######## block 1 ########
==> block_1/met3.png <==
Scale bar: 20 um.
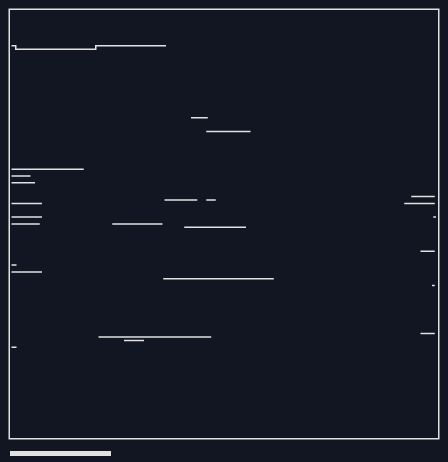
==> block_1/final_placement.png <==
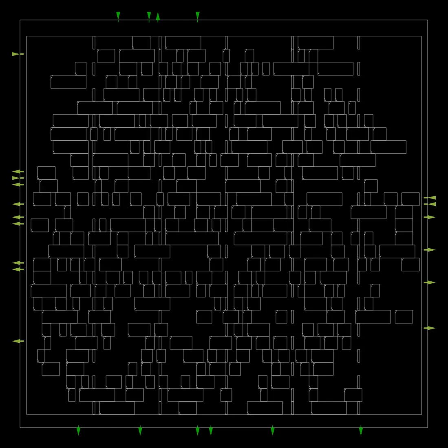
### config.mk
export PLATFORM = sky130hd
export DESIGN_NAME = quad_decoder
export DESIGN_NICKNAME = d
export VERILOG_FILES = /design/src/rtl/quad_decoder_pkg.sv /design/src/rtl/quad_decoder_input_filter.sv /design/src/rtl/quad_decoder.sv
export SDC_FILE = /design/constraint.sdc
export NUM_CORES = 1
export LEC_CHECK = 0
export CAP_MARGIN = 20
export CELL_PAD_IN_SITES_DETAIL_PLACEMENT = 1
export CELL_PAD_IN_SITES_GLOBAL_PLACEMENT = 2
export CORE_UTILIZATION = 34
export CTS_CLUSTER_DIAMETER = 120
export CTS_CLUSTER_SIZE = 8
export DETAILED_ROUTE_END_ITERATION = 16
export HOLD_SLACK_MARGIN = 0.05
export PLACE_DENSITY = 0.8
export SLEW_MARGIN = 10
export SYNTH_ARGS = -nofsm -noshare
export SYNTH_HDL_FRONTEND = slang
export SYNTH_SLANG_ARGS = --single-unit
### constraint.sdc
create_clock -name clk -period 4.85 [get_ports clk]
set_clock_uncertainty 0.1 [all_clocks]
set_input_delay 1.455 -clock clk [delete_from_list [all_inputs] [get_ports clk]]
set_output_delay 1.455 -clock clk [all_outputs]
set_load 0.005 [all_outputs]
### src/rtl/quad_decoder_pkg.sv
// Shared encodings and the transition classifier for the quadrature decoder.
package quad_decoder_pkg;

  // State is {filt_a, filt_b}.
  localparam logic [1:0] S00 = 2'b00;
  localparam logic [1:0] S01 = 2'b01;
  localparam logic [1:0] S10 = 2'b10;
  localparam logic [1:0] S11 = 2'b11;

  typedef enum logic [1:0] {
    DIR_NONE    = 2'd0,
    DIR_UP      = 2'd1,
    DIR_DOWN    = 2'd2,
    DIR_ILLEGAL = 2'd3
  } dir_e;

  // Forward rotation is 00 -> 10 -> 11 -> 01 -> 00.
  function automatic logic [1:0] fwd_next(input logic [1:0] s);
    logic [1:0] r;
    case (s)
      S00:     r = S10;
      S10:     r = S11;
      S11:     r = S01;
      default: r = S00;
    endcase
    return r;
  endfunction

  function automatic dir_e quad_dir(input logic [1:0] prev_s, input logic [1:0] next_s);
    dir_e r;
    if (prev_s == next_s) begin
      r = DIR_NONE;
    end else if ((prev_s ^ next_s) == 2'b11) begin
      r = DIR_ILLEGAL;
    end else if (next_s == fwd_next(prev_s)) begin
      r = DIR_UP;
    end else begin
      r = DIR_DOWN;
    end
    return r;
  endfunction

endpackage

### src/rtl/quad_decoder_input_filter.sv
// One quadrature channel: synchronizer chain followed by a stability filter.
module quad_input_filter #(
  parameter int unsigned SYNC_STAGES = 2,
  parameter int unsigned FILTER_LEN  = 3
) (
  input  logic clk,
  input  logic reset,
  input  logic din_i,
  output logic filt_nxt_o_c,
  output logic stable_o_c
);

  localparam int unsigned CNT_W = $clog2(FILTER_LEN + 1);

  logic [SYNC_STAGES-1:0] sync_q;
  logic [SYNC_STAGES-1:0] vld_q;
  logic                   filt_q, filt_d;
  logic [CNT_W-1:0]       diff_q, diff_d;
  logic [CNT_W-1:0]       same_q, same_d;
  logic                   synced;
  logic                   synced_vld;

  // vld_q tracks which sync stages hold a post-reset sample.
  assign synced     = sync_q[SYNC_STAGES-1];
  assign synced_vld = vld_q[SYNC_STAGES-1];

  always_comb begin
    filt_d = filt_q;
    diff_d = diff_q;
    same_d = same_q;
    if (synced_vld) begin
      if (synced == filt_q) begin
        diff_d = '0;
        if (same_q != CNT_W'(FILTER_LEN)) same_d = same_q + CNT_W'(1);
      end else begin
        same_d = '0;
        if (diff_q == CNT_W'(FILTER_LEN - 1)) begin
          filt_d = synced;
          diff_d = '0;
          same_d = CNT_W'(FILTER_LEN);
        end else begin
          diff_d = diff_q + CNT_W'(1);
        end
      end
    end
  end

  always_ff @(posedge clk) begin
    if (reset) begin
      sync_q <= '0;
      vld_q  <= '0;
      filt_q <= 1'b0;
      diff_q <= '0;
      same_q <= '0;
    end else begin
      sync_q <= {sync_q[SYNC_STAGES-2:0], din_i};
      vld_q  <= {vld_q[SYNC_STAGES-2:0], 1'b1};
      filt_q <= filt_d;
      diff_q <= diff_d;
      same_q <= same_d;
    end
  end

  // Next filtered level lets the top register step on the same edge filt moves.
  assign filt_nxt_o_c = filt_d;
  assign stable_o_c   = (same_q == CNT_W'(FILTER_LEN));

endmodule

### src/rtl/quad_decoder.sv
// Quadrature decoder: filtered A/B channels to step/up strobes, position and sticky error.
module quad_decoder
  import quad_decoder_pkg::*;
#(
  parameter int unsigned BITS        = 16,
  parameter int unsigned SYNC_STAGES = 2,
  parameter int unsigned FILTER_LEN  = 3
) (
  input  logic            clk,
  input  logic            reset,
  input  logic            a_in,
  input  logic            b_in,
  input  logic            enable,
  input  logic            clear,
  input  logic            err_clr,
  output logic            step,
  output logic            up,
  output logic [BITS-1:0] pos,
  output logic            err
);

  logic            a_nxt, b_nxt, a_stable, b_stable;
  logic            primed_q, primed_d;
  logic [1:0]      s_q, s_d, s_nxt;
  logic            step_q, step_d;
  logic            up_q, up_d;
  logic [BITS-1:0] pos_q, pos_d;
  logic            err_q, err_d;
  dir_e            dir;

  quad_input_filter #(.SYNC_STAGES(SYNC_STAGES), .FILTER_LEN(FILTER_LEN)) u_filt_a (
    .clk          (clk),
    .reset        (reset),
    .din_i        (a_in),
    .filt_nxt_o_c (a_nxt),
    .stable_o_c   (a_stable)
  );

  quad_input_filter #(.SYNC_STAGES(SYNC_STAGES), .FILTER_LEN(FILTER_LEN)) u_filt_b (
    .clk          (clk),
    .reset        (reset),
    .din_i        (b_in),
    .filt_nxt_o_c (b_nxt),
    .stable_o_c   (b_stable)
  );

  assign s_nxt = {a_nxt, b_nxt};
  assign dir   = quad_dir(s_q, s_nxt);

  // State tracks the filters even while disabled so re-enabling is glitch-free.
  always_comb begin
    primed_d = primed_q;
    s_d      = s_q;
    step_d   = 1'b0;
    up_d     = up_q;
    pos_d    = pos_q;
    err_d    = err_q & ~err_clr;
    if (!primed_q) begin
      if (a_stable && b_stable) begin
        primed_d = 1'b1;
        s_d      = s_nxt;
      end
    end else begin
      s_d = s_nxt;
      case (dir)
        DIR_UP: begin
          if (enable) begin
            step_d = 1'b1;
            up_d   = 1'b1;
            pos_d  = pos_q + BITS'(1);
          end
        end
        DIR_DOWN: begin
          if (enable) begin
            step_d = 1'b1;
            up_d   = 1'b0;
            pos_d  = pos_q - BITS'(1);
          end
        end
        DIR_ILLEGAL: err_d = 1'b1;
        default: ;
      endcase
    end
    if (clear) pos_d = '0;
  end

  always_ff @(posedge clk) begin
    if (reset) begin
      primed_q <= 1'b0;
      s_q      <= S00;
      step_q   <= 1'b0;
      up_q     <= 1'b0;
      pos_q    <= '0;
      err_q    <= 1'b0;
    end else begin
      primed_q <= primed_d;
      s_q      <= s_d;
      step_q   <= step_d;
      up_q     <= up_d;
      pos_q    <= pos_d;
      err_q    <= err_d;
    end
  end

  assign step = step_q;
  assign up   = up_q;
  assign pos  = pos_q;
  assign err  = err_q;

endmodule

==> flow_metrics.env <==
# flow metrics
export IMPL_status="complete, no violations"
export IMPL_p_switching_uw=139
export IMPL_p_comb_uw=31.5
export IMPL_criticalPathCategory="flip-flop to flip-flop"
export IMPL_finalClockPeriodUsage_pct=89.1
export IMPL_fillers=786
export IMPL_required_ns=4.98
export IMPL_hold_violations=0
export IMPL_final_antenna_net_count=0
export IMPL_area_dominant_class="multi-input combinational cells"
export IMPL_dieWidth_um=85.0
export IMPL_grt_usage_pct=17.5
export IMPL_slowest_delay_ns=0.65
export IMPL_cts_sinks=38
export IMPL_route_detailed_drc=0
export IMPL_worstPathCellList="nor2b_1, nand2_1, mux2i_1, inv_1, a21oi_1, mux2_2, ha_1, inv_1, fa_1, nor2b_1, o2111ai_1, a21oi_2, a221oi_2, or4_1, nand3_1"
export IMPL_crit_end="pos[14]"
export IMPL_place_inst=375
export IMPL_aoi_share_pct=23.0
export IMPL_design_seq_count=38
export IMPL_overflow=0
export IMPL_synthTopLogicFamily="simple AND/OR/NAND/NOR gates"
export IMPL_final_area_um2=2800
export IMPL_path_buffers=2
export IMPL_clkTransAtPathRegs_ns=0.08
export IMPL_cp_slowest_cell="ha_1"
export IMPL_fin_nets=331
export IMPL_intPower_uw=550
export IMPL_ys_types=54
export IMPL_ys_sh_simple_pct=24.2
export IMPL_rsz0062_at_grt="no"
export IMPL_top_area_share_pct=32.5
export IMPL_hp_start="u_filt_b.vld_q[0]"
export IMPL_arrival_ns=4.45
export IMPL_synth_nets=308
## Picture notes: block_1/met3.png
The wires run mostly horizontal. 21 nets have wire on it.

## Picture notes: block_1/final_placement.png
tap cell count: 77
flop share of the area: 27.2%
fin cells: 383
row cnt: 29

layout by cell type, fill, tap and decap left out, drive strengths merged, types with 4 or more instances in the layout:
cell           count
a211oi             4
a21o               6
a21oi             28
a31oi              5
and3               6
buf                5
clkbuf             6
clkdlybuf4s50     25
dfxtp             38
ha                18
inv                6
mux2i              4
nand2             23
nand3             20
nor2              23
nor2b             10
nor3               4
nor4               4
o211ai             4
o21a               4
o21ai              8
or3                4
xnor2              6
registers in the layout, summed over array words and instances, names as in the netlist:
name and flops:
err 1, u_filt_b.filt_q 1, u_filt_a.vld_q 1, pos 16
step 1, u_filt_b.same_q 2, u_filt_a.diff_q 2, s_q 2
up 1, u_filt_b.diff_q 2, u_filt_a.same_q 2, u_filt_b.sync_q 2
u_filt_b.vld_q 1, u_filt_a.sync_q 2, u_filt_a.filt_q 1, primed_q 1
metal layers:
metal  routed length [um]  global-route usage [%]  vias up  share of wire, %
met5                    0                       0        -                 0
met4                   62                    4.62        0               1.1
met3                  181                    2.82        6               3.1
met2                 2450                    26.1       30                42
met1                 3200                    25.9      980                54
li1                     -                       -     1089                 -

######## block 2 ########
==> block_2/cell_classes.png <==
Fill, decap, tap and diode cells in gray.
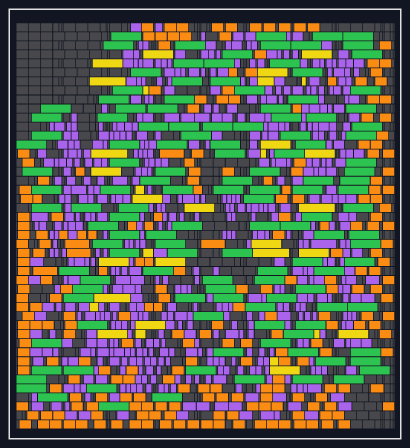
**config.mk**
```make
export PLATFORM = sky130hd
export DESIGN_NAME = wb_stage
export DESIGN_NICKNAME = d
export VERILOG_FILES = /design/src/rtl/wb_stage.sv
export SDC_FILE = /design/constraint.sdc
export NUM_CORES = 1
export LEC_CHECK = 0
export CAP_MARGIN = 5
export CORE_ASPECT_RATIO = 1.1
export CORE_MARGIN = 1.5
export CORE_UTILIZATION = 47
export DETAILED_ROUTE_END_ITERATION = 10
export PLACE_DENSITY = 0.82
export SLEW_MARGIN = 15
export SYNTH_ARGS = -nofsm -noshare
export SYNTH_HDL_FRONTEND = slang
export SYNTH_SLANG_ARGS = --single-unit
```
**constraint.sdc**
```tcl
create_clock -name clk -period 2.55 [get_ports clk]
set_clock_uncertainty 0.1 [all_clocks]
set_input_delay 0.51 -clock clk [delete_from_list [all_inputs] [get_ports clk]]
set_output_delay 0.51 -clock clk [all_outputs]
set_load 0.02 [all_outputs]
```
**src/rtl/wb_stage.sv**
```systemverilog
// Writeback stage: selects ALU / load / PC+4 result and drives the register-file
// write port, with load-response timeout, sticky error flag and retire counter.
module wb_stage #(
    parameter int unsigned LOAD_TIMEOUT = 255,
    parameter int unsigned CNT_W        = 64
) (
    input  logic             clk,
    input  logic             rst_n,
    input  logic             in_valid,
    output logic             in_ready,
    input  logic [4:0]       in_rd,
    input  logic             in_regwen,
    input  logic [1:0]       in_wbsel,
    input  logic [31:0]      in_alu,
    input  logic [31:0]      in_pc4,
    input  logic [2:0]       in_funct3,
    input  logic [1:0]       in_addr_lo,
    input  logic             mem_rvalid,
    input  logic [31:0]      mem_rdata,
    output logic [4:0]       AddrD,
    output logic [31:0]      DataD,
    output logic             RegWEn,
    output logic             err,
    output logic [CNT_W-1:0] instret
);

    typedef enum logic [1:0] {
        IDLE      = 2'd0,
        WAIT_LOAD = 2'd1,
        WRITE     = 2'd2
    } state_e;

    localparam logic [15:0] TIMER_LAST = 16'(LOAD_TIMEOUT - 1);

    state_e             state_q, state_d;
    logic [4:0]         rd_q, rd_d;
    logic               regwen_q, regwen_d;
    logic [2:0]         funct3_q, funct3_d;
    logic [1:0]         addr_lo_q, addr_lo_d;
    logic [15:0]        timer_q, timer_d;
    logic [4:0]         addrd_q, addrd_d;
    logic [31:0]        datad_q, datad_d;
    logic               err_q, err_d;
    logic [CNT_W-1:0]   instret_q, instret_d;
    logic               accept;

    function automatic logic [31:0] load_ext(input logic [2:0]  f3,
                                             input logic [1:0]  lo,
                                             input logic [31:0] word);
        logic [7:0]  b;
        logic [15:0] h;
        case (lo)
            2'd0:    b = word[7:0];
            2'd1:    b = word[15:8];
            2'd2:    b = word[23:16];
            default: b = word[31:24];
        endcase
        h = lo[1] ? word[31:16] : word[15:0];
        case (f3)
            3'b000:  load_ext = {{24{b[7]}}, b};
            3'b100:  load_ext = {24'h0, b};
            3'b001:  load_ext = {{16{h[15]}}, h};
            3'b101:  load_ext = {16'h0, h};
            default: load_ext = word;
        endcase
    endfunction

    assign in_ready = (state_q != WAIT_LOAD);
    assign accept   = in_valid && in_ready;

    always_comb begin
        state_d   = state_q;
        rd_d      = rd_q;
        regwen_d  = regwen_q;
        funct3_d  = funct3_q;
        addr_lo_d = addr_lo_q;
        timer_d   = timer_q;
        addrd_d   = addrd_q;
        datad_d   = datad_q;
        err_d     = err_q;
        instret_d = instret_q;

        case (state_q)
            IDLE, WRITE: begin
                if (state_q == WRITE) begin
                    instret_d = instret_q + CNT_W'(1);
                end
                if (accept) begin
                    rd_d      = in_rd;
                    regwen_d  = in_regwen;
                    funct3_d  = in_funct3;
                    addr_lo_d = in_addr_lo;
                    if (in_wbsel == 2'd1) begin
                        timer_d = '0;
                        state_d = WAIT_LOAD;
                    end else begin
                        datad_d = (in_wbsel == 2'd2) ? in_pc4 : in_alu;
                        addrd_d = in_rd;
                        state_d = WRITE;
                    end
                end else begin
                    state_d = IDLE;
                end
            end
            WAIT_LOAD: begin
                // Response on the final wait edge still beats the timeout.
                if (mem_rvalid) begin
                    datad_d = load_ext(funct3_q, addr_lo_q, mem_rdata);
                    addrd_d = rd_q;
                    state_d = WRITE;
                end else if (timer_q == TIMER_LAST) begin
                    err_d   = 1'b1;
                    state_d = IDLE;
                end else begin
                    timer_d = timer_q + 16'd1;
                end
            end
            default: state_d = IDLE;
        endcase
    end

    always_ff @(posedge clk or negedge rst_n) begin
        if (!rst_n) begin
            state_q   <= IDLE;
            rd_q      <= '0;
            regwen_q  <= 1'b0;
            funct3_q  <= '0;
            addr_lo_q <= '0;
            timer_q   <= '0;
            addrd_q   <= '0;
            datad_q   <= '0;
            err_q     <= 1'b0;
            instret_q <= '0;
        end else begin
            state_q   <= state_d;
            rd_q      <= rd_d;
            regwen_q  <= regwen_d;
            funct3_q  <= funct3_d;
            addr_lo_q <= addr_lo_d;
            timer_q   <= timer_d;
            addrd_q   <= addrd_d;
            datad_q   <= datad_d;
            err_q     <= err_d;
            instret_q <= instret_d;
        end
    end

    assign AddrD   = addrd_q;
    assign DataD   = datad_q;
    assign RegWEn  = (state_q == WRITE) && regwen_q && (addrd_q != '0);
    assign err     = err_q;
    assign instret = instret_q;

endmodule

```
==> flow_metrics.env <==
# flow metrics
export IMPL_fmax_mhz=402
export IMPL_status="complete, no violations"
export IMPL_hold_buffers=1
export IMPL_hold_path_endpoint="instret[63]"
export IMPL_final_util_pct=71.3
export IMPL_place_inst=1117
export IMPL_synth_most_common_cell="dfrtp_1"
export IMPL_ys_types=44
export IMPL_synth_flops=131
export IMPL_layout_cells_non_filler=1150
export IMPL_first_pass_iters=5
export IMPL_critPathLaunch="AddrD[1]"
export IMPL_yosys_area_um2=6780
export IMPL_cp_slowest_cell="or3_1"
export IMPL_crit_end="RegWEn"
export IMPL_comb_share_pct=32.9
export IMPL_num_vias=6399
export IMPL_criticalPathCategory="flip-flop to output pin"
export IMPL_r2r_start="instret[23]"
export IMPL_area_dominant_class="sequential cells"
About block_2/cell_classes.png:
all other logic: shown in purple, cells 557. clock drivers and dummy loads: shown in yellow, cells 32. other buffers and delay cells: shown in orange, cells 242. flip-flops: shown in green, cells 131.

-- routing by layer --
metal	routed length, um	vias to the layer above	share of wire (%)	global-route usage (%)
met5	0	-	0	0
met4	655	0	3.2	11.1
met3	1400	53	6.8	6.03
met2	9810	292	48	46.3
met1	8570	3054	42	36.3
li1	-	3000	-	-
-- kinds of logic after synthesis --
logic type,after synthesis,synth area share [%]
DFF,131,48.3
xor gates and xnor gates,68,8.78
muxes,38,6.03
buffers and inverters,61,3.52
and+or+nand+nor,283,20.5
AOI/OAI and AO/OA,140,12.2
adders and majority gates,3,0.554
-- flip-flops by register name (all words and copies together) (netlist names) --
register / count
err: 1
funct3_q: 3
AddrD: 5
DataD: 32
rd_q: 5
instret: 64
addr_lo_q: 2
state_q: 2
regwen_q: 1
timer_q: 16
-- report_power, final --
group	switching, mW	internal, mW	leakage, nW
Combinational	0.750	0.713	2.37
Sequential	0.171	2.29	1.72
Clock	0.941	1.76	0.310
Total	1.86	4.76	4.41
-- critical path, delay by kind of cell, from the launching register on --
family	cells	cell delay (ns)
DFF	1	0.40
and+or+nand+nor	1	0.41
buffers and inverters	1	0.35
AOI/OAI and AO/OA	1	0.30

######## block 3 ########
==> block_3/port_nets.png <==
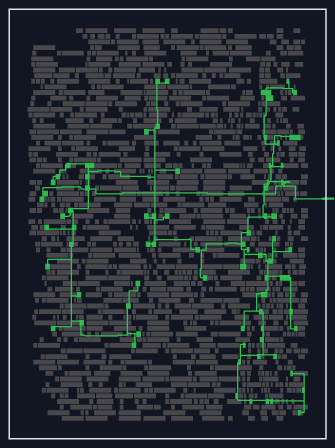
==> block_3/cell_classes.png <==
Fill, decap, tap and diode cells in gray.
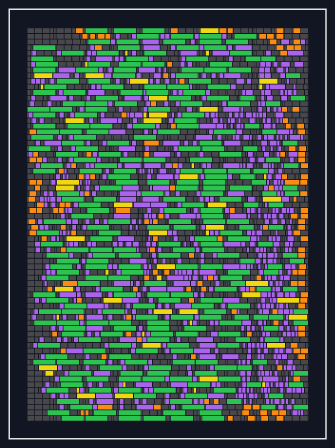
File: src/rtl/core_sequencer.sv
// Program sequencer: fetches from instruction memory, follows jump-table redirects
// and ends a run on timeout, a run of all-zero instructions, or the top of the PC space.
module core_sequencer #(
    parameter  int PC_W       = 8,
    parameter  int IW         = 9,
    parameter  int LUT_DEPTH  = 32,
    parameter  int HALT_ZEROS = 2,
    parameter  int MAX_CYCLES = 0,
    localparam int LW         = (LUT_DEPTH > 1) ? $clog2(LUT_DEPTH) : 1
) (
    input  logic            i_clk,
    input  logic            i_reset,
    input  logic            i_start,
    output logic [PC_W-1:0] o_imem_addr,
    input  logic [IW-1:0]   i_imem_data,
    input  logic            i_branch_taken,
    input  logic [LW-1:0]   i_branch_idx,
    input  logic            i_stall,
    input  logic            i_lut_wr_en,
    input  logic [LW-1:0]   i_lut_wr_idx,
    input  logic [PC_W-1:0] i_lut_wr_data,
    output logic            o_run,
    output logic            o_done,
    output logic            o_timeout,
    output logic [31:0]     o_cycle_count
);

    typedef enum logic [1:0] {
        S_IDLE = 2'd0,
        S_RUN  = 2'd1,
        S_DONE = 2'd2
    } state_t;

    localparam logic [PC_W-1:0] PC_ZERO  = PC_W'(0);
    localparam logic [PC_W-1:0] PC_ONE   = PC_W'(1);
    localparam logic [PC_W-1:0] PC_LAST  = {PC_W{1'b1}};
    localparam logic [31:0]     CYC_MAX  = 32'hFFFF_FFFF;
    localparam logic [31:0]     CYC_END  = 32'(MAX_CYCLES - 1);
    localparam logic [3:0]      HALT_CNT = 4'(HALT_ZEROS);

    state_t          r_state;
    logic [PC_W-1:0] r_pc;
    logic [31:0]     r_cyc;
    logic [3:0]      r_zc;
    logic            r_timeout;
    logic            r_run;
    logic            r_done;
    logic [PC_W-1:0] r_lut [LUT_DEPTH];

    state_t          w_state_nxt;
    logic [PC_W-1:0] w_pc_nxt;
    logic [31:0]     w_cyc_nxt;
    logic [3:0]      w_zc_nxt;
    logic            w_timeout_nxt;
    logic            w_zero;
    logic [3:0]      w_zc_inc;
    logic            w_hit_timeout;
    logic [PC_W-1:0] w_target;

    assign w_zero        = (i_imem_data == {IW{1'b0}});
    assign w_zc_inc      = r_zc + 4'd1;
    assign w_hit_timeout = (MAX_CYCLES != 0) && (r_cyc == CYC_END);
    // Table read sees the pre-edge contents, so a same-cycle write is not forwarded.
    assign w_target      = r_lut[i_branch_idx];

    // Next-state, PC, counters and timeout flag.
    always_comb begin
        w_state_nxt   = r_state;
        w_pc_nxt      = r_pc;
        w_cyc_nxt     = r_cyc;
        w_zc_nxt      = r_zc;
        w_timeout_nxt = r_timeout;
        case (r_state)
            S_IDLE, S_DONE: begin
                if (i_start) begin
                    w_state_nxt   = S_RUN;
                    w_pc_nxt      = PC_ZERO;
                    w_cyc_nxt     = 32'd0;
                    w_zc_nxt      = 4'd0;
                    w_timeout_nxt = 1'b0;
                end else begin
                    w_state_nxt   = r_state;
                end
            end
            S_RUN: begin
                w_cyc_nxt = (r_cyc == CYC_MAX) ? CYC_MAX : r_cyc + 32'd1;
                if (w_hit_timeout) begin
                    w_state_nxt   = S_DONE;
                    w_timeout_nxt = 1'b1;
                end else if (!i_stall && w_zero && (w_zc_inc == HALT_CNT)) begin
                    w_state_nxt = S_DONE;
                end else if (!i_stall && !i_branch_taken && (r_pc == PC_LAST)) begin
                    w_state_nxt = S_DONE;
                end else if (!i_stall) begin
                    w_pc_nxt = i_branch_taken ? w_target : r_pc + PC_ONE;
                    w_zc_nxt = w_zero ? w_zc_inc : 4'd0;
                end else begin
                    w_pc_nxt = r_pc;
                    w_zc_nxt = r_zc;
                end
            end
            default: begin
                w_state_nxt = S_IDLE;
            end
        endcase
    end

    // Sequencer state and registered status outputs.
    always_ff @(posedge i_clk) begin
        if (i_reset) begin
            r_state   <= S_IDLE;
            r_pc      <= PC_ZERO;
            r_cyc     <= 32'd0;
            r_zc      <= 4'd0;
            r_timeout <= 1'b0;
            r_run     <= 1'b0;
            r_done    <= 1'b0;
        end else begin
            r_state   <= w_state_nxt;
            r_pc      <= w_pc_nxt;
            r_cyc     <= w_cyc_nxt;
            r_zc      <= w_zc_nxt;
            r_timeout <= w_timeout_nxt;
            r_run     <= (w_state_nxt == S_RUN);
            r_done    <= (w_state_nxt == S_DONE);
        end
    end

    // Jump table: writable in any state, cleared by reset.
    always_ff @(posedge i_clk) begin
        if (i_reset) begin
            for (int i = 0; i < LUT_DEPTH; i++) begin
                r_lut[i] <= PC_ZERO;
            end
        end else if (i_lut_wr_en) begin
            r_lut[i_lut_wr_idx] <= i_lut_wr_data;
        end else begin
            r_lut[i_lut_wr_idx] <= r_lut[i_lut_wr_idx];
        end
    end

    assign o_imem_addr   = r_pc;
    assign o_run         = r_run;
    assign o_done        = r_done;
    assign o_timeout     = r_timeout;
    assign o_cycle_count = r_cyc;

endmodule

File: config.mk
export PLATFORM = sky130hd
export DESIGN_NAME = core_sequencer
export DESIGN_NICKNAME = d
export VERILOG_FILES = /design/src/rtl/core_sequencer.sv
export SDC_FILE = /design/constraint.sdc
export NUM_CORES = 1
export LEC_CHECK = 0
export CORE_ASPECT_RATIO = 1.4
export CORE_MARGIN = 8
export CORE_UTILIZATION = 56
export CTS_BUF_LIST = sky130_fd_sc_hd__clkbuf_16
export DETAILED_ROUTE_END_ITERATION = 8
export PLACE_DENSITY_LB_ADDON = 0.05
export SLEW_MARGIN = 20
export SYNTH_ARGS = -nofsm -noshare
export SYNTH_HDL_FRONTEND = slang
export SYNTH_SLANG_ARGS = --single-unit
File: constraint.sdc
create_clock -name i_clk -period 2.8 [get_ports i_clk]
set_clock_uncertainty 0.2 [all_clocks]
set_input_delay 0.28 -clock i_clk [delete_from_list [all_inputs] [get_ports i_clk]]
set_output_delay 0.28 -clock i_clk [all_outputs]
set_load 0.02 [all_outputs]
==> flow_metrics.env <==
# flow metrics
export IMPL_status="complete, no violations"
export IMPL_cts_sinks=304
export IMPL_end_kind="flip-flop"
export IMPL_top_cells_by_area="edfxtp_1, and2_1, mux4_2"
export IMPL_criticalPathCategory="flip-flop to flip-flop"
export IMPL_first_pass_iters=5
export IMPL_crit_end="o_cycle_count[31]"
export IMPL_clkPwrFrac_pct=39.8
export IMPL_wl_met3_um=1840
export IMPL_design_seq_count=304
export IMPL_nNonClkBuffers=155
export IMPL_grt_pass1_vias=9564
export IMPL_r2r_setup_slack_ns=0.42
export IMPL_clk_path_buf_depth=3
export IMPL_place_inst=1537
export IMPL_total_power_mw=10.0
export IMPL_top_layer="met4"
export IMPL_ys_cells=1123
export IMPL_warnings=27
export IMPL_hold_violations=0
export IMPL_layout_cells_non_filler=1590
export IMPL_power_density_nw_per_um2=587
export IMPL_p_switching_mw=2.28
export IMPL_buffer_area_share_pct=8.15
export IMPL_routed_wl_um=36300
export IMPL_drv_cap=0
export IMPL_synth_cells=1123
export IMPL_seqPwrFrac_pct=51.7
export IMPL_comb_share_pct=33.0
export IMPL_antenna_found_initial=0
export IMPL_final_common_cell="and2_1"
export IMPL_arrival_ns=2.65
Notes on block_3/port_nets.png above:
i_reset: shown in green, bits 1, direction input, end cells 78, buffers 2, wire 1050 um.
Ports: 76
# port buffers: 74

Notes on block_3/cell_classes.png above:
all other logic: shown in purple, cells 754. flip-flops: shown in green, cells 304. other buffers and delay cells: shown in orange, cells 155. clock drivers and dummy loads: shown in yellow, cells 53.
row cnt: 70
core outline area: 25900 um^2
final core occ: 66.0%
Finished Cell Area: 17100 um^2
flop share of the area: 50.6%

[power by group through the flow]
stage          combinational [mW]  clock [mW]  sequential [mW]
2_1_floorplan               0.511           0             5.25
3_3_place_gp                0.857           0             5.28
3_5_place_dp                0.864           0             5.28
4_1_cts                     0.866        4.04             5.19
5_1_grt                     0.913        4.20             5.20
6_report                    0.857        3.99             5.19
[critical path, delay by kind of cell, from the launching register on]
family                    cells  cell delay, ns
DFF                           1            0.46
AOI/OAI and AO/OA             1            0.27
xor gates and xnor gates      1            0.12
and+or+nand+nor               4            1.23
[sequential cells by signal (all words and copies together) (netlist names)]
| signal | cells |
|---|---|
| o_cycle_count | 32 |
| o_done | 1 |
| o_imem_addr | 8 |
| o_run | 1 |
| r_lut | 256 |
| r_state | 2 |
| r_zc | 4 |
[kinds of logic (layout without fill, tap and decap cells)]
| logic type | after synthesis | after routing | synth area share, % |
|---|---|---|---|
| other cells | 1 | 1 | 0.0256 |
| compound gates | 129 | 129 | 5.87 |
| simple gates | 524 | 524 | 20.6 |
| flops | 304 | 304 | 59.1 |
| fa+ha+maj | 4 | 4 | 0.342 |
| buf+inv | 78 | 221 | 2.27 |
| mux | 80 | 80 | 11.6 |
| xor+xnor | 3 | 3 | 0.180 |

######## block 4 ########
==> block_4/cell_classes.png <==
Fill, decap, tap and diode cells in gray.
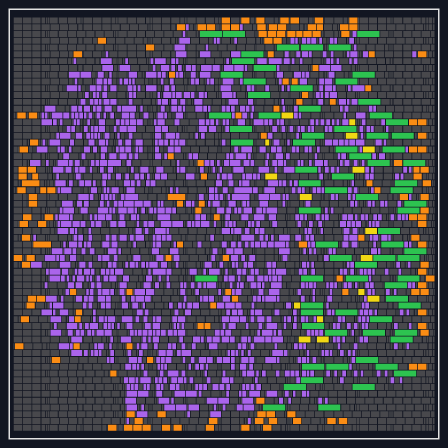
==> block_4/port_nets.png <==
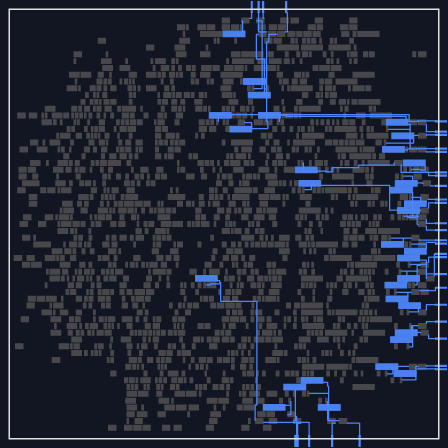
File: config.mk
export PLATFORM = sky130hd
export DESIGN_NAME = alu_exec_unit
export DESIGN_NICKNAME = d
export VERILOG_FILES = /design/src/rtl/alu_exec_unit.sv
export SDC_FILE = /design/constraint.sdc
export NUM_CORES = 1
export LEC_CHECK = 0
export CORE_UTILIZATION = 35
export CTS_BUF_LIST = sky130_fd_sc_hd__clkbuf_4 sky130_fd_sc_hd__clkbuf_8
export DETAILED_ROUTE_END_ITERATION = 8
export GPL_ROUTABILITY_DRIVEN = 0
export PLACE_DENSITY = 0.56
export SETUP_SLACK_MARGIN = 0.3
export SYNTH_ARGS = -nofsm -noshare
export SYNTH_HDL_FRONTEND = slang
export SYNTH_SLANG_ARGS = --single-unit
export TNS_END_PERCENT = 100
File: constraint.sdc
create_clock -name clk -period 6.65 [get_ports clk]
set_clock_uncertainty 0.15 [all_clocks]
set_input_delay 1.995 -clock clk [delete_from_list [all_inputs] [get_ports clk]]
set_output_delay 1.995 -clock clk [all_outputs]
set_load 0.01 [all_outputs]
File: src/rtl/alu_exec_unit.sv
// Execute-stage ALU: single-cycle arithmetic/logic ops, serial 1-bit-per-cycle shifter,
// valid/ready handshakes on operand intake and result delivery.
module alu_exec_unit #(
  parameter int XLEN = 32,
  parameter int SHW  = $clog2(XLEN)
) (
  input  logic            clk,
  input  logic            rst,
  input  logic            in_valid,
  output logic            in_ready,
  input  logic [3:0]      alu_ctrl,
  input  logic [XLEN-1:0] op_a,
  input  logic [XLEN-1:0] op_b,
  output logic            out_valid,
  input  logic            out_ready,
  output logic [XLEN-1:0] result,
  output logic            zero,
  output logic            illegal
);
  localparam logic [3:0] OP_AND = 4'b0000;
  localparam logic [3:0] OP_OR  = 4'b0001;
  localparam logic [3:0] OP_ADD = 4'b0010;
  localparam logic [3:0] OP_XOR = 4'b0011;
  localparam logic [3:0] OP_SLL = 4'b0100;
  localparam logic [3:0] OP_SRL = 4'b0101;
  localparam logic [3:0] OP_SUB = 4'b0110;
  localparam logic [3:0] OP_SLT = 4'b0111;
  localparam logic [3:0] OP_SRA = 4'b1000;

  typedef enum logic [1:0] {IDLE, SHIFT, DONE} state_t;

  state_t          state_q, state_d;
  logic [3:0]      ctrl_q, ctrl_d;
  logic [XLEN-1:0] acc_q, acc_d;
  logic [XLEN-1:0] result_q, result_d;
  logic [SHW-1:0]  cnt_q, cnt_d;
  logic            zero_q, zero_d;
  logic            illegal_q, illegal_d;

  logic [XLEN-1:0] alu_res;
  logic            alu_ill;
  logic            is_shift;
  logic [XLEN-1:0] acc_sh;
  logic [SHW-1:0]  shamt;

  assign shamt = op_b[SHW-1:0];

  always_comb begin
    alu_res  = '0;
    alu_ill  = 1'b0;
    is_shift = 1'b0;
    case (alu_ctrl)
      OP_AND: alu_res = op_a & op_b;
      OP_OR:  alu_res = op_a | op_b;
      OP_ADD: alu_res = op_a + op_b;
      OP_XOR: alu_res = op_a ^ op_b;
      OP_SUB: alu_res = op_a - op_b;
      OP_SLT: alu_res = {{(XLEN-1){1'b0}}, $signed(op_a) < $signed(op_b)};
      OP_SLL, OP_SRL, OP_SRA: is_shift = 1'b1;
      default: alu_ill = 1'b1;
    endcase
  end

  // One-bit step in the direction/fill of the latched shift op.
  always_comb begin
    case (ctrl_q)
      OP_SLL:  acc_sh = {acc_q[XLEN-2:0], 1'b0};
      OP_SRL:  acc_sh = {1'b0, acc_q[XLEN-1:1]};
      default: acc_sh = {acc_q[XLEN-1], acc_q[XLEN-1:1]};
    endcase
  end

  always_comb begin
    state_d   = state_q;
    ctrl_d    = ctrl_q;
    acc_d     = acc_q;
    cnt_d     = cnt_q;
    result_d  = result_q;
    zero_d    = zero_q;
    illegal_d = illegal_q;
    case (state_q)
      IDLE: begin
        if (in_valid) begin
          ctrl_d = alu_ctrl;
          if (is_shift) begin
            acc_d = op_a;
            cnt_d = shamt;
            if (shamt == '0) begin
              result_d  = op_a;
              zero_d    = (op_a == '0);
              illegal_d = 1'b0;
              state_d   = DONE;
            end else begin
              state_d = SHIFT;
            end
          end else begin
            result_d  = alu_res;
            zero_d    = (alu_res == '0);
            illegal_d = alu_ill;
            state_d   = DONE;
          end
        end
      end
      SHIFT: begin
        acc_d = acc_sh;
        cnt_d = cnt_q - SHW'(1);
        // Last step lands straight in the result register to save a cycle.
        if (cnt_q == SHW'(1)) begin
          result_d  = acc_sh;
          zero_d    = (acc_sh == '0);
          illegal_d = 1'b0;
          state_d   = DONE;
        end
      end
      DONE: begin
        if (out_ready) state_d = IDLE;
      end
      default: state_d = IDLE;
    endcase
  end

  always_ff @(posedge clk or posedge rst) begin
    if (rst) begin
      state_q   <= IDLE;
      ctrl_q    <= '0;
      acc_q     <= '0;
      cnt_q     <= '0;
      result_q  <= '0;
      zero_q    <= 1'b0;
      illegal_q <= 1'b0;
    end else begin
      state_q   <= state_d;
      ctrl_q    <= ctrl_d;
      acc_q     <= acc_d;
      cnt_q     <= cnt_d;
      result_q  <= result_d;
      zero_q    <= zero_d;
      illegal_q <= illegal_d;
    end
  end

  assign in_ready  = (state_q == IDLE);
  assign out_valid = (state_q == DONE);
  assign result    = result_q;
  assign zero      = zero_q;
  assign illegal   = illegal_q;
endmodule

==> flow_metrics.env <==
# flow metrics
export IMPL_slew_viol_final=0
export IMPL_wl_per_cell_um=21.7
export IMPL_status="complete, no violations"
export IMPL_mi_logic_area_um2=7350
export IMPL_grt_pass1_vias=10800
export IMPL_intPower_mw=1.47
export IMPL_criticalPathCategory="input port to flip-flop"
export IMPL_slew_headroom_pct=43.9
export IMPL_setup_violations=0
export IMPL_dieWidth_um=171
export IMPL_route_detailed_drc=0
export IMPL_nClkBuffers=13
export IMPL_taps=378
export IMPL_seq_cell_share_pct=16.3
export IMPL_rows=61
export IMPL_routed_wl_um=41600
export IMPL_clkPwrFrac_pct=12.8
export IMPL_htree_levels=3
export IMPL_place_area_um2=11700
export IMPL_yosys_area_um2=10000
export IMPL_synthMuxAreaShare_pct=1.93
export IMPL_grt_max_degree=82
export IMPL_layout_drive_gt1_share_pct=7.04
export IMPL_netlist_area_um2=10000
export IMPL_grt_pass1_wl_um=63700
export IMPL_vias_per_cell=6.10
## Picture notes: block_4/cell_classes.png
other buffers and delay cells: shown in orange, cells 156. clock drivers and dummy loads: shown in yellow, cells 16. all other logic: shown in purple, cells 1285. flip-flops: shown in green, cells 77.

## Picture notes: block_4/port_nets.png
result: shown in blue, bits 32, direction output, end cells 32, buffers 32, wire 954 um.

-- flip-flops by register name, summed over array words and instances (netlist names) --
signal,flops
zero,1
result,32
ctrl_q,4
cnt_q,5
state_q,2
acc_q,32
illegal,1
-- worst paths after layout --
| check | from | slack, ns | endpoint | cells past startpoint |
|---|---|---|---|---|
| hold reg to reg | illegal | 0.33 | illegal | 2 |
| setup / recovery | op_a[3] | 0.53 | result[27] | 14 |
| max in group asynchronous | rst | 3.46 | acc_q[21] | 3 |
| setup reg to reg | ctrl_q[1] | 2.96 | zero | 11 |
| hold / removal | illegal | 0.33 | illegal | 2 |
| min in group asynchronous | rst | 1.84 | cnt_q[2] | 2 |
-- power by group through the flow --
stage                     Sequential, mW  Combinational (mW)  Clock [mW]
final                              0.907                1.50       0.354
after global routing               0.939                1.67       0.378
after CTS                          0.904                1.48       0.360
after detailed placement           0.911                1.48           0
after global placement             0.909                1.46           0
after floorplan                    0.874               0.867           0
-- routing by layer --
metal	vias up	track usage (%)	routed length (um)
li1	5409	-	-
met1	5469	39.2	18100
met2	665	44.1	18100
met3	121	4.67	3970
met4	0	9.36	1420
met5	-	0	0

######## block 5 ########
==> block_5/port_nets.png <==
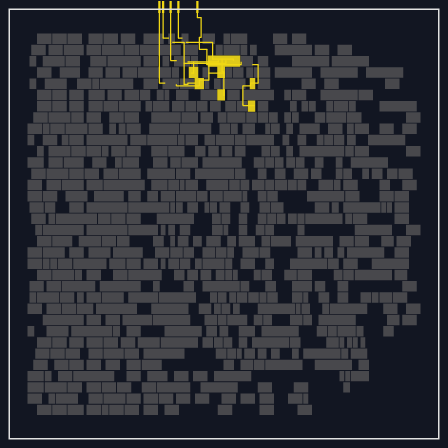
==> block_5/met2.png <==
Cells faint in the background.
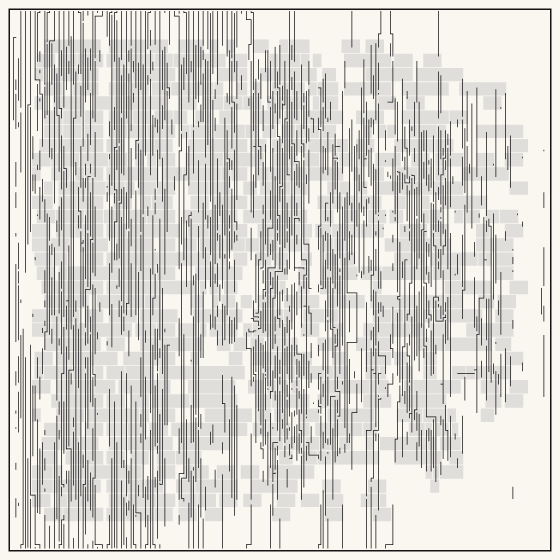
===== config.mk =====
export PLATFORM = sky130hd
export DESIGN_NAME = grf_wport_arb
export DESIGN_NICKNAME = d
export VERILOG_FILES = /design/src/rtl/grf_wport_arb.sv
export SDC_FILE = /design/constraint.sdc
export NUM_CORES = 1
export LEC_CHECK = 0
export ABC_AREA = 0
export CORE_MARGIN = 4
export CORE_UTILIZATION = 33
export DETAILED_ROUTE_END_ITERATION = 8
export GPL_ROUTABILITY_DRIVEN = 0
export HOLD_SLACK_MARGIN = 0.12
export MAX_ROUTING_LAYER = met4
export PLACE_DENSITY_LB_ADDON = 0.1
export SYNTH_ARGS = -nofsm -noshare
export SYNTH_HDL_FRONTEND = slang
export SYNTH_SLANG_ARGS = --single-unit

===== constraint.sdc =====
create_clock -name clk -period 2.09 [get_ports clk]
set_clock_uncertainty 0.05 [all_clocks]
set_input_delay 0.418 -clock clk [delete_from_list [all_inputs] [get_ports clk]]
set_output_delay 0.418 -clock clk [all_outputs]
set_load 0.01 [all_outputs]

===== src/rtl/grf_wport_arb.sv =====
// GRF write-port arbiter: the W stage has fixed priority, and MDU and BUS
// results share the slots it leaves free in round-robin order. The block also
// keeps a pending-write scoreboard and requests a W bubble when a secondary
// writer is starved.
module grf_wport_arb #(
  parameter int unsigned STARVE_LIMIT = 4,
  parameter int unsigned CNT_W        = 3
) (
  input  logic        clk,
  input  logic        reset,
  input  logic        wb_en,
  input  logic [4:0]  wb_a3,
  input  logic [31:0] wb_wd,
  input  logic        mdu_valid,
  output logic        mdu_ready,
  input  logic [4:0]  mdu_a3,
  input  logic [31:0] mdu_wd,
  input  logic        bus_valid,
  output logic        bus_ready,
  input  logic [4:0]  bus_a3,
  input  logic [31:0] bus_wd,
  input  logic        iss_en,
  input  logic [4:0]  iss_a3,
  output logic        grf_we,
  output logic [4:0]  grf_a3,
  output logic [31:0] grf_wd,
  output logic [1:0]  grf_src,
  output logic        stall_req,
  output logic [31:0] busy
);

  localparam int unsigned AW = 5;
  localparam int unsigned DW = 32;
  localparam int unsigned NREG = 32;

  logic             rr_ptr_q, rr_ptr_d;
  logic [CNT_W-1:0] wait_cnt_q, wait_cnt_d;
  logic             stall_req_q, stall_req_d;
  logic [NREG-1:0]  busy_q, busy_d;

  logic w_act;
  logic grant_mdu;
  logic grant_bus;

  // Same-cycle grant: W first, then the round-robin choice between MDU and BUS.
  // Nothing is granted while reset is held.
  always_comb begin
    grant_mdu = 1'b0;
    grant_bus = 1'b0;
    grf_we    = 1'b0;
    grf_a3    = '0;
    grf_wd    = '0;
    grf_src   = 2'd0;
    w_act     = wb_en && (wb_a3 != AW'(0));
    if (reset) begin
      if (w_act) begin
        grf_we  = 1'b1;
        grf_a3  = wb_a3;
        grf_wd  = wb_wd;
        grf_src = 2'd1;
      end else if (mdu_valid && (!bus_valid || !rr_ptr_q)) begin
        grant_mdu = 1'b1;
        grf_src   = 2'd2;
        grf_we    = (mdu_a3 != AW'(0));
        grf_a3    = mdu_a3;
        grf_wd    = (mdu_a3 != AW'(0)) ? mdu_wd : DW'(0);
      end else if (bus_valid) begin
        grant_bus = 1'b1;
        grf_src   = 2'd3;
        grf_we    = (bus_a3 != AW'(0));
        grf_a3    = bus_a3;
        grf_wd    = (bus_a3 != AW'(0)) ? bus_wd : DW'(0);
      end
    end
    mdu_ready = grant_mdu;
    bus_ready = grant_bus;
  end

  // Next state: round-robin pointer, starvation counter, stall flag, scoreboard.
  always_comb begin
    rr_ptr_d   = rr_ptr_q;
    wait_cnt_d = wait_cnt_q;
    busy_d     = busy_q;
    if (grant_mdu) begin
      rr_ptr_d = 1'b1;
    end else if (grant_bus) begin
      rr_ptr_d = 1'b0;
    end
    if (grant_mdu || grant_bus || !(mdu_valid || bus_valid)) begin
      wait_cnt_d = '0;
    end else if (wait_cnt_q != CNT_W'(STARVE_LIMIT)) begin
      wait_cnt_d = wait_cnt_q + CNT_W'(1);
    end
    stall_req_d = (wait_cnt_d == CNT_W'(STARVE_LIMIT));
    // A clear and a set of the same register in one cycle leave it set.
    if (grant_mdu) begin
      busy_d[mdu_a3] = 1'b0;
    end
    if (grant_bus) begin
      busy_d[bus_a3] = 1'b0;
    end
    if (iss_en) begin
      busy_d[iss_a3] = 1'b1;
    end
    busy_d[0] = 1'b0;
  end

  // State registers; reset clears everything asynchronously.
  always_ff @(posedge clk or negedge reset) begin
    if (!reset) begin
      rr_ptr_q    <= 1'b0;
      wait_cnt_q  <= '0;
      stall_req_q <= 1'b0;
      busy_q      <= '0;
    end else begin
      rr_ptr_q    <= rr_ptr_d;
      wait_cnt_q  <= wait_cnt_d;
      stall_req_q <= stall_req_d;
      busy_q      <= busy_d;
    end
  end

  assign stall_req = stall_req_q;
  assign busy      = busy_q;

endmodule


==> flow_metrics.env <==
# flow metrics
export IMPL_final_area_um2=6340
export IMPL_fin_ws_ns=-0.233
export IMPL_crit_end="grf_wd[20]"
export IMPL_route_detailed_drc=0
export IMPL_wl_met3_um=1250
export IMPL_critPathLaunch="rr_ptr_q"
export IMPL_end_kind="output pin"
export IMPL_num_multi_input_gates=271
export IMPL_rows=34
export IMPL_ys_cells=338
export IMPL_top_cells_by_area="dfrtp_1, mux2i_1, o2bb2ai_1"
export IMPL_dieWidth_um=104
export IMPL_p_comb_mw=1.80
export IMPL_r2r_start="rr_ptr_q"
export IMPL_violations="negative setup slack"
export IMPL_fin_crit_ns=2.32
export IMPL_leakage_nw=2.47
export IMPL_yosysWarnings=0
export IMPL_grt_max_degree=36
export IMPL_setup_violations=35
export IMPL_rsz0062_at_grt="yes"
export IMPL_synth_cells=338
export IMPL_top_usage_layer="met2"
export IMPL_arrival_ns=1.86
export IMPL_ff_type="dfrtp_1"
export IMPL_yosys_area_um2=3010
export IMPL_r2r_setup_slack_ns=0.12
export IMPL_design_seq_count=36
export IMPL_status="finished with violations"
export IMPL_mi_logic_area_um2=2590
export IMPL_slew_viol_final=0
export IMPL_r2r_cells=6
export IMPL_ys_types=49
export IMPL_grtUsageMet3_pct=7.84
export IMPL_comb_share_pct=40.9
export IMPL_first_pass_iters=5
export IMPL_seqPwrFrac_pct=29.2
export IMPL_first_iter_violations=222
export IMPL_total_power_mw=3.41
export IMPL_area_dominant_class="multi-input combinational cells"
export IMPL_clk_share_pct=1.70
export IMPL_cts_sinks=36
export IMPL_nClkBuffers=6
Notes on block_5/port_nets.png above:
wb_a3: shown in yellow, bits 5, direction input, end cells 7, buffers 5, wire 171 um.

Notes on block_5/met2.png above:
The layer carries 8370 um of wire. The longest straight run is 56.1 um. The layer holds 53% of the routed length.
M2 GR Usage: 49.3%
Routed WL: 15700 um
vias: 4036

-- Yosys cell counts (all sizes together) (3+ instances only) --
cell type,instances
dfrtp,36
mux2i,32
o2bb2ai,32
nand3,27
a32o,19
clkbuf,17
nor2,15
nor3,14
nand4,13
o22ai,12
buf,10
o31ai,9
nand2,8
nor2b,8
or3,8
o21ai,7
nand2b,6
nor3b,5
and3,4
inv,4
a21oi,3
a22oi,3
and2,3
and4,3
nand3b,3
nor4,3
nor4b,3
o41ai,3
or2,3
or4,3
-- state kept, by name (all words and copies together), names as in the netlist --
signal      count
rr_ptr_q        1
busy           31
stall_req       1
wait_cnt_q      3
-- kinds of logic (layout without fill, tap and decap cells) --
group                    Yosys count  count (layout)  synth area share [%]
other                              1               2                 0.125
adder cells (fa/ha/maj)            2               2                 0.831
AND/OR/NAND/NOR                  137             137                  27.1
buffers and inverters             31             286                  4.32
flip-flops                        36              36                  29.9
AND-OR/OR-AND                     98              98                  26.7
multiplexers                      33              33                  11.0
-- critical path, cell delays in order (launching register included) --
cell       delay, ns
dfrtp_1         0.43
a21boi_4        0.21
buf_4           0.19
buf_12          0.19
mux2i_1         0.28
o2bb2ai_2       0.10
buf_2           0.15

######## block 6 ########
==> block_6/met2.png <==
Cells faint in the background.
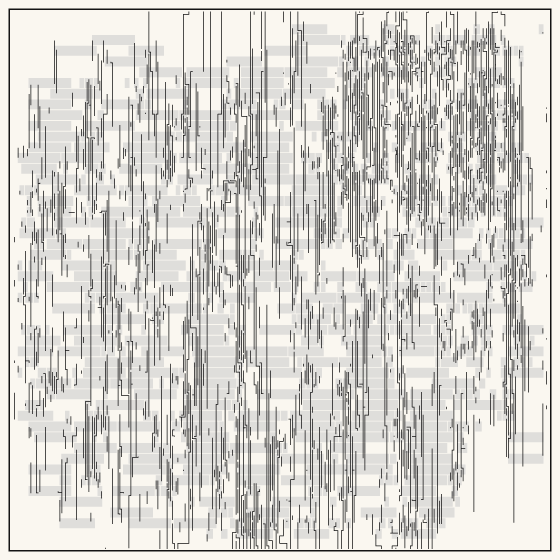
==> block_6/port_nets.png <==
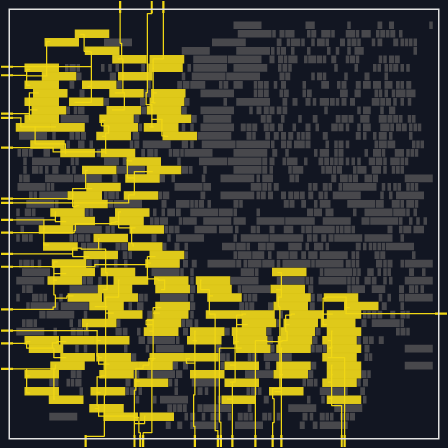
==> block_6/cell_classes.png <==
Fill, decap, tap and diode cells in gray.
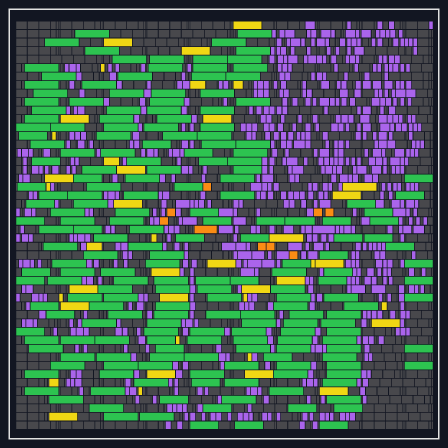
==> config.mk <==
export PLATFORM = sky130hd
export DESIGN_NAME = regfile_wb_arbiter
export DESIGN_NICKNAME = d
export VERILOG_FILES = /design/src/rtl/regfile_pkg.sv /design/src/rtl/regfile_wb_arbiter_fifo.sv /design/src/rtl/regfile_wb_arbiter.sv
export SDC_FILE = /design/constraint.sdc
export NUM_CORES = 1
export LEC_CHECK = 0
export ABC_AREA = 1
export CORE_MARGIN = 1.5
export CORE_UTILIZATION = 53
export CTS_CLUSTER_SIZE = 14
export DETAILED_ROUTE_END_ITERATION = 7
export DONT_BUFFER_PORTS = 1
export PLACE_DENSITY = 0.66
export SYNTH_ARGS = -nofsm -noshare
export SYNTH_HDL_FRONTEND = slang
export SYNTH_SLANG_ARGS = --single-unit
export TNS_END_PERCENT = 5
==> constraint.sdc <==
create_clock -name clk -period 4.1 [get_ports clk]
set_input_delay 0.82 -clock clk [delete_from_list [all_inputs] [get_ports clk]]
set_output_delay 0.82 -clock clk [all_outputs]
set_load 0.03 [all_outputs]
==> src/rtl/regfile_pkg.sv <==
// Shared register-file types and constants for the MIPS writeback path.
package regfile_pkg;

    localparam int REG_ADDR_W = 5;
    localparam int REG_DATA_W = 32;
    localparam int NUM_REGS   = 32;
    localparam logic [REG_ADDR_W-1:0] REG_ZERO = 5'd0;

    typedef struct packed {
        logic [REG_ADDR_W-1:0] dest;
        logic [REG_DATA_W-1:0] data;
    } wb_entry_t;

endpackage

==> src/rtl/regfile_wb_arbiter_fifo.sv <==
// Circular buffer of pending load returns; also exposes which registers have
// a queued write so the top can build the pending mask.
module wb_fifo
    import regfile_pkg::*;
#(
    parameter  int DEPTH = 4,
    localparam int PTR_W = $clog2(DEPTH),
    localparam int CNT_W = $clog2(DEPTH + 1)
) (
    input  logic                clk,
    input  logic                rst,
    input  logic                push_i,
    input  wb_entry_t           push_entry_i,
    input  logic                pop_i,
    output wb_entry_t           head_o,
    output logic [CNT_W-1:0]    count_o,
    output logic                empty_o,
    output logic [NUM_REGS-1:0] dest_vec_o
);

    wb_entry_t          mem_q [DEPTH];
    logic [DEPTH-1:0]   valid_q;
    logic [PTR_W-1:0]   wr_ptr_q;
    logic [PTR_W-1:0]   rd_ptr_q;
    logic [CNT_W-1:0]   count_q;

    always_ff @(posedge clk or posedge rst) begin
        if (rst) begin
            valid_q  <= '0;
            wr_ptr_q <= '0;
            rd_ptr_q <= '0;
            count_q  <= '0;
        end else begin
            // Push and pop never target the same slot: that needs empty or full.
            if (push_i) begin
                valid_q[wr_ptr_q] <= 1'b1;
                wr_ptr_q          <= wr_ptr_q + 1'b1;
            end
            if (pop_i) begin
                valid_q[rd_ptr_q] <= 1'b0;
                rd_ptr_q          <= rd_ptr_q + 1'b1;
            end
            case ({push_i, pop_i})
                2'b10:   count_q <= count_q + CNT_W'(1);
                2'b01:   count_q <= count_q - CNT_W'(1);
                default: count_q <= count_q;
            endcase
        end
    end

    always_ff @(posedge clk) begin
        if (push_i) begin
            mem_q[wr_ptr_q] <= push_entry_i;
        end
    end

    always_comb begin
        dest_vec_o = '0;
        for (int i = 0; i < DEPTH; i++) begin
            if (valid_q[i]) begin
                dest_vec_o[mem_q[i].dest] = 1'b1;
            end
        end
    end

    assign head_o  = mem_q[rd_ptr_q];
    assign count_o = count_q;
    assign empty_o = (count_q == '0);

endmodule

==> src/rtl/regfile_wb_arbiter.sv <==
// Merges ALU results and buffered load returns onto the register-file write port.
// Define WB_LOAD_BYPASS_EN to let a load skip the empty FIFO when the port is free.
module regfile_wb_arbiter
    import regfile_pkg::*;
#(
    parameter  int DEPTH        = 4,
    parameter  int STARVE_LIMIT = 8,
    localparam int CNT_W        = $clog2(DEPTH + 1)
) (
    input  logic                  clk,
    input  logic                  rst,
    input  logic                  alu_valid,
    input  logic [REG_ADDR_W-1:0] alu_dest,
    input  logic [REG_DATA_W-1:0] alu_data,
    input  logic                  ld_valid,
    output logic                  ld_ready,
    input  logic [REG_ADDR_W-1:0] ld_dest,
    input  logic [REG_DATA_W-1:0] ld_data,
    output logic                  reg_write_en,
    output logic [REG_ADDR_W-1:0] reg_write_dest,
    output logic [REG_DATA_W-1:0] reg_write_data,
    output logic [NUM_REGS-1:0]   pending_mask,
    output logic [CNT_W-1:0]      fifo_count,
    output logic                  alu_hold
);

    localparam int STV_W = $clog2(STARVE_LIMIT + 1);

    logic                  wen_q,  wen_d;
    logic [REG_ADDR_W-1:0] wdest_q, wdest_d;
    logic [REG_DATA_W-1:0] wdata_q, wdata_d;
    logic [STV_W-1:0]      starve_q, starve_d;
    logic                  hold_q, hold_d;

    logic                  alu_win, ld_live, ld_bypass, push, pop, fifo_empty;
    wb_entry_t             head, push_entry;
    logic [NUM_REGS-1:0]   fifo_dest_vec;

    assign ld_ready = (fifo_count < CNT_W'(DEPTH));
    assign alu_win  = alu_valid && (alu_dest != REG_ZERO);
    assign ld_live  = ld_valid && ld_ready && (ld_dest != REG_ZERO);

`ifdef WB_LOAD_BYPASS_EN
    assign ld_bypass = ld_live && fifo_empty && !alu_win;
`else
    assign ld_bypass = 1'b0;
`endif

    assign push = ld_live && !ld_bypass;
    assign pop  = !alu_win && !fifo_empty;
    assign push_entry = '{dest: ld_dest, data: ld_data};

    wb_fifo #(.DEPTH(DEPTH)) u_fifo (
        .clk          (clk),
        .rst          (rst),
        .push_i       (push),
        .push_entry_i (push_entry),
        .pop_i        (pop),
        .head_o       (head),
        .count_o      (fifo_count),
        .empty_o      (fifo_empty),
        .dest_vec_o   (fifo_dest_vec)
    );

    always_comb begin
        wen_d   = 1'b0;
        wdest_d = wdest_q;
        wdata_d = wdata_q;
        if (alu_win) begin
            wen_d   = 1'b1;
            wdest_d = alu_dest;
            wdata_d = alu_data;
        end else if (pop) begin
            wen_d   = 1'b1;
            wdest_d = head.dest;
            wdata_d = head.data;
        end else if (ld_bypass) begin
            wen_d   = 1'b1;
            wdest_d = ld_dest;
            wdata_d = ld_data;
        end
    end

    // Counts only cycles where the queue had work and the ALU took the port.
    always_comb begin
        if (fifo_empty || pop) begin
            starve_d = '0;
        end else if (alu_win && (starve_q != STV_W'(STARVE_LIMIT))) begin
            starve_d = starve_q + STV_W'(1);
        end else begin
            starve_d = starve_q;
        end

        if (pop) begin
            hold_d = 1'b0;
        end else if (starve_d == STV_W'(STARVE_LIMIT)) begin
            hold_d = 1'b1;
        end else begin
            hold_d = hold_q;
        end
    end

    always_ff @(posedge clk or posedge rst) begin
        if (rst) begin
            wen_q    <= 1'b0;
            wdest_q  <= '0;
            wdata_q  <= '0;
            starve_q <= '0;
            hold_q   <= 1'b0;
        end else begin
            wen_q    <= wen_d;
            wdest_q  <= wdest_d;
            wdata_q  <= wdata_d;
            starve_q <= starve_d;
            hold_q   <= hold_d;
        end
    end

    assign reg_write_en   = wen_q;
    assign reg_write_dest = wdest_q;
    assign reg_write_data = wdata_q;
    assign alu_hold       = hold_q;

    assign pending_mask[0] = 1'b0;
    for (genvar gi = 1; gi < NUM_REGS; gi++) begin : g_mask
        assign pending_mask[gi] = fifo_dest_vec[gi] |
                                  (wen_q && (wdest_q == REG_ADDR_W'(gi)));
    end

endmodule

==> flow_metrics.env <==
# flow metrics
export IMPL_status="complete, no violations"
export IMPL_comb_share_pct=30.4
export IMPL_synth_flops=202
export IMPL_core_um2=17400
export IMPL_dp_hpwl_um=15400
export IMPL_synth_nets=1046
export IMPL_area_dominant_class="sequential cells"
export IMPL_fin_setup_tns_ns=0
export IMPL_ys_types=36
export IMPL_cts_buffers=22
export IMPL_die_area_um2=18700
export IMPL_htree_levels=1
export IMPL_largest_reg_flops=148
export IMPL_buffer_area_share_pct=0.775
export IMPL_arrival_ns=2.40
export IMPL_wl_per_cell_um=20.1
export IMPL_grt_pass1_wl_um=36400
export IMPL_gp_congestion=0.974
export IMPL_netlist_area_um2=9490
export IMPL_final_common_cell="nand2_1"
export IMPL_leakage_nw=3.90
export IMPL_hold_class="input port to asynchronous set/reset pin"
Notes on block_6/met2.png above:
The layer carries 10800 um of wire. The longest straight run is 61.0 um.
Routed WL: 23900 um
vias: 7089

Notes on block_6/port_nets.png above:
ld_data: shown in yellow, bits 32, direction input, end cells 128, buffers 0, wire 1460 um.
Ports: 153
# port buffers: 0

Notes on block_6/cell_classes.png above:
all other logic: shown in purple, cells 710. clock drivers and dummy loads: shown in yellow, cells 40. flip-flops: shown in green, cells 202. other buffers and delay cells: shown in orange, cells 9.

-- cell usage after synthesis, types with 16 or more instances --
master,count
o21ai_1,21
buf_2,29
inv_1,78
dfrtp_1,54
o22ai_1,28
nand2_1,151
edfxtp_1,148
nand3_1,44
nor3_1,21
a31oi_1,16
nor2_1,130
o21ai_0,92
o2111ai_1,16
a21oi_1,48
-- power breakdown --
group	internal (mW)	switching, mW
clock	1.12	0.791
combinational	0.566	1.56
sequential	2.65	0.689
total	4.33	3.04
-- critical path: stages (launching register included) --
cell       delay [ns]
dfrtp_1          0.54
inv_1            0.07
nor2_1           0.37
inv_2            0.21
o2111ai_1        0.69
-- metrics by stage --
stage / total power [mW] / worst slack (ns) / hold WS, ns
2_1_floorplan: 4.95 / 0.927 / 0.492
3_3_place_gp: 5.46 / 1.19 / 0.534
3_5_place_dp: 5.49 / 1.16 / 0.556
4_1_cts: 7.41 / 0.915 / 0.344
5_1_grt: 7.79 / 0.776 / 0.369
6_report: 7.37 / 0.876 / 0.331
-- metal layers --
metal	track usage (%)	wire (um)
met1	36.4	10100
met2	39.1	10800
met3	6.44	2310
met4	8.54	620
met5	0	0

######## block 7 ########
`config.mk`:
```
export PLATFORM = sky130hd
export DESIGN_NAME = lsu_mem_port_flat
export DESIGN_NICKNAME = d
export VERILOG_FILES = /design/src/rtl/lsu_mem_port_if.sv /design/src/rtl/lsu_mem_port.sv /design/src/flat_wrapper.sv
export SDC_FILE = /design/constraint.sdc
export NUM_CORES = 1
export LEC_CHECK = 0
export CAP_MARGIN = 10
export CORE_MARGIN = 5
export CORE_UTILIZATION = 49
export CTS_CLUSTER_DIAMETER = 80
export DETAILED_ROUTE_END_ITERATION = 10
export PLACE_DENSITY = 0.87
export SYNTH_ARGS = -nofsm -noshare
export SYNTH_HDL_FRONTEND = slang
export SYNTH_SLANG_ARGS = --single-unit
```
`constraint.sdc`:
```
create_clock -name clk -period 5.8 [get_ports clk]
set_clock_uncertainty 0.15 [all_clocks]
set_input_delay 1.45 -clock clk [delete_from_list [all_inputs] [get_ports clk]]
set_output_delay 1.45 -clock clk [all_outputs]
set_load 0.01 [all_outputs]
```
`src/rtl/lsu_mem_port_if.sv`:
```
// Core request/response and data-memory bus bundle for lsu_mem_port.
// slave: the load/store unit's view. master: the core + memory environment's view.
interface lsu_mem_port_if;
  logic        req_valid;
  logic        req_ready;
  logic        req_store;
  logic [2:0]  req_funct3;
  logic [31:0] req_addr;
  logic [31:0] req_wdata;
  logic        resp_valid;
  logic [31:0] resp_rdata;
  logic        resp_err;
  logic        MemRead;
  logic        MemWrite;
  logic [8:0]  mem_addr;
  logic [31:0] mem_wdata;
  logic [31:0] mem_rdata;

  modport slave (
    input  req_valid, req_store, req_funct3, req_addr, req_wdata, mem_rdata,
    output req_ready, resp_valid, resp_rdata, resp_err, MemRead, MemWrite, mem_addr, mem_wdata
  );

  modport master (
    output req_valid, req_store, req_funct3, req_addr, req_wdata, mem_rdata,
    input  req_ready, resp_valid, resp_rdata, resp_err, MemRead, MemWrite, mem_addr, mem_wdata
  );
endinterface

```
`src/rtl/lsu_mem_port.sv`:
```
// RV32I load/store unit in front of a 512-byte word-wide data memory.
// Sub-word stores are done as read-modify-write. Optional macro LSU_MISALIGN_TRAP_EN turns
// misaligned halfword/word accesses into errors; otherwise the low address bits are cleared.
module lsu_mem_port (
  input logic           clk,
  input logic           rst_n,
  lsu_mem_port_if.slave bus
);

  typedef enum logic [2:0] {StIdle, StLoad, StRmwRd, StWrite, StResp} state_e;

  state_e      state_q, state_d;
  logic [8:0]  addr_q, addr_d;
  logic [2:0]  funct3_q, funct3_d;
  logic [15:0] wdata_q, wdata_d;      // only the low half is needed for SB/SH merges
  logic [31:0] wr_word_q, wr_word_d;  // word presented on mem_wdata during WRITE
  logic [31:0] resp_rdata_q, resp_rdata_d;
  logic        resp_err_q, resp_err_d;

  logic        legal_f3, in_range, misaligned, illegal;
  logic [8:0]  req_addr_al;
  logic [7:0]  ld_byte;
  logic [15:0] ld_half;
  logic [31:0] ld_result;
  logic [31:0] merge_word;

  // Decode legality and aligned address of the request presented in IDLE
  always_comb begin
    if (bus.req_store) begin
      legal_f3 = (bus.req_funct3 == 3'b000) || (bus.req_funct3 == 3'b001) ||
                 (bus.req_funct3 == 3'b010);
    end else begin
      legal_f3 = (bus.req_funct3 != 3'b011) && (bus.req_funct3 != 3'b110) &&
                 (bus.req_funct3 != 3'b111);
    end
    in_range   = (bus.req_addr[31:9] == 23'd0);
    misaligned = ((bus.req_funct3[1:0] == 2'b01) && bus.req_addr[0]) ||
                 ((bus.req_funct3[1:0] == 2'b10) && (bus.req_addr[1:0] != 2'b00));
    req_addr_al = bus.req_addr[8:0];
`ifdef LSU_MISALIGN_TRAP_EN
    illegal = !legal_f3 || !in_range || misaligned;
`else
    illegal = !legal_f3 || !in_range;
    if (misaligned) begin
      req_addr_al[1:0] = (bus.req_funct3[1:0] == 2'b10) ? 2'b00 : {bus.req_addr[1], 1'b0};
    end
`endif
  end

  // Extract and extend the addressed lane of the memory word for loads
  always_comb begin
    unique case (addr_q[1:0])
      2'b00:   ld_byte = bus.mem_rdata[7:0];
      2'b01:   ld_byte = bus.mem_rdata[15:8];
      2'b10:   ld_byte = bus.mem_rdata[23:16];
      default: ld_byte = bus.mem_rdata[31:24];
    endcase
    ld_half = addr_q[1] ? bus.mem_rdata[31:16] : bus.mem_rdata[15:0];
    case (funct3_q)
      3'b000:  ld_result = {{24{ld_byte[7]}}, ld_byte};
      3'b001:  ld_result = {{16{ld_half[15]}}, ld_half};
      3'b100:  ld_result = {24'd0, ld_byte};
      3'b101:  ld_result = {16'd0, ld_half};
      default: ld_result = bus.mem_rdata;
    endcase
  end

  // Replace only the addressed byte/halfword lanes of the word read during RMW_RD
  always_comb begin
    merge_word = bus.mem_rdata;
    if (funct3_q[1:0] == 2'b00) begin
      unique case (addr_q[1:0])
        2'b00:   merge_word[7:0]   = wdata_q[7:0];
        2'b01:   merge_word[15:8]  = wdata_q[7:0];
        2'b10:   merge_word[23:16] = wdata_q[7:0];
        default: merge_word[31:24] = wdata_q[7:0];
      endcase
    end else if (addr_q[1]) begin
      merge_word[31:16] = wdata_q;
    end else begin
      merge_word[15:0] = wdata_q;
    end
  end

  // Next-state logic; response fields only change on entry to RESP so they hold in between
  always_comb begin
    state_d      = state_q;
    addr_d       = addr_q;
    funct3_d     = funct3_q;
    wdata_d      = wdata_q;
    wr_word_d    = wr_word_q;
    resp_rdata_d = resp_rdata_q;
    resp_err_d   = resp_err_q;
    unique case (state_q)
      StIdle: begin
        if (bus.req_valid) begin
          addr_d   = req_addr_al;
          funct3_d = bus.req_funct3;
          wdata_d  = bus.req_wdata[15:0];
          if (illegal) begin
            resp_err_d   = 1'b1;
            resp_rdata_d = 32'd0;
            state_d      = StResp;
          end else if (!bus.req_store) begin
            state_d = StLoad;
          end else if (bus.req_funct3[1:0] == 2'b10) begin
            wr_word_d = bus.req_wdata;
            state_d   = StWrite;
          end else begin
            state_d = StRmwRd;
          end
        end
      end
      StLoad: begin
        resp_rdata_d = ld_result;
        resp_err_d   = 1'b0;
        state_d      = StResp;
      end
      StRmwRd: begin
        wr_word_d = merge_word;
        state_d   = StWrite;
      end
      StWrite: begin
        resp_rdata_d = 32'd0;
        resp_err_d   = 1'b0;
        state_d      = StResp;
      end
      StResp:  state_d = StIdle;
      default: state_d = StIdle;
    endcase
  end

  // State and captured-request registers; reset abandons any transaction in flight
  always_ff @(posedge clk or negedge rst_n) begin
    if (!rst_n) begin
      state_q      <= StIdle;
      addr_q       <= 9'd0;
      funct3_q     <= 3'd0;
      wdata_q      <= 16'd0;
      wr_word_q    <= 32'd0;
      resp_rdata_q <= 32'd0;
      resp_err_q   <= 1'b0;
    end else begin
      state_q      <= state_d;
      addr_q       <= addr_d;
      funct3_q     <= funct3_d;
      wdata_q      <= wdata_d;
      wr_word_q    <= wr_word_d;
      resp_rdata_q <= resp_rdata_d;
      resp_err_q   <= resp_err_d;
    end
  end

  // Outputs decoded from registered state only, so strobes drop as soon as reset asserts
  always_comb begin
    bus.req_ready  = (state_q == StIdle);
    bus.MemRead    = (state_q == StLoad) || (state_q == StRmwRd);
    bus.MemWrite   = (state_q == StWrite);
    bus.resp_valid = (state_q == StResp);
    bus.resp_rdata = resp_rdata_q;
    bus.resp_err   = resp_err_q;
    bus.mem_addr   = {addr_q[8:2], 2'b00};
    bus.mem_wdata  = wr_word_q;
  end

endmodule

```
`src/flat_wrapper.sv`:
```
// flat-port wrapper written by rule: the top's interface ports become plain ports
module lsu_mem_port_flat 
  (clk, rst_n, bus_req_valid, bus_req_store, bus_req_funct3, bus_req_addr, bus_req_wdata, bus_mem_rdata, bus_req_ready, bus_resp_valid, bus_resp_rdata, bus_resp_err, bus_MemRead, bus_MemWrite, bus_mem_addr, bus_mem_wdata);
  lsu_mem_port_if bus_i ();
  input logic clk;
  input logic rst_n;
  input wire logic [$bits(bus_i.req_valid)-1:0] bus_req_valid;
  input wire logic [$bits(bus_i.req_store)-1:0] bus_req_store;
  input wire logic [$bits(bus_i.req_funct3)-1:0] bus_req_funct3;
  input wire logic [$bits(bus_i.req_addr)-1:0] bus_req_addr;
  input wire logic [$bits(bus_i.req_wdata)-1:0] bus_req_wdata;
  input wire logic [$bits(bus_i.mem_rdata)-1:0] bus_mem_rdata;
  output wire logic [$bits(bus_i.req_ready)-1:0] bus_req_ready;
  output wire logic [$bits(bus_i.resp_valid)-1:0] bus_resp_valid;
  output wire logic [$bits(bus_i.resp_rdata)-1:0] bus_resp_rdata;
  output wire logic [$bits(bus_i.resp_err)-1:0] bus_resp_err;
  output wire logic [$bits(bus_i.MemRead)-1:0] bus_MemRead;
  output wire logic [$bits(bus_i.MemWrite)-1:0] bus_MemWrite;
  output wire logic [$bits(bus_i.mem_addr)-1:0] bus_mem_addr;
  output wire logic [$bits(bus_i.mem_wdata)-1:0] bus_mem_wdata;
  assign bus_i.req_valid = bus_req_valid;
  assign bus_i.req_store = bus_req_store;
  assign bus_i.req_funct3 = bus_req_funct3;
  assign bus_i.req_addr = bus_req_addr;
  assign bus_i.req_wdata = bus_req_wdata;
  assign bus_i.mem_rdata = bus_mem_rdata;
  assign bus_req_ready = bus_i.req_ready;
  assign bus_resp_valid = bus_i.resp_valid;
  assign bus_resp_rdata = bus_i.resp_rdata;
  assign bus_resp_err = bus_i.resp_err;
  assign bus_MemRead = bus_i.MemRead;
  assign bus_MemWrite = bus_i.MemWrite;
  assign bus_mem_addr = bus_i.mem_addr;
  assign bus_mem_wdata = bus_i.mem_wdata;
  lsu_mem_port u_core (.clk(clk), .rst_n(rst_n), .bus(bus_i));
endmodule
```
==> block_7/port_nets.png <==
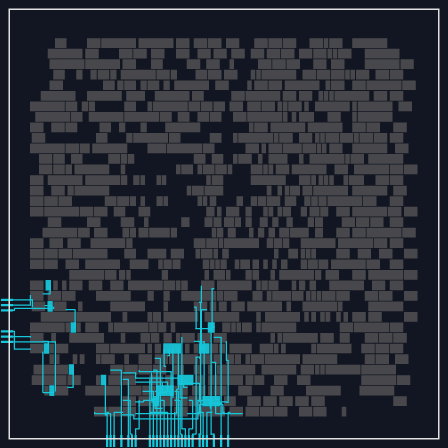
bus_req_addr: shown in cyan, bits 32, direction input, end cells 15, buffers 32, wire 771 um.

==> block_7/cell_classes.png <==
Fill, decap, tap and diode cells in gray.
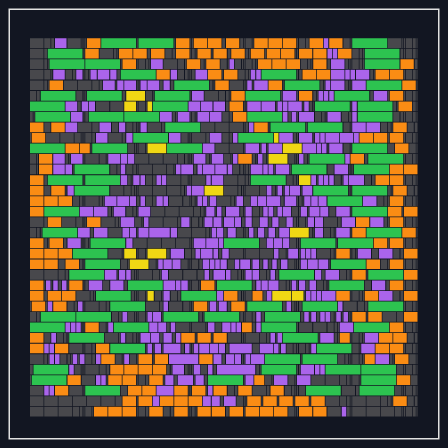
flip-flops: shown in green, cells 96. other buffers and delay cells: shown in orange, cells 183. all other logic: shown in purple, cells 363. clock drivers and dummy loads: shown in yellow, cells 16.

==> flow_metrics.env <==
# flow metrics
export IMPL_place_area_um2=6650
export IMPL_layout_cells_non_filler=791
export IMPL_netlist_top_cell_by_area="dfrtp_1"
export IMPL_hold_buffers=0
export IMPL_slew_headroom_pct=20.5
export IMPL_arrival_ns=4.20
export IMPL_top_area_share_pct=48.5
export IMPL_fin_ws_ns=1.73
export IMPL_post_cts_setup_buffers=0
export IMPL_routed_wl_um=16600
export IMPL_yosys_area_um2=4950
export IMPL_grt_pass1_wl_um=26000
export IMPL_path_buffers=1
export IMPL_syn_area_per_cell_um2=9.77
export IMPL_fin_nets=756
export IMPL_slew_viol_final=0
export IMPL_status="complete, no violations"
export IMPL_whs_ns=0.338
export IMPL_use_met2_pct=41.4
export IMPL_fmax_mhz=246
export IMPL_insertion_delay_ns=0.35
export IMPL_overflow=0
export IMPL_crit_end="u_core.bus.mem_wdata[28]"
export IMPL_pre_cts_slack_ns=1.42
export IMPL_cp_slowest_cell="and4_1"
export IMPL_final_area_um2=6820
export IMPL_portBuffers=178
## power by group
group / internal [mW] / total, mW / switching, mW / leakage [nW]
combinational: 0.154 / 0.333 / 0.179 / 1.59
clock: 0.161 / 0.399 / 0.239 / 0.0883
sequential: 0.700 / 0.739 / 0.0390 / 1.25
## kinds of logic after synthesis
| kind of cell | share of synthesized area (%) |
|---|---|
| buffers and inverters | 6.82 |
| multiplexers | 3.64 |
| other | 0.0757 |
| AND/OR/NAND/NOR | 15.4 |
| flip-flops | 48.5 |
| AND-OR/OR-AND | 25.6 |
## registers in the layout (all words and copies together), names as in the netlist
| name | flops |
|---|---|
| u_core.bus.mem_wdata | 32 |
| u_core.funct3_q | 3 |
| u_core.addr_q | 9 |
| u_core.wdata_q | 16 |
| u_core.bus.resp_err | 1 |
| u_core.state_q | 3 |
| u_core.bus.resp_rdata | 32 |
## final cells by class
cell class	count	share of cell area [%]
Multi-Input combinational cell	350	32.5
Inverter	13	0.715
Clock inverter	5	0.587
Timing Repair Buffer	183	26.6
Tap cell	133	2.44
Clock buffer	11	1.93
Sequential cell	96	35.2

######## block 8 ########
==> block_8/cell_classes.png <==
Fill, decap, tap and diode cells in gray.
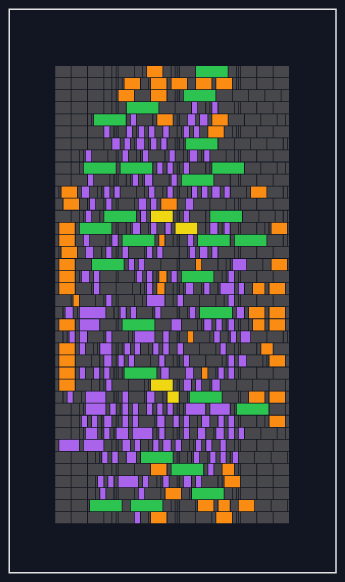
==> block_8/met2.png <==
Cells faint in the background.
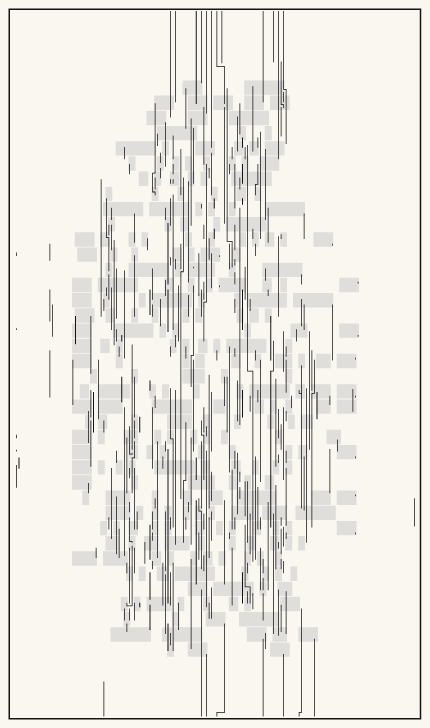
`src/rtl/spike_dispatcher.sv`:
```
// spike_dispatcher: pops presynaptic IDs from the spike queue and fans each one out
// into NUM_POST synapse events (pre, post, weight address) on a valid/ready stream.
module spike_dispatcher #(
    parameter int NUM_POST   = 32,
    parameter int POST_W     = 5,
    parameter int ADDR_W     = 13,
    parameter int FETCH_WAIT = 2
) (
    input  logic              clk,
    input  logic              rst,
    input  logic              enable_i,
    input  logic              q_valid_i,
    input  logic [7:0]        q_data_i,
    input  logic              q_insert_i,
    output logic              q_read_o,
    output logic              out_valid_o,
    input  logic              out_ready_i,
    output logic [7:0]        out_pre_o,
    output logic [POST_W-1:0] out_post_o,
    output logic [ADDR_W-1:0] out_addr_o,
    output logic              out_last_o,
    output logic              busy_o
);
    typedef enum logic [1:0] {IDLE, WAIT, POP, DISPATCH} state_t;
    localparam int WAIT_W = $clog2(FETCH_WAIT + 1);

    state_t            state;
    logic [WAIT_W-1:0] wait_cnt;
    logic              hs, start;

    // The queue drops a read that coincides with an insert, so only pop when no insert is pending.
    assign q_read_o = state == POP && !q_insert_i && q_valid_i;
    assign busy_o   = state != IDLE;
    assign hs       = out_valid_o && out_ready_i;
    assign start    = enable_i && q_valid_i;

    function automatic logic [ADDR_W-1:0] addr_of(input logic [7:0] pre, input logic [POST_W-1:0] post);
        return ADDR_W'(32'(pre) * NUM_POST + 32'(post));
    endfunction

    always_ff @(posedge clk) begin
        if (rst) begin
            state       <= IDLE;
            wait_cnt    <= '0;
            out_valid_o <= 1'b0;
            out_pre_o   <= '0;
            out_post_o  <= '0;
            out_addr_o  <= '0;
            out_last_o  <= 1'b0;
        end else begin
            case (state)
                IDLE: if (start) begin
                    state    <= WAIT;
                    wait_cnt <= WAIT_W'(FETCH_WAIT);
                end
                WAIT: begin
                    wait_cnt <= wait_cnt - 1'b1;
                    if (wait_cnt == WAIT_W'(1)) state <= POP;
                end
                POP: begin
                    out_pre_o <= q_data_i;
                    if (q_read_o) begin
                        state       <= DISPATCH;
                        out_valid_o <= 1'b1;
                        out_post_o  <= '0;
                        out_addr_o  <= addr_of(q_data_i, '0);
                        out_last_o  <= NUM_POST == 1;
                    end
                end
                DISPATCH: if (hs) begin
                    if (out_last_o) begin
                        out_valid_o <= 1'b0;
                        out_last_o  <= 1'b0;
                        state       <= start ? WAIT : IDLE;
                        wait_cnt    <= WAIT_W'(FETCH_WAIT);
                    end else begin
                        out_post_o <= out_post_o + 1'b1;
                        out_addr_o <= addr_of(out_pre_o, out_post_o + 1'b1);
                        out_last_o <= out_post_o == POST_W'(NUM_POST - 2);
                    end
                end
            endcase
        end
    end
endmodule

```
`config.mk`:
```
export PLATFORM = sky130hd
export DESIGN_NAME = spike_dispatcher
export DESIGN_NICKNAME = d
export VERILOG_FILES = /design/src/rtl/spike_dispatcher.sv
export SDC_FILE = /design/constraint.sdc
export NUM_CORES = 1
export LEC_CHECK = 0
export ABC_AREA = 1
export CAP_MARGIN = 20
export CELL_PAD_IN_SITES_DETAIL_PLACEMENT = 1
export CELL_PAD_IN_SITES_GLOBAL_PLACEMENT = 2
export CORE_ASPECT_RATIO = 2
export CORE_MARGIN = 10
export CORE_UTILIZATION = 27
export CTS_CLUSTER_DIAMETER = 40
export CTS_CLUSTER_SIZE = 28
export DETAILED_ROUTE_END_ITERATION = 16
export GPL_TIMING_DRIVEN = 0
export PLACE_DENSITY = 0.94
export RECOVER_POWER = 100
export SETUP_SLACK_MARGIN = 0.15
export SLEW_MARGIN = 20
export SYNTH_ARGS = -nofsm -noshare
export SYNTH_HDL_FRONTEND = slang
export SYNTH_SLANG_ARGS = --single-unit
```
`constraint.sdc`:
```
create_clock -name clk -period 4.3 [get_ports clk]
set_input_delay 0.43 -clock clk [delete_from_list [all_inputs] [get_ports clk]]
set_output_delay 0.43 -clock clk [all_outputs]
set_load 0.03 [all_outputs]
```
==> flow_metrics.env <==
# flow metrics
export IMPL_status="complete, no violations"
export IMPL_startpoint_type="flip-flop"
export IMPL_seqPwrFrac_pct=34.4
export IMPL_n_antenna_cell=0
export IMPL_fa_ha_area_share_pct=8.13
export IMPL_arrival_ns=2.75
export IMPL_num_multi_input_gates=169
export IMPL_clk_path_buf_depth=2
export IMPL_design_seq_count=27
export IMPL_drv_cap=0
export IMPL_path_buffers=4
export IMPL_final_common_cell="nand2_1"
export IMPL_yosysWarnings=0
export IMPL_leakage_nw=0.985
export IMPL_final_util_pct=37.6
export IMPL_vias_per_cell=4.63
export IMPL_use_met1_pct=9.56
export IMPL_route_detailed_drc=0
export IMPL_final_area_um2=2050
export IMPL_finClkSkew_ns=0.00703
Notes on block_8/cell_classes.png above:
all other logic: shown in purple, cells 190. other buffers and delay cells: shown in orange, cells 55. flip-flops: shown in green, cells 27. clock drivers and dummy loads: shown in yellow, cells 4.
row cnt: 38
core outline area: 5470 um^2
flop share of the area: 26.3%

Notes on block_8/met2.png above:
245 nets have wire on it. The wires run mostly vertical.
vias: 1554
Routed WL: 4530 um

-- cell usage after synthesis --
library cell / count / share of area [%]
nor3_1: 2 / 0.65
nor2_1: 36 / 8.8
buf_2: 2 / 0.65
nand3b_1: 1 / 0.49
nand3_1: 7 / 2.3
buf_4: 6 / 2.9
xnor2_1: 1 / 0.57
ha_1: 10 / 8.1
o21ai_4: 1 / 1.1
nand2_1: 75 / 18
dfxtp_1: 27 / 35
nor2_4: 1 / 0.73
inv_1: 15 / 3.7
o21ai_1: 1 / 0.32
clkinv_1: 1 / 0.24
nand4_1: 1 / 0.41
clkbuf_1: 2 / 0.49
inv_2: 5 / 1.2
o21bai_1: 1 / 0.49
o21ai_0: 8 / 2.6
nand2_4: 1 / 0.73
a21oi_2: 2 / 1.1
a21oi_1: 15 / 4.9
buf_6: 2 / 1.5
nand2_2: 3 / 1.2
o211ai_1: 1 / 0.49
or2_2: 1 / 0.41
o21ai_2: 1 / 0.57
-- sequential cells by signal (all words and copies together) (netlist names) --
register,cells
out_addr_o,9
out_pre_o,8
out_post_o,4
state,2
wait_cnt,2
out_last_o,1
out_valid_o,1

######## block 9 ########
==> block_9/port_nets.png <==
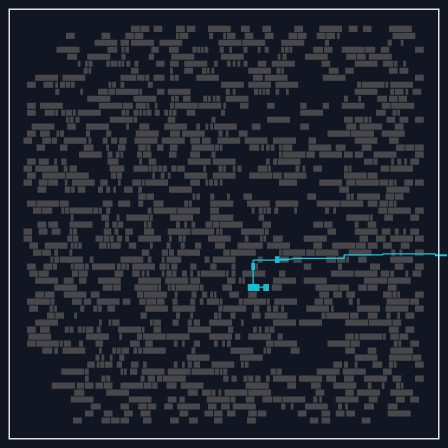
==> block_9/final_placement.png <==
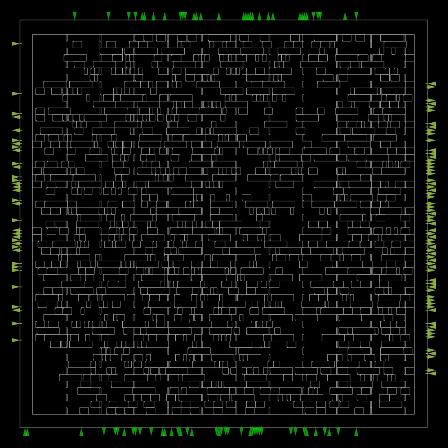
===== src/rtl/if_stage.sv =====
// Instruction-fetch stage: PC, memory request handshake, 1-entry skid buffer and IF/ID register.
// Define IF_BRANCH_DELAY_SLOT_EN to keep the instruction fetched alongside a taken branch as a delay slot.
module if_stage #(
    parameter logic [31:0] RESET_PC = 32'h0000_0000
) (
    input  logic        clk,
    input  logic        rst,
    input  logic        stall,
    input  logic        branch,
    input  logic [31:0] branch_target,
    input  logic        halt,
    output logic        imem_req,
    output logic [31:0] imem_addr,
    input  logic        imem_ready,
    input  logic [31:0] imem_rdata,
    output logic [31:0] if_id_instr,
    output logic [31:0] if_id_pc4,
    output logic        if_id_valid,
    output logic        halted
);

`ifdef IF_BRANCH_DELAY_SLOT_EN
    localparam bit DELAY_SLOT = 1'b1;
`else
    localparam bit DELAY_SLOT = 1'b0;
`endif

    typedef enum logic [1:0] {RUN, DRAIN, HALTED} state_t;

    state_t      state, state_nx;
    logic [31:0] pc, pc_nx;
    logic        skid_valid, skid_valid_nx;
    logic [31:0] skid_instr, skid_instr_nx;
    logic [31:0] skid_pc4, skid_pc4_nx;
    logic        pend_valid, pend_valid_nx;
    logic        pend_kill, pend_kill_nx;
    logic [31:0] pend_target, pend_target_nx;
    logic [31:0] instr_q, instr_nx;
    logic [31:0] pc4_q, pc4_nx;
    logic        valid_q, valid_nx;

    logic        req_int;
    logic        accept;
    logic        outstanding;
    logic        keep_data;
    logic [31:0] target_al;
    logic [31:0] pc_plus4;

    assign target_al = branch_target & 32'hFFFF_FFFC;
    assign pc_plus4  = pc + 32'd4;

    always_comb begin
        req_int = 1'b0;
        unique case (state)
            RUN:     req_int = !skid_valid;
            DRAIN:   req_int = 1'b1;
            default: req_int = 1'b0;
        endcase
    end

    // Request is gated by rst so it drops the instant reset asserts, abandoning any open request.
    assign imem_req    = req_int && !rst;
    assign imem_addr   = pc;
    assign accept      = imem_req && imem_ready;
    assign outstanding = imem_req && !imem_ready;
    assign keep_data   = accept && !(pend_valid && pend_kill);

    // NOTE: every next-state variable takes its current value first, so no path can infer a latch.
    always_comb begin
        state_nx       = state;
        pc_nx          = pc;
        skid_valid_nx  = skid_valid;
        skid_instr_nx  = skid_instr;
        skid_pc4_nx    = skid_pc4;
        pend_valid_nx  = pend_valid;
        pend_kill_nx   = pend_kill;
        pend_target_nx = pend_target;
        instr_nx       = instr_q;
        pc4_nx         = pc4_q;
        valid_nx       = valid_q;

        // A redirect latched during a wait takes effect once the held request completes.
        if (accept) begin
            pc_nx         = pend_valid ? pend_target : pc_plus4;
            pend_valid_nx = 1'b0;
            pend_kill_nx  = 1'b0;
        end

        unique case (state)
            RUN: begin
                if (stall) begin
                    if (keep_data) begin
                        skid_valid_nx = 1'b1;
                        skid_instr_nx = imem_rdata;
                        skid_pc4_nx   = pc_plus4;
                    end
                end else if (halt) begin
                    valid_nx      = 1'b0;
                    skid_valid_nx = 1'b0;
                    state_nx      = outstanding ? DRAIN : HALTED;
                end else if (branch) begin
                    valid_nx      = 1'b0;
                    skid_valid_nx = 1'b0;
                    if (DELAY_SLOT && skid_valid) begin
                        instr_nx = skid_instr;
                        pc4_nx   = skid_pc4;
                        valid_nx = 1'b1;
                    end else if (DELAY_SLOT && keep_data) begin
                        instr_nx = imem_rdata;
                        pc4_nx   = pc_plus4;
                        valid_nx = 1'b1;
                    end
                    if (outstanding) begin
                        pend_valid_nx  = 1'b1;
                        pend_kill_nx   = !DELAY_SLOT;
                        pend_target_nx = target_al;
                    end else begin
                        pc_nx = target_al;
                    end
                end else if (skid_valid) begin
                    instr_nx      = skid_instr;
                    pc4_nx        = skid_pc4;
                    valid_nx      = 1'b1;
                    skid_valid_nx = 1'b0;
                end else if (keep_data) begin
                    instr_nx = imem_rdata;
                    pc4_nx   = pc_plus4;
                    valid_nx = 1'b1;
                end else begin
                    valid_nx = 1'b0;
                end
            end
            DRAIN: begin
                valid_nx      = 1'b0;
                skid_valid_nx = 1'b0;
                if (accept) state_nx = HALTED;
            end
            default: begin
                valid_nx      = 1'b0;
                skid_valid_nx = 1'b0;
            end
        endcase
    end

    // NOTE: state registers use non-blocking assignments so every flop samples pre-edge values.
    always_ff @(posedge clk or posedge rst) begin
        if (rst) begin
            state       <= RUN;
            pc          <= RESET_PC;
            skid_valid  <= 1'b0;
            skid_instr  <= '0;
            skid_pc4    <= '0;
            pend_valid  <= 1'b0;
            pend_kill   <= 1'b0;
            pend_target <= '0;
            instr_q     <= '0;
            pc4_q       <= '0;
            valid_q     <= 1'b0;
        end else begin
            state       <= state_nx;
            pc          <= pc_nx;
            skid_valid  <= skid_valid_nx;
            skid_instr  <= skid_instr_nx;
            skid_pc4    <= skid_pc4_nx;
            pend_valid  <= pend_valid_nx;
            pend_kill   <= pend_kill_nx;
            pend_target <= pend_target_nx;
            instr_q     <= instr_nx;
            pc4_q       <= pc4_nx;
            valid_q     <= valid_nx;
        end
    end

    assign if_id_instr = instr_q;
    assign if_id_pc4   = pc4_q;
    assign if_id_valid = valid_q;
    assign halted      = (state == HALTED);

endmodule


===== config.mk =====
export PLATFORM = sky130hd
export DESIGN_NAME = if_stage
export DESIGN_NICKNAME = d
export VERILOG_FILES = /design/src/rtl/if_stage.sv
export SDC_FILE = /design/constraint.sdc
export NUM_CORES = 1
export LEC_CHECK = 0
export CAP_MARGIN = 25
export CELL_PAD_IN_SITES_DETAIL_PLACEMENT = 0
export CELL_PAD_IN_SITES_GLOBAL_PLACEMENT = 1
export CORE_MARGIN = 5
export CORE_UTILIZATION = 37
export CTS_CLUSTER_DIAMETER = 50
export DETAILED_ROUTE_END_ITERATION = 10
export PLACE_DENSITY_LB_ADDON = 0.15
export SLEW_MARGIN = 20
export SYNTH_ARGS = -nofsm -noshare
export SYNTH_HDL_FRONTEND = slang
export SYNTH_SLANG_ARGS = --single-unit

===== constraint.sdc =====
create_clock -name clk -period 6.7 [get_ports clk]
set_input_delay 1.34 -clock clk [delete_from_list [all_inputs] [get_ports clk]]
set_output_delay 1.34 -clock clk [all_outputs]
set_load 0.02 [all_outputs]

==> flow_metrics.env <==
# flow metrics
export IMPL_status="complete, no violations"
export IMPL_wl_per_cell_um=17.8
export IMPL_synth_nets=936
export IMPL_fa_ha_area_share_pct=0.138
export IMPL_nClkBuffers=17
export IMPL_nNonClkBuffers=177
export IMPL_place_inst=1308
export IMPL_p_sw_share_pct=31.0
export IMPL_hold_class="flip-flop to flip-flop"
export IMPL_r2r_cells=7
export IMPL_yosysWarnings=0
export IMPL_edf_count=0
export IMPL_comb_share_pct=33.4
export IMPL_slew_headroom_pct=37.8
export IMPL_grt_pass1_wl_um=38700
export IMPL_fin_crit_ns=4.51
export IMPL_fin_nets=1074
export IMPL_antenna_found_initial=0
export IMPL_dp_hpwl_um=16300
export IMPL_required_ns=5.36
export IMPL_final_area_um2=11600
export IMPL_netlist_top_cell_by_area="dfrtp_1"
export IMPL_synth_most_common_cell="dfrtp_1"
export IMPL_routed_wl_um=23800
Notes on block_9/port_nets.png above:
stall: shown in cyan, bits 1, direction input, end cells 4, buffers 1, wire 95.2 um.

Notes on block_9/final_placement.png above:
final core occ: 47.9%
fin cells: 1340
flop share of the area: 42.3%
core outline area: 24200 um^2
row cnt: 57

-- routing by layer --
layer / wire, um / vias up / track usage, %
met5: 0 / - / 0
li1: - / 3338 / -
met1: 12000 / 3260 / 25.3
met2: 10500 / 167 / 26.4
met3: 1070 / 11 / 3.63
met4: 184 / 0 / 3.66
-- state kept, by name (all words and copies together), names as in the netlist, named ones only --
signal       flops
if_id_instr     32
if_id_pc4       32
if_id_valid      1
imem_addr       32
pend_target     30
skid_instr      32
skid_pc4        32
skid_valid       1
state            2
-- power groups by stage --
stage                     clock, mW  combinational, mW  sequential, mW
after global routing           1.07              0.594            1.42
after detailed placement          0              0.545            1.43
after CTS                      1.03              0.547            1.40
after global placement            0              0.540            1.42
after floorplan                   0              0.236            1.46
final                          1.00              0.541            1.40
-- worst max-delay path, cell delays in order --
cell	delay, ns
clkdlybuf4s50_1	0.57
nor2_1	0.31
nand2_1	0.18
inv_2	0.14
clkdlybuf4s50_1	0.62
-- path summary, 6_finish.rpt --
check	end
hold reg to reg	if_id_pc4[12]
max in group asynchronous	skid_pc4[1]
hold / removal	if_id_pc4[12]
min in group asynchronous	skid_valid
setup reg to reg	if_id_pc4[30]
setup / recovery	imem_req

######## block 10 ########
[src/rtl/fsm_ordered_merge_pkg.sv]
// Shared definitions for the ordered-merge controller: one-hot state codes,
// the default index width and the wrapping index increment.
package fsm_merge_pkg;

  localparam int DEF_IDX_W = 10;

  localparam logic [3:0] ST_INIT = 4'b0001;
  localparam logic [3:0] ST_WAIT = 4'b0010;
  localparam logic [3:0] ST_PUSH = 4'b0100;
  localparam logic [3:0] ST_FULL = 4'b1000;

  typedef enum logic [3:0] {
    S_INIT = ST_INIT,
    S_WAIT = ST_WAIT,
    S_PUSH = ST_PUSH,
    S_FULL = ST_FULL
  } state_t;

  // Increment modulo 2^w; callers truncate the result to their own index width.
  function automatic logic [31:0] idx_inc(input logic [31:0] v, input int unsigned w);
    logic [31:0] mask;
    mask = (w >= 32) ? '1 : ((32'd1 << w) - 32'd1);
    return (v + 32'd1) & mask;
  endfunction

endpackage

[src/rtl/fsm_ordered_merge_if.sv]
// Channel and output-FIFO signals of the ordered-merge controller.
interface fsm_ordered_merge_if
  import fsm_merge_pkg::*;
#(
    parameter int NUM_CH = 2,
    parameter int IDX_W  = DEF_IDX_W
);

    // Handshake: a channel item is offered while ch_valid[k] is high and is
    // consumed on the cycle ch_accepted[k] pulses; the source must present its
    // next item (or drop valid) by the following cycle. out_fifo_push writes the
    // item selected by ch_enable and is never issued while out_fifo_full is seen.
    logic                    out_fifo_full;
    logic                    out_fifo_clr;
    logic                    out_fifo_push;
    logic [NUM_CH-1:0]       ch_valid;
    logic [NUM_CH*IDX_W-1:0] ch_index;
    logic [NUM_CH-1:0]       ch_enable;
    logic [NUM_CH-1:0]       ch_accepted;
    logic [IDX_W-1:0]        out_index;
    logic                    err_stall;
    logic                    fifo_blocked;

    modport master (
        input  out_fifo_full, ch_valid, ch_index,
        output out_fifo_clr, out_fifo_push, ch_enable, ch_accepted,
               out_index, err_stall, fifo_blocked
    );

    modport slave (
        output out_fifo_full, ch_valid, ch_index,
        input  out_fifo_clr, out_fifo_push, ch_enable, ch_accepted,
               out_index, err_stall, fifo_blocked
    );

endinterface

[src/rtl/fsm_ordered_merge_pick.sv]
// Combinational arbiter: lowest channel whose tag equals the current index,
// otherwise lowest channel whose tag is the next index.
module merge_pick
  import fsm_merge_pkg::*;
#(
    parameter int NUM_CH = 2,
    parameter int IDX_W  = DEF_IDX_W
) (
    input  logic [NUM_CH-1:0]       valid,
    input  logic [NUM_CH*IDX_W-1:0] tags,
    input  logic [IDX_W-1:0]        cur_idx,
    output logic                    found,
    output logic [NUM_CH-1:0]       sel,
    output logic                    inc
);

    logic [IDX_W-1:0]  nxt_idx;
    logic [NUM_CH-1:0] eq;
    logic [NUM_CH-1:0] nx;
    logic [NUM_CH-1:0] eq_first;
    logic [NUM_CH-1:0] nx_first;

    always_comb begin
        nxt_idx = IDX_W'(idx_inc(32'(cur_idx), IDX_W));
        eq      = '0;
        nx      = '0;
        for (int k = 0; k < NUM_CH; k++) begin
            eq[k] = valid[k] && (tags[k*IDX_W +: IDX_W] == cur_idx);
            nx[k] = valid[k] && (tags[k*IDX_W +: IDX_W] == nxt_idx);
        end
    end

    // x & -x isolates the lowest set bit, i.e. the highest-priority channel.
    assign eq_first = eq & (~eq + NUM_CH'(1));
    assign nx_first = nx & (~nx + NUM_CH'(1));

    assign found = (|eq) || (|nx);
    assign inc   = !(|eq) && (|nx);
    assign sel   = (|eq) ? eq_first : nx_first;

endmodule

[src/rtl/fsm_ordered_merge.sv]
// N-channel ordered merge into the shared output FIFO: items leave strictly in
// index order, continuations of the current index ahead of the next index.
module fsm_ordered_merge
  import fsm_merge_pkg::*;
#(
    parameter int NUM_CH    = 2,
    parameter int IDX_W     = DEF_IDX_W,
    parameter int STALL_W   = 8,
    parameter int STALL_MAX = 200
) (
    input  logic                clk,
    input  logic                reset,
    input  logic                flush,
    fsm_ordered_merge_if.master bus,
    output state_t              state_dbg
);

    localparam logic [STALL_W-1:0] STALL_LIM = STALL_W'(STALL_MAX);

    state_t             state_q, state_d;
    logic [NUM_CH-1:0]  sel_q, sel_d;
    logic               inc_q, inc_d;
    logic [IDX_W-1:0]   idx_q, idx_d;
    logic [STALL_W-1:0] stall_q, stall_d;

    logic              pick_found;
    logic              pick_inc;
    logic [NUM_CH-1:0] pick_sel;
    logic              stall_hit;

    merge_pick #(.NUM_CH(NUM_CH), .IDX_W(IDX_W)) u_pick (
        .valid   (bus.ch_valid),
        .tags    (bus.ch_index),
        .cur_idx (idx_q),
        .found   (pick_found),
        .sel     (pick_sel),
        .inc     (pick_inc)
    );

    // The counter saturates at the limit, so the pulse is decoded from registers.
    assign stall_hit = (STALL_MAX > 0) && (state_q == S_WAIT) && (stall_q == STALL_LIM);

    always_ff @(posedge clk) begin
        if (reset || flush) begin
            state_q <= S_INIT;
            sel_q   <= '0;
            inc_q   <= 1'b0;
            idx_q   <= '0;
            stall_q <= '0;
        end else begin
            state_q <= state_d;
            sel_q   <= sel_d;
            inc_q   <= inc_d;
            idx_q   <= idx_d;
            stall_q <= stall_d;
        end
    end

    always_comb begin
        state_d = state_q;
        sel_d   = sel_q;
        inc_d   = inc_q;
        idx_d   = idx_q;
        stall_d = stall_q;
        case (state_q)
            S_INIT: begin
                state_d = S_WAIT;
                stall_d = '0;
            end
            S_WAIT: begin
                if (stall_hit) begin
                    state_d = S_INIT;
                    idx_d   = '0;
                    stall_d = '0;
                end else if (pick_found && !bus.out_fifo_full) begin
                    state_d = S_PUSH;
                    sel_d   = pick_sel;
                    inc_d   = pick_inc;
                    stall_d = '0;
                end else if (pick_found) begin
                    state_d = S_FULL;
                    stall_d = '0;
                end else if (!(|bus.ch_valid)) begin
                    stall_d = '0;
                end else if (!bus.out_fifo_full && (STALL_MAX > 0) && (stall_q != STALL_LIM)) begin
                    stall_d = stall_q + STALL_W'(1);
                end
            end
            S_PUSH: begin
                state_d = S_WAIT;
                stall_d = '0;
                if (inc_q) idx_d = IDX_W'(idx_inc(32'(idx_q), IDX_W));
            end
            S_FULL: begin
                stall_d = '0;
                if (!bus.out_fifo_full) state_d = S_WAIT;
            end
            default: state_d = S_INIT;
        endcase
    end

    assign bus.out_fifo_clr  = (state_q == S_INIT);
    assign bus.out_fifo_push = (state_q == S_PUSH);
    assign bus.ch_enable     = (state_q == S_PUSH) ? sel_q : '0;
    assign bus.ch_accepted   = (state_q == S_PUSH) ? sel_q : '0;
    assign bus.out_index     = idx_q;
    assign bus.err_stall     = stall_hit;
    assign bus.fifo_blocked  = (state_q == S_FULL);
    assign state_dbg         = state_q;

endmodule

[src/flat_wrapper.sv]
// flat-port wrapper written by rule: the top's interface ports become plain ports
module fsm_ordered_merge_flat import fsm_merge_pkg::*;
#(
    parameter int NUM_CH    = 2,
    parameter int IDX_W     = DEF_IDX_W,
    parameter int STALL_W   = 8,
    parameter int STALL_MAX = 200
)
  (clk, reset, flush, state_dbg, bus_out_fifo_full, bus_ch_valid, bus_ch_index, bus_out_fifo_clr, bus_out_fifo_push, bus_ch_enable, bus_ch_accepted, bus_out_index, bus_err_stall, bus_fifo_blocked);
  fsm_ordered_merge_if #(.NUM_CH(NUM_CH), .IDX_W(IDX_W)) bus_i ();
  input  logic clk;
  input  logic reset;
  input  logic flush;
  output state_t state_dbg;
  input wire logic [$bits(bus_i.out_fifo_full)-1:0] bus_out_fifo_full;
  input wire logic [$bits(bus_i.ch_valid)-1:0] bus_ch_valid;
  input wire logic [$bits(bus_i.ch_index)-1:0] bus_ch_index;
  output wire logic [$bits(bus_i.out_fifo_clr)-1:0] bus_out_fifo_clr;
  output wire logic [$bits(bus_i.out_fifo_push)-1:0] bus_out_fifo_push;
  output wire logic [$bits(bus_i.ch_enable)-1:0] bus_ch_enable;
  output wire logic [$bits(bus_i.ch_accepted)-1:0] bus_ch_accepted;
  output wire logic [$bits(bus_i.out_index)-1:0] bus_out_index;
  output wire logic [$bits(bus_i.err_stall)-1:0] bus_err_stall;
  output wire logic [$bits(bus_i.fifo_blocked)-1:0] bus_fifo_blocked;
  assign bus_i.out_fifo_full = bus_out_fifo_full;
  assign bus_i.ch_valid = bus_ch_valid;
  assign bus_i.ch_index = bus_ch_index;
  assign bus_out_fifo_clr = bus_i.out_fifo_clr;
  assign bus_out_fifo_push = bus_i.out_fifo_push;
  assign bus_ch_enable = bus_i.ch_enable;
  assign bus_ch_accepted = bus_i.ch_accepted;
  assign bus_out_index = bus_i.out_index;
  assign bus_err_stall = bus_i.err_stall;
  assign bus_fifo_blocked = bus_i.fifo_blocked;
  fsm_ordered_merge #(.NUM_CH(NUM_CH), .IDX_W(IDX_W), .STALL_W(STALL_W), .STALL_MAX(STALL_MAX)) u_core (.clk(clk), .reset(reset), .flush(flush), .bus(bus_i), .state_dbg(state_dbg));
endmodule
[config.mk]
export PLATFORM = sky130hd
export DESIGN_NAME = fsm_ordered_merge_flat
export DESIGN_NICKNAME = d
export VERILOG_FILES = /design/src/rtl/fsm_ordered_merge_pkg.sv /design/src/rtl/fsm_ordered_merge_if.sv /design/src/rtl/fsm_ordered_merge_pick.sv /design/src/rtl/fsm_ordered_merge.sv /design/src/flat_wrapper.sv
export SDC_FILE = /design/constraint.sdc
export NUM_CORES = 1
export LEC_CHECK = 0
export CAP_MARGIN = 30
export CORE_ASPECT_RATIO = 1.5
export CORE_MARGIN = 1
export CORE_UTILIZATION = 31
export DETAILED_ROUTE_END_ITERATION = 12
export GPL_TIMING_DRIVEN = 0
export HOLD_SLACK_MARGIN = 0.03
export SETUP_SLACK_MARGIN = 0.05
export SYNTH_ARGS = -nofsm -noshare
export SYNTH_HDL_FRONTEND = slang
export SYNTH_SLANG_ARGS = --single-unit
[constraint.sdc]
create_clock -name clk -period 4.39 [get_ports clk]
set_input_delay 1.0975 -clock clk [delete_from_list [all_inputs] [get_ports clk]]
set_output_delay 1.0975 -clock clk [all_outputs]
set_load 0.01 [all_outputs]
==> block_10/port_nets.png <==
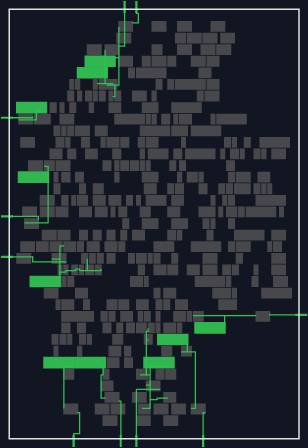
bus_out_index: shown in green, bits 10, direction output, end cells 10, buffers 10, wire 265 um.
Ports: 48
# port buffers: 47

==> flow_metrics.env <==
# flow metrics
export IMPL_buffer_area_share_pct=21.8
export IMPL_status="complete, no violations"
export IMPL_vias_per_cell=5.61
export IMPL_hold_violations=0
export IMPL_cts_resized=0
export IMPL_ys_sh_xor_pct=12.3
export IMPL_yosysWarnings=0
export IMPL_synthTopLogicFamily="simple AND/OR/NAND/NOR gates"
export IMPL_cts_tree="yes"
export IMPL_grt_pass1_vias=2104
export IMPL_nNonClkBuffers=63
export IMPL_htree_levels=1
export IMPL_use_met1_pct=20.7
export IMPL_route_detailed_drc=0
export IMPL_design_seq_count=25
export IMPL_cp_slowest_cell="clkdlybuf4s50_1"
export IMPL_post_cts_setup_buffers=0
export IMPL_r2r_setup_slack_ns=1.54
export IMPL_antenna_found_initial=0
export IMPL_rsz0062_at_grt="no"
export IMPL_critPathMaxFanout=9
export IMPL_grtUsageMet3_pct=2.05
export IMPL_syn_area_per_cell_um2=7.58
export IMPL_hold_class="flip-flop to flip-flop"
export IMPL_hold_buffers=0
export IMPL_use_met2_pct=33.4
export IMPL_nClkBuffers=3
[synth_stat cells, types with 5 or more instances]
master,count
nor2_1,25
xnor2_1,20
nand3_1,20
nand2_1,23
and3_1,5
nor3_1,11
xor2_1,8
o21ai_0,12
a21oi_1,14
nand4_1,6
nor4_1,8
dfxtp_1,25
buf_4,6
clkbuf_1,5
inv_1,6
[sequential cells by signal, indices dropped and copies added (netlist names)]
signal,cells
u_core.bus.out_index,10
u_core.stall_q,8
u_core.state_dbg,4
u_core.sel_q,2
u_core.inc_q,1
[power breakdown]
group	internal (mW)	leakage [nW]	switching, mW	total [mW]
logic	0.0416	0.658	0.0367	0.0783
registers	0.228	0.202	0.00149	0.229
clock network	0.0637	0.0255	0.0801	0.144
[through the flow]
stage | hold WS (ns) | std cells | power, mW
final | 0.499 | 389 | 0.451
after detailed placement | 0.485 | 385 | 0.312
after floorplan | 0.455 | 264 | 0.270
after CTS | 0.499 | 389 | 0.458
after global placement | 0.471 | 385 | 0.312
after global routing | 0.516 | 389 | 0.470
[critical path: cells and delay by family (launching register included)]
family | cells | cell delay, ns
and+or+nand+nor | 2 | 1.02
buffers and inverters | 3 | 0.87
DFF | 1 | 0.36

######## block 11 ########
--- config.mk ---
export PLATFORM = sky130hd
export DESIGN_NAME = outport_uart_tx
export DESIGN_NICKNAME = d
export VERILOG_FILES = /design/src/rtl/outport_uart_tx.sv
export SDC_FILE = /design/constraint.sdc
export NUM_CORES = 1
export LEC_CHECK = 0
export ABC_CLOCK_PERIOD_IN_PS = 5200
export CAP_MARGIN = 10
export CORE_AREA = 5 5 75 77
export CTS_CLUSTER_SIZE = 25
export DETAILED_ROUTE_END_ITERATION = 12
export DIE_AREA = 0 0 80 82
export PLACE_DENSITY = 0.82
export SLEW_MARGIN = 30
export SYNTH_ARGS = -nofsm -noshare
export SYNTH_HDL_FRONTEND = slang
export SYNTH_SLANG_ARGS = --single-unit
--- constraint.sdc ---
create_clock -name clock -period 5.2 [get_ports clock]
set_clock_uncertainty 0.05 [all_clocks]
set_input_delay 0.78 -clock clock [delete_from_list [all_inputs] [get_ports clock]]
set_output_delay 0.78 -clock clock [all_outputs]
set_load 0.005 [all_outputs]
--- src/rtl/outport_uart_tx.sv ---
// -----------------------------------------------------------------------------
// outport_uart_tx
//
// Purpose:
//   Serialises CPU output-port writes onto a UART line. Each write strobe
//   pushes the low byte of the written word into a small FIFO. Bytes are
//   drained one at a time and sent as 8N1 frames (start bit, 8 data bits
//   LSB first, one stop bit), each bit lasting CLKS_PER_BIT clock cycles.
//
// Parameters:
//   n            - CPU data width (width of wr_data)
//   CLKS_PER_BIT - clock cycles per serial bit (>= 2)
//   DEPTH        - FIFO depth in bytes (power of 2, >= 2)
//
// Ports:
//   clock    in   system clock, all state changes on the rising edge
//   reset    in   asynchronous active-low reset (0 = in reset)
//   wr_data  in   CPU outport value, only bits [7:0] are used
//   wr_en    in   outport write strobe, one byte pushed per high cycle
//   full     out  FIFO holds DEPTH bytes, further writes are rejected
//   dropped  out  sticky flag, a write was rejected since reset
//   busy     out  FIFO not empty or a frame is in progress
//   tx       out  serial line, idle high
//
// Every output is driven directly by a flop; the next-state values are
// computed from the next FSM state and FIFO count so the registered outputs
// stay cycle-consistent with the internal state.
// -----------------------------------------------------------------------------
module outport_uart_tx #(
    parameter int n            = 32,
    parameter int CLKS_PER_BIT = 10,
    parameter int DEPTH        = 4
) (
    input  logic         clock,
    input  logic         reset,
    input  logic [n-1:0] wr_data,
    input  logic         wr_en,
    output logic         full,
    output logic         dropped,
    output logic         busy,
    output logic         tx
);

    localparam int PTR_W = $clog2(DEPTH);
    localparam int CNT_W = PTR_W + 1;
    localparam int CLK_W = $clog2(CLKS_PER_BIT);

    localparam logic [CNT_W-1:0] CNT_ZERO = {CNT_W{1'b0}};
    localparam logic [CNT_W-1:0] CNT_ONE  = CNT_W'(1);
    localparam logic [CNT_W-1:0] CNT_FULL = CNT_W'(DEPTH);
    localparam logic [PTR_W-1:0] PTR_ZERO = {PTR_W{1'b0}};
    localparam logic [PTR_W-1:0] PTR_ONE  = PTR_W'(1);
    localparam logic [CLK_W-1:0] CLK_ZERO = {CLK_W{1'b0}};
    localparam logic [CLK_W-1:0] CLK_ONE  = CLK_W'(1);
    localparam logic [CLK_W-1:0] CLK_LAST = CLK_W'(CLKS_PER_BIT - 1);

    localparam logic [1:0] ST_IDLE  = 2'd0;
    localparam logic [1:0] ST_START = 2'd1;
    localparam logic [1:0] ST_DATA  = 2'd2;
    localparam logic [1:0] ST_STOP  = 2'd3;

    // FIFO storage and pointers
    logic [7:0]       mem_q [DEPTH];
    logic [PTR_W-1:0] wptr_q, wptr_d;
    logic [PTR_W-1:0] rptr_q, rptr_d;
    logic [CNT_W-1:0] count_q, count_d;

    // Transmitter state
    logic [1:0]       state_q, state_d;
    logic [CLK_W-1:0] clk_cnt_q, clk_cnt_d;
    logic [2:0]       bit_idx_q, bit_idx_d;
    logic [7:0]       shift_q, shift_d;

    // Registered outputs
    logic tx_q, tx_d;
    logic full_q, full_d;
    logic busy_q, busy_d;
    logic dropped_q, dropped_d;

    logic push_s;
    logic pop_s;
    logic bit_end_s;

    // full_q always equals (count_q == DEPTH), so a push while full is
    // rejected even when a pop happens on the same edge.
    assign push_s    = wr_en & ~full_q;
    assign pop_s     = (state_q == ST_IDLE) & (count_q != CNT_ZERO);
    assign bit_end_s = (clk_cnt_q == CLK_LAST);

    // FIFO pointer and occupancy next-state
    always_comb begin
        wptr_d  = wptr_q;
        rptr_d  = rptr_q;
        count_d = count_q;
        if (push_s) begin
            wptr_d = wptr_q + PTR_ONE;
        end else begin
            wptr_d = wptr_q;
        end
        if (pop_s) begin
            rptr_d = rptr_q + PTR_ONE;
        end else begin
            rptr_d = rptr_q;
        end
        case ({push_s, pop_s})
            2'b10:   count_d = count_q + CNT_ONE;
            2'b01:   count_d = count_q - CNT_ONE;
            default: count_d = count_q;
        endcase
    end

    // Transmitter FSM next-state: bit timing, bit index and shift register
    always_comb begin
        state_d   = state_q;
        clk_cnt_d = clk_cnt_q;
        bit_idx_d = bit_idx_q;
        shift_d   = shift_q;
        case (state_q)
            ST_IDLE: begin
                clk_cnt_d = CLK_ZERO;
                bit_idx_d = 3'd0;
                if (pop_s) begin
                    shift_d = mem_q[rptr_q];
                    state_d = ST_START;
                end else begin
                    state_d = ST_IDLE;
                end
            end
            ST_START: begin
                if (bit_end_s) begin
                    clk_cnt_d = CLK_ZERO;
                    bit_idx_d = 3'd0;
                    state_d   = ST_DATA;
                end else begin
                    clk_cnt_d = clk_cnt_q + CLK_ONE;
                end
            end
            ST_DATA: begin
                if (bit_end_s) begin
                    clk_cnt_d = CLK_ZERO;
                    shift_d   = {1'b0, shift_q[7:1]};
                    if (bit_idx_q == 3'd7) begin
                        bit_idx_d = 3'd0;
                        state_d   = ST_STOP;
                    end else begin
                        bit_idx_d = bit_idx_q + 3'd1;
                    end
                end else begin
                    clk_cnt_d = clk_cnt_q + CLK_ONE;
                end
            end
            ST_STOP: begin
                if (bit_end_s) begin
                    clk_cnt_d = CLK_ZERO;
                    state_d   = ST_IDLE;
                end else begin
                    clk_cnt_d = clk_cnt_q + CLK_ONE;
                end
            end
            default: begin
                clk_cnt_d = CLK_ZERO;
                bit_idx_d = 3'd0;
                state_d   = ST_IDLE;
            end
        endcase
    end

    // Output next-state, derived from next state so the flops track the FSM
    always_comb begin
        tx_d = 1'b1;
        case (state_d)
            ST_START: tx_d = 1'b0;
            ST_DATA:  tx_d = shift_d[0];
            default:  tx_d = 1'b1;
        endcase
        full_d    = (count_d == CNT_FULL);
        busy_d    = (state_d != ST_IDLE) | (count_d != CNT_ZERO);
        dropped_d = dropped_q | (wr_en & full_q);
    end

    // FIFO byte storage; only the low byte of the CPU word is kept
    always_ff @(posedge clock or negedge reset) begin
        if (!reset) begin
            for (int i = 0; i < DEPTH; i++) begin
                mem_q[i] <= 8'h00;
            end
        end else begin
            if (push_s) begin
                mem_q[wptr_q] <= wr_data[7:0];
            end
        end
    end

    // State, counter and output registers
    always_ff @(posedge clock or negedge reset) begin
        if (!reset) begin
            wptr_q    <= PTR_ZERO;
            rptr_q    <= PTR_ZERO;
            count_q   <= CNT_ZERO;
            state_q   <= ST_IDLE;
            clk_cnt_q <= CLK_ZERO;
            bit_idx_q <= 3'd0;
            shift_q   <= 8'h00;
            tx_q      <= 1'b1;
            full_q    <= 1'b0;
            busy_q    <= 1'b0;
            dropped_q <= 1'b0;
        end else begin
            wptr_q    <= wptr_d;
            rptr_q    <= rptr_d;
            count_q   <= count_d;
            state_q   <= state_d;
            clk_cnt_q <= clk_cnt_d;
            bit_idx_q <= bit_idx_d;
            shift_q   <= shift_d;
            tx_q      <= tx_d;
            full_q    <= full_d;
            busy_q    <= busy_d;
            dropped_q <= dropped_d;
        end
    end

    assign tx      = tx_q;
    assign full    = full_q;
    assign busy    = busy_q;
    assign dropped = dropped_q;

endmodule
==> block_11/met3.png <==
Scale bar: 20 um.
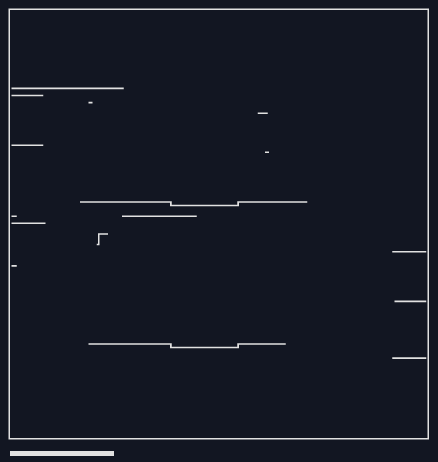
The longest straight run is 21.2 um. 11 nets have wire on it. The wires run mostly horizontal. The layer holds 3.6% of the routed length.

==> block_11/port_nets.png <==
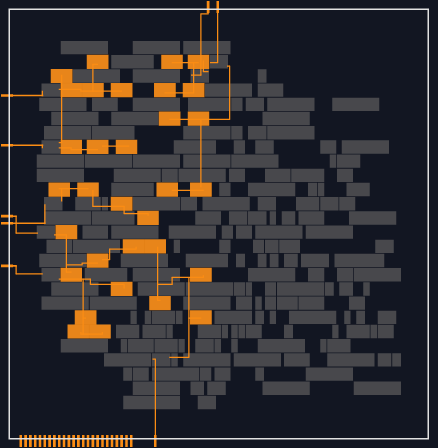
wr_data: shown in orange, bits 32, direction input, end cells 32, buffers 8, wire 306 um.

==> flow_metrics.env <==
# flow metrics
export IMPL_status="complete, no violations"
export IMPL_end_kind="flip-flop"
export IMPL_grtUsageMet3_pct=5.92
export IMPL_use_met2_pct=27.2
export IMPL_netlist_top_cell_by_area="dfrtp_1"
export IMPL_ys_cells=192
export IMPL_hp_start="dropped"
export IMPL_async_reset_ff_share_pct=100
export IMPL_critPathMaxFanout=8
export IMPL_netlist_area_um2=2720
export IMPL_overflow=0
export IMPL_first_pass_iters=4
export IMPL_ys_types=34
export IMPL_hold_path_endpoint="dropped"
export IMPL_r2r_start="state_q[0]"
export IMPL_setup_violations=0
export IMPL_grt_pass1_wl_um=8000
export IMPL_top_cells_by_area="dfrtp_1, mux2_2, mux4_2"
export IMPL_wl_per_cell_um=15.6
export IMPL_power_density_nw_per_um2=619
export IMPL_area_growth_pct=14.6
export IMPL_post_cts_setup_buffers=0
export IMPL_hold_violations=0
export IMPL_syn_area_per_cell_um2=14.1
export IMPL_hold_depth=1
export IMPL_dieWidth_um=80
export IMPL_wl_met1_um=2000
export IMPL_ir_drop_uv=391
export IMPL_route_met2_wl_um=2230
export IMPL_place_inst=270
export IMPL_crit_path_frequent_cell="inv_1"
export IMPL_worst_slew_pin_slew_ns=0.726
export IMPL_dp_hpwl_um=2950
export IMPL_slew_headroom_pct=51.6
export IMPL_slew_viol_final=0
export IMPL_routed_wl_um=4470
export IMPL_top_usage_layer="met2"
export IMPL_edf_count=0
export IMPL_fmax_mhz=362
export IMPL_clk_path_buf_depth=2
export IMPL_gp_congestion=0.718
export IMPL_initial_core_util_pct=54.9
export IMPL_pre_cts_slack_ns=2.04
report_power, final:
group          switching [mW]  internal [mW]  leakage, nW
sequential              0.169          0.690        0.719
combinational           0.251          0.391        0.545
clock                   0.179          0.246        0.102
state kept, by name (all words and copies together), names as in the netlist, 2 cells and up:
signal	flops
mem_q	32
count_q	3
shift_q	8
state_q	2
wptr_q	2
clk_cnt_q	4
bit_idx_q	3
rptr_q	2
area by class of cell:
cell class                 instances  area, um^2  area share (%)
clock inverter                     4        47.5            1.53
sequential                        60        1500            48.3
timing repair buffer              15         143            4.58
tap                               70        87.6            2.81
multi-input combinational        117        1150            36.8
inverter                           8        30.0           0.965
clock buffer                      12         155            4.99
cell families (layout without fill, tap and decap cells):
family / Yosys count / in the layout / synth area share [%]
buf+inv: 15 / 39 / 2.44
mux: 42 / 42 / 20.9
simple gates: 39 / 39 / 8.02
fa+ha+maj: 11 / 11 / 5.25
xor+xnor: 9 / 9 / 2.90
flops: 60 / 60 / 55.3
compound gates: 16 / 16 / 5.16
stage by stage:
stage,hold slack [ns],total power [mW]
after floorplan,0.401,1.36
after CTS,0.415,1.95
after global routing,0.435,2.07
final,0.409,1.93
after global placement,0.390,1.48
after detailed placement,0.401,1.52

######## block 12 ########
==> block_12/cell_classes.png <==
Fill, decap, tap and diode cells in gray.
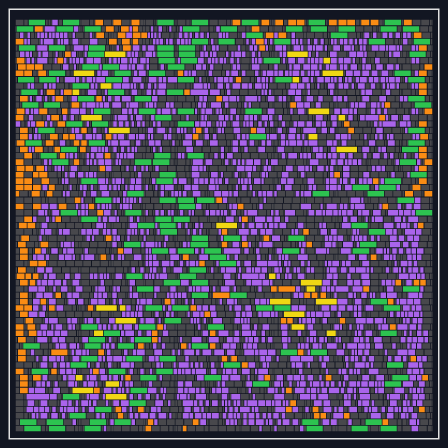
==> block_12/final_placement.png <==
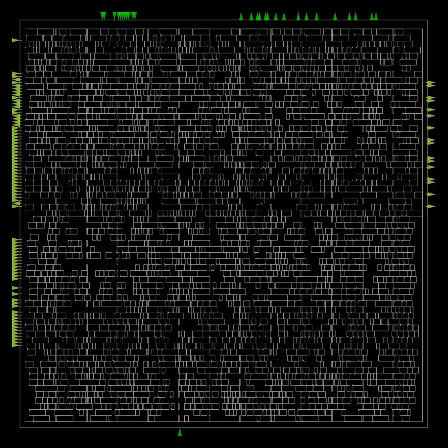
--- src/rtl/mul_div_unit.sv ---
`timescale 1ns/1ps
`default_nettype none
// ============================================================================
// Module   : mul_div_unit
// Brief    : Iterative radix-2 RV32M multiply/divide unit driving the
//            register-file write port with a one-cycle result pulse.
// Revision : 1.0
// ============================================================================
module mul_div_unit #(
    parameter int XLEN    = 32,
    parameter int RADDR_W = 5
) (
    input  logic               clk,
    input  logic               reset_n,
    input  logic               in_valid,
    output logic               in_ready,
    input  logic [2:0]         op,
    input  logic [XLEN-1:0]    a,
    input  logic [XLEN-1:0]    b,
    input  logic [RADDR_W-1:0] rd,
    input  logic               kill,
    output logic               busy,
    output logic [RADDR_W-1:0] busy_rd,
    output logic               wb_we,
    output logic [RADDR_W-1:0] wb_addr,
    output logic [XLEN-1:0]    wb_data
);

    localparam int C_CNT_W = $clog2(XLEN);

    typedef enum logic [1:0] {
        IDLE = 2'd0,
        CALC = 2'd1,
        FIX  = 2'd2,
        DONE = 2'd3
    } state_t;

    state_t               state_q, state_d;
    logic [2:0]           op_q, op_d;
    logic [RADDR_W-1:0]   rd_q, rd_d;
    logic [XLEN-1:0]      a_q, a_d;
    logic [XLEN-1:0]      opnd_q, opnd_d;
    logic [2*XLEN-1:0]    prod_q, prod_d;
    logic [C_CNT_W-1:0]   cnt_q, cnt_d;
    logic                 neg_q, neg_d;
    logic                 bzero_q, bzero_d;
    logic [RADDR_W-1:0]   wb_addr_q, wb_addr_d;
    logic [XLEN-1:0]      wb_data_q, wb_data_d;

    logic                 w_a_signed, w_b_signed, w_a_neg, w_b_neg;
    logic [XLEN-1:0]      w_mag_a, w_mag_b;
    logic [XLEN:0]        w_mul_sum;
    logic [XLEN:0]        w_div_shift, w_div_diff;
    logic                 w_div_ge;
    logic [2*XLEN-1:0]    w_prod_neg;
    logic [XLEN-1:0]      w_hi, w_lo, w_result;

    assign w_a_signed = (op == 3'b001) || (op == 3'b010) || (op == 3'b100) || (op == 3'b110);
    assign w_b_signed = (op == 3'b001) || (op == 3'b100) || (op == 3'b110);
    assign w_a_neg    = w_a_signed & a[XLEN-1];
    assign w_b_neg    = w_b_signed & b[XLEN-1];
    assign w_mag_a    = w_a_neg ? (~a + 1'b1) : a;
    assign w_mag_b    = w_b_neg ? (~b + 1'b1) : b;

    // Multiply: low half of prod_q holds the shrinking multiplier, high half accumulates.
    assign w_mul_sum   = {1'b0, prod_q[2*XLEN-1:XLEN]} + (prod_q[0] ? {1'b0, opnd_q} : '0);
    // Divide: high half is the partial remainder, low half shifts dividend out / quotient in.
    assign w_div_shift = {prod_q[2*XLEN-1:XLEN], prod_q[XLEN-1]};
    assign w_div_diff  = w_div_shift - {1'b0, opnd_q};
    assign w_div_ge    = ~w_div_diff[XLEN];

    assign w_prod_neg = ~prod_q + 1'b1;
    assign w_hi       = prod_q[2*XLEN-1:XLEN];
    assign w_lo       = prod_q[XLEN-1:0];

    always_comb begin
        w_result = w_lo;
        case (op_q)
            3'b000:                 w_result = w_lo;
            3'b001, 3'b010, 3'b011: w_result = neg_q ? w_prod_neg[2*XLEN-1:XLEN] : w_hi;
            3'b100, 3'b101:         w_result = bzero_q ? '1 : (neg_q ? (~w_lo + 1'b1) : w_lo);
            default:                w_result = bzero_q ? a_q : (neg_q ? (~w_hi + 1'b1) : w_hi);
        endcase
    end

    always_comb begin
        state_d   = state_q;
        op_d      = op_q;
        rd_d      = rd_q;
        a_d       = a_q;
        opnd_d    = opnd_q;
        prod_d    = prod_q;
        cnt_d     = cnt_q;
        neg_d     = neg_q;
        bzero_d   = bzero_q;
        wb_addr_d = wb_addr_q;
        wb_data_d = wb_data_q;
        case (state_q)
            IDLE: begin
                if (in_valid && !kill) begin
                    state_d = CALC;
                    op_d    = op;
                    rd_d    = rd;
                    a_d     = a;
                    cnt_d   = '0;
                    bzero_d = (b == '0);
                    if (op[2]) begin
                        opnd_d = w_mag_b;
                        prod_d = {{XLEN{1'b0}}, w_mag_a};
                        neg_d  = op[1] ? w_a_neg : (w_a_neg ^ w_b_neg);
                    end else begin
                        opnd_d = w_mag_a;
                        prod_d = {{XLEN{1'b0}}, w_mag_b};
                        neg_d  = w_a_neg ^ w_b_neg;
                    end
                end
            end
            CALC: begin
                if (op_q[2]) begin
                    prod_d = {(w_div_ge ? w_div_diff[XLEN-1:0] : w_div_shift[XLEN-1:0]),
                              prod_q[XLEN-2:0], w_div_ge};
                end else begin
                    prod_d = {w_mul_sum, prod_q[XLEN-1:1]};
                end
                cnt_d = cnt_q + 1'b1;
                if (cnt_q == C_CNT_W'(XLEN-1)) begin
                    state_d = FIX;
                end
            end
            FIX: begin
                wb_data_d = w_result;
                wb_addr_d = rd_q;
                state_d   = DONE;
            end
            default: begin
                state_d = IDLE;
            end
        endcase
        // Flush wins over everything, including the FIX-cycle result latch.
        if (kill && (state_q != IDLE)) begin
            state_d   = IDLE;
            wb_data_d = wb_data_q;
            wb_addr_d = wb_addr_q;
        end
    end

    always_ff @(posedge clk) begin
        if (!reset_n) begin
            state_q   <= IDLE;
            op_q      <= '0;
            rd_q      <= '0;
            a_q       <= '0;
            opnd_q    <= '0;
            prod_q    <= '0;
            cnt_q     <= '0;
            neg_q     <= 1'b0;
            bzero_q   <= 1'b0;
            wb_addr_q <= '0;
            wb_data_q <= '0;
        end else begin
            state_q   <= state_d;
            op_q      <= op_d;
            rd_q      <= rd_d;
            a_q       <= a_d;
            opnd_q    <= opnd_d;
            prod_q    <= prod_d;
            cnt_q     <= cnt_d;
            neg_q     <= neg_d;
            bzero_q   <= bzero_d;
            wb_addr_q <= wb_addr_d;
            wb_data_q <= wb_data_d;
        end
    end

    assign in_ready = (state_q == IDLE);
    assign busy     = (state_q != IDLE);
    assign busy_rd  = busy ? rd_q : '0;
    assign wb_we    = (state_q == DONE) && (rd_q != '0) && !kill;
    assign wb_addr  = wb_addr_q;
    assign wb_data  = wb_data_q;

endmodule
`default_nettype wire

--- config.mk ---
export PLATFORM = sky130hd
export DESIGN_NAME = mul_div_unit
export DESIGN_NICKNAME = d
export VERILOG_FILES = /design/src/rtl/mul_div_unit.sv
export SDC_FILE = /design/constraint.sdc
export NUM_CORES = 1
export LEC_CHECK = 0
export CAP_MARGIN = 10
export CORE_MARGIN = 2
export CORE_UTILIZATION = 50
export CTS_CLUSTER_SIZE = 24
export DETAILED_ROUTE_END_ITERATION = 16
export PLACE_DENSITY = 0.67
export SYNTH_ARGS = -nofsm -noshare
export SYNTH_HDL_FRONTEND = slang
export SYNTH_SLANG_ARGS = --single-unit
--- constraint.sdc ---
create_clock -name clk -period 4 [get_ports clk]
set_input_delay 0.8 -clock clk [delete_from_list [all_inputs] [get_ports clk]]
set_output_delay 0.8 -clock clk [all_outputs]
set_load 0.01 [all_outputs]
==> flow_metrics.env <==
# flow metrics
export IMPL_hold_class="flip-flop to flip-flop"
export IMPL_wl_met1_um=28500
export IMPL_rows=65
export IMPL_cts_sinks=182
export IMPL_synth_cells=2276
export IMPL_htree_levels=4
export IMPL_hold_depth=2
export IMPL_grt_max_degree=91
export IMPL_crit_path_frequent_cell="or3_1"
export IMPL_status="complete, no violations"
export IMPL_use_met1_pct=53.9
export IMPL_top_layer="met4"
export IMPL_cts_tree="yes"
export IMPL_ff_type="dfxtp_1"
export IMPL_drv_cap=0
export IMPL_clkTransAtPathRegs_ns=0.08
export IMPL_worst_slew_pin_slew_ns=1.12
export IMPL_setup_violations=0
export IMPL_required_ns=4.37
export IMPL_largest_register="prod_q"
export IMPL_clk_path_buf_depth=2
export IMPL_arrival_ns=4.17
export IMPL_fmax_mhz=263
export IMPL_ys_seq_share_pct=22.6
export IMPL_grtUsageMet3_pct=8.46
export IMPL_async_reset_ff_share_pct=0
export IMPL_routed_wl_um=67800
export IMPL_r2r_cells=12
export IMPL_synth_nets=2428
export IMPL_first_pass_iters=6
export IMPL_hold_violations=0
export IMPL_wl_per_cell_um=24.4
export IMPL_cts_root_buffer="clkbuf_16"
export IMPL_finClkSkew_ns=0.0200
export IMPL_hold_buffers=0
export IMPL_netlist_top_cell_by_area="dfxtp_1"
export IMPL_wl_met3_um=7020
export IMPL_grt_pass1_vias=16900
export IMPL_path_buffers=1
export IMPL_cp_slowest_cell="or3_1"
Notes on block_12/cell_classes.png above:
all other logic: shown in purple, cells 1931. clock drivers and dummy loads: shown in yellow, cells 31. other buffers and delay cells: shown in orange, cells 240. flip-flops: shown in green, cells 182.

Notes on block_12/final_placement.png above:
fin cells: 2786
tap cell count: 402
registers: 182
core outline area: 31600 um^2
flop share of the area: 19.5%

area by class of cell:
type / instances / area [um^2] / share of cell area, %
Clock inverter: 13 / 138 / 0.735
Timing Repair Buffer: 240 / 2130 / 11.4
Multi-Input combinational cell: 1863 / 11600 / 62.1
Tap cell: 402 / 503 / 2.68
Sequential cell: 182 / 3650 / 19.5
Clock buffer: 18 / 439 / 2.34
Inverter: 68 / 255 / 1.36
cells by family after synthesis:
kind of cell             Yosys count  synth area share [%]
adder cells (fa/ha/maj)           76                  5.99
AND-OR/OR-AND                    761                  29.8
XOR/XNOR                         167                  9.07
flip-flops                       182                  22.6
AND/OR/NAND/NOR                  794                  22.9
buffers and inverters            231                  5.43
multiplexers                      65                  4.20
where the power goes:
group / switching (mW) / total, mW / internal [mW] / leakage [nW]
clock network: 0.911 / 1.76 / 0.844 / 0.280
logic: 2.57 / 4.06 / 1.49 / 5.56
registers: 0.319 / 2.40 / 2.08 / 1.48
total: 3.80 / 8.21 / 4.41 / 7.32
worst paths after layout:
check,start,end,slack [ns]
max,prod_q[31],prod_q[33],0.19
min,opnd_q[16],opnd_q[16],0.46
max reg2reg,prod_q[31],prod_q[33],0.19
min reg2reg,opnd_q[16],opnd_q[16],0.46

######## block 13 ########
===== src/rtl/riscv_lsu.sv =====
// Load/store unit between the core datapath and data memory: request/ready handshake with stall,
// byte-lane steering, sign/zero extension, misalignment/illegal-size detection and bus timeout.
module riscv_lsu #(
    parameter int unsigned XLEN           = 32,
    parameter int unsigned ADDR_W         = 32,
    parameter int unsigned TIMEOUT_CYCLES = 16
) (
    input  logic              clk_i,
    input  logic              rst_i,
    input  logic              core_req_i,
    input  logic              core_we_i,
    input  logic [2:0]        core_size_i,
    input  logic [ADDR_W-1:0] core_addr_i,
    input  logic [XLEN-1:0]   core_wd_i,
    output logic              core_stall_o,
    output logic [XLEN-1:0]   core_rd_o,
    output logic              core_err_o,
    output logic              mem_req_o,
    output logic              mem_we_o,
    output logic [XLEN/8-1:0] mem_be_o,
    output logic [ADDR_W-1:0] mem_addr_o,
    output logic [XLEN-1:0]   mem_wd_o,
    input  logic [XLEN-1:0]   mem_rd_i,
    input  logic              mem_ready_i
);

    localparam int unsigned BeW  = XLEN / 8;
    localparam int unsigned OffW = $clog2(BeW);
    localparam int unsigned CntW = (TIMEOUT_CYCLES > 1) ? $clog2(TIMEOUT_CYCLES) : 1;
    localparam logic [CntW-1:0] CntMax =
        CntW'((TIMEOUT_CYCLES > 0) ? (TIMEOUT_CYCLES - 1) : 0);

    typedef enum logic [1:0] {StIdle, StBusy, StDone} state_e;

    state_e              state_q, state_d;
    logic [ADDR_W-1:0]   addr_q, addr_d;
    logic                we_q, we_d;
    logic [2:0]          size_q, size_d;
    logic [BeW-1:0]      be_q, be_d;
    logic [XLEN-1:0]     wd_q, wd_d;
    logic [OffW-1:0]     off_q, off_d;
    logic                err_q, err_d;
    logic [XLEN-1:0]     rd_q, rd_d;
    logic [CntW-1:0]     cnt_q, cnt_d;

    logic [OffW-1:0]     req_off;
    logic                illegal_size;
    logic                misaligned;
    logic [BeW-1:0]      req_mask;
    logic [XLEN-1:0]     req_wd;
    logic [XLEN-1:0]     rd_shift;
    logic [XLEN-1:0]     load_ext;

    assign req_off = core_addr_i[OffW-1:0];

    // Request decode: legality, lane mask and replicated store data.
    always_comb begin
        illegal_size = (core_size_i == 3'd7) || (core_we_i && core_size_i[2]) ||
                       ((XLEN == 32) && ((core_size_i == 3'd3) || (core_size_i == 3'd6)));
        misaligned = 1'b0;
        req_mask   = '0;
        req_wd     = core_wd_i;
        unique case (core_size_i[1:0])
            2'd0: begin
                misaligned = 1'b0;
                req_mask   = BeW'(8'h01);
                req_wd     = {BeW{core_wd_i[7:0]}};
            end
            2'd1: begin
                misaligned = core_addr_i[0];
                req_mask   = BeW'(8'h03);
                req_wd     = {(XLEN / 16){core_wd_i[15:0]}};
            end
            2'd2: begin
                misaligned = |core_addr_i[1:0];
                req_mask   = BeW'(8'h0F);
                req_wd     = {(XLEN / 32){core_wd_i[31:0]}};
            end
            default: begin
                misaligned = |core_addr_i[2:0];
                req_mask   = BeW'(8'hFF);
                req_wd     = core_wd_i;
            end
        endcase
    end

    assign rd_shift = mem_rd_i >> {off_q, 3'b000};

    always_comb begin
        unique case (size_q)
            3'd0:    load_ext = XLEN'($signed(rd_shift[7:0]));
            3'd1:    load_ext = XLEN'($signed(rd_shift[15:0]));
            3'd2:    load_ext = XLEN'($signed(rd_shift[31:0]));
            3'd4:    load_ext = XLEN'(rd_shift[7:0]);
            3'd5:    load_ext = XLEN'(rd_shift[15:0]);
            3'd6:    load_ext = XLEN'(rd_shift[31:0]);
            default: load_ext = rd_shift;
        endcase
    end

    always_comb begin
        state_d = state_q;
        addr_d  = addr_q;
        we_d    = we_q;
        size_d  = size_q;
        be_d    = be_q;
        wd_d    = wd_q;
        off_d   = off_q;
        err_d   = err_q;
        rd_d    = rd_q;
        cnt_d   = cnt_q;
        unique case (state_q)
            StIdle: begin
                if (core_req_i) begin
                    if (illegal_size || misaligned) begin
                        err_d   = 1'b1;
                        rd_d    = '0;
                        state_d = StDone;
                    end else begin
                        addr_d  = {core_addr_i[ADDR_W-1:OffW], OffW'(0)};
                        we_d    = core_we_i;
                        size_d  = core_size_i;
                        be_d    = req_mask << req_off;
                        wd_d    = req_wd;
                        off_d   = req_off;
                        err_d   = 1'b0;
                        cnt_d   = '0;
                        state_d = StBusy;
                    end
                end
            end
            StBusy: begin
                if (mem_ready_i) begin
                    rd_d    = we_q ? '0 : load_ext;
                    err_d   = 1'b0;
                    state_d = StDone;
                end else if ((TIMEOUT_CYCLES != 0) && (cnt_q == CntMax)) begin
                    rd_d    = '0;
                    err_d   = 1'b1;
                    state_d = StDone;
                end else begin
                    cnt_d = cnt_q + 1'b1;
                end
            end
            StDone:  state_d = StIdle;
            default: state_d = StIdle;
        endcase
    end

    always_ff @(posedge clk_i or negedge rst_i) begin
        if (!rst_i) begin
            state_q <= StIdle;
            addr_q  <= '0;
            we_q    <= 1'b0;
            size_q  <= '0;
            be_q    <= '0;
            wd_q    <= '0;
            off_q   <= '0;
            err_q   <= 1'b0;
            rd_q    <= '0;
            cnt_q   <= '0;
        end else begin
            state_q <= state_d;
            addr_q  <= addr_d;
            we_q    <= we_d;
            size_q  <= size_d;
            be_q    <= be_d;
            wd_q    <= wd_d;
            off_q   <= off_d;
            err_q   <= err_d;
            rd_q    <= rd_d;
            cnt_q   <= cnt_d;
        end
    end

    // Gated by reset so the core is released as soon as reset asserts.
    assign core_stall_o = rst_i && core_req_i && (state_q != StDone);
    assign core_rd_o    = rd_q;
    assign core_err_o   = (state_q == StDone) && err_q;
    assign mem_req_o    = (state_q == StBusy);
    assign mem_we_o     = we_q;
    assign mem_be_o     = be_q;
    assign mem_addr_o   = addr_q;
    assign mem_wd_o     = wd_q;

endmodule


===== config.mk =====
export PLATFORM = sky130hd
export DESIGN_NAME = riscv_lsu
export DESIGN_NICKNAME = d
export VERILOG_FILES = /design/src/rtl/riscv_lsu.sv
export SDC_FILE = /design/constraint.sdc
export NUM_CORES = 1
export LEC_CHECK = 0
export CORE_MARGIN = 2
export CORE_UTILIZATION = 38
export DETAILED_ROUTE_END_ITERATION = 16
export HOLD_SLACK_MARGIN = 0.1
export PLACE_DENSITY_LB_ADDON = 0.25
export SYNTH_ARGS = -nofsm -noshare
export SYNTH_HDL_FRONTEND = slang
export SYNTH_SLANG_ARGS = --single-unit

===== constraint.sdc =====
create_clock -name clk_i -period 2.7 [get_ports clk_i]
set_input_delay 0.27 -clock clk_i [delete_from_list [all_inputs] [get_ports clk_i]]
set_output_delay 0.27 -clock clk_i [all_outputs]
set_load 0.02 [all_outputs]

==> block_13/final_placement.png <==
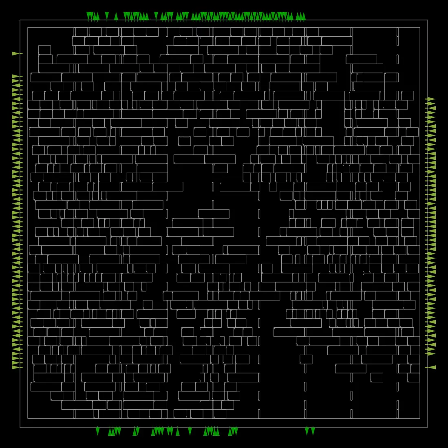
flop share of the area: 35.7%
fillcell total: 1226
row cnt: 43
tap cell count: 180

==> flow_metrics.env <==
# flow metrics
export IMPL_syn_area_per_cell_um2=11.1
export IMPL_ys_cells=475
export IMPL_hold_violations=0
export IMPL_ys_sh_xor_pct=0
export IMPL_path_buffers=1
export IMPL_p_switching_mw=2.48
export IMPL_rsz0062_at_grt="no"
export IMPL_critPathLaunch="state_q[1]"
export IMPL_r2r_cells=4
export IMPL_critPathMaxFanout=12
export IMPL_power_frac_comb_pct=44.1
export IMPL_first_iter_violations=161
export IMPL_status="complete, no violations"
export IMPL_worst_slew_pin_slew_ns=1.20
export IMPL_fin_nets=777
export IMPL_finalClockPeriodUsage_pct=83.9
export IMPL_slowest_delay_ns=0.70
export IMPL_slew_viol_final=0
export IMPL_antenna_found_initial=0
export IMPL_num_multi_input_gates=326
export IMPL_power_density_nw_per_um2=887
==> block_13/port_nets.png <==
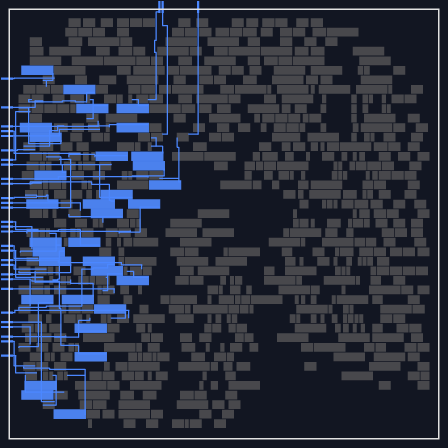
mem_wd_o: shown in blue, bits 32, direction output, end cells 32, buffers 32, wire 1270 um.

## synthesized netlist by cell type, drive strengths merged, types with 2 or more instances
cell and n:
a211oi 2, a21oi 17, a221o 2, a22o 7, and3 2, buf 21, clkbuf 13, dfrtp 111
inv 5, mux2 52, mux2i 45, nand2 77, nand2b 3, nand3 16, nor2 14, nor2b 3
nor3 2, nor3b 2, o211ai 4, o21ai 43, o2bb2ai 7, o311ai 2, o31ai 4, or2 2
or4 2
## cells in the final DEF, fill, tap and decap left out, types with 5 or more instances in the layout
cell type and count:
nor2_1 14, buf_4 13, nand3_1 16, mux2_1 7, mux2i_1 45, a21oi_1 17, o2bb2ai_1 7, o21ai_0 42
mux2_2 45, clkdlybuf4s50_1 204, inv_1 5, clkbuf_16 9, dfrtp_1 111, a22o_1 7, nand2_1 77
## worst min path at each step
stage	from	end	depth (start not counted)
2_1_floorplan	rst_i	cnt_q[0]	0
3_3_place_gp	rst_i	core_rd_o[0]	1
3_5_place_dp	rst_i	core_rd_o[0]	1
4_1_cts	rst_i	core_rd_o[0]	2
5_1_grt	rst_i	core_rd_o[0]	2
6_report	rst_i	core_rd_o[0]	2

######## block 14 ########
**config.mk**
```make
export PLATFORM = sky130hd
export DESIGN_NAME = score_bcd_controller_flat
export DESIGN_NICKNAME = d
export VERILOG_FILES = /design/src/rtl/score_bcd_controller_if.sv /design/src/rtl/score_bcd_controller.sv /design/src/flat_wrapper.sv
export SDC_FILE = /design/constraint.sdc
export NUM_CORES = 1
export LEC_CHECK = 0
export CORE_MARGIN = 5
export CORE_UTILIZATION = 29
export CTS_CLUSTER_SIZE = 12
export DETAILED_ROUTE_END_ITERATION = 7
export DONT_BUFFER_PORTS = 1
export PLACE_DENSITY = 0.47
export SYNTH_ARGS = -nofsm -noshare
export SYNTH_HDL_FRONTEND = slang
export SYNTH_SLANG_ARGS = --single-unit
```
**constraint.sdc**
```tcl
create_clock -name clk -period 3.35 [get_ports clk]
set_clock_uncertainty 0.05 [all_clocks]
set_input_delay 0.67 -clock clk [delete_from_list [all_inputs] [get_ports clk]]
set_output_delay 0.67 -clock clk [all_outputs]
set_load 0.005 [all_outputs]
```
**src/rtl/score_bcd_controller_if.sv**
```systemverilog
// Award/score bus between game logic and the score controller.
// The master side raises requests and clear; the slave side returns grants, score and digits.
interface score_bcd_controller_if #(
    parameter int N_REQ   = 4,
    parameter int PTS_W   = 4,
    parameter int SCORE_W = 10
);
    logic [N_REQ-1:0]       req;
    logic [N_REQ*PTS_W-1:0] pts;
    logic                   clear;
    logic [N_REQ-1:0]       gnt;
    logic [SCORE_W-1:0]     score;
    logic [3:0]             dig_2;
    logic [3:0]             dig_1;
    logic [3:0]             dig_0;
    logic                   busy;
    logic                   valid;

    modport master (
        output req, pts, clear,
        input  gnt, score, dig_2, dig_1, dig_0, busy, valid
    );

    modport slave (
        input  req, pts, clear,
        output gnt, score, dig_2, dig_1, dig_0, busy, valid
    );
endinterface

```
**src/rtl/score_bcd_controller.sv**
```systemverilog
// Saturating score register with round-robin award arbitration and a
// multi-cycle shift-add-3 converter feeding three stable BCD digits.
module score_bcd_controller #(
    parameter int N_REQ     = 4,
    parameter int PTS_W     = 4,
    parameter int SCORE_W   = 10,
    parameter int SCORE_MAX = 999
) (
    input  logic                 clk,
    input  logic                 resetn,
    score_bcd_controller_if.slave bus
);
    localparam int PTR_W = (N_REQ > 1) ? $clog2(N_REQ) : 1;
    localparam int CNT_W = $clog2(SCORE_W + 1);

    typedef enum logic {IDLE, CONV} state_t;

    state_t             r_state;
    logic [SCORE_W-1:0] r_score;
    logic [SCORE_W-1:0] r_bin;
    logic [11:0]        r_bcd;
    logic [11:0]        r_dig;
    logic [PTR_W-1:0]   r_ptr;
    logic [CNT_W-1:0]   r_cnt;
    logic               r_clear_pend;
    logic               r_valid;
    logic               r_busy;

    logic               w_any;
    logic [PTR_W-1:0]   w_sel;
    logic               w_award;
    logic [N_REQ-1:0]   w_gnt;
    logic [PTS_W-1:0]   w_pts;
    logic [SCORE_W:0]   w_sum;
    logic [SCORE_W-1:0] w_new_score;
    logic [11:0]        w_adj;
    logic [11:0]        w_bcd_nxt;
    logic               w_unused_msb;

    // First requester at or after the pointer, wrapping.
    always_comb begin
        w_any = 1'b0;
        w_sel = '0;
        for (int k = 0; k < N_REQ; k++) begin
            if (!w_any && bus.req[(int'(r_ptr) + k) % N_REQ]) begin
                w_any = 1'b1;
                w_sel = PTR_W'((int'(r_ptr) + k) % N_REQ);
            end
        end
    end

    assign w_award     = resetn && (r_state == IDLE) && !bus.clear && !r_clear_pend && w_any;
    assign w_gnt       = w_award ? (N_REQ'(1) << w_sel) : '0;
    assign w_pts       = bus.pts[w_sel*PTS_W +: PTS_W];
    assign w_sum       = {1'b0, r_score} + (SCORE_W+1)'(w_pts);
    assign w_new_score = (w_sum > (SCORE_W+1)'(SCORE_MAX)) ? SCORE_W'(SCORE_MAX)
                                                           : w_sum[SCORE_W-1:0];

    always_comb begin
        w_adj = r_bcd;
        for (int n = 0; n < 3; n++) begin
            if (r_bcd[n*4 +: 4] >= 4'd5) w_adj[n*4 +: 4] = r_bcd[n*4 +: 4] + 4'd3;
        end
    end

    // Scores never exceed 999, so the top adjusted bit always shifts out as 0.
    assign w_bcd_nxt    = {w_adj[10:0], r_bin[SCORE_W-1]};
    assign w_unused_msb = w_adj[11];

    always_ff @(posedge clk or negedge resetn) begin
        if (!resetn) begin
            r_state      <= IDLE;
            r_score      <= '0;
            r_bin        <= '0;
            r_bcd        <= '0;
            r_dig        <= '0;
            r_ptr        <= '0;
            r_cnt        <= '0;
            r_clear_pend <= 1'b0;
            r_valid      <= 1'b1;
            r_busy       <= 1'b0;
        end else begin
            case (r_state)
                IDLE: begin
                    if (bus.clear || r_clear_pend) begin
                        r_score      <= '0;
                        r_dig        <= '0;
                        r_valid      <= 1'b1;
                        r_clear_pend <= 1'b0;
                    end else if (w_award) begin
                        r_score <= w_new_score;
                        r_ptr   <= PTR_W'((int'(w_sel) + 1) % N_REQ);
                        r_bin   <= w_new_score;
                        r_bcd   <= '0;
                        r_cnt   <= '0;
                        r_valid <= 1'b0;
                        r_busy  <= 1'b1;
                        r_state <= CONV;
                    end
                end
                CONV: begin
                    if (bus.clear) r_clear_pend <= 1'b1;
                    r_bcd <= w_bcd_nxt;
                    r_bin <= {r_bin[SCORE_W-2:0], 1'b0};
                    r_cnt <= r_cnt + 1'b1;
                    // Digits only change here, so intermediate values never reach the display.
                    if (r_cnt == CNT_W'(SCORE_W - 1)) begin
                        r_dig   <= w_bcd_nxt;
                        r_valid <= 1'b1;
                        r_busy  <= 1'b0;
                        r_state <= IDLE;
                    end
                end
                default: r_state <= IDLE;
            endcase
        end
    end

    assign bus.gnt   = w_gnt;
    assign bus.score = r_score;
    assign bus.dig_2 = r_dig[11:8];
    assign bus.dig_1 = r_dig[7:4];
    assign bus.dig_0 = r_dig[3:0];
    assign bus.busy  = r_busy;
    assign bus.valid = r_valid;
endmodule

```
**src/flat_wrapper.sv**
```systemverilog
// flat-port wrapper written by rule: the top's interface ports become plain ports
module score_bcd_controller_flat 
#(
    parameter int N_REQ     = 4,
    parameter int PTS_W     = 4,
    parameter int SCORE_W   = 10,
    parameter int SCORE_MAX = 999
)
  (clk, resetn, bus_req, bus_pts, bus_clear, bus_gnt, bus_score, bus_dig_2, bus_dig_1, bus_dig_0, bus_busy, bus_valid);
  score_bcd_controller_if #(.N_REQ(N_REQ), .PTS_W(PTS_W), .SCORE_W(SCORE_W)) bus_i ();
  input  logic clk;
  input  logic resetn;
  input wire logic [$bits(bus_i.req)-1:0] bus_req;
  input wire logic [$bits(bus_i.pts)-1:0] bus_pts;
  input wire logic [$bits(bus_i.clear)-1:0] bus_clear;
  output wire logic [$bits(bus_i.gnt)-1:0] bus_gnt;
  output wire logic [$bits(bus_i.score)-1:0] bus_score;
  output wire logic [$bits(bus_i.dig_2)-1:0] bus_dig_2;
  output wire logic [$bits(bus_i.dig_1)-1:0] bus_dig_1;
  output wire logic [$bits(bus_i.dig_0)-1:0] bus_dig_0;
  output wire logic [$bits(bus_i.busy)-1:0] bus_busy;
  output wire logic [$bits(bus_i.valid)-1:0] bus_valid;
  assign bus_i.req = bus_req;
  assign bus_i.pts = bus_pts;
  assign bus_i.clear = bus_clear;
  assign bus_gnt = bus_i.gnt;
  assign bus_score = bus_i.score;
  assign bus_dig_2 = bus_i.dig_2;
  assign bus_dig_1 = bus_i.dig_1;
  assign bus_dig_0 = bus_i.dig_0;
  assign bus_busy = bus_i.busy;
  assign bus_valid = bus_i.valid;
  score_bcd_controller #(.N_REQ(N_REQ), .PTS_W(PTS_W), .SCORE_W(SCORE_W), .SCORE_MAX(SCORE_MAX)) u_core (.clk(clk), .resetn(resetn), .bus(bus_i));
endmodule
```
==> block_14/met2.png <==
Cells faint in the background.
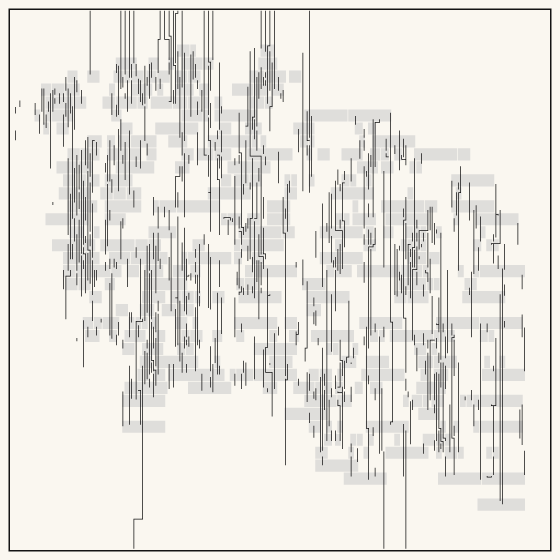
327 nets have wire on it. The layer carries 3740 um of wire. The wires run mostly vertical. The layer holds 49% of the routed length.
M2 GR Usage: 20.4%
vias: 2488
Routed WL: 7580 um

==> block_14/final_placement.png <==
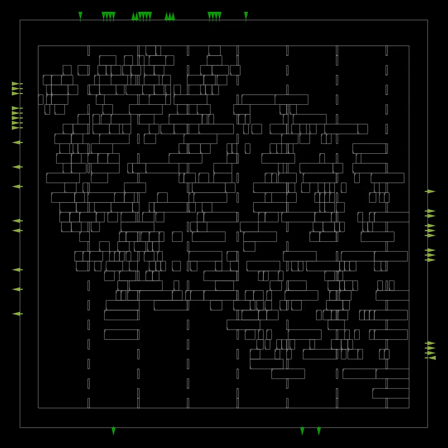
flop share of the area: 36.2%
fin cells: 505

==> flow_metrics.env <==
# flow metrics
export IMPL_netlist_top_cells_count="nand2_1, dfrtp_1, ha_1"
export IMPL_dp_hpwl_um=5380
export IMPL_n_antenna_cell=0
export IMPL_status="complete, no violations"
export IMPL_ys_types=51
export IMPL_slew_headroom_pct=47.3
export IMPL_arrival_ns=3.49
export IMPL_nNonClkBuffers=35
export IMPL_first_pass_iters=4
export IMPL_vias_per_cell=4.93
export IMPL_die_area_um2=12800
export IMPL_required_ns=3.50
export IMPL_critPathMaxFanout=8
export IMPL_synth_flops=54
export IMPL_critPathLaunch="u_core.r_ptr[1]"
export IMPL_grt_pass1_vias=2497
export IMPL_clkTransAtPathRegs_ns=0.09
[per-stage QoR]
| stage | util (%) | hold slack [ns] | instance area, um^2 |
|---|---|---|---|
| detailed placement | 33.3 | 0.326 | 3460 |
| global route | 36.1 | 0.118 | 3740 |
| finish | 36.1 | 0.147 | 3740 |
| floorplan | - | 0.324 | 3130 |
| CTS | 35.3 | 0.136 | 3660 |
| global placement | 33.3 | 0.326 | 3460 |
[registers in the layout (all words and copies together), names as in the netlist]
register / cells
u_core.r_cnt: 4
u_core.bus.valid: 1
u_core.r_bin: 10
u_core.r_dig: 12
u_core.r_state: 1
u_core.bus.busy: 1
u_core.r_bcd: 12
u_core.r_ptr: 2
u_core.r_clear_pend: 1
u_core.bus.score: 10
[layout by cell type (no fill, tap or decap), types with 5 or more instances in the layout]
cell type and n:
a211oi_1 5, a211oi_2 6, a21o_1 15, a21oi_1 9, a21oi_2 6, a22oi_1 5
and2_1 5, buf_4 32, clkbuf_8 6, dfrtp_1 52, ha_1 14, inv_1 13
nand2_1 74, nand3_1 7, nor2_1 13, o21ai_0 14, o21ai_1 5, xnor2_1 7

######## block 15 ########
### src/rtl/rapid_mem_arbiter.sv
`timescale 1ns/1ps
`default_nettype none
// ============================================================================
// Module      : rapid_mem_arbiter
// Description : Two-port to one-port main-memory arbiter for the rapid_x core.
//               Port 1 (instruction fetch) and port 2 (data stage) share one
//               memory channel. One transaction is in flight at a time, and
//               the ports are granted round-robin. A per-transaction watchdog
//               produces an error completion if memory stalls.
// Revision    : 1.0 - initial release
// ============================================================================
module rapid_mem_arbiter #(
  parameter int ADDR_W  = 32,
  parameter int DATA_W  = 32,
  parameter int TIMEOUT = 1023
) (
  input  logic                  i_clk,
  input  logic                  i_reset,

  // Port 1: instruction fetch
  input  logic                  i_p1_valid,
  input  logic [ADDR_W-1:0]     i_p1_addr,
  input  logic                  i_p1_we,
  input  logic [DATA_W-1:0]     i_p1_wdata,
  input  logic [DATA_W/8-1:0]   i_p1_wstrb,
  output logic                  o_p1_done,
  output logic [DATA_W-1:0]     o_p1_rdata,
  output logic                  o_p1_err,

  // Port 2: data memory stage
  input  logic                  i_p2_valid,
  input  logic [ADDR_W-1:0]     i_p2_addr,
  input  logic                  i_p2_we,
  input  logic [DATA_W-1:0]     i_p2_wdata,
  input  logic [DATA_W/8-1:0]   i_p2_wstrb,
  output logic                  o_p2_done,
  output logic [DATA_W-1:0]     o_p2_rdata,
  output logic                  o_p2_err,

  // Main-memory channel
  output logic                  o_mem_valid,
  output logic [ADDR_W-1:0]     o_mem_addr,
  output logic                  o_mem_we,
  output logic [DATA_W-1:0]     o_mem_wdata,
  output logic [DATA_W/8-1:0]   o_mem_wstrb,
  input  logic                  i_mem_ready,
  input  logic                  i_mem_rvalid,
  input  logic [DATA_W-1:0]     i_mem_rdata,

  // Status
  output logic                  o_busy,
  output logic [1:0]            o_grant
);

  // Timer holds 0..TIMEOUT; a disabled watchdog still needs a 1-bit vector.
  localparam int                   c_TIMER_W     = (TIMEOUT > 0) ? $clog2(TIMEOUT + 1) : 1;
  localparam logic [c_TIMER_W-1:0] c_TIMEOUT_VAL = c_TIMER_W'(TIMEOUT);
  localparam bit                   c_WDOG_EN     = (TIMEOUT != 0);
  localparam logic [c_TIMER_W-1:0] c_TIMER_ONE   = c_TIMER_W'(1);

  typedef enum logic [1:0] {
    S_IDLE = 2'd0,
    S_REQ  = 2'd1,
    S_WAIT = 2'd2,
    S_DONE = 2'd3
  } state_t;

  state_t                 r_state;
  logic                   r_last_grant;   // 0 = p1 granted last, 1 = p2
  logic [c_TIMER_W-1:0]   r_timer;

  logic                   w_any_req;
  logic                   w_pick_p2;
  logic [ADDR_W-1:0]      w_sel_addr;
  logic                   w_sel_we;
  logic [DATA_W-1:0]      w_sel_wdata;
  logic [DATA_W/8-1:0]    w_sel_wstrb;
  logic                   w_timer_expired;
  logic                   w_finish;
  logic                   w_fin_err;
  logic [DATA_W-1:0]      w_fin_rdata;

  // Round-robin winner: a lone requester wins, a tie goes to the port not
  // granted last. Only the winner's fields are forwarded.
  always_comb begin
    w_any_req   = i_p1_valid | i_p2_valid;
    w_pick_p2   = i_p2_valid & (~i_p1_valid | ~r_last_grant);
    w_sel_addr  = w_pick_p2 ? i_p2_addr  : i_p1_addr;
    w_sel_we    = w_pick_p2 ? i_p2_we    : i_p1_we;
    w_sel_wdata = w_pick_p2 ? i_p2_wdata : i_p1_wdata;
    w_sel_wstrb = w_pick_p2 ? i_p2_wstrb : i_p1_wstrb;
  end

  // Completion decision for the current cycle. Memory handshakes win over
  // the watchdog when both land together; writes always return zero data.
  always_comb begin
    w_timer_expired = c_WDOG_EN && (r_timer == c_TIMEOUT_VAL);
    w_finish        = 1'b0;
    w_fin_err       = 1'b0;
    w_fin_rdata     = '0;
    case (r_state)
      S_REQ: begin
        if (!i_mem_ready && w_timer_expired) begin
          w_finish  = 1'b1;
          w_fin_err = 1'b1;
        end
      end
      S_WAIT: begin
        if (i_mem_rvalid) begin
          w_finish    = 1'b1;
          w_fin_rdata = o_mem_we ? '0 : i_mem_rdata;
        end else if (w_timer_expired) begin
          w_finish  = 1'b1;
          w_fin_err = 1'b1;
        end
      end
      default: begin
      end
    endcase
  end

  // Transaction FSM with all outputs registered. Reset aborts any transaction
  // in flight without a completion pulse.
  always_ff @(posedge i_clk or negedge i_reset) begin
    if (!i_reset) begin
      r_state      <= S_IDLE;
      r_last_grant <= 1'b0;
      r_timer      <= '0;
      o_mem_valid  <= 1'b0;
      o_mem_addr   <= '0;
      o_mem_we     <= 1'b0;
      o_mem_wdata  <= '0;
      o_mem_wstrb  <= '0;
      o_p1_done    <= 1'b0;
      o_p1_rdata   <= '0;
      o_p1_err     <= 1'b0;
      o_p2_done    <= 1'b0;
      o_p2_rdata   <= '0;
      o_p2_err     <= 1'b0;
      o_busy       <= 1'b0;
      o_grant      <= 2'b00;
    end else begin
      case (r_state)
        S_IDLE: begin
          if (w_any_req) begin
            o_mem_addr   <= w_sel_addr;
            o_mem_we     <= w_sel_we;
            o_mem_wdata  <= w_sel_wdata;
            o_mem_wstrb  <= w_sel_wstrb;
            o_mem_valid  <= 1'b1;
            o_grant      <= w_pick_p2 ? 2'b10 : 2'b01;
            r_last_grant <= w_pick_p2;
            r_timer      <= '0;
            o_busy       <= 1'b1;
            r_state      <= S_REQ;
          end
        end

        S_REQ, S_WAIT: begin
          if (w_finish) begin
            o_mem_valid <= 1'b0;
            if (o_grant[1]) begin
              o_p2_done  <= 1'b1;
              o_p2_rdata <= w_fin_rdata;
              o_p2_err   <= w_fin_err;
            end else begin
              o_p1_done  <= 1'b1;
              o_p1_rdata <= w_fin_rdata;
              o_p1_err   <= w_fin_err;
            end
            r_state <= S_DONE;
          end else begin
            if (c_WDOG_EN) begin
              r_timer <= r_timer + c_TIMER_ONE;
            end
            if (r_state == S_REQ && i_mem_ready) begin
              o_mem_valid <= 1'b0;
              r_state     <= S_WAIT;
            end
          end
        end

        S_DONE: begin
          o_p1_done  <= 1'b0;
          o_p1_rdata <= '0;
          o_p1_err   <= 1'b0;
          o_p2_done  <= 1'b0;
          o_p2_rdata <= '0;
          o_p2_err   <= 1'b0;
          o_grant    <= 2'b00;
          o_busy     <= 1'b0;
          r_state    <= S_IDLE;
        end

        default: begin
          r_state <= S_IDLE;
        end
      endcase
    end
  end

endmodule
`default_nettype wire

### config.mk
export PLATFORM = sky130hd
export DESIGN_NAME = rapid_mem_arbiter
export DESIGN_NICKNAME = d
export VERILOG_FILES = /design/src/rtl/rapid_mem_arbiter.sv
export SDC_FILE = /design/constraint.sdc
export NUM_CORES = 1
export LEC_CHECK = 0
export ABC_AREA = 1
export ABC_CLOCK_PERIOD_IN_PS = 2500
export CORE_ASPECT_RATIO = 0.5
export CORE_MARGIN = 1.5
export CORE_UTILIZATION = 41
export DETAILED_ROUTE_END_ITERATION = 7
export GPL_ROUTABILITY_DRIVEN = 0
export PLACE_DENSITY = 0.8
export RECOVER_POWER = 25
export SKIP_CTS_REPAIR_TIMING = 1
export SLEW_MARGIN = 10
export SYNTH_ARGS = -nofsm -noshare
export SYNTH_HDL_FRONTEND = slang
export SYNTH_SLANG_ARGS = --single-unit
### constraint.sdc
create_clock -name i_clk -period 2.5 [get_ports i_clk]
set_input_delay 0.5 -clock i_clk [delete_from_list [all_inputs] [get_ports i_clk]]
set_output_delay 0.5 -clock i_clk [all_outputs]
set_load 0.01 [all_outputs]
==> block_15/met2.png <==
Cells faint in the background.
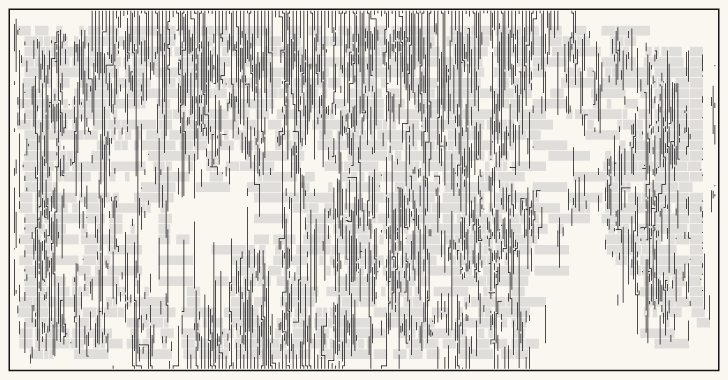
The longest straight run is 38.1 um. The layer holds 51% of the routed length. 1038 nets have wire on it.

==> flow_metrics.env <==
# flow metrics
export IMPL_mostFrequentLayoutCells="clkdlybuf4s50_1, nand2_1, dfrtp_1, o21ai_0, nor2_1"
export IMPL_num_vias=6654
export IMPL_intPower_mw=7.49
export IMPL_ir_drop_uv=597
export IMPL_comb_share_pct=24.2
export IMPL_cts_sinks=154
export IMPL_r2r_end="r_timer[0]"
export IMPL_nNonClkBuffers=330
export IMPL_num_multi_input_gates=560
export IMPL_pg_seq_mw=3.92
export IMPL_synth_nets=963
export IMPL_hold_class="input port to asynchronous set/reset pin"
export IMPL_routed_wl_um=21000
export IMPL_worstPathCellList="inv_1, ha_1, inv_1, o21ai_0, nand2_1, buf_4, nand2_1, o21ai_0"
export IMPL_critPathMaxFanout=13
export IMPL_status="complete, no violations"
export IMPL_fin_setup_tns_ns=0
export IMPL_route_met2_wl_um=10700
export IMPL_n_antenna_cell=0
export IMPL_inverters=18
export IMPL_wl_met1_um=8520
export IMPL_leakage_nw=4.55
export IMPL_nClkBuffers=17
export IMPL_top_usage_layer="met2"
export IMPL_criticalPathCategory="flip-flop to flip-flop"
==> block_15/port_nets.png <==
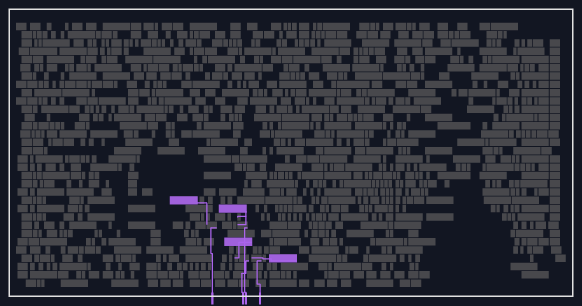
o_mem_wstrb: shown in purple, bits 4, direction output, end cells 4, buffers 4, wire 122 um.
# port buffers: 316
Ports: 317

cells by family after synthesis:
logic type,share of synthesized area [%]
compound gates,16.5
flops,57.0
buf+inv,4.79
fa+ha+maj,0.926
simple gates,19.9
xor+xnor,0.907
metrics by stage:
step	std cells	worst slack [ns]	cell area, um^2	utilization (%)	power (mW)
global route	1315	0.114	10700	68.1	12.7
detailed placement	1283	0.363	10100	64.3	9.26
floorplan	782	0.771	6760	-	6.50
global placement	1283	0.413	10100	64.3	9.13
finish	1315	0.376	10700	68.1	12.0
CTS	1315	0.376	10800	68.3	12.1
state kept, by name, indices dropped and copies added, names as in the netlist, 2 cells and up:
register / flops
o_grant: 2
o_mem_addr: 32
o_mem_wdata: 32
o_mem_wstrb: 4
o_p1_rdata: 32
o_p2_rdata: 32
r_state: 2
r_timer: 10
worst min path at each step:
stage	startpoint	end	slack, ns	cells after the start
floorplan	i_reset	o_busy	0.20	0
global placement	o_p1_rdata[19]	o_p1_rdata[19]	0.47	2
detailed placement	o_p1_err	o_p1_err	0.47	2
CTS	i_reset	o_mem_wdata[3]	0.07	1
global route	o_p1_rdata[12]	o_p1_rdata[12]	0.51	2
finish	i_reset	o_mem_wdata[3]	0.41	1

######## block 16 ########
==> block_16/port_nets.png <==
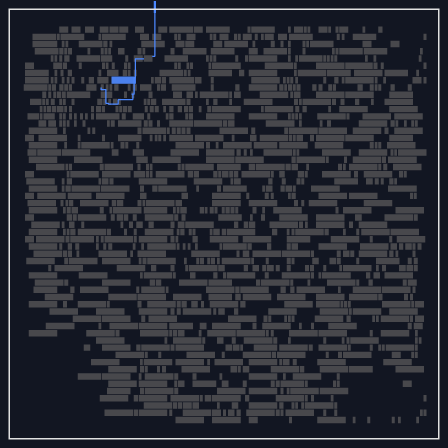
**src/rtl/skeleton_echo_fifo_if.sv**
```systemverilog
// Handshake bundle for skeleton_echo_fifo: the test driver uses the master side, the echo buffer the slave side.
interface skeleton_echo_fifo_if #(
  parameter int BITWIDTH_DATA = 16,
  parameter int BITWIDTH_HEAD = 26,
  parameter int DEPTH_LOG2    = 4
);
  logic                     EN;
  logic                     WR_EN;
  logic [BITWIDTH_DATA-1:0] DATA_IN;
  logic                     TRGG_START_CALC;
  logic                     RD_ACK;
  logic [BITWIDTH_DATA-1:0] DATA_OUT;
  logic [BITWIDTH_HEAD-1:0] DATA_HEAD;
  logic                     DATA_VALID;
  logic [DEPTH_LOG2:0]      FIFO_COUNT;
  logic                     FIFO_FULL;
  logic                     FIFO_EMPTY;
  logic                     BUSY;
  logic                     OVERFLOW;

  modport master (
    output EN, WR_EN, DATA_IN, TRGG_START_CALC, RD_ACK,
    input  DATA_OUT, DATA_HEAD, DATA_VALID, FIFO_COUNT, FIFO_FULL, FIFO_EMPTY, BUSY, OVERFLOW
  );

  modport slave (
    input  EN, WR_EN, DATA_IN, TRGG_START_CALC, RD_ACK,
    output DATA_OUT, DATA_HEAD, DATA_VALID, FIFO_COUNT, FIFO_FULL, FIFO_EMPTY, BUSY, OVERFLOW
  );
endinterface

```
**src/rtl/skeleton_echo_fifo.sv**
```systemverilog
// Buffered echo skeleton: captures a burst, replays it on trigger with valid/ack flow control.
// Define SKELETON_ECHO_LIFO_EN for last-in-first-out replay; FIFO order otherwise.
module skeleton_echo_fifo #(
  parameter int BITWIDTH_DATA = 16,
  parameter int BITWIDTH_HEAD = 26,
  parameter int DEPTH_LOG2    = 4
) (
  input logic                CLK_SYS,
  input logic                RSTN,
  skeleton_echo_fifo_if.slave bus
);
  localparam int DEPTH = 1 << DEPTH_LOG2;
  localparam int CNT_W = DEPTH_LOG2 + 1;
  localparam logic [CNT_W-1:0]      CNT_FULL = {1'b1, {DEPTH_LOG2{1'b0}}};
  localparam logic [CNT_W-1:0]      CNT_ZERO = {CNT_W{1'b0}};
  localparam logic [CNT_W-1:0]      CNT_ONE  = CNT_W'(1);
  localparam logic [DEPTH_LOG2-1:0] PTR_ZERO = {DEPTH_LOG2{1'b0}};
  localparam logic [DEPTH_LOG2-1:0] PTR_ONE  = DEPTH_LOG2'(1);
`ifdef SKELETON_ECHO_LIFO_EN
  localparam logic [3:0] MODE = 4'd3;
`else
  localparam logic [3:0] MODE = 4'd2;
`endif
  localparam logic [5:0] HEAD_DEPTH = 6'(DEPTH_LOG2);
  localparam logic [4:0] HEAD_WIDTH = 5'(BITWIDTH_DATA);
  localparam logic [BITWIDTH_HEAD-1:0] HEAD_C =
    BITWIDTH_HEAD'({MODE, HEAD_DEPTH, 6'd1, HEAD_WIDTH, HEAD_WIDTH});

  typedef enum logic [1:0] {
    S_IDLE  = 2'd0,
    S_FILL  = 2'd1,
    S_DRAIN = 2'd2
  } state_t;

  state_t                   state_r;
  logic [BITWIDTH_DATA-1:0] mem_r [DEPTH];
  logic [BITWIDTH_DATA-1:0] data_out_r;
  logic                     valid_r;
  logic                     busy_r;
  logic                     ovf_r;
  logic                     full_r;
  logic                     empty_r;
  logic [CNT_W-1:0]         count_r;
  logic [CNT_W-1:0]         count_nxt_s;
  logic                     push_s;
  logic                     pop_s;
  logic                     load_s;
  logic                     ovf_s;
  logic [DEPTH_LOG2-1:0]    wr_idx_s;
  logic [DEPTH_LOG2-1:0]    rd_idx_s;
`ifdef SKELETON_ECHO_LIFO_EN
  logic [DEPTH_LOG2-1:0]    sp_r;
`else
  logic [DEPTH_LOG2-1:0]    wr_ptr_r;
  logic [DEPTH_LOG2-1:0]    rd_ptr_r;
`endif

  // Decode this cycle's push, pop, output-register load and rejected write.
  always_comb begin
    push_s = 1'b0;
    pop_s  = 1'b0;
    load_s = 1'b0;
    ovf_s  = 1'b0;
    if (bus.EN) begin
      case (state_r)
        S_IDLE: begin
          push_s = bus.WR_EN;
        end
        S_FILL: begin
          push_s = bus.WR_EN && !full_r;
          ovf_s  = bus.WR_EN && full_r;
        end
        S_DRAIN: begin
          ovf_s  = bus.WR_EN;
          pop_s  = valid_r && bus.RD_ACK;
          // first load right after the trigger, then refill on every pop but the last
          load_s = !valid_r || (pop_s && (count_r != CNT_ONE));
        end
        default: begin
          push_s = 1'b0;
        end
      endcase
    end else begin
      push_s = 1'b0;
    end
  end

  // Word count includes the word parked in the output register.
  always_comb begin
    count_nxt_s = count_r;
    if (push_s) begin
      count_nxt_s = count_r + CNT_ONE;
    end else if (pop_s) begin
      count_nxt_s = count_r - CNT_ONE;
    end else begin
      count_nxt_s = count_r;
    end
  end

  // Buffer addressing: the stack variant reuses one pointer for both ends.
  always_comb begin
`ifdef SKELETON_ECHO_LIFO_EN
    wr_idx_s = sp_r;
    rd_idx_s = sp_r - PTR_ONE;
`else
    wr_idx_s = wr_ptr_r;
    rd_idx_s = rd_ptr_r;
`endif
  end

  // Storage array; contents are don't-care once the count says empty.
  always_ff @(posedge CLK_SYS) begin
    if (push_s) begin
      mem_r[wr_idx_s] <= bus.DATA_IN;
    end
  end

  // Control FSM, pointers, count and all registered status outputs.
  always_ff @(posedge CLK_SYS or negedge RSTN) begin
    if (!RSTN) begin
      state_r    <= S_IDLE;
      data_out_r <= {BITWIDTH_DATA{1'b0}};
      valid_r    <= 1'b0;
      busy_r     <= 1'b0;
      ovf_r      <= 1'b0;
      full_r     <= 1'b0;
      empty_r    <= 1'b1;
      count_r    <= CNT_ZERO;
`ifdef SKELETON_ECHO_LIFO_EN
      sp_r       <= PTR_ZERO;
`else
      wr_ptr_r   <= PTR_ZERO;
      rd_ptr_r   <= PTR_ZERO;
`endif
    end else if (!bus.EN) begin
      state_r    <= S_IDLE;
      data_out_r <= {BITWIDTH_DATA{1'b0}};
      valid_r    <= 1'b0;
      busy_r     <= 1'b0;
      ovf_r      <= 1'b0;
      full_r     <= 1'b0;
      empty_r    <= 1'b1;
      count_r    <= CNT_ZERO;
`ifdef SKELETON_ECHO_LIFO_EN
      sp_r       <= PTR_ZERO;
`else
      wr_ptr_r   <= PTR_ZERO;
      rd_ptr_r   <= PTR_ZERO;
`endif
    end else begin
      count_r <= count_nxt_s;
      full_r  <= (count_nxt_s == CNT_FULL);
      empty_r <= (count_nxt_s == CNT_ZERO);
      if (ovf_s) begin
        ovf_r <= 1'b1;
      end
      if (load_s) begin
        data_out_r <= mem_r[rd_idx_s];
      end
`ifdef SKELETON_ECHO_LIFO_EN
      if (push_s) begin
        sp_r <= sp_r + PTR_ONE;
      end else if (load_s) begin
        sp_r <= sp_r - PTR_ONE;
      end
`else
      if (push_s) begin
        wr_ptr_r <= wr_ptr_r + PTR_ONE;
      end
      if (load_s) begin
        rd_ptr_r <= rd_ptr_r + PTR_ONE;
      end
`endif
      case (state_r)
        S_IDLE: begin
          if (push_s) begin
            state_r <= S_FILL;
          end
        end
        S_FILL: begin
          if (bus.TRGG_START_CALC) begin
            state_r <= S_DRAIN;
            busy_r  <= 1'b1;
          end
        end
        S_DRAIN: begin
          if (!valid_r) begin
            valid_r <= 1'b1;
          end else if (pop_s && (count_r == CNT_ONE)) begin
            valid_r <= 1'b0;
            busy_r  <= 1'b0;
            state_r <= S_IDLE;
          end
        end
        default: begin
          state_r <= S_IDLE;
          valid_r <= 1'b0;
          busy_r  <= 1'b0;
        end
      endcase
    end
  end

  assign bus.DATA_OUT   = data_out_r;
  assign bus.DATA_HEAD  = HEAD_C;
  assign bus.DATA_VALID = valid_r;
  assign bus.FIFO_COUNT = count_r;
  assign bus.FIFO_FULL  = full_r;
  assign bus.FIFO_EMPTY = empty_r;
  assign bus.BUSY       = busy_r;
  assign bus.OVERFLOW   = ovf_r;
endmodule

```
**src/flat_wrapper.sv**
```systemverilog
// flat-port wrapper written by rule: the top's interface ports become plain ports
module skeleton_echo_fifo_flat 
#(
  parameter int BITWIDTH_DATA = 16,
  parameter int BITWIDTH_HEAD = 26,
  parameter int DEPTH_LOG2    = 4
)
  (CLK_SYS, RSTN, bus_EN, bus_WR_EN, bus_DATA_IN, bus_TRGG_START_CALC, bus_RD_ACK, bus_DATA_OUT, bus_DATA_HEAD, bus_DATA_VALID, bus_FIFO_COUNT, bus_FIFO_FULL, bus_FIFO_EMPTY, bus_BUSY, bus_OVERFLOW);
  skeleton_echo_fifo_if #(.BITWIDTH_DATA(BITWIDTH_DATA), .BITWIDTH_HEAD(BITWIDTH_HEAD), .DEPTH_LOG2(DEPTH_LOG2)) bus_i ();
  input logic CLK_SYS;
  input logic RSTN;
  input wire logic [$bits(bus_i.EN)-1:0] bus_EN;
  input wire logic [$bits(bus_i.WR_EN)-1:0] bus_WR_EN;
  input wire logic [$bits(bus_i.DATA_IN)-1:0] bus_DATA_IN;
  input wire logic [$bits(bus_i.TRGG_START_CALC)-1:0] bus_TRGG_START_CALC;
  input wire logic [$bits(bus_i.RD_ACK)-1:0] bus_RD_ACK;
  output wire logic [$bits(bus_i.DATA_OUT)-1:0] bus_DATA_OUT;
  output wire logic [$bits(bus_i.DATA_HEAD)-1:0] bus_DATA_HEAD;
  output wire logic [$bits(bus_i.DATA_VALID)-1:0] bus_DATA_VALID;
  output wire logic [$bits(bus_i.FIFO_COUNT)-1:0] bus_FIFO_COUNT;
  output wire logic [$bits(bus_i.FIFO_FULL)-1:0] bus_FIFO_FULL;
  output wire logic [$bits(bus_i.FIFO_EMPTY)-1:0] bus_FIFO_EMPTY;
  output wire logic [$bits(bus_i.BUSY)-1:0] bus_BUSY;
  output wire logic [$bits(bus_i.OVERFLOW)-1:0] bus_OVERFLOW;
  assign bus_i.EN = bus_EN;
  assign bus_i.WR_EN = bus_WR_EN;
  assign bus_i.DATA_IN = bus_DATA_IN;
  assign bus_i.TRGG_START_CALC = bus_TRGG_START_CALC;
  assign bus_i.RD_ACK = bus_RD_ACK;
  assign bus_DATA_OUT = bus_i.DATA_OUT;
  assign bus_DATA_HEAD = bus_i.DATA_HEAD;
  assign bus_DATA_VALID = bus_i.DATA_VALID;
  assign bus_FIFO_COUNT = bus_i.FIFO_COUNT;
  assign bus_FIFO_FULL = bus_i.FIFO_FULL;
  assign bus_FIFO_EMPTY = bus_i.FIFO_EMPTY;
  assign bus_BUSY = bus_i.BUSY;
  assign bus_OVERFLOW = bus_i.OVERFLOW;
  skeleton_echo_fifo #(.BITWIDTH_DATA(BITWIDTH_DATA), .BITWIDTH_HEAD(BITWIDTH_HEAD), .DEPTH_LOG2(DEPTH_LOG2)) u_core (.CLK_SYS(CLK_SYS), .RSTN(RSTN), .bus(bus_i));
endmodule
```
**config.mk**
```make
export PLATFORM = sky130hd
export DESIGN_NAME = skeleton_echo_fifo_flat
export DESIGN_NICKNAME = d
export VERILOG_FILES = /design/src/rtl/skeleton_echo_fifo_if.sv /design/src/rtl/skeleton_echo_fifo.sv /design/src/flat_wrapper.sv
export SDC_FILE = /design/constraint.sdc
export NUM_CORES = 1
export LEC_CHECK = 0
export ABC_AREA = 1
export CORE_MARGIN = 4
export CORE_UTILIZATION = 52
export DETAILED_ROUTE_END_ITERATION = 8
export PLACE_DENSITY_LB_ADDON = 0.08
export SYNTH_ARGS = -nofsm -noshare
export SYNTH_HDL_FRONTEND = slang
export SYNTH_SLANG_ARGS = --single-unit
```
**constraint.sdc**
```tcl
create_clock -name CLK_SYS -period 6.7 [get_ports CLK_SYS]
set_input_delay 0.67 -clock CLK_SYS [delete_from_list [all_inputs] [get_ports CLK_SYS]]
set_output_delay 0.67 -clock CLK_SYS [all_outputs]
set_load 0.005 [all_outputs]
```
==> flow_metrics.env <==
# flow metrics
export IMPL_async_reset_ff_share_pct=12.3
export IMPL_criticalPathCategory="flip-flop to flip-flop"
export IMPL_fin_setup_tns_ns=0
export IMPL_mi_logic_area_um2=3120
export IMPL_synth_cells=1031
export IMPL_first_pass_iters=5
export IMPL_fp_dieH_um=161
export IMPL_yosys_area_um2=12200
export IMPL_clk_path_buf_depth=3
export IMPL_core_um2=22800
export IMPL_initial_core_util_pct=53.3
export IMPL_crit_end="u_core.bus.DATA_OUT[13]"
export IMPL_r2r_cells=8
export IMPL_critPathMaxFanout=70
export IMPL_ys_seq_share_pct=70.5
export IMPL_yosysWarnings=0
export IMPL_use_met1_pct=37.2
export IMPL_status="complete, no violations"
export IMPL_edf_count=256
export IMPL_crit_family="buffers and inverters"
export IMPL_synthMuxAreaShare_pct=0
export IMPL_wl_met1_um=14300
export IMPL_num_vias=7979
export IMPL_overflow=0
export IMPL_finClkSkew_ns=0.0186
export IMPL_slew_headroom_pct=25.8
export IMPL_intPower_mw=3.30
export IMPL_route_met2_wl_um=15400
About block_16/port_nets.png:
bus_DATA_VALID: shown in blue, bits 1, direction output, end cells 1, buffers 1, wire 57.7 um.
# port buffers: 47
Ports: 74

## power groups by stage
stage	clock, mW	combinational (mW)	sequential [mW]
global route	1.69	1.09	2.18
global placement	0	0.973	2.20
floorplan	0	0.662	2.16
detailed placement	0	0.974	2.20
CTS	1.61	0.977	2.17
finish	1.59	0.987	2.17
## registers in the layout (all words and copies together) (netlist names)
| register | flops |
|---|---|
| u_core.bus.FIFO_EMPTY | 1 |
| u_core.rd_idx_s | 4 |
| u_core.bus.OVERFLOW | 1 |
| u_core.state_r | 2 |
| u_core.mem_r | 256 |
| u_core.bus.BUSY | 1 |
| u_core.bus.DATA_OUT | 16 |
| u_core.wr_idx_s | 4 |
| u_core.bus.FIFO_COUNT | 5 |
| u_core.bus.DATA_VALID | 1 |
| u_core.bus.FIFO_FULL | 1 |
## through the flow
step	cell area [um^2]	total power, mW	cells	hold WS, ns	worst slack (ns)
6_report	13600	4.75	1396	0.203	3.73
5_1_grt	13600	4.96	1396	0.269	3.51
4_1_cts	13600	4.75	1396	0.227	3.74
3_5_place_dp	12700	3.18	1340	0.464	3.20
3_3_place_gp	12700	3.17	1340	0.466	3.25
2_1_floorplan	12300	2.82	1055	0.374	4.40

######## block 17 ########
[config.mk]
export PLATFORM = sky130hd
export DESIGN_NAME = store_unit
export DESIGN_NICKNAME = d
export VERILOG_FILES = /design/src/rtl/store_unit.sv
export SDC_FILE = /design/constraint.sdc
export NUM_CORES = 1
export LEC_CHECK = 0
export ABC_AREA = 1
export CORE_MARGIN = 2
export CORE_UTILIZATION = 48
export CTS_CLUSTER_SIZE = 24
export DETAILED_ROUTE_END_ITERATION = 10
export PLACE_DENSITY_LB_ADDON = 0.08
export SLEW_MARGIN = 25
export SYNTH_ARGS = -nofsm -noshare
export SYNTH_HDL_FRONTEND = slang
export SYNTH_SLANG_ARGS = --single-unit
[constraint.sdc]
create_clock -name clk -period 2.27 [get_ports clk]
set_input_delay 0.3405 -clock clk [delete_from_list [all_inputs] [get_ports clk]]
set_output_delay 0.3405 -clock clk [all_outputs]
set_load 0.01 [all_outputs]
[src/rtl/store_unit.sv]
// -----------------------------------------------------------------------------
// store_unit
//
// Register-to-memory store engine. On an accepted start it captures a DATA_W
// register value and a base byte address, then writes the value to data memory
// as little-endian BUS_W-wide beats over a req/ack bus. Completion is reported
// with a one-cycle done pulse; a beat that is not acknowledged within TIMEOUT
// cycles aborts the store with a one-cycle err pulse.
//
// Parameters
//   DATA_W   width of the stored register value
//   BUS_W    memory data-bus width; BEATS = ceil(DATA_W / BUS_W)
//   ADDR_W   byte-address width (addresses wrap modulo 2**ADDR_W)
//   TIMEOUT  cycles to wait for mem_ack on one beat (>= 1)
//
// Ports
//   clk        rising-edge clock
//   rst_n      asynchronous active-low reset
//   start      store request, honoured only while idle
//   R          register value, sampled on the accepted start
//   addr       base byte address, sampled on the accepted start
//   busy       high whenever a store is in progress (state != IDLE)
//   done       one-cycle pulse after the last beat is acknowledged
//   err        one-cycle pulse when a beat times out
//   mem_req    beat valid
//   mem_we     write enable, always equal to mem_req
//   mem_addr   byte address of the current beat
//   mem_wdata  byte of the current beat
//   mem_ack    memory accepted the current beat (ignored when mem_req = 0)
//
// Every output is decoded from registers only, so there is no combinational
// path from mem_ack or start to any output.
// -----------------------------------------------------------------------------
module store_unit #(
  parameter int DATA_W  = 20,
  parameter int BUS_W   = 8,
  parameter int ADDR_W  = 16,
  parameter int TIMEOUT = 16
) (
  input  logic              clk,
  input  logic              rst_n,
  input  logic              start,
  input  logic [DATA_W-1:0] R,
  input  logic [ADDR_W-1:0] addr,
  output logic              busy,
  output logic              done,
  output logic              err,
  output logic              mem_req,
  output logic              mem_we,
  output logic [ADDR_W-1:0] mem_addr,
  output logic [BUS_W-1:0]  mem_wdata,
  input  logic              mem_ack
);

  // ---------------------------------------------------------------------------
  // Derived sizes
  // ---------------------------------------------------------------------------
  localparam int BEATS  = (DATA_W + BUS_W - 1) / BUS_W;
  localparam int PAD_W  = BEATS * BUS_W;   // captured value, zero-padded
  localparam int BEAT_W = (BEATS > 1) ? $clog2(BEATS) : 1;
  localparam int TMO_W  = (TIMEOUT > 1) ? $clog2(TIMEOUT) : 1;

  localparam logic [BEAT_W-1:0] LAST_BEAT = BEAT_W'(BEATS - 1);
  localparam logic [TMO_W-1:0]  TMO_LAST  = TMO_W'(TIMEOUT - 1);

  // Elaboration-time guards against parameter sets the datapath cannot serve.
  if (TIMEOUT < 1) begin : g_bad_timeout
    $error("store_unit: TIMEOUT must be >= 1");
  end
  if (BUS_W < 1 || DATA_W < 1 || ADDR_W < 1) begin : g_bad_width
    $error("store_unit: DATA_W, BUS_W and ADDR_W must be >= 1");
  end

  // ---------------------------------------------------------------------------
  // State
  // ---------------------------------------------------------------------------
  typedef enum logic [1:0] {
    S_IDLE = 2'd0,
    S_REQ  = 2'd1,
    S_DONE = 2'd2,
    S_ERR  = 2'd3
  } state_e;

  state_e              state_q, state_d;
  logic [PAD_W-1:0]    data_q,  data_d;   // captured R, zero-extended
  logic [ADDR_W-1:0]   base_q,  base_d;   // captured base address
  logic [BEAT_W-1:0]   beat_q,  beat_d;   // index of the beat on the bus
  logic [TMO_W-1:0]    tmo_q,   tmo_d;    // unacknowledged cycles on this beat

  // ---------------------------------------------------------------------------
  // State register
  // ---------------------------------------------------------------------------
  // NOTE: sequential state uses non-blocking (<=) so every register samples the
  // pre-edge value of every other register, independent of process order.
  // NOTE: the captured data/address registers are reset as well; they feed the
  // bus outputs and must never expose X, and there are only a few dozen flops.
  always_ff @(posedge clk or negedge rst_n) begin
    if (!rst_n) begin
      state_q <= S_IDLE;
      data_q  <= '0;
      base_q  <= '0;
      beat_q  <= '0;
      tmo_q   <= '0;
    end else begin
      state_q <= state_d;
      data_q  <= data_d;
      base_q  <= base_d;
      beat_q  <= beat_d;
      tmo_q   <= tmo_d;
    end
  end

  // ---------------------------------------------------------------------------
  // Next-state logic
  // ---------------------------------------------------------------------------
  // NOTE: every signal written here gets a hold/default value first, so no path
  // through the case leaves a variable unassigned and no latch is inferred.
  always_comb begin
    state_d = state_q;
    data_d  = data_q;
    base_d  = base_q;
    beat_d  = beat_q;
    tmo_d   = tmo_q;

    unique case (state_q)
      S_IDLE: begin
        if (start) begin
          data_d  = PAD_W'(R);
          base_d  = addr;
          beat_d  = '0;
          tmo_d   = '0;
          state_d = S_REQ;
        end
      end

      S_REQ: begin
        // An ack in the expiry cycle is still honoured: ack is tested first.
        if (mem_ack) begin
          if (beat_q == LAST_BEAT) begin
            state_d = S_DONE;
          end else begin
            beat_d = beat_q + 1'b1;
            tmo_d  = '0;
          end
        end else if (tmo_q == TMO_LAST) begin
          state_d = S_ERR;
        end else begin
          tmo_d = tmo_q + 1'b1;
        end
      end

      S_DONE:  state_d = S_IDLE;
      S_ERR:   state_d = S_IDLE;
      default: state_d = S_IDLE;
    endcase
  end

  // ---------------------------------------------------------------------------
  // Output decode (registers only)
  // ---------------------------------------------------------------------------
  logic [BUS_W-1:0] beat_byte;

  always_comb begin
    beat_byte = data_q[int'(beat_q) * BUS_W +: BUS_W];
  end

  assign busy    = (state_q != S_IDLE);
  assign done    = (state_q == S_DONE);
  assign err     = (state_q == S_ERR);
  assign mem_req = (state_q == S_REQ);
  assign mem_we  = mem_req;

  // The bus is driven to zero outside REQ so a released bus is quiet and the
  // reset values of mem_addr/mem_wdata fall out directly.
  assign mem_addr  = mem_req ? (base_q + ADDR_W'(beat_q)) : '0;
  assign mem_wdata = mem_req ? beat_byte : '0;

endmodule

==> block_17/port_nets.png <==
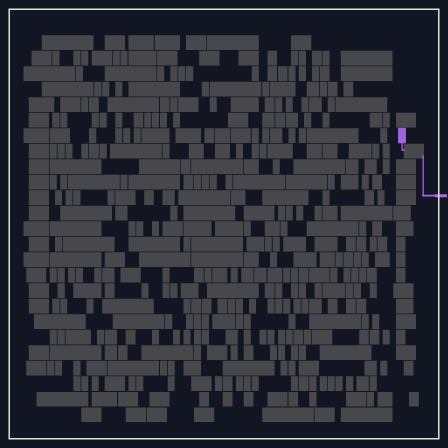
err: shown in purple, bits 1, direction output, end cells 1, buffers 1, wire 11.6 um.

==> block_17/met3.png <==
Scale bar: 20 um.
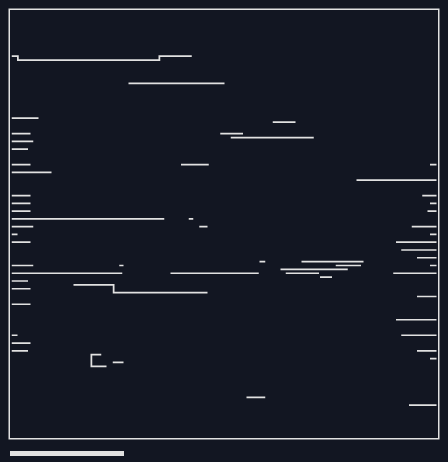
The longest straight run is 26.4 um. The layer carries 337 um of wire.

==> flow_metrics.env <==
# flow metrics
export IMPL_largestRegisters="data_q: 20 flops, base_q: 16 flops, tmo_q: 4 flops"
export IMPL_netlist_area_um2=2420
export IMPL_status="complete, no violations"
export IMPL_layout_cells_non_filler=479
export IMPL_ys_sh_xor_pct=0
export IMPL_synthTopLogicFamily="simple AND/OR/NAND/NOR gates"
export IMPL_route_detailed_drc=0
export IMPL_grt_usage_pct=22.6
export IMPL_total_power_mw=4.08
export IMPL_fin_setup_tns_ns=0
export IMPL_end_kind="output pin"
export IMPL_worstPathCellList="ha_2, fa_2, nand2_4, buf_6, buf_4, nor3_2, nor3_2, buf_2"
export IMPL_fin_crit_ns=2.26
export IMPL_use_met1_pct=29.1
export IMPL_n_antenna_cell=0
export IMPL_ys_types=28
export IMPL_grt_max_degree=45
export IMPL_die_area_um2=5640
export IMPL_synth_flops=44
export IMPL_use_met2_pct=36.7
export IMPL_antenna_found_initial=0
export IMPL_wl_met1_um=2690
export IMPL_r2r_setup_slack_ns=0.76
export IMPL_vias_per_cell=4.89
export IMPL_top_usage_layer="met2"
export IMPL_synth_cells=332
export IMPL_rsz0062_at_grt="yes"
export IMPL_crit_family="adder cells"
export IMPL_first_pass_iters=5
export IMPL_synth_nets=377
export IMPL_final_area_um2=3370
export IMPL_ys_sh_simple_pct=33.7
export IMPL_slowest_delay_ns=0.39
export IMPL_hold_violations=0
export IMPL_grt_pass1_wl_um=9710
export IMPL_path_buffers=3
per-stage QoR:
step	hold WS [ns]	util, %
after detailed placement	0.452	66.8
after CTS	0.127	69.5
final	0.116	70.4
after global routing	0.170	70.4
after floorplan	0.0449	-
after global placement	0.450	66.8
cells in the mapped netlist, types with 3 or more instances:
master / count
ha_1: 4
dfrtp_1: 44
nand2_1: 142
buf_4: 5
o21ai_0: 11
mux2i_1: 4
nor2_2: 3
inv_1: 29
a21oi_1: 13
nand3_1: 13
nor2_1: 26
o22ai_1: 4
nor3_1: 4
nand2_2: 4
o21ai_1: 7
layout make-up:
| type | instances | area, um^2 | area share, % |
|---|---|---|---|
| flip-flops and latches | 44 | 1100 | 32.7 |
| repair buffers | 83 | 788 | 23.4 |
| clock buffers | 7 | 86.3 | 2.56 |
| well taps | 67 | 83.8 | 2.49 |
| inverters | 31 | 116 | 3.46 |
| multi-input cells | 246 | 1180 | 35.2 |
| clock inverters | 1 | 7.51 | 0.223 |
power breakdown:
group | switching (mW) | total [mW] | internal, mW | leakage, nW
Clock | 0.265 | 0.512 | 0.247 | 0.0445
Combinational | 1.18 | 2.17 | 0.983 | 1.20
Sequential | 0.269 | 1.40 | 1.13 | 0.550

######## block 18 ########
**src/rtl/riscv_pkg.sv**
```systemverilog
// Shared RISC-V load definitions: funct3 load encodings, load-unit FSM states
// and the misalignment rule used when LOAD_UNIT_MISALIGN_TRAP_EN is defined.
package riscv_pkg;

   localparam int unsigned RV_XLEN = 32;

   localparam logic [2:0] LB  = 3'd0;
   localparam logic [2:0] LH  = 3'd1;
   localparam logic [2:0] LW  = 3'd2;
   localparam logic [2:0] LBU = 3'd4;
   localparam logic [2:0] LHU = 3'd5;

   typedef enum logic [2:0] {
      IDLE  = 3'd0,
      REQ   = 3'd1,
      WAIT  = 3'd2,
      WB    = 3'd3,
      FAULT = 3'd4
   } load_state_t;

   // Halfwords need 2-byte alignment, words 4-byte; bytes never fault.
   function automatic logic is_misaligned(input logic [2:0] ctl, input logic [1:0] ea_lo);
      logic r;
      r = 1'b0;
      case (ctl)
         LH, LHU: r = ea_lo[0];
         LW:      r = |ea_lo;
         default: r = 1'b0;
      endcase
      return r;
   endfunction

endpackage

```
**src/rtl/load_align_ext.sv**
```systemverilog
// Picks the byte/halfword lane out of a read word and sign- or zero-extends it.
module load_align_ext
   import riscv_pkg::*;
(
   input  logic [RV_XLEN-1:0] i_word,
   input  logic [1:0]         i_ea_lo,
   input  logic [2:0]         i_load_control,
   output logic [RV_XLEN-1:0] o_data_c
);

   logic [7:0]  w_byte;
   logic [15:0] w_half;

   always_comb begin
      w_byte   = 8'h00;
      w_half   = 16'h0000;
      o_data_c = '0;
      case (i_ea_lo)
         2'd0:    w_byte = i_word[7:0];
         2'd1:    w_byte = i_word[15:8];
         2'd2:    w_byte = i_word[23:16];
         default: w_byte = i_word[31:24];
      endcase
      w_half = i_ea_lo[1] ? i_word[31:16] : i_word[15:0];
      // Unknown codes fall through to LB.
      case (i_load_control)
         LH:      o_data_c = {{16{w_half[15]}}, w_half};
         LW:      o_data_c = i_word;
         LBU:     o_data_c = {24'h000000, w_byte};
         LHU:     o_data_c = {16'h0000, w_half};
         default: o_data_c = {{24{w_byte[7]}}, w_byte};
      endcase
   end

endmodule

```
**src/rtl/load_unit.sv**
```systemverilog
// Load execute/memory stage: one outstanding word-aligned read, lane extract and writeback.
// Optional misaligned-load trap via `define LOAD_UNIT_MISALIGN_TRAP_EN.
module load_unit
   import riscv_pkg::*;
#(
   parameter int unsigned XLEN   = 32,
   parameter int unsigned ADDR_W = 32
) (
   input  logic              clk,
   input  logic              rst_n,
   input  logic              in_valid,
   output logic              in_ready,
   input  logic [XLEN-1:0]   in_rs1_val,
   input  logic [11:0]       in_imm,
   input  logic [4:0]        in_rd,
   input  logic [2:0]        in_load_control,
   output logic              mem_req_valid,
   input  logic              mem_req_ready,
   output logic [ADDR_W-1:0] mem_addr,
   input  logic              mem_rsp_valid,
   input  logic [XLEN-1:0]   mem_rdata,
   output logic              wb_valid,
   output logic [4:0]        wb_rd,
   output logic [XLEN-1:0]   wb_data,
   output logic              fault_valid,
   output logic [XLEN-1:0]   fault_addr
);

   load_state_t       r_state;
   load_state_t       w_state_nxt;
   logic [4:0]        r_rd;
   logic [2:0]        r_ctl;
   logic [XLEN-1:0]   r_ea;

   logic              r_in_ready;
   logic              r_mem_req_valid;
   logic [ADDR_W-1:0] r_mem_addr;
   logic              r_wb_valid;
   logic [4:0]        r_wb_rd;
   logic [XLEN-1:0]   r_wb_data;

   logic              w_accept;
   logic              w_trap;
   logic [XLEN-1:0]   w_ea_in;
   logic [XLEN-1:0]   w_ea_nxt;
   logic [XLEN-1:0]   w_ext_c;
   logic              w_in_ready_nxt;
   logic              w_req_valid_nxt;
   logic [ADDR_W-1:0] w_addr_nxt;
   logic              w_wb_valid_nxt;
   logic [4:0]        w_wb_rd_nxt;
   logic [XLEN-1:0]   w_wb_data_nxt;

   assign w_accept = in_valid && r_in_ready;
   assign w_ea_in  = in_rs1_val + {{(XLEN-12){in_imm[11]}}, in_imm};

`ifdef LOAD_UNIT_MISALIGN_TRAP_EN
   assign w_trap = is_misaligned(in_load_control, w_ea_in[1:0]);
`else
   assign w_trap = 1'b0;
`endif

   // Response word is extended on the way into the writeback registers.
   load_align_ext u_align_ext (
      .i_word         (mem_rdata),
      .i_ea_lo        (r_ea[1:0]),
      .i_load_control (r_ctl),
      .o_data_c       (w_ext_c)
   );

   // Next state plus next values of the registered outputs.
   always_comb begin
      w_state_nxt     = r_state;
      w_ea_nxt        = r_ea;
      w_in_ready_nxt  = 1'b0;
      w_req_valid_nxt = 1'b0;
      w_addr_nxt      = '0;
      w_wb_valid_nxt  = 1'b0;
      w_wb_rd_nxt     = '0;
      w_wb_data_nxt   = '0;
      case (r_state)
         IDLE: begin
            if (w_accept) begin
               w_ea_nxt    = w_ea_in;
               w_state_nxt = w_trap ? FAULT : REQ;
            end
         end
         REQ:     if (mem_req_ready) w_state_nxt = WAIT;
         WAIT:    if (mem_rsp_valid) w_state_nxt = WB;
         WB:      w_state_nxt = IDLE;
         FAULT:   w_state_nxt = IDLE;
         default: w_state_nxt = IDLE;
      endcase
      w_in_ready_nxt  = (w_state_nxt == IDLE);
      w_req_valid_nxt = (w_state_nxt == REQ);
      if (w_state_nxt == REQ) w_addr_nxt = ADDR_W'({w_ea_nxt[XLEN-1:2], 2'b00});
      if (w_state_nxt == WB) begin
         w_wb_valid_nxt = 1'b1;
         w_wb_rd_nxt    = r_rd;
         w_wb_data_nxt  = w_ext_c;
      end
   end

   always_ff @(posedge clk or negedge rst_n) begin
      if (!rst_n) begin
         r_state         <= IDLE;
         r_rd            <= '0;
         r_ctl           <= '0;
         r_ea            <= '0;
         r_in_ready      <= 1'b1;
         r_mem_req_valid <= 1'b0;
         r_mem_addr      <= '0;
         r_wb_valid      <= 1'b0;
         r_wb_rd         <= '0;
         r_wb_data       <= '0;
      end else begin
         r_state         <= w_state_nxt;
         r_ea            <= w_ea_nxt;
         if (w_accept) begin
            r_rd  <= in_rd;
            r_ctl <= in_load_control;
         end
         r_in_ready      <= w_in_ready_nxt;
         r_mem_req_valid <= w_req_valid_nxt;
         r_mem_addr      <= w_addr_nxt;
         r_wb_valid      <= w_wb_valid_nxt;
         r_wb_rd         <= w_wb_rd_nxt;
         r_wb_data       <= w_wb_data_nxt;
      end
   end

`ifdef LOAD_UNIT_MISALIGN_TRAP_EN
   logic            r_fault_valid;
   logic [XLEN-1:0] r_fault_addr;

   always_ff @(posedge clk or negedge rst_n) begin
      if (!rst_n) begin
         r_fault_valid <= 1'b0;
         r_fault_addr  <= '0;
      end else begin
         r_fault_valid <= (w_state_nxt == FAULT);
         r_fault_addr  <= (w_state_nxt == FAULT) ? w_ea_nxt : '0;
      end
   end

   assign fault_valid = r_fault_valid;
   assign fault_addr  = r_fault_addr;
`else
   assign fault_valid = 1'b0;
   assign fault_addr  = '0;
`endif

   assign in_ready      = r_in_ready;
   assign mem_req_valid = r_mem_req_valid;
   assign mem_addr      = r_mem_addr;
   assign wb_valid      = r_wb_valid;
   assign wb_rd         = r_wb_rd;
   assign wb_data       = r_wb_data;

endmodule
```
**config.mk**
```make
export PLATFORM = sky130hd
export DESIGN_NAME = load_unit
export DESIGN_NICKNAME = d
export VERILOG_FILES = /design/src/rtl/riscv_pkg.sv /design/src/rtl/load_align_ext.sv /design/src/rtl/load_unit.sv
export SDC_FILE = /design/constraint.sdc
export NUM_CORES = 1
export LEC_CHECK = 0
export CAP_MARGIN = 10
export CORE_ASPECT_RATIO = 0.9
export CORE_MARGIN = 2
export CORE_UTILIZATION = 48
export DETAILED_ROUTE_END_ITERATION = 7
export GPL_TIMING_DRIVEN = 0
export PLACE_DENSITY = 0.81
export SLEW_MARGIN = 10
export SYNTH_ARGS = -nofsm -noshare
export SYNTH_HDL_FRONTEND = slang
export SYNTH_SLANG_ARGS = --single-unit
```
**constraint.sdc**
```tcl
create_clock -name clk -period 5.55 [get_ports clk]
set_clock_uncertainty 0.2 [all_clocks]
set_input_delay 1.11 -clock clk [delete_from_list [all_inputs] [get_ports clk]]
set_output_delay 1.11 -clock clk [all_outputs]
set_load 0.005 [all_outputs]
```
==> block_18/met3.png <==
Scale bar: 50 um.
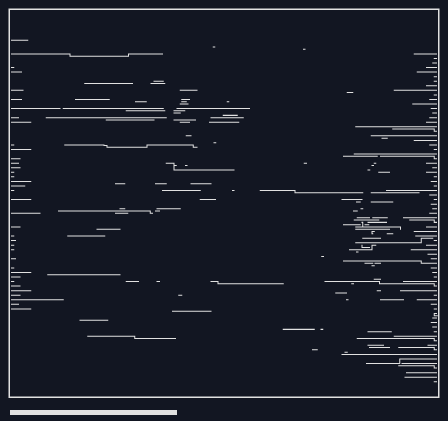
The wires run mostly horizontal. 175 nets have wire on it.

==> block_18/cell_classes.png <==
Fill, decap, tap and diode cells in gray.
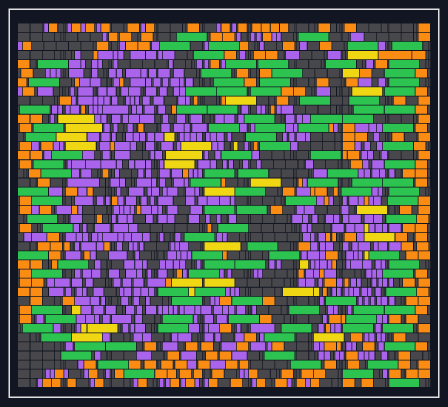
clock drivers and dummy loads: shown in yellow, cells 31. all other logic: shown in purple, cells 566. other buffers and delay cells: shown in orange, cells 238. flip-flops: shown in green, cells 113.

==> flow_metrics.env <==
# flow metrics
export IMPL_ys_sh_simple_pct=16.2
export IMPL_top_area_share_pct=42.3
export IMPL_worst_slew_pin_slew_ns=0.874
export IMPL_area_dominant_class="multi-input combinational cells"
export IMPL_layout_cells_non_filler=1116
export IMPL_initial_core_util_pct=49.4
export IMPL_ir_drop_uv=305
export IMPL_clkTransAtPathRegs_ns=0.05
export IMPL_edf_count=0
export IMPL_seq_area_um2=2830
export IMPL_final_area_um2=9190
export IMPL_mi_logic_area_um2=3450
export IMPL_final_common_cell="clkdlybuf4s50_1"
export IMPL_status="complete, no violations"
export IMPL_hold_depth=2
export IMPL_place_area_um2=8580
export IMPL_ff_type="dfrtp_1"
export IMPL_cp_slowest_cell="clkdlybuf4s50_1"
export IMPL_cts_buffers=17
export IMPL_intPower_mw=2.12
export IMPL_vias_per_cell=5.48
export IMPL_ys_sh_xor_pct=2.91
export IMPL_r2r_cells=8
export IMPL_pin_count=194
export IMPL_area_growth_pct=38.7
export IMPL_warnings=26
export IMPL_r2r_end="r_ea[30]"
export IMPL_netlist_top_cell_by_area="dfrtp_1"
export IMPL_first_iter_violations=410
export IMPL_overflow=0
export IMPL_path_buffers=2
export IMPL_netlist_top_cells_count="dfrtp_1, nand2_1, a21oi_1"
export IMPL_synthTopLogicFamily="AND-OR/OR-AND gates"
export IMPL_num_multi_input_gates=557
export IMPL_htree_levels=4
export IMPL_hold_path_endpoint="r_ea[13]"
export IMPL_buffer_area_share_pct=22.4
export IMPL_synth_most_common_cell="dfrtp_1"
export IMPL_mostFrequentLayoutCells="clkdlybuf4s50_1, dfrtp_1, nand2_1, a21oi_1, nor2_1"
export IMPL_clk_share_pct=6.63
export IMPL_crit_end="mem_addr[23]"
export IMPL_cts_tree="yes"
export IMPL_fp_dieH_um=115
export IMPL_nNonClkBuffers=238
## metrics by stage
step | TNS (ns) | hold WS, ns | setup WS [ns] | power [mW] | util (%)
floorplan | 0 | 0.227 | 2.07 | 1.58 | -
global placement | -123.18 | 0.241 | -1.11 | 1.88 | 63.7
detailed placement | 0 | 0.254 | 0.891 | 1.90 | 63.9
CTS | 0 | 0.267 | 1.24 | 3.05 | 68.5
global route | 0 | 0.289 | 1.00 | 3.21 | 68.5
finish | 0 | 0.265 | 1.25 | 3.05 | 68.5
## layer usage
layer / up-vias / share of wire, % / track usage, %
li1: 2935 / - / -
met1: 2868 / 43 / 32.8
met2: 278 / 48 / 42.9
met3: 40 / 7.2 / 6.83
met4: 0 / 2.4 / 9.96
met5: - / 0 / 0
## flip-flops by register name (all words and copies together), names as in the netlist
signal / cells
r_ea: 32
wb_data: 32
mem_addr: 30
r_rd: 5
wb_rd: 5
r_ctl: 3
r_state: 3
in_ready: 1
mem_req_valid: 1
wb_valid: 1
## power groups by stage
stage	Clock [mW]	Sequential (mW)	Combinational, mW
CTS	1.15	1.03	0.872
detailed placement	0	1.04	0.861
global route	1.20	1.04	0.974
global placement	0	1.04	0.842
floorplan	0	1.03	0.550
finish	1.14	1.03	0.882

######## block 19 ########
File: src/rtl/ext_arb.sv
// ext_arb -- shared immediate / jump-offset extension unit for the decode stage.
//
// Two requesters share one extender. Port 0 carries an I-type immediate with a
// 2-bit extend mode, port 1 carries a J-type 26-bit jump index. The winner of
// arbitration is extended to N+1 bits and captured in a one-entry output
// register that feeds the ID/EX operand mux.
//
// Handshake: a transfer happens on any rising edge where valid and ready are
// both high on the same port (or on the output side). Ready never depends on
// the same port's payload. Requesters keep valid and payload stable until
// accepted.
//
// Ports:
//   clk, rst_n              clock, asynchronous active-low reset
//   in0_valid/imm/mode      port 0 request (16-bit immediate, extend mode)
//   in0_ready               port 0 accepted this cycle
//   in1_valid/idx           port 1 request (26-bit jump index)
//   in1_ready               port 1 accepted this cycle
//   out_valid/data/id       result register contents and originating port
//   out_ready               consumer takes the result this cycle
//
// Parameters:
//   N        MSB index of the data word (result is N+1 bits)
//   MAXWAIT  lost-arbitration cycles before port 0 is force-granted
//
// Build option: EXT_ARB_RR_EN selects round-robin arbitration instead of
// fixed priority with the port 0 starvation guard.

module ext_arb #(
    parameter int N       = 31,
    parameter int MAXWAIT = 4
) (
    input  logic        clk,
    input  logic        rst_n,
    input  logic        in0_valid,
    input  logic [15:0] in0_imm,
    input  logic [1:0]  in0_mode,
    output logic        in0_ready,
    input  logic        in1_valid,
    input  logic [25:0] in1_idx,
    output logic        in1_ready,
    output logic        out_valid,
    output logic [N:0]  out_data,
    output logic        out_id,
    input  logic        out_ready
);

    // Extend-mode encodings; any other value selects sign extension.
    localparam logic [1:0] EXT_UNSI = 2'd1;
    localparam logic [1:0] EXT_LUI  = 2'd2;
    localparam logic [1:0] EXT_SA   = 2'd3;

    typedef enum logic {
        EMPTY = 1'b0,
        FULL  = 1'b1
    } state_t;

    state_t     state_q, state_d;
    logic       slot_free;
    logic       grant0, grant1;
    logic       xfer0, xfer1, xfer;
    logic [N:0] ext0, ext1;

    // ---------------------------------------------------------------
    // Arbitration
    // ---------------------------------------------------------------
`ifdef EXT_ARB_RR_EN
    logic rr_ptr;

    always_comb begin
        grant0 = in0_valid & (~in1_valid | ~rr_ptr);
        grant1 = in1_valid & ~grant0;
    end

    // After a transfer the port that did not move gets priority next time.
    always_ff @(posedge clk or negedge rst_n) begin
        if (!rst_n) begin
            rr_ptr <= 1'b0;
        end else if (xfer) begin
            rr_ptr <= xfer0;
        end
    end
`else
    localparam int WW = $clog2(MAXWAIT + 1);

    logic [WW-1:0] wait_cnt;
    logic          starved;

    // Port 1 normally wins; a port 0 that has lost MAXWAIT times in a row
    // takes the next grant.
    always_comb begin
        starved = (wait_cnt == WW'(MAXWAIT));
        grant1  = in1_valid & ~(in0_valid & starved);
        grant0  = in0_valid & ~grant1;
    end

    // Counts only cycles where port 1 actually moved past a waiting port 0,
    // so an output stall does not age the request.
    always_ff @(posedge clk or negedge rst_n) begin
        if (!rst_n) begin
            wait_cnt <= '0;
        end else if (xfer0) begin
            wait_cnt <= '0;
        end else if (in0_valid && xfer1 && !starved) begin
            wait_cnt <= wait_cnt + 1'b1;
        end
    end
`endif

    // ---------------------------------------------------------------
    // Handshake
    // ---------------------------------------------------------------
    // rst_n gates the readies so nothing is accepted while reset is held.
    always_comb begin
        slot_free = (state_q == EMPTY) | out_ready;
        in0_ready = grant0 & slot_free & rst_n;
        in1_ready = grant1 & slot_free & rst_n;
        xfer0     = in0_valid & in0_ready;
        xfer1     = in1_valid & in1_ready;
        xfer      = xfer0 | xfer1;
    end

    // ---------------------------------------------------------------
    // Extension
    // ---------------------------------------------------------------
    always_comb begin
        case (in0_mode)
            EXT_UNSI: ext0 = (N+1)'(in0_imm);
            EXT_LUI:  ext0 = (N+1)'({in0_imm, 16'h0000});
            EXT_SA:   ext0 = (N+1)'(in0_imm[10:6]);
            default:  ext0 = (N+1)'($signed(in0_imm));
        endcase
        // Sign-extend first, then word-align; the shift drops the top bits.
        ext1 = (N+1)'($signed(in1_idx)) << 2;
    end

    // ---------------------------------------------------------------
    // Output register state machine
    // ---------------------------------------------------------------
    always_ff @(posedge clk or negedge rst_n) begin
        if (!rst_n) begin
            state_q <= EMPTY;
        end else begin
            state_q <= state_d;
        end
    end

    // A new transfer while FULL and drained refills the slot on the same
    // edge, so back-to-back results flow with no bubble.
    always_comb begin
        state_d   = state_q;
        out_valid = (state_q == FULL);
        if (xfer) begin
            state_d = FULL;
        end else if (out_ready) begin
            state_d = EMPTY;
        end
    end

    always_ff @(posedge clk or negedge rst_n) begin
        if (!rst_n) begin
            out_data <= '0;
            out_id   <= 1'b0;
        end else if (xfer0) begin
            out_data <= ext0;
            out_id   <= 1'b0;
        end else if (xfer1) begin
            out_data <= ext1;
            out_id   <= 1'b1;
        end
    end

endmodule
File: config.mk
export PLATFORM = sky130hd
export DESIGN_NAME = ext_arb
export DESIGN_NICKNAME = d
export VERILOG_FILES = /design/src/rtl/ext_arb.sv
export SDC_FILE = /design/constraint.sdc
export NUM_CORES = 1
export LEC_CHECK = 0
export CORE_MARGIN = 2
export CORE_UTILIZATION = 38
export CTS_CLUSTER_DIAMETER = 50
export CTS_CLUSTER_SIZE = 20
export DETAILED_ROUTE_END_ITERATION = 8
export GPL_TIMING_DRIVEN = 0
export PLACE_DENSITY = 0.76
export SKIP_CTS_REPAIR_TIMING = 1
export SLEW_MARGIN = 10
export SYNTH_ARGS = -nofsm -noshare
export SYNTH_HDL_FRONTEND = slang
export SYNTH_SLANG_ARGS = --single-unit
File: constraint.sdc
create_clock -name clk -period 1.75 [get_ports clk]
set_clock_uncertainty 0.1 [all_clocks]
set_input_delay 0.2625 -clock clk [delete_from_list [all_inputs] [get_ports clk]]
set_output_delay 0.2625 -clock clk [all_outputs]
set_load 0.01 [all_outputs]
==> block_19/port_nets.png <==
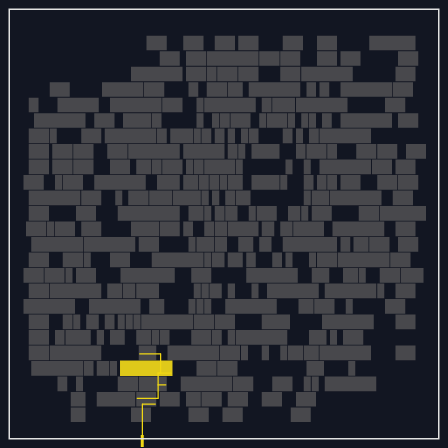
out_valid: shown in yellow, bits 1, direction output, end cells 1, buffers 1, wire 27.2 um.

[how the worst min path moves through the flow]
stage               slack, ns          end
detailed placement      0.007  out_data[5]
global placement         0.36  out_data[0]
floorplan               -0.13  out_data[0]
CTS                     -0.31  wait_cnt[0]
finish                   0.29  wait_cnt[1]
global route             0.30  out_data[7]
[cells by family (layout without fill, tap and decap cells)]
logic type | count (synthesis) | in the layout
fa+ha+maj | 2 | 2
compound gates | 57 | 57
simple gates | 59 | 59
buf+inv | 30 | 138
mux | 14 | 14
flops | 37 | 37
[metrics by stage]
step,cells,util [%],power [mW]
detailed placement,350,59.2,2.28
CTS,358,61.7,3.05
global route,374,67.2,3.41
global placement,349,58.9,2.25
finish,374,67.2,3.22
floorplan,199,-,1.66
[sequential cells by signal (all words and copies together) (netlist names)]
register,count
out_valid,1
wait_cnt,3
out_id,1
out_data,32
[layout make-up]
class,instances,area [um^2],share of cell area [%]
Timing Repair Buffer,102,1030,31.7
Multi-Input combinational cell,132,935,28.9
Sequential cell,37,926,28.6
Buffer,13,91.3,2.82
Clock buffer,7,86.3,2.67
Tap cell,67,83.8,2.59
Inverter,15,58.8,1.82
Clock inverter,1,30.0,0.928
==> flow_metrics.env <==
# flow metrics
export IMPL_aoi_share_pct=21.1
export IMPL_wl_met1_um=2500
export IMPL_startpoint_type="flip-flop"
export IMPL_finalClockPeriodUsage_pct=118
export IMPL_rows=25
export IMPL_cts_buffers=5
export IMPL_hold_violations=0
export IMPL_dp_hpwl_um=4040
export IMPL_ff_type="dfrtp_1"
export IMPL_grt_pass1_wl_um=8680
export IMPL_r2r_setup_slack_ns=-0.20
export IMPL_ys_sh_simple_pct=14.8
export IMPL_fin_ws_ns=-0.320
export IMPL_fmax_mhz=483
export IMPL_final_area_um2=3240
export IMPL_netlist_area_um2=1920
export IMPL_core_um2=4820
export IMPL_required_ns=1.39
export IMPL_use_met2_pct=31.8
export IMPL_clkPwrFrac_pct=23.9
export IMPL_grt_pass1_vias=1820
export IMPL_crit_path_frequent_cell="buf_6"
export IMPL_antenna_found_initial=0
export IMPL_fp_dieH_um=75.2
export IMPL_setup_violations=31
export IMPL_first_iter_violations=136
export IMPL_insertion_delay_ns=0.29
export IMPL_crit_family="buffers and inverters"
export IMPL_synthTopLogicFamily="AND-OR/OR-AND gates"
export IMPL_p_sw_share_pct=29.5
export IMPL_status="finished with violations"
export IMPL_ys_cells=199
export IMPL_violations="negative setup slack"
export IMPL_worst_slew_pin_slew_ns=0.949
export IMPL_syn_area_per_cell_um2=9.67
export IMPL_slew_headroom_pct=36.1
export IMPL_critPathLaunch="wait_cnt[1]"
export IMPL_mostFrequentLayoutCells="clkdlybuf4s50_1, nand2_1, dfrtp_1, a21oi_1"
export IMPL_fillers=394
export IMPL_intPower_mw=2.27
export IMPL_gp_congestion=0.743
export IMPL_ys_types=35
export IMPL_cp_depth=6
export IMPL_p_clk_uw=768
export IMPL_power_density_nw_per_um2=994

######## block 20 ########
`config.mk`:
```
export PLATFORM = sky130hd
export DESIGN_NAME = inst_fetch_unit_flat
export DESIGN_NICKNAME = d
export VERILOG_FILES = /design/src/rtl/inst_fetch_if.sv /design/src/rtl/inst_fetch_unit.sv /design/src/flat_wrapper.sv
export SDC_FILE = /design/constraint.sdc
export NUM_CORES = 1
export LEC_CHECK = 0
export CAP_MARGIN = 40
export CORE_ASPECT_RATIO = 0.6
export CORE_MARGIN = 8
export CORE_UTILIZATION = 42
export CTS_BUF_LIST = sky130_fd_sc_hd__clkbuf_4 sky130_fd_sc_hd__clkbuf_8 sky130_fd_sc_hd__clkbuf_16
export CTS_CLUSTER_SIZE = 28
export DETAILED_ROUTE_END_ITERATION = 8
export PLACE_DENSITY = 0.88
export RECOVER_POWER = 50
export SYNTH_ARGS = -nofsm -noshare
export SYNTH_HDL_FRONTEND = slang
export SYNTH_SLANG_ARGS = --single-unit
```
`constraint.sdc`:
```
create_clock -name clk -period 2.6 [get_ports clk]
set_input_delay 0.26 -clock clk [delete_from_list [all_inputs] [get_ports clk]]
set_output_delay 0.26 -clock clk [all_outputs]
set_load 0.005 [all_outputs]
```
`src/rtl/inst_fetch_if.sv`:
```
// inst_fetch_if: fetch-stage bus between the fetch unit, instruction memory and decode
interface inst_fetch_if;
    logic        stall_i;
    logic        flush_i;
    logic [31:0] flush_pc_i;
    logic        branch_flag_i;
    logic [31:0] branch_target_i;
    logic [31:0] rom_data_i;
    logic [31:0] rom_addr_o;
    logic        rom_ce_o;
    logic [31:0] if_pc_o;
    logic [31:0] if_inst_o;
    logic        if_valid_o;
    modport master (
        input  stall_i, flush_i, flush_pc_i, branch_flag_i, branch_target_i, rom_data_i,
        output rom_addr_o, rom_ce_o, if_pc_o, if_inst_o, if_valid_o
    );
    modport slave (
        output stall_i, flush_i, flush_pc_i, branch_flag_i, branch_target_i, rom_data_i,
        input  rom_addr_o, rom_ce_o, if_pc_o, if_inst_o, if_valid_o
    );
endinterface

```
`src/rtl/inst_fetch_unit.sv`:
```
// inst_fetch_unit: program counter, instruction fetch and IF/ID pipeline register
module inst_fetch_unit #(
    parameter logic [31:0] RESET_PC   = 32'h0000_0000,
    parameter bit          DELAY_SLOT = 1'b1
) (
    input logic clk,
    input logic rst,
    inst_fetch_if.master bus
);
    logic        ce_q;
    logic [31:0] pc_q;
    logic [31:0] pc_d;
    logic        squash;
    assign bus.rom_addr_o = pc_q;
    assign bus.rom_ce_o   = ce_q;
    assign squash = bus.branch_flag_i && !DELAY_SLOT;
    // next PC: enable-up holds RESET_PC, then flush > stall > branch > sequential
    always_comb begin
        pc_d = !ce_q            ? RESET_PC :
               bus.flush_i      ? {bus.flush_pc_i[31:2], 2'b00} :
               bus.stall_i      ? pc_q :
               bus.branch_flag_i ? {bus.branch_target_i[31:2], 2'b00} :
                                   pc_q + 32'd4;
    end
    // PC and chip-enable registers
    always_ff @(posedge clk) begin
        if (rst) begin
            ce_q <= 1'b0;
            pc_q <= RESET_PC;
        end else begin
            ce_q <= 1'b1;
            pc_q <= pc_d;
        end
    end
    // IF/ID register: flush clears, stall holds, squashed branch shadow clears
    always_ff @(posedge clk) begin
        if (rst || bus.flush_i || (!bus.stall_i && squash)) begin
            bus.if_pc_o    <= '0;
            bus.if_inst_o  <= '0;
            bus.if_valid_o <= 1'b0;
        end else if (!bus.stall_i) begin
            bus.if_pc_o    <= pc_q;
            bus.if_inst_o  <= bus.rom_data_i;
            bus.if_valid_o <= ce_q;
        end
    end
endmodule

```
`src/flat_wrapper.sv`:
```
// flat-port wrapper written by rule: the top's interface ports become plain ports
module inst_fetch_unit_flat 
#(
    parameter logic [31:0] RESET_PC   = 32'h0000_0000,
    parameter bit          DELAY_SLOT = 1'b1
)
  (clk, rst, bus_stall_i, bus_flush_i, bus_flush_pc_i, bus_branch_flag_i, bus_branch_target_i, bus_rom_data_i, bus_rom_addr_o, bus_rom_ce_o, bus_if_pc_o, bus_if_inst_o, bus_if_valid_o);
  inst_fetch_if bus_i ();
  input logic clk;
  input logic rst;
  input wire logic [$bits(bus_i.stall_i)-1:0] bus_stall_i;
  input wire logic [$bits(bus_i.flush_i)-1:0] bus_flush_i;
  input wire logic [$bits(bus_i.flush_pc_i)-1:0] bus_flush_pc_i;
  input wire logic [$bits(bus_i.branch_flag_i)-1:0] bus_branch_flag_i;
  input wire logic [$bits(bus_i.branch_target_i)-1:0] bus_branch_target_i;
  input wire logic [$bits(bus_i.rom_data_i)-1:0] bus_rom_data_i;
  output wire logic [$bits(bus_i.rom_addr_o)-1:0] bus_rom_addr_o;
  output wire logic [$bits(bus_i.rom_ce_o)-1:0] bus_rom_ce_o;
  output wire logic [$bits(bus_i.if_pc_o)-1:0] bus_if_pc_o;
  output wire logic [$bits(bus_i.if_inst_o)-1:0] bus_if_inst_o;
  output wire logic [$bits(bus_i.if_valid_o)-1:0] bus_if_valid_o;
  assign bus_i.stall_i = bus_stall_i;
  assign bus_i.flush_i = bus_flush_i;
  assign bus_i.flush_pc_i = bus_flush_pc_i;
  assign bus_i.branch_flag_i = bus_branch_flag_i;
  assign bus_i.branch_target_i = bus_branch_target_i;
  assign bus_i.rom_data_i = bus_rom_data_i;
  assign bus_rom_addr_o = bus_i.rom_addr_o;
  assign bus_rom_ce_o = bus_i.rom_ce_o;
  assign bus_if_pc_o = bus_i.if_pc_o;
  assign bus_if_inst_o = bus_i.if_inst_o;
  assign bus_if_valid_o = bus_i.if_valid_o;
  inst_fetch_unit #(.RESET_PC(RESET_PC), .DELAY_SLOT(DELAY_SLOT)) u_core (.clk(clk), .rst(rst), .bus(bus_i));
endmodule
```
==> block_20/port_nets.png <==
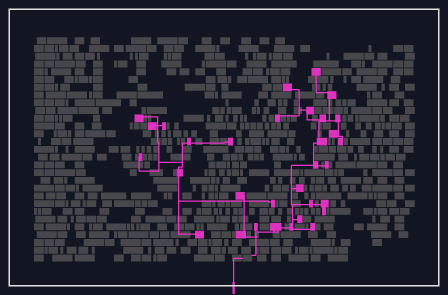
bus_branch_flag_i: shown in magenta, bits 1, direction input, end cells 35, buffers 2, wire 362 um.
Ports: 199
# port buffers: 194

==> block_20/final_placement.png <==
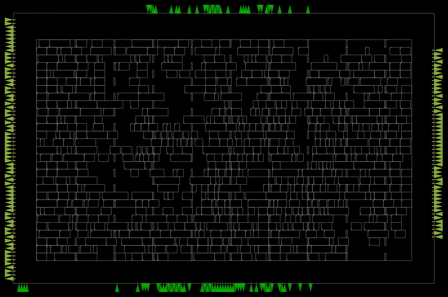
fin cells: 855
registers: 98

==> flow_metrics.env <==
# flow metrics
export IMPL_cts_sinks=98
export IMPL_vias_per_cell=5.56
export IMPL_fmax_mhz=458
export IMPL_status="complete, no violations"
export IMPL_path_buffers=0
export IMPL_criticalPathCategory="flip-flop to flip-flop"
export IMPL_seqPwrFrac_pct=46.8
export IMPL_top_usage_layer="met2"
export IMPL_cts_resized=0
export IMPL_ys_sh_xor_pct=1.74
export IMPL_fin_crit_ns=2.18
export IMPL_synth_cells=526
export IMPL_slew_headroom_pct=35.8
export IMPL_netlist_top_cell_by_area="dfxtp_1"
export IMPL_ff_type="dfxtp_1"
export IMPL_grt_pass1_vias=4828
export IMPL_clkPwrFrac_pct=38.2
export IMPL_use_met1_pct=26.3
export IMPL_synth_nets=628
export IMPL_dieWidth_um=150
export IMPL_fin_ws_ns=0.417
export IMPL_p_sw_share_pct=24.8
export IMPL_fp_dieH_um=96.5
export IMPL_dp_hpwl_um=12500
export IMPL_core_um2=10600
## cell type report
| cell class | count | area, um^2 |
|---|---|---|
| repair buffers | 211 | 2060 |
| fillers | 851 | 3650 |
| clock buffers | 13 | 268 |
| multi-input cells | 379 | 2380 |
| diodes | 1 | 2.50 |
| flip-flops and latches | 98 | 1960 |
| clock inverters | 3 | 23.8 |
| inverters | 11 | 41.3 |
| well taps | 139 | 174 |
## cells by family after synthesis
kind of cell | after synthesis
buffers and inverters | 49
multiplexers | 73
flip-flops | 98
AND/OR/NAND/NOR | 196
adder cells (fa/ha/maj) | 1
XOR/XNOR | 9
AND-OR/OR-AND | 100
## through the flow
step | utilization (%) | cells | power, mW
global route | 65.4 | 855 | 3.54
global placement | 62.7 | 838 | 2.13
finish | 65.4 | 855 | 3.41
detailed placement | 62.7 | 838 | 2.15
CTS | 65.5 | 854 | 3.45
floorplan | - | 526 | 1.84
## sequential cells by signal, summed over array words and instances, names as in the netlist
name / cells
u_core.bus.if_inst_o: 32
u_core.bus.if_pc_o: 32
u_core.bus.rom_addr_o: 32
u_core.bus.if_valid_o: 1
u_core.bus.rom_ce_o: 1

######## block 21 ########
==> block_21/cell_classes.png <==
Fill, decap, tap and diode cells in gray.
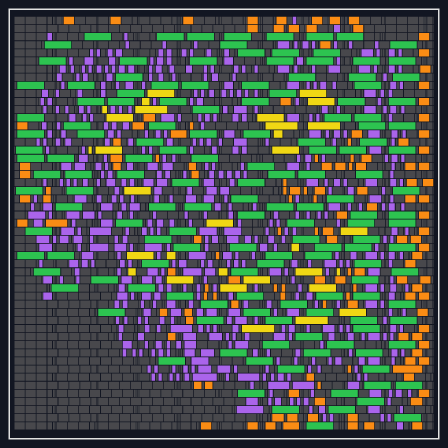
==> block_21/final_placement.png <==
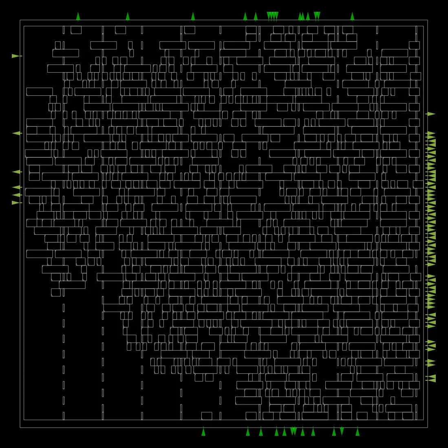
`config.mk`:
```
export PLATFORM = sky130hd
export DESIGN_NAME = stream_pkt_meter
export DESIGN_NICKNAME = d
export VERILOG_FILES = /design/src/rtl/stream_pkt_meter.sv
export SDC_FILE = /design/constraint.sdc
export NUM_CORES = 1
export LEC_CHECK = 0
export ABC_AREA = 1
export CAP_MARGIN = 20
export CELL_PAD_IN_SITES_DETAIL_PLACEMENT = 1
export CELL_PAD_IN_SITES_GLOBAL_PLACEMENT = 2
export CORE_UTILIZATION = 34
export DETAILED_ROUTE_END_ITERATION = 8
export GPL_TIMING_DRIVEN = 0
export MAX_ROUTING_LAYER = met4
export PLACE_DENSITY = 0.86
export SYNTH_ARGS = -nofsm -noshare
export SYNTH_HDL_FRONTEND = slang
export SYNTH_SLANG_ARGS = --single-unit
```
`constraint.sdc`:
```
create_clock -name clk -period 3.1 [get_ports clk]
set_input_delay 0.775 -clock clk [delete_from_list [all_inputs] [get_ports clk]]
set_output_delay 0.775 -clock clk [all_outputs]
set_load 0.01 [all_outputs]
```
`src/rtl/stream_pkt_meter.sv`:
```
// Forwards a keep-masked stream through a 2-entry skid buffer and emits one word-count descriptor per packet.
// Define STREAM_METER_KEEP_CHECK_EN to flag non-contiguous keep masks in the descriptor error bit.
module stream_pkt_meter #(
  parameter int unsigned T_DATA_WIDTH = 4,
  parameter int unsigned KEEP_WIDTH   = 7,
  parameter int unsigned LEN_WIDTH    = 8,
  parameter int unsigned DESC_DEPTH   = 4
) (
  input  logic                    clk,
  input  logic                    rst_n,
  input  logic [T_DATA_WIDTH-1:0] s_data_i [KEEP_WIDTH],
  input  logic [KEEP_WIDTH-1:0]   s_keep_i,
  input  logic                    s_last_i,
  input  logic                    s_valid_i,
  output logic                    s_ready_o,
  output logic [T_DATA_WIDTH-1:0] m_data_o [KEEP_WIDTH],
  output logic [KEEP_WIDTH-1:0]   m_keep_o,
  output logic                    m_last_o,
  output logic                    m_valid_o,
  input  logic                    m_ready_i,
  output logic [LEN_WIDTH-1:0]    len_data_o,
  output logic                    len_err_o,
  output logic                    len_valid_o,
  input  logic                    len_ready_i
);
  localparam int unsigned CNT_W = $clog2(KEEP_WIDTH + 1);
  localparam int unsigned AW    = $clog2(DESC_DEPTH);
  localparam int unsigned PTR_W = AW + 1;
  localparam logic [LEN_WIDTH:0] LEN_MAX = {1'b0, {LEN_WIDTH{1'b1}}};

  typedef struct packed {
    logic [KEEP_WIDTH-1:0][T_DATA_WIDTH-1:0] data;
    logic [KEEP_WIDTH-1:0]                   keep;
    logic                                    last;
  } beat_t;

  typedef struct packed {
    logic                 err;
    logic [LEN_WIDTH-1:0] len;
  } desc_t;

  typedef enum logic [1:0] {ST_IDLE, ST_PKT, ST_HOLD} state_e;

  beat_t            in_beat;
  beat_t            out_q, out_d, skid_q, skid_d;
  logic             out_vld_q, out_vld_d, skid_vld_q, skid_vld_d;
  logic             s_ready_q, s_ready_d;
  logic             acc_beat, pop_beat;

  state_e           state_q, state_d;
  logic [LEN_WIDTH-1:0] acc_q, acc_d;
  logic             sat_q, sat_d, kerr_q, kerr_d;
  desc_t            hold_q, hold_d;
  logic [CNT_W-1:0] beat_cnt;
  logic [LEN_WIDTH:0] sum;
  logic             beat_sat, beat_kerr;
  desc_t            new_desc, push_desc;

  logic             push_req, push_ok, push, pop, fifo_full;
  desc_t            mem_q [DESC_DEPTH];
  desc_t            mem_d [DESC_DEPTH];
  logic [PTR_W-1:0] wr_q, wr_d, rd_q, rd_d;
  desc_t            head_q, head_d;
  logic             lvld_q, lvld_d;

  assign acc_beat  = s_valid_i & s_ready_q;
  assign pop_beat  = out_vld_q & m_ready_i;
  assign pop       = lvld_q & len_ready_i;
  assign fifo_full = (wr_q[AW] != rd_q[AW]) && (wr_q[AW-1:0] == rd_q[AW-1:0]);
  assign push_ok   = !fifo_full || pop;
  assign push      = push_req & push_ok;

  always_comb begin
    in_beat = '0;
    for (int i = 0; i < KEEP_WIDTH; i++) in_beat.data[i] = s_data_i[i];
    in_beat.keep = s_keep_i;
    in_beat.last = s_last_i;
  end

  // Skid buffer: out_q is the head, skid_q absorbs the beat accepted while the head is stalled.
  always_comb begin
    out_d      = out_q;
    out_vld_d  = out_vld_q;
    skid_d     = skid_q;
    skid_vld_d = skid_vld_q;
    if (pop_beat || !out_vld_q) begin
      if (skid_vld_q) begin
        out_d      = skid_q;
        out_vld_d  = 1'b1;
        skid_vld_d = acc_beat;
        if (acc_beat) skid_d = in_beat;
      end else begin
        out_vld_d = acc_beat;
        if (acc_beat) out_d = in_beat;
      end
    end else if (acc_beat) begin
      skid_d     = in_beat;
      skid_vld_d = 1'b1;
    end
  end

  // Ready is registered, so it must guarantee room for one more beat whatever the sink does next.
  assign s_ready_d = !(out_vld_d && skid_vld_d) && (state_d != ST_HOLD);

  always_comb begin
    beat_cnt = '0;
    for (int i = 0; i < KEEP_WIDTH; i++) beat_cnt = beat_cnt + CNT_W'(s_keep_i[i]);
    sum      = {1'b0, acc_q} + (LEN_WIDTH+1)'(beat_cnt);
    beat_sat = sum > LEN_MAX;
`ifdef STREAM_METER_KEEP_CHECK_EN
    beat_kerr = ((s_keep_i & (s_keep_i + KEEP_WIDTH'(1))) != '0) || ((s_keep_i == '0) && !s_last_i);
`else
    beat_kerr = 1'b0;
`endif
    new_desc.len = beat_sat ? LEN_WIDTH'(LEN_MAX) : LEN_WIDTH'(sum);
    new_desc.err = sat_q | beat_sat | kerr_q | beat_kerr;
  end

  always_comb begin
    state_d   = state_q;
    acc_d     = acc_q;
    sat_d     = sat_q;
    kerr_d    = kerr_q;
    hold_d    = hold_q;
    push_req  = 1'b0;
    push_desc = new_desc;
    unique case (state_q)
      ST_IDLE, ST_PKT: begin
        if (acc_beat) begin
          if (s_last_i) begin
            push_req = 1'b1;
            acc_d    = '0;
            sat_d    = 1'b0;
            kerr_d   = 1'b0;
            if (push_ok) begin
              state_d = ST_IDLE;
            end else begin
              state_d = ST_HOLD;
              hold_d  = new_desc;
            end
          end else begin
            state_d = ST_PKT;
            acc_d   = new_desc.len;
            sat_d   = sat_q | beat_sat;
            kerr_d  = kerr_q | beat_kerr;
          end
        end
      end
      ST_HOLD: begin
        push_req  = 1'b1;
        push_desc = hold_q;
        if (push_ok) state_d = ST_IDLE;
      end
      default: state_d = ST_IDLE;
    endcase
  end

  // Descriptor FIFO with a registered copy of the head entry driving the len_* outputs.
  always_comb begin
    mem_d = mem_q;
    if (push) mem_d[wr_q[AW-1:0]] = push_desc;
    wr_d   = wr_q + PTR_W'(push);
    rd_d   = rd_q + PTR_W'(pop);
    lvld_d = (wr_d != rd_d);
    head_d = lvld_d ? mem_d[rd_d[AW-1:0]] : '0;
  end

  always_ff @(posedge clk or negedge rst_n) begin
    if (!rst_n) begin
      out_q      <= '0;
      out_vld_q  <= 1'b0;
      skid_q     <= '0;
      skid_vld_q <= 1'b0;
      s_ready_q  <= 1'b0;
      state_q    <= ST_IDLE;
      acc_q      <= '0;
      sat_q      <= 1'b0;
      kerr_q     <= 1'b0;
      hold_q     <= '0;
      wr_q       <= '0;
      rd_q       <= '0;
      head_q     <= '0;
      lvld_q     <= 1'b0;
      for (int i = 0; i < DESC_DEPTH; i++) mem_q[i] <= '0;
    end else begin
      out_q      <= out_d;
      out_vld_q  <= out_vld_d;
      skid_q     <= skid_d;
      skid_vld_q <= skid_vld_d;
      s_ready_q  <= s_ready_d;
      state_q    <= state_d;
      acc_q      <= acc_d;
      sat_q      <= sat_d;
      kerr_q     <= kerr_d;
      hold_q     <= hold_d;
      wr_q       <= wr_d;
      rd_q       <= rd_d;
      head_q     <= head_d;
      lvld_q     <= lvld_d;
      mem_q      <= mem_d;
    end
  end

  always_comb begin
    for (int i = 0; i < KEEP_WIDTH; i++) m_data_o[i] = out_q.data[i];
  end

  assign s_ready_o   = s_ready_q;
  assign m_valid_o   = out_vld_q;
  assign m_keep_o    = out_q.keep;
  assign m_last_o    = out_q.last;
  assign len_valid_o = lvld_q;
  assign len_data_o  = head_q.len;
  assign len_err_o   = head_q.err;

endmodule

```
==> flow_metrics.env <==
# flow metrics
export IMPL_status="finished with violations"
export IMPL_violations="negative setup slack"
export IMPL_pin_count=89
export IMPL_wl_met3_um=736
export IMPL_cts_tree="yes"
export IMPL_fin_ws_ns=-0.686
export IMPL_criticalPathCategory="input port to flip-flop"
export IMPL_grt_pass1_vias=5941
export IMPL_slowest_delay_ns=0.55
export IMPL_setup_violations=63
export IMPL_ys_sh_simple_pct=23.5
export IMPL_design_seq_count=147
export IMPL_cp_slowest_cell="fa_1"
export IMPL_routed_wl_um=18600
export IMPL_route_detailed_drc=0
export IMPL_ir_drop_uv=674
export IMPL_num_vias=5547
export IMPL_clk_share_pct=6.98
export IMPL_taps=265
export IMPL_fa_ha_area_share_pct=3.19
export IMPL_ys_sh_xor_pct=1.03
export IMPL_worstPathCellList="buf_8, fa_1, inv_2, fa_1, fa_1, inv_2, ha_4, fa_2, nand3_2, nand2_4, nand3b_4, nand4_1, nand3_1, nand3_1, nand3_1, a21oi_2"
export IMPL_critPathLaunch="s_keep_i[0]"
export IMPL_cts_root_buffer="clkbuf_16"
export IMPL_cts_buffers=17
export IMPL_dieWidth_um=144
export IMPL_r2r_setup_slack_ns=0.35
export IMPL_nNonClkBuffers=136
export IMPL_ys_seq_share_pct=54.0
export IMPL_rows=51
Notes on block_21/cell_classes.png above:
all other logic: shown in purple, cells 563. flip-flops: shown in green, cells 147. clock drivers and dummy loads: shown in yellow, cells 31. other buffers and delay cells: shown in orange, cells 136.
final core occ: 46.8%
flop share of the area: 40.3%

Notes on block_21/final_placement.png above:
fin cells: 1142
core outline area: 19500 um^2
fillcell total: 2232

## routing by layer
layer | up-vias | global-route usage [%]
li1 | 2686 | -
met1 | 2735 | 25.0
met2 | 108 | 33.6
met3 | 18 | 3.60
met4 | 0 | 5.21
met5 | - | -
## power breakdown
| group | internal (mW) | leakage (nW) | switching (mW) |
|---|---|---|---|
| combinational | 1.95 | 2.15 | 2.62 |
| clock | 1.43 | 0.300 | 0.819 |
| sequential | 2.80 | 1.78 | 0.388 |
## synth_stat cells, types with 4 or more instances
| cell | instances | share of area (%) |
|---|---|---|
| dfrtp_1 | 147 | 54 |
| o21ai_0 | 31 | 2.3 |
| buf_1 | 4 | 0.22 |
| nor2_1 | 40 | 2.2 |
| clkbuf_1 | 21 | 1.2 |
| nand3_2 | 4 | 0.59 |
| a21oi_1 | 9 | 0.66 |
| mux2_2 | 32 | 5.3 |
| nand2_1 | 222 | 12 |
| xnor2_1 | 5 | 0.64 |
| inv_1 | 49 | 2.7 |
| and2_1 | 4 | 0.37 |
| ha_1 | 11 | 2.0 |
| fa_1 | 4 | 1.2 |
| nand3_1 | 74 | 5.4 |
| a31oi_1 | 36 | 3.3 |
| nor2_4 | 4 | 0.66 |
| inv_2 | 4 | 0.22 |

######## block 22 ########
==> block_22/met2.png <==
Cells faint in the background.
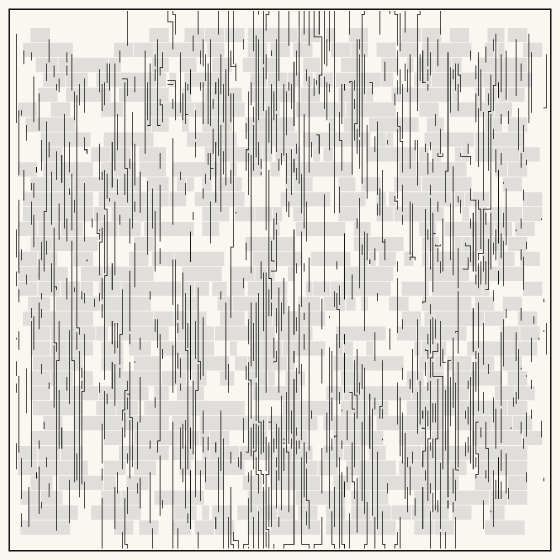
==> block_22/final_placement.png <==
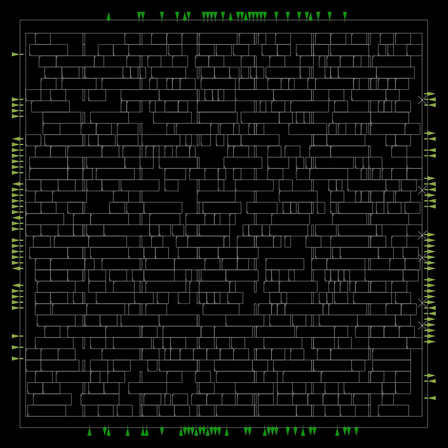
`config.mk`:
```
export PLATFORM = sky130hd
export DESIGN_NAME = multiword_adder_sequencer
export DESIGN_NICKNAME = d
export VERILOG_FILES = /design/src/rtl/multiword_adder_sequencer.sv
export SDC_FILE = /design/constraint.sdc
export NUM_CORES = 1
export LEC_CHECK = 0
export CAP_MARGIN = 20
export CORE_UTILIZATION = 52
export CTS_CLUSTER_DIAMETER = 120
export DETAILED_ROUTE_END_ITERATION = 16
export PLACE_DENSITY_LB_ADDON = 0.1
export SLEW_MARGIN = 20
export SYNTH_ARGS = -nofsm -noshare
export SYNTH_HDL_FRONTEND = slang
export SYNTH_SLANG_ARGS = --single-unit
```
`constraint.sdc`:
```
create_clock -name clk -period 3.1 [get_ports clk]
set_clock_uncertainty 0.15 [all_clocks]
set_input_delay 0.62 -clock clk [delete_from_list [all_inputs] [get_ports clk]]
set_output_delay 0.62 -clock clk [all_outputs]
set_load 0.02 [all_outputs]
```
`src/rtl/multiword_adder_sequencer.sv`:
```
// multiword_adder_sequencer: drives one external BITS-wide adder slice
// LS slice first to add/subtract W=BITS*WORDS-bit operands.
// Ports: in_* request handshake (valid/ready, a, b, ci, sub);
//        out_* result handshake (valid/ready, s, co, ovf); busy;
//        add_a/add_b/add_ci to the slice, add_s/add_co back from it.
module multiword_adder_sequencer #(
  parameter int BITS  = 8,
  parameter int WORDS = 4
) (
  input  logic                  clk,
  input  logic                  rst_n,
  input  logic                  in_valid,
  output logic                  in_ready,
  input  logic [BITS*WORDS-1:0] in_a,
  input  logic [BITS*WORDS-1:0] in_b,
  input  logic                  in_ci,
  input  logic                  in_sub,
  output logic                  out_valid,
  input  logic                  out_ready,
  output logic [BITS*WORDS-1:0] out_s,
  output logic                  out_co,
  output logic                  out_ovf,
  output logic                  busy,
  output logic [BITS-1:0]       add_a,
  output logic [BITS-1:0]       add_b,
  output logic                  add_ci,
  input  logic [BITS-1:0]       add_s,
  input  logic                  add_co
);

  localparam int W  = BITS * WORDS;
  localparam int IW = (WORDS > 1) ? $clog2(WORDS) : 1;
  localparam logic [IW-1:0] LAST = IW'(WORDS - 1);

  typedef enum logic [1:0] {
    IDLE = 2'd0,
    RUN  = 2'd1,
    DONE = 2'd2
  } state_e;

  state_e        state_q, state_d;
  logic [IW-1:0] idx_q, idx_d;
  logic [W-1:0]  a_q, a_d;
  logic [W-1:0]  b_q, b_d;
  logic [W-1:0]  s_q, s_d;
  logic          ci_q, ci_d;
  logic          carry_q, carry_d;
  logic          co_q, co_d;
  logic          ovf_q, ovf_d;

  always_comb begin
    state_d   = state_q;
    idx_d     = idx_q;
    a_d       = a_q;
    b_d       = b_q;
    s_d       = s_q;
    ci_d      = ci_q;
    carry_d   = carry_q;
    co_d      = co_q;
    ovf_d     = ovf_q;
    in_ready  = 1'b0;
    out_valid = 1'b0;
    add_a     = '0;
    add_b     = '0;
    add_ci    = 1'b0;
    unique case (state_q)
      IDLE: begin
        in_ready = 1'b1;
        if (in_valid) begin
          // Subtract is A + ~B + ~borrow; invert once at capture.
          a_d     = in_a;
          b_d     = in_b ^ {W{in_sub}};
          ci_d    = in_ci ^ in_sub;
          idx_d   = '0;
          state_d = RUN;
        end
      end
      RUN: begin
        add_a   = a_q[idx_q*BITS +: BITS];
        add_b   = b_q[idx_q*BITS +: BITS];
        add_ci  = (idx_q == '0) ? ci_q : carry_q;
        s_d[idx_q*BITS +: BITS] = add_s;
        carry_d = add_co;
        if (idx_q == LAST) begin
          // Top slice carry ends here; it never re-enters slice 0.
          co_d    = add_co;
          ovf_d   = (a_q[W-1] == b_q[W-1]) &&
                    (add_s[BITS-1] != a_q[W-1]);
          idx_d   = '0;
          state_d = DONE;
        end else begin
          idx_d = idx_q + 1'b1;
        end
      end
      DONE: begin
        out_valid = 1'b1;
        if (out_ready) begin
          state_d = IDLE;
        end
      end
      default: begin
        state_d = IDLE;
      end
    endcase
  end

  always_ff @(posedge clk or negedge rst_n) begin
    if (!rst_n) begin
      state_q <= IDLE;
      idx_q   <= '0;
      a_q     <= '0;
      b_q     <= '0;
      s_q     <= '0;
      ci_q    <= 1'b0;
      carry_q <= 1'b0;
      co_q    <= 1'b0;
      ovf_q   <= 1'b0;
    end else begin
      state_q <= state_d;
      idx_q   <= idx_d;
      a_q     <= a_d;
      b_q     <= b_d;
      s_q     <= s_d;
      ci_q    <= ci_d;
      carry_q <= carry_d;
      co_q    <= co_d;
      ovf_q   <= ovf_d;
    end
  end

  assign out_s   = s_q;
  assign out_co  = co_q;
  assign out_ovf = ovf_q;
  assign busy    = (state_q != IDLE);

endmodule

```
==> flow_metrics.env <==
# flow metrics
export IMPL_path_buffers=2
export IMPL_hold_class="input port to asynchronous set/reset pin"
export IMPL_route_detailed_drc=6
export IMPL_fin_nets=590
export IMPL_intPower_mw=4.26
export IMPL_mostFrequentLayoutCells="clkdlybuf4s50_1, dfrtp_1, nor2_1, a21oi_1, xnor2_1"
export IMPL_layout_drive_gt1_share_pct=13.5
export IMPL_synth_nets=461
export IMPL_rsz0062_at_grt="no"
export IMPL_pg_seq_mw=2.40
export IMPL_area_growth_pct=34.4
export IMPL_status="finished with violations"
export IMPL_violations="design-rule violations"
export IMPL_netlist_area_um2=4830
export IMPL_grt_pass1_wl_um=17500
export IMPL_yosysWarnings=0
export IMPL_overflow=0
export IMPL_antenna_found_initial=0
export IMPL_cts_root_buffer="clkbuf_8"
export IMPL_worst_slew_pin_slew_ns=0.951
export IMPL_mi_logic_area_um2=2060
export IMPL_num_vias=3352
export IMPL_required_ns=2.33
export IMPL_top_cells_by_area="dfrtp_1, mux4_2, xnor2_1"
## Picture notes: block_22/met2.png
The layer holds 50% of the routed length. 514 nets have wire on it. The wires run mostly vertical. The longest straight run is 42.3 um. The layer carries 5220 um of wire.

## Picture notes: block_22/final_placement.png
core outline area: 8850 um^2
final core occ: 73.4%
fin cells: 619
flop share of the area: 40.1%

-- flip-flops by register name, summed over array words and instances (netlist names) --
signal / cells
idx_q: 2
a_q: 32
state_q: 2
carry_q: 1
out_ovf: 1
b_q: 32
out_s: 32
out_co: 1
ci_q: 1
-- kinds of logic (layout without fill, tap and decap cells) --
kind of cell | after synthesis | in the layout | share of synthesized area, %
and+or+nand+nor | 83 | 83 | 10.2
adders and majority gates | 5 | 5 | 1.29
DFF | 104 | 104 | 53.9
buffers and inverters | 30 | 164 | 3.60
AOI/OAI and AO/OA | 71 | 71 | 9.50
muxes | 51 | 51 | 15.6
xor gates and xnor gates | 33 | 33 | 5.98
-- per-layer routing --
| layer | up-vias | global-route usage (%) |
|---|---|---|
| li1 | 1581 | - |
| met4 | 0 | 7.23 |
| met5 | - | 0 |
| met2 | 92 | 38.1 |
| met3 | 12 | 6.23 |
| met1 | 1667 | 30.7 |
-- area by class of cell --
cell class / count / area share [%]
inverters: 5 / 0.289
clock buffers: 11 / 2.33
clock inverters: 5 / 0.983
multi-input cells: 243 / 31.8
repair buffers: 143 / 22.5
flip-flops and latches: 104 / 40.1
well taps: 108 / 2.08

######## block 23 ########
==> block_23/met2.png <==
Cells faint in the background.
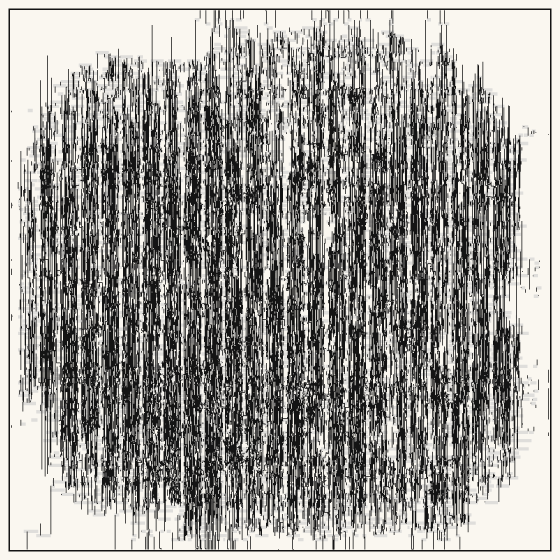
==> block_23/cell_classes.png <==
Fill, decap, tap and diode cells in gray.
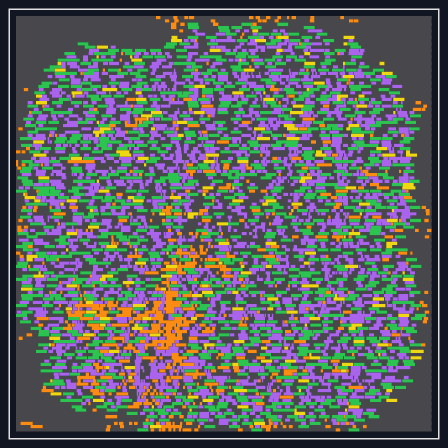
`src/rtl/msrv32_integer_file_pkg.sv`:
```
// msrv32_integer_file_pkg: shared integer-file sizing and the datapath word type
package msrv32_integer_file_pkg;
  localparam int XLEN = 32;
  localparam int REG_COUNT = 32;
  localparam int ADDR_W = 5;
  typedef logic [XLEN-1:0] xlen_t;
endpackage

```
`src/rtl/msrv32_integer_file.sv`:
```
// msrv32_integer_file: RV32I integer register file, two combinational read ports with write-through bypass
module msrv32_integer_file #(
  parameter int XLEN = msrv32_integer_file_pkg::XLEN,
  parameter int REG_COUNT = msrv32_integer_file_pkg::REG_COUNT,
  parameter int ADDR_W = msrv32_integer_file_pkg::ADDR_W
) (
  input  logic              ms_riscv32_mp_clk_in,
  input  logic              ms_riscv32_mp_rst_in,
  input  logic [ADDR_W-1:0] rs_1_addr_in,
  input  logic [ADDR_W-1:0] rs_2_addr_in,
  input  logic [ADDR_W-1:0] rd_addr_in,
  input  logic              wr_en_in,
  input  logic [XLEN-1:0]   rd_in,
  output logic [XLEN-1:0]   rs_1_out,
  output logic [XLEN-1:0]   rs_2_out
);
  logic [XLEN-1:0] regs_q [REG_COUNT];
  logic [REG_COUNT-1:0] we_d;
  logic wr_ok;
  // x0 is never a write target, so it keeps its reset value forever
  assign wr_ok = ms_riscv32_mp_rst_in && wr_en_in && rd_addr_in != '0;
  always_comb begin
    we_d = '0;
    for (int i = 1; i < REG_COUNT; i++) we_d[i] = wr_ok && rd_addr_in == ADDR_W'(i);
  end
  always_ff @(posedge ms_riscv32_mp_clk_in or negedge ms_riscv32_mp_rst_in) begin
    if (!ms_riscv32_mp_rst_in)
      for (int i = 0; i < REG_COUNT; i++) regs_q[i] <= '0;
    else
      for (int i = 1; i < REG_COUNT; i++) if (we_d[i]) regs_q[i] <= rd_in;
  end
  assign rs_1_out = !ms_riscv32_mp_rst_in || rs_1_addr_in == '0 ? '0 :
                    wr_ok && rs_1_addr_in == rd_addr_in ? rd_in : regs_q[rs_1_addr_in];
  assign rs_2_out = !ms_riscv32_mp_rst_in || rs_2_addr_in == '0 ? '0 :
                    wr_ok && rs_2_addr_in == rd_addr_in ? rd_in : regs_q[rs_2_addr_in];
endmodule

```
`config.mk`:
```
export PLATFORM = sky130hd
export DESIGN_NAME = msrv32_integer_file
export DESIGN_NICKNAME = d
export VERILOG_FILES = /design/src/rtl/msrv32_integer_file_pkg.sv /design/src/rtl/msrv32_integer_file.sv
export SDC_FILE = /design/constraint.sdc
export NUM_CORES = 2
export LEC_CHECK = 0
export CAP_MARGIN = 10
export CORE_MARGIN = 5
export CORE_UTILIZATION = 45
export CTS_CLUSTER_DIAMETER = 60
export DETAILED_ROUTE_END_ITERATION = 6
export GPL_TIMING_DRIVEN = 0
export SLEW_MARGIN = 25
export SYNTH_ARGS = -nofsm -noshare
export SYNTH_HDL_FRONTEND = slang
export SYNTH_SLANG_ARGS = --single-unit
export TNS_END_PERCENT = 1
```
`constraint.sdc`:
```
create_clock -name ms_riscv32_mp_clk_in -period 3.6 [get_ports ms_riscv32_mp_clk_in]
set_input_delay 0.72 -clock ms_riscv32_mp_clk_in [delete_from_list [all_inputs] [get_ports ms_riscv32_mp_clk_in]]
set_output_delay 0.72 -clock ms_riscv32_mp_clk_in [all_outputs]
set_load 0.005 [all_outputs]
```
==> flow_metrics.env <==
# flow metrics
export IMPL_top_area_share_pct=46.1
export IMPL_dp_hpwl_um=176000
export IMPL_insertion_delay_ns=0.74
export IMPL_cts_tree="yes"
export IMPL_largestRegisters="regs_q: 992 flops"
export IMPL_criticalPathCategory="input port to output pin"
export IMPL_route_detailed_drc=2
export IMPL_finClkSkew_ns=0
export IMPL_rsz0062_at_grt="yes"
export IMPL_cts_resized=780
export IMPL_setup_violations=46
export IMPL_synth_most_common_cell="mux2_2"
export IMPL_largest_reg_flops=992
export IMPL_violations="design-rule violations, negative setup slack"
export IMPL_gp_congestion=1.04
export IMPL_status="finished with violations"
export IMPL_ff_type="dfrtp_1"
export IMPL_worstPathCellList="clkdlybuf4s15_2, nor2b_1, nand2b_1, clkbuf_1, clkbuf_8, o22ai_1, nor2_1, a32o_2, clkdlybuf4s50_1"
export IMPL_wl_per_cell_um=45.0
export IMPL_first_iter_violations=6591
export IMPL_top_cells_by_area="dfrtp_1, mux2_2, mux4_2"
export IMPL_pre_cts_slack_ns=-2.41
export IMPL_fin_nets=4173
export IMPL_slowest_delay_ns=0.54
export IMPL_fin_ws_ns=-0.363
export IMPL_netlist_area_um2=53900
About block_23/met2.png:
3884 nets have wire on it. The layer carries 108 mm of wire. The layer holds 41% of the routed length.
M2 GR Usage: 57.3%
Routed WL: 263000 um
vias: 42200

About block_23/cell_classes.png:
clock drivers and dummy loads: shown in yellow, cells 223. other buffers and delay cells: shown in orange, cells 658. flip-flops: shown in green, cells 992. all other logic: shown in purple, cells 2351.
Finished Cell Area: 66800 um^2
core outline area: 119000 um^2
final core occ: 56.0%

power by group through the flow:
stage | Sequential [mW] | Clock (mW) | Combinational, mW
final | 13.8 | 13.0 | 6.77
after global routing | 13.9 | 13.4 | 6.95
after CTS | 13.7 | 12.9 | 6.50
after detailed placement | 13.9 | 0 | 5.91
after global placement | 13.9 | 0 | 5.58
after floorplan | 13.5 | 0 | 3.82
critical path, delay by kind of cell:
family	cells	cell delay, ns
buffers and inverters	4	1.72
AND/OR/NAND/NOR	3	0.38
AND-OR/OR-AND	2	0.40
cell type report:
type,count,area share [%]
repair buffers,252,5.14
clock buffers,171,5.28
diodes,20,0.0749
flip-flops and latches,992,37.2
well taps,1612,3.02
multi-input cells,2346,42.2
inverters,5,0.0524
clock inverters,52,0.963
plain buffers,406,6.12
routing by layer:
metal / routed length [um] / vias up / track usage (%) / part of all wire, %
met3: 36400 / 1124 / 18.2 / 14
met5: 423 / - / 1.62 / 0.16
met4: 24700 / 14 / 29.3 / 9.4
li1: - / 15300 / - / -
met2: 108000 / 3534 / 57.3 / 41
met1: 93400 / 22200 / 51.0 / 35

######## block 24 ########
==> block_24/port_nets.png <==
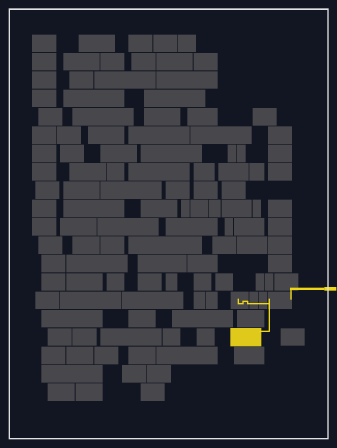
==> block_24/final_placement.png <==
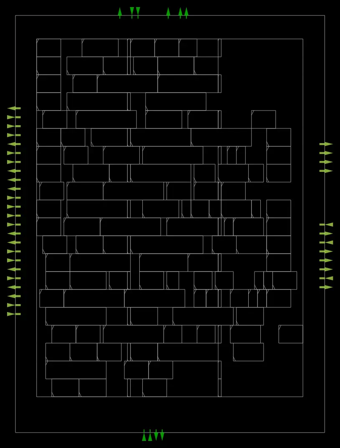
### src/rtl/mult_pkg.sv
// Shared definitions for the radix-4 multiplier sequencer: state encoding and
// the helper that sizes the digit index.
package mult_pkg;

    typedef enum logic [1:0] {
        IDLE = 2'd0,
        LOAD = 2'd1,
        RUN  = 2'd2,
        DONE = 2'd3
    } state_t;

    // A single-digit multiplier still needs a 1-bit index port.
    function automatic int idx_width(input int n);
        return (n <= 1) ? 1 : $clog2(n);
    endfunction

endpackage

### src/rtl/mult_sequencer_digit_counter.sv
// Radix-4 digit index counter: synchronous clear has priority over enable,
// and last flags the final digit (N-1).
module digit_counter #(
    parameter int N = 4,
    parameter int W = 2
) (
    input  logic         clk,
    input  logic         rst,
    input  logic         clear,
    input  logic         enable,
    output logic [W-1:0] idx,
    output logic         last
);

    always_ff @(posedge clk or negedge rst) begin
        if (!rst) begin
            idx <= '0;
        end else if (clear) begin
            idx <= '0;
        end else if (enable) begin
            idx <= idx + W'(1);
        end
    end

    assign last = (idx == W'(N - 1));

endmodule

### src/rtl/mult_sequencer.sv
// Control sequencer for a radix-4 (Booth) multiplier datapath: latches operands,
// strobes load, steps one digit per cycle, then holds the result until taken.
// Optional feature macro: MULT_SEQ_PERF_CNT_EN adds the op_count output.
module mult_sequencer
    import mult_pkg::*;
#(
    parameter int X_WIDTH = 8,
    parameter int Y_WIDTH = 8,
    localparam int N      = Y_WIDTH / 2,
    localparam int IDX_W  = idx_width(Y_WIDTH / 2)
) (
    input  logic               clk,
    input  logic               rst,
    input  logic               in_valid,
    output logic               in_ready,
    input  logic [X_WIDTH-1:0] x_in,
    input  logic [Y_WIDTH-1:0] y_in,
    input  logic               abort,
    output logic [X_WIDTH-1:0] x_hold,
    output logic [Y_WIDTH-1:0] y_hold,
    output logic               load,
    output logic               step,
    output logic               first_digit,
    output logic [IDX_W-1:0]   digit_idx,
    output logic               answering,
    output logic               out_valid,
    input  logic               out_ready,
`ifdef MULT_SEQ_PERF_CNT_EN
    output logic [15:0]        op_count,
`endif
    output logic               busy
);

    state_t state;
    state_t state_next;
    logic   accept;
    logic   last_digit;
    logic   cnt_clear;
    logic   cnt_enable;

    always_ff @(posedge clk or negedge rst) begin
        if (!rst) begin
            state <= IDLE;
        end else begin
            state <= state_next;
        end
    end

    always_comb begin
        state_next = state;
        unique case (state)
            IDLE: if (in_valid) state_next = LOAD;
            LOAD: state_next = RUN;
            RUN:  if (last_digit) state_next = DONE;
            DONE: if (out_ready) state_next = in_valid ? LOAD : IDLE;
            default: state_next = IDLE;
        endcase
        // Abort outranks everything except when already idle.
        if (abort && (state != IDLE)) begin
            state_next = IDLE;
        end
    end

    // Operands are taken only on a transition into LOAD from IDLE or DONE.
    assign accept = (state_next == LOAD) && ((state == IDLE) || (state == DONE));

    always_ff @(posedge clk or negedge rst) begin
        if (!rst) begin
            x_hold <= '0;
            y_hold <= '0;
        end else if (accept) begin
            x_hold <= x_in;
            y_hold <= y_in;
        end
    end

    // Clearing on the last digit leaves the index at 0 through DONE and IDLE.
    assign cnt_enable = (state == RUN);
    assign cnt_clear  = (state != RUN) || abort || last_digit;

    digit_counter #(
        .N (N),
        .W (IDX_W)
    ) u_digit_counter (
        .clk    (clk),
        .rst    (rst),
        .clear  (cnt_clear),
        .enable (cnt_enable),
        .idx    (digit_idx),
        .last   (last_digit)
    );

    // Every strobe is a pure decode of registered state, keeping in_valid off
    // all output paths; in_ready alone looks at out_ready.
    assign load        = (state == LOAD);
    assign step        = (state == RUN);
    assign answering   = (state == RUN);
    assign first_digit = (state == RUN) && (digit_idx == '0);
    assign out_valid   = (state == DONE);
    assign busy        = (state != IDLE);
    assign in_ready    = (state == IDLE) || ((state == DONE) && out_ready);

`ifdef MULT_SEQ_PERF_CNT_EN
    always_ff @(posedge clk or negedge rst) begin
        if (!rst) begin
            op_count <= '0;
        end else if ((state == DONE) && out_ready && !abort) begin
            op_count <= op_count + 16'd1;
        end
    end
`endif

endmodule

### config.mk
export PLATFORM = sky130hd
export DESIGN_NAME = mult_sequencer
export DESIGN_NICKNAME = d
export VERILOG_FILES = /design/src/rtl/mult_pkg.sv /design/src/rtl/mult_sequencer_digit_counter.sv /design/src/rtl/mult_sequencer.sv
export SDC_FILE = /design/constraint.sdc
export NUM_CORES = 1
export LEC_CHECK = 0
export CAP_MARGIN = 40
export CORE_ASPECT_RATIO = 1.4
export CORE_MARGIN = 3
export CORE_UTILIZATION = 44
export DETAILED_ROUTE_END_ITERATION = 12
export MAX_ROUTING_LAYER = met4
export PLACE_DENSITY = 0.88
export SYNTH_ARGS = -nofsm -noshare
export SYNTH_HDL_FRONTEND = slang
export SYNTH_SLANG_ARGS = --single-unit
### constraint.sdc
create_clock -name clk -period 3.9 [get_ports clk]
set_clock_uncertainty 0.15 [all_clocks]
set_input_delay 0.78 -clock clk [delete_from_list [all_inputs] [get_ports clk]]
set_output_delay 0.78 -clock clk [all_outputs]
set_load 0.01 [all_outputs]
==> flow_metrics.env <==
# flow metrics
export IMPL_final_antenna_net_count=0
export IMPL_fin_ws_ns=1.05
export IMPL_top_usage_layer="met2"
export IMPL_core_um2=2200
export IMPL_design_seq_count=20
export IMPL_whs_ns=0.358
export IMPL_num_vias=736
export IMPL_cts_resized=0
export IMPL_ff_type="dfrtp_1"
export IMPL_netlist_top_cells_count="dfrtp_1, mux2_4, ha_1, mux2_2, inv_1"
export IMPL_grt_pass1_wl_um=3520
export IMPL_initial_core_util_pct=47.0
export IMPL_yosysWarnings=0
export IMPL_overflow=0
export IMPL_criticalPathCategory="flip-flop to output pin"
export IMPL_taps=22
export IMPL_routed_wl_um=2200
export IMPL_status="complete, no violations"
export IMPL_rsz0062_at_grt="no"
export IMPL_largestRegisters="x_hold: 8 flops, y_hold: 8 flops"
export IMPL_arrival_ns=1.92
export IMPL_wl_met1_um=834
export IMPL_hold_class="flip-flop to flip-flop"
Notes on block_24/port_nets.png above:
out_valid: shown in yellow, bits 1, direction output, end cells 1, buffers 1, wire 18.5 um.

Notes on block_24/final_placement.png above:
flop share of the area: 32.3%
row cnt: 20
final core occ: 70.4%

-- metrics by stage --
stage	instances	instance area [um^2]	util, %
2_1_floorplan	72	1040	-
3_3_place_gp	137	1480	67.3
3_5_place_dp	138	1500	68.0
4_1_cts	142	1550	70.4
5_1_grt	142	1550	70.4
6_report	142	1550	70.4
-- cells by family (layout without fill, tap and decap cells) --
logic type               after synthesis  after routing
buffers and inverters                  8             56
flip-flops                            20             20
AND-OR/OR-AND                          9              9
multiplexers                          17             17
AND/OR/NAND/NOR                       11             11
adder cells (fa/ha/maj)                7              7
-- report_power, final --
group,switching [mW],internal [mW],leakage [nW]
sequential,0.0706,0.309,0.242
clock,0.0661,0.104,0.0279
combinational,0.317,0.509,0.392
-- final timing paths --
path	depth (start not counted)	from	endpoint	slack (ns)
worst max-delay path	5	state[0]	in_ready	1.05
worst min-delay path	1	u_digit_counter.idx[0]	u_digit_counter.idx[0]	0.36
worst max register to register	7	state[0]	y_hold[0]	1.48
worst min register to register	1	u_digit_counter.idx[0]	u_digit_counter.idx[0]	0.36
max in group asynchronous	2	rst	x_hold[6]	2.57
min in group asynchronous	1	rst	y_hold[3]	0.63


==> layout pictures side by side <==
Cell placement.
(a)
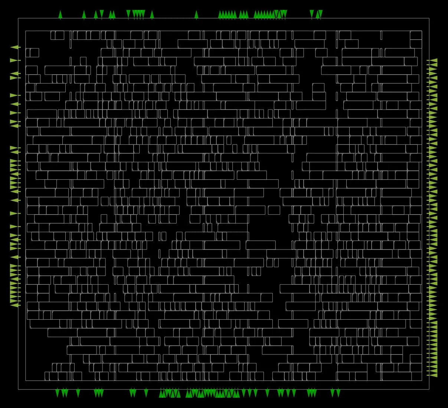
(b)
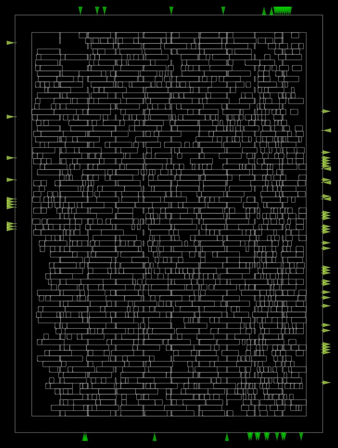
(c)
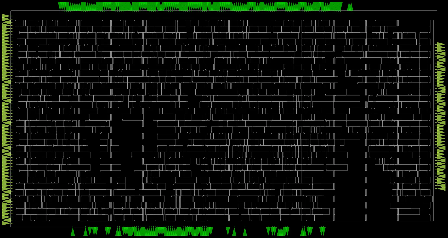
(d)
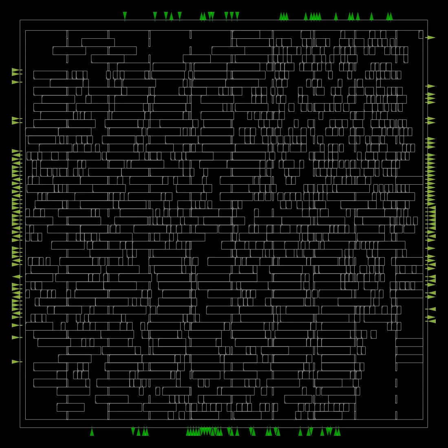
(e)
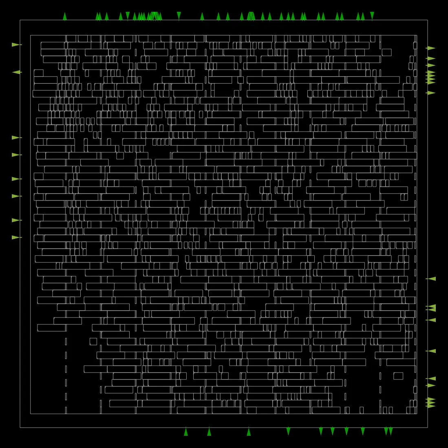
(f)
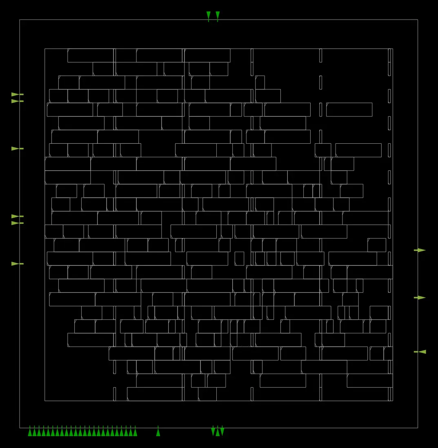
(e): block 16
(f): block 11
(a): block 18
(b): block 3
(d): block 6
(c): block 15
Of these, fewest cells: (f)
Of these, fewest sequential cells: (f)


## Gallery

Cells colored by class.
Fill, decap, tap and diode cells in gray.
picture 1
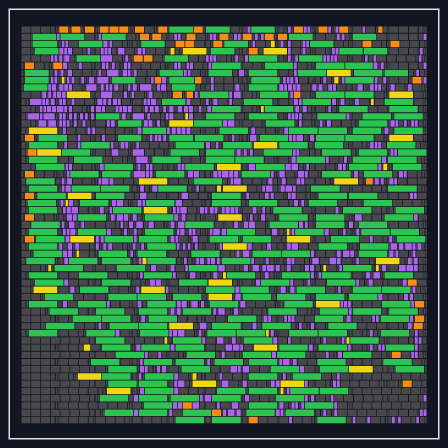
picture 2
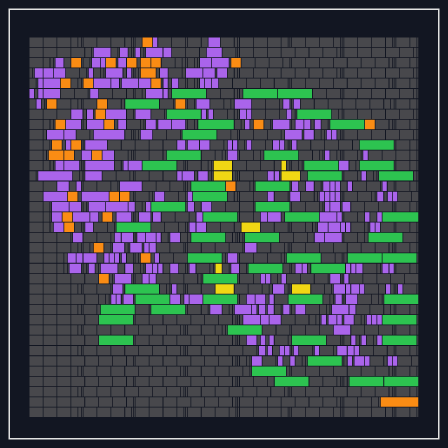
picture 3
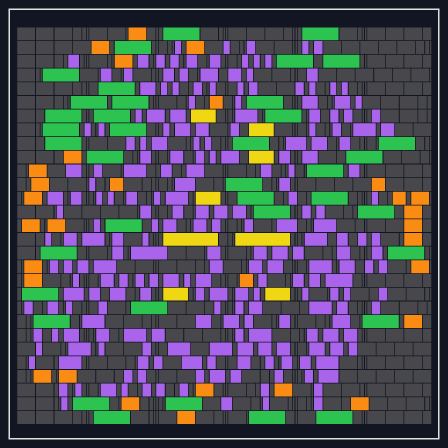
picture 4
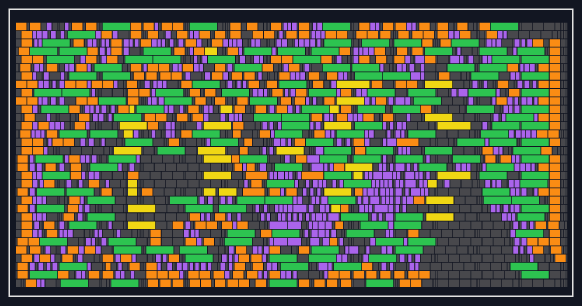
picture 5
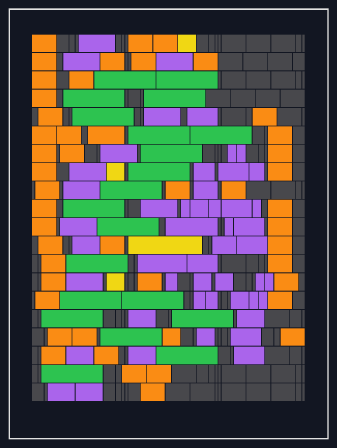
picture 6
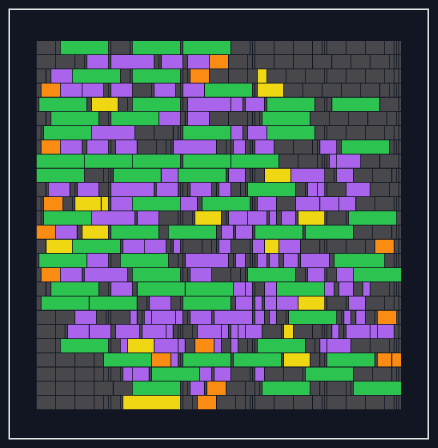
The one with the fewest sequential cells is picture 5.
The one with the lowest utilization is picture 2.
block 11 -> picture 6
block 14 -> picture 2
block 16 -> picture 1
block 15 -> picture 4
block 1 -> picture 3
block 24 -> picture 5

No activity file was given, so power comes from the tool's default toggle rates.
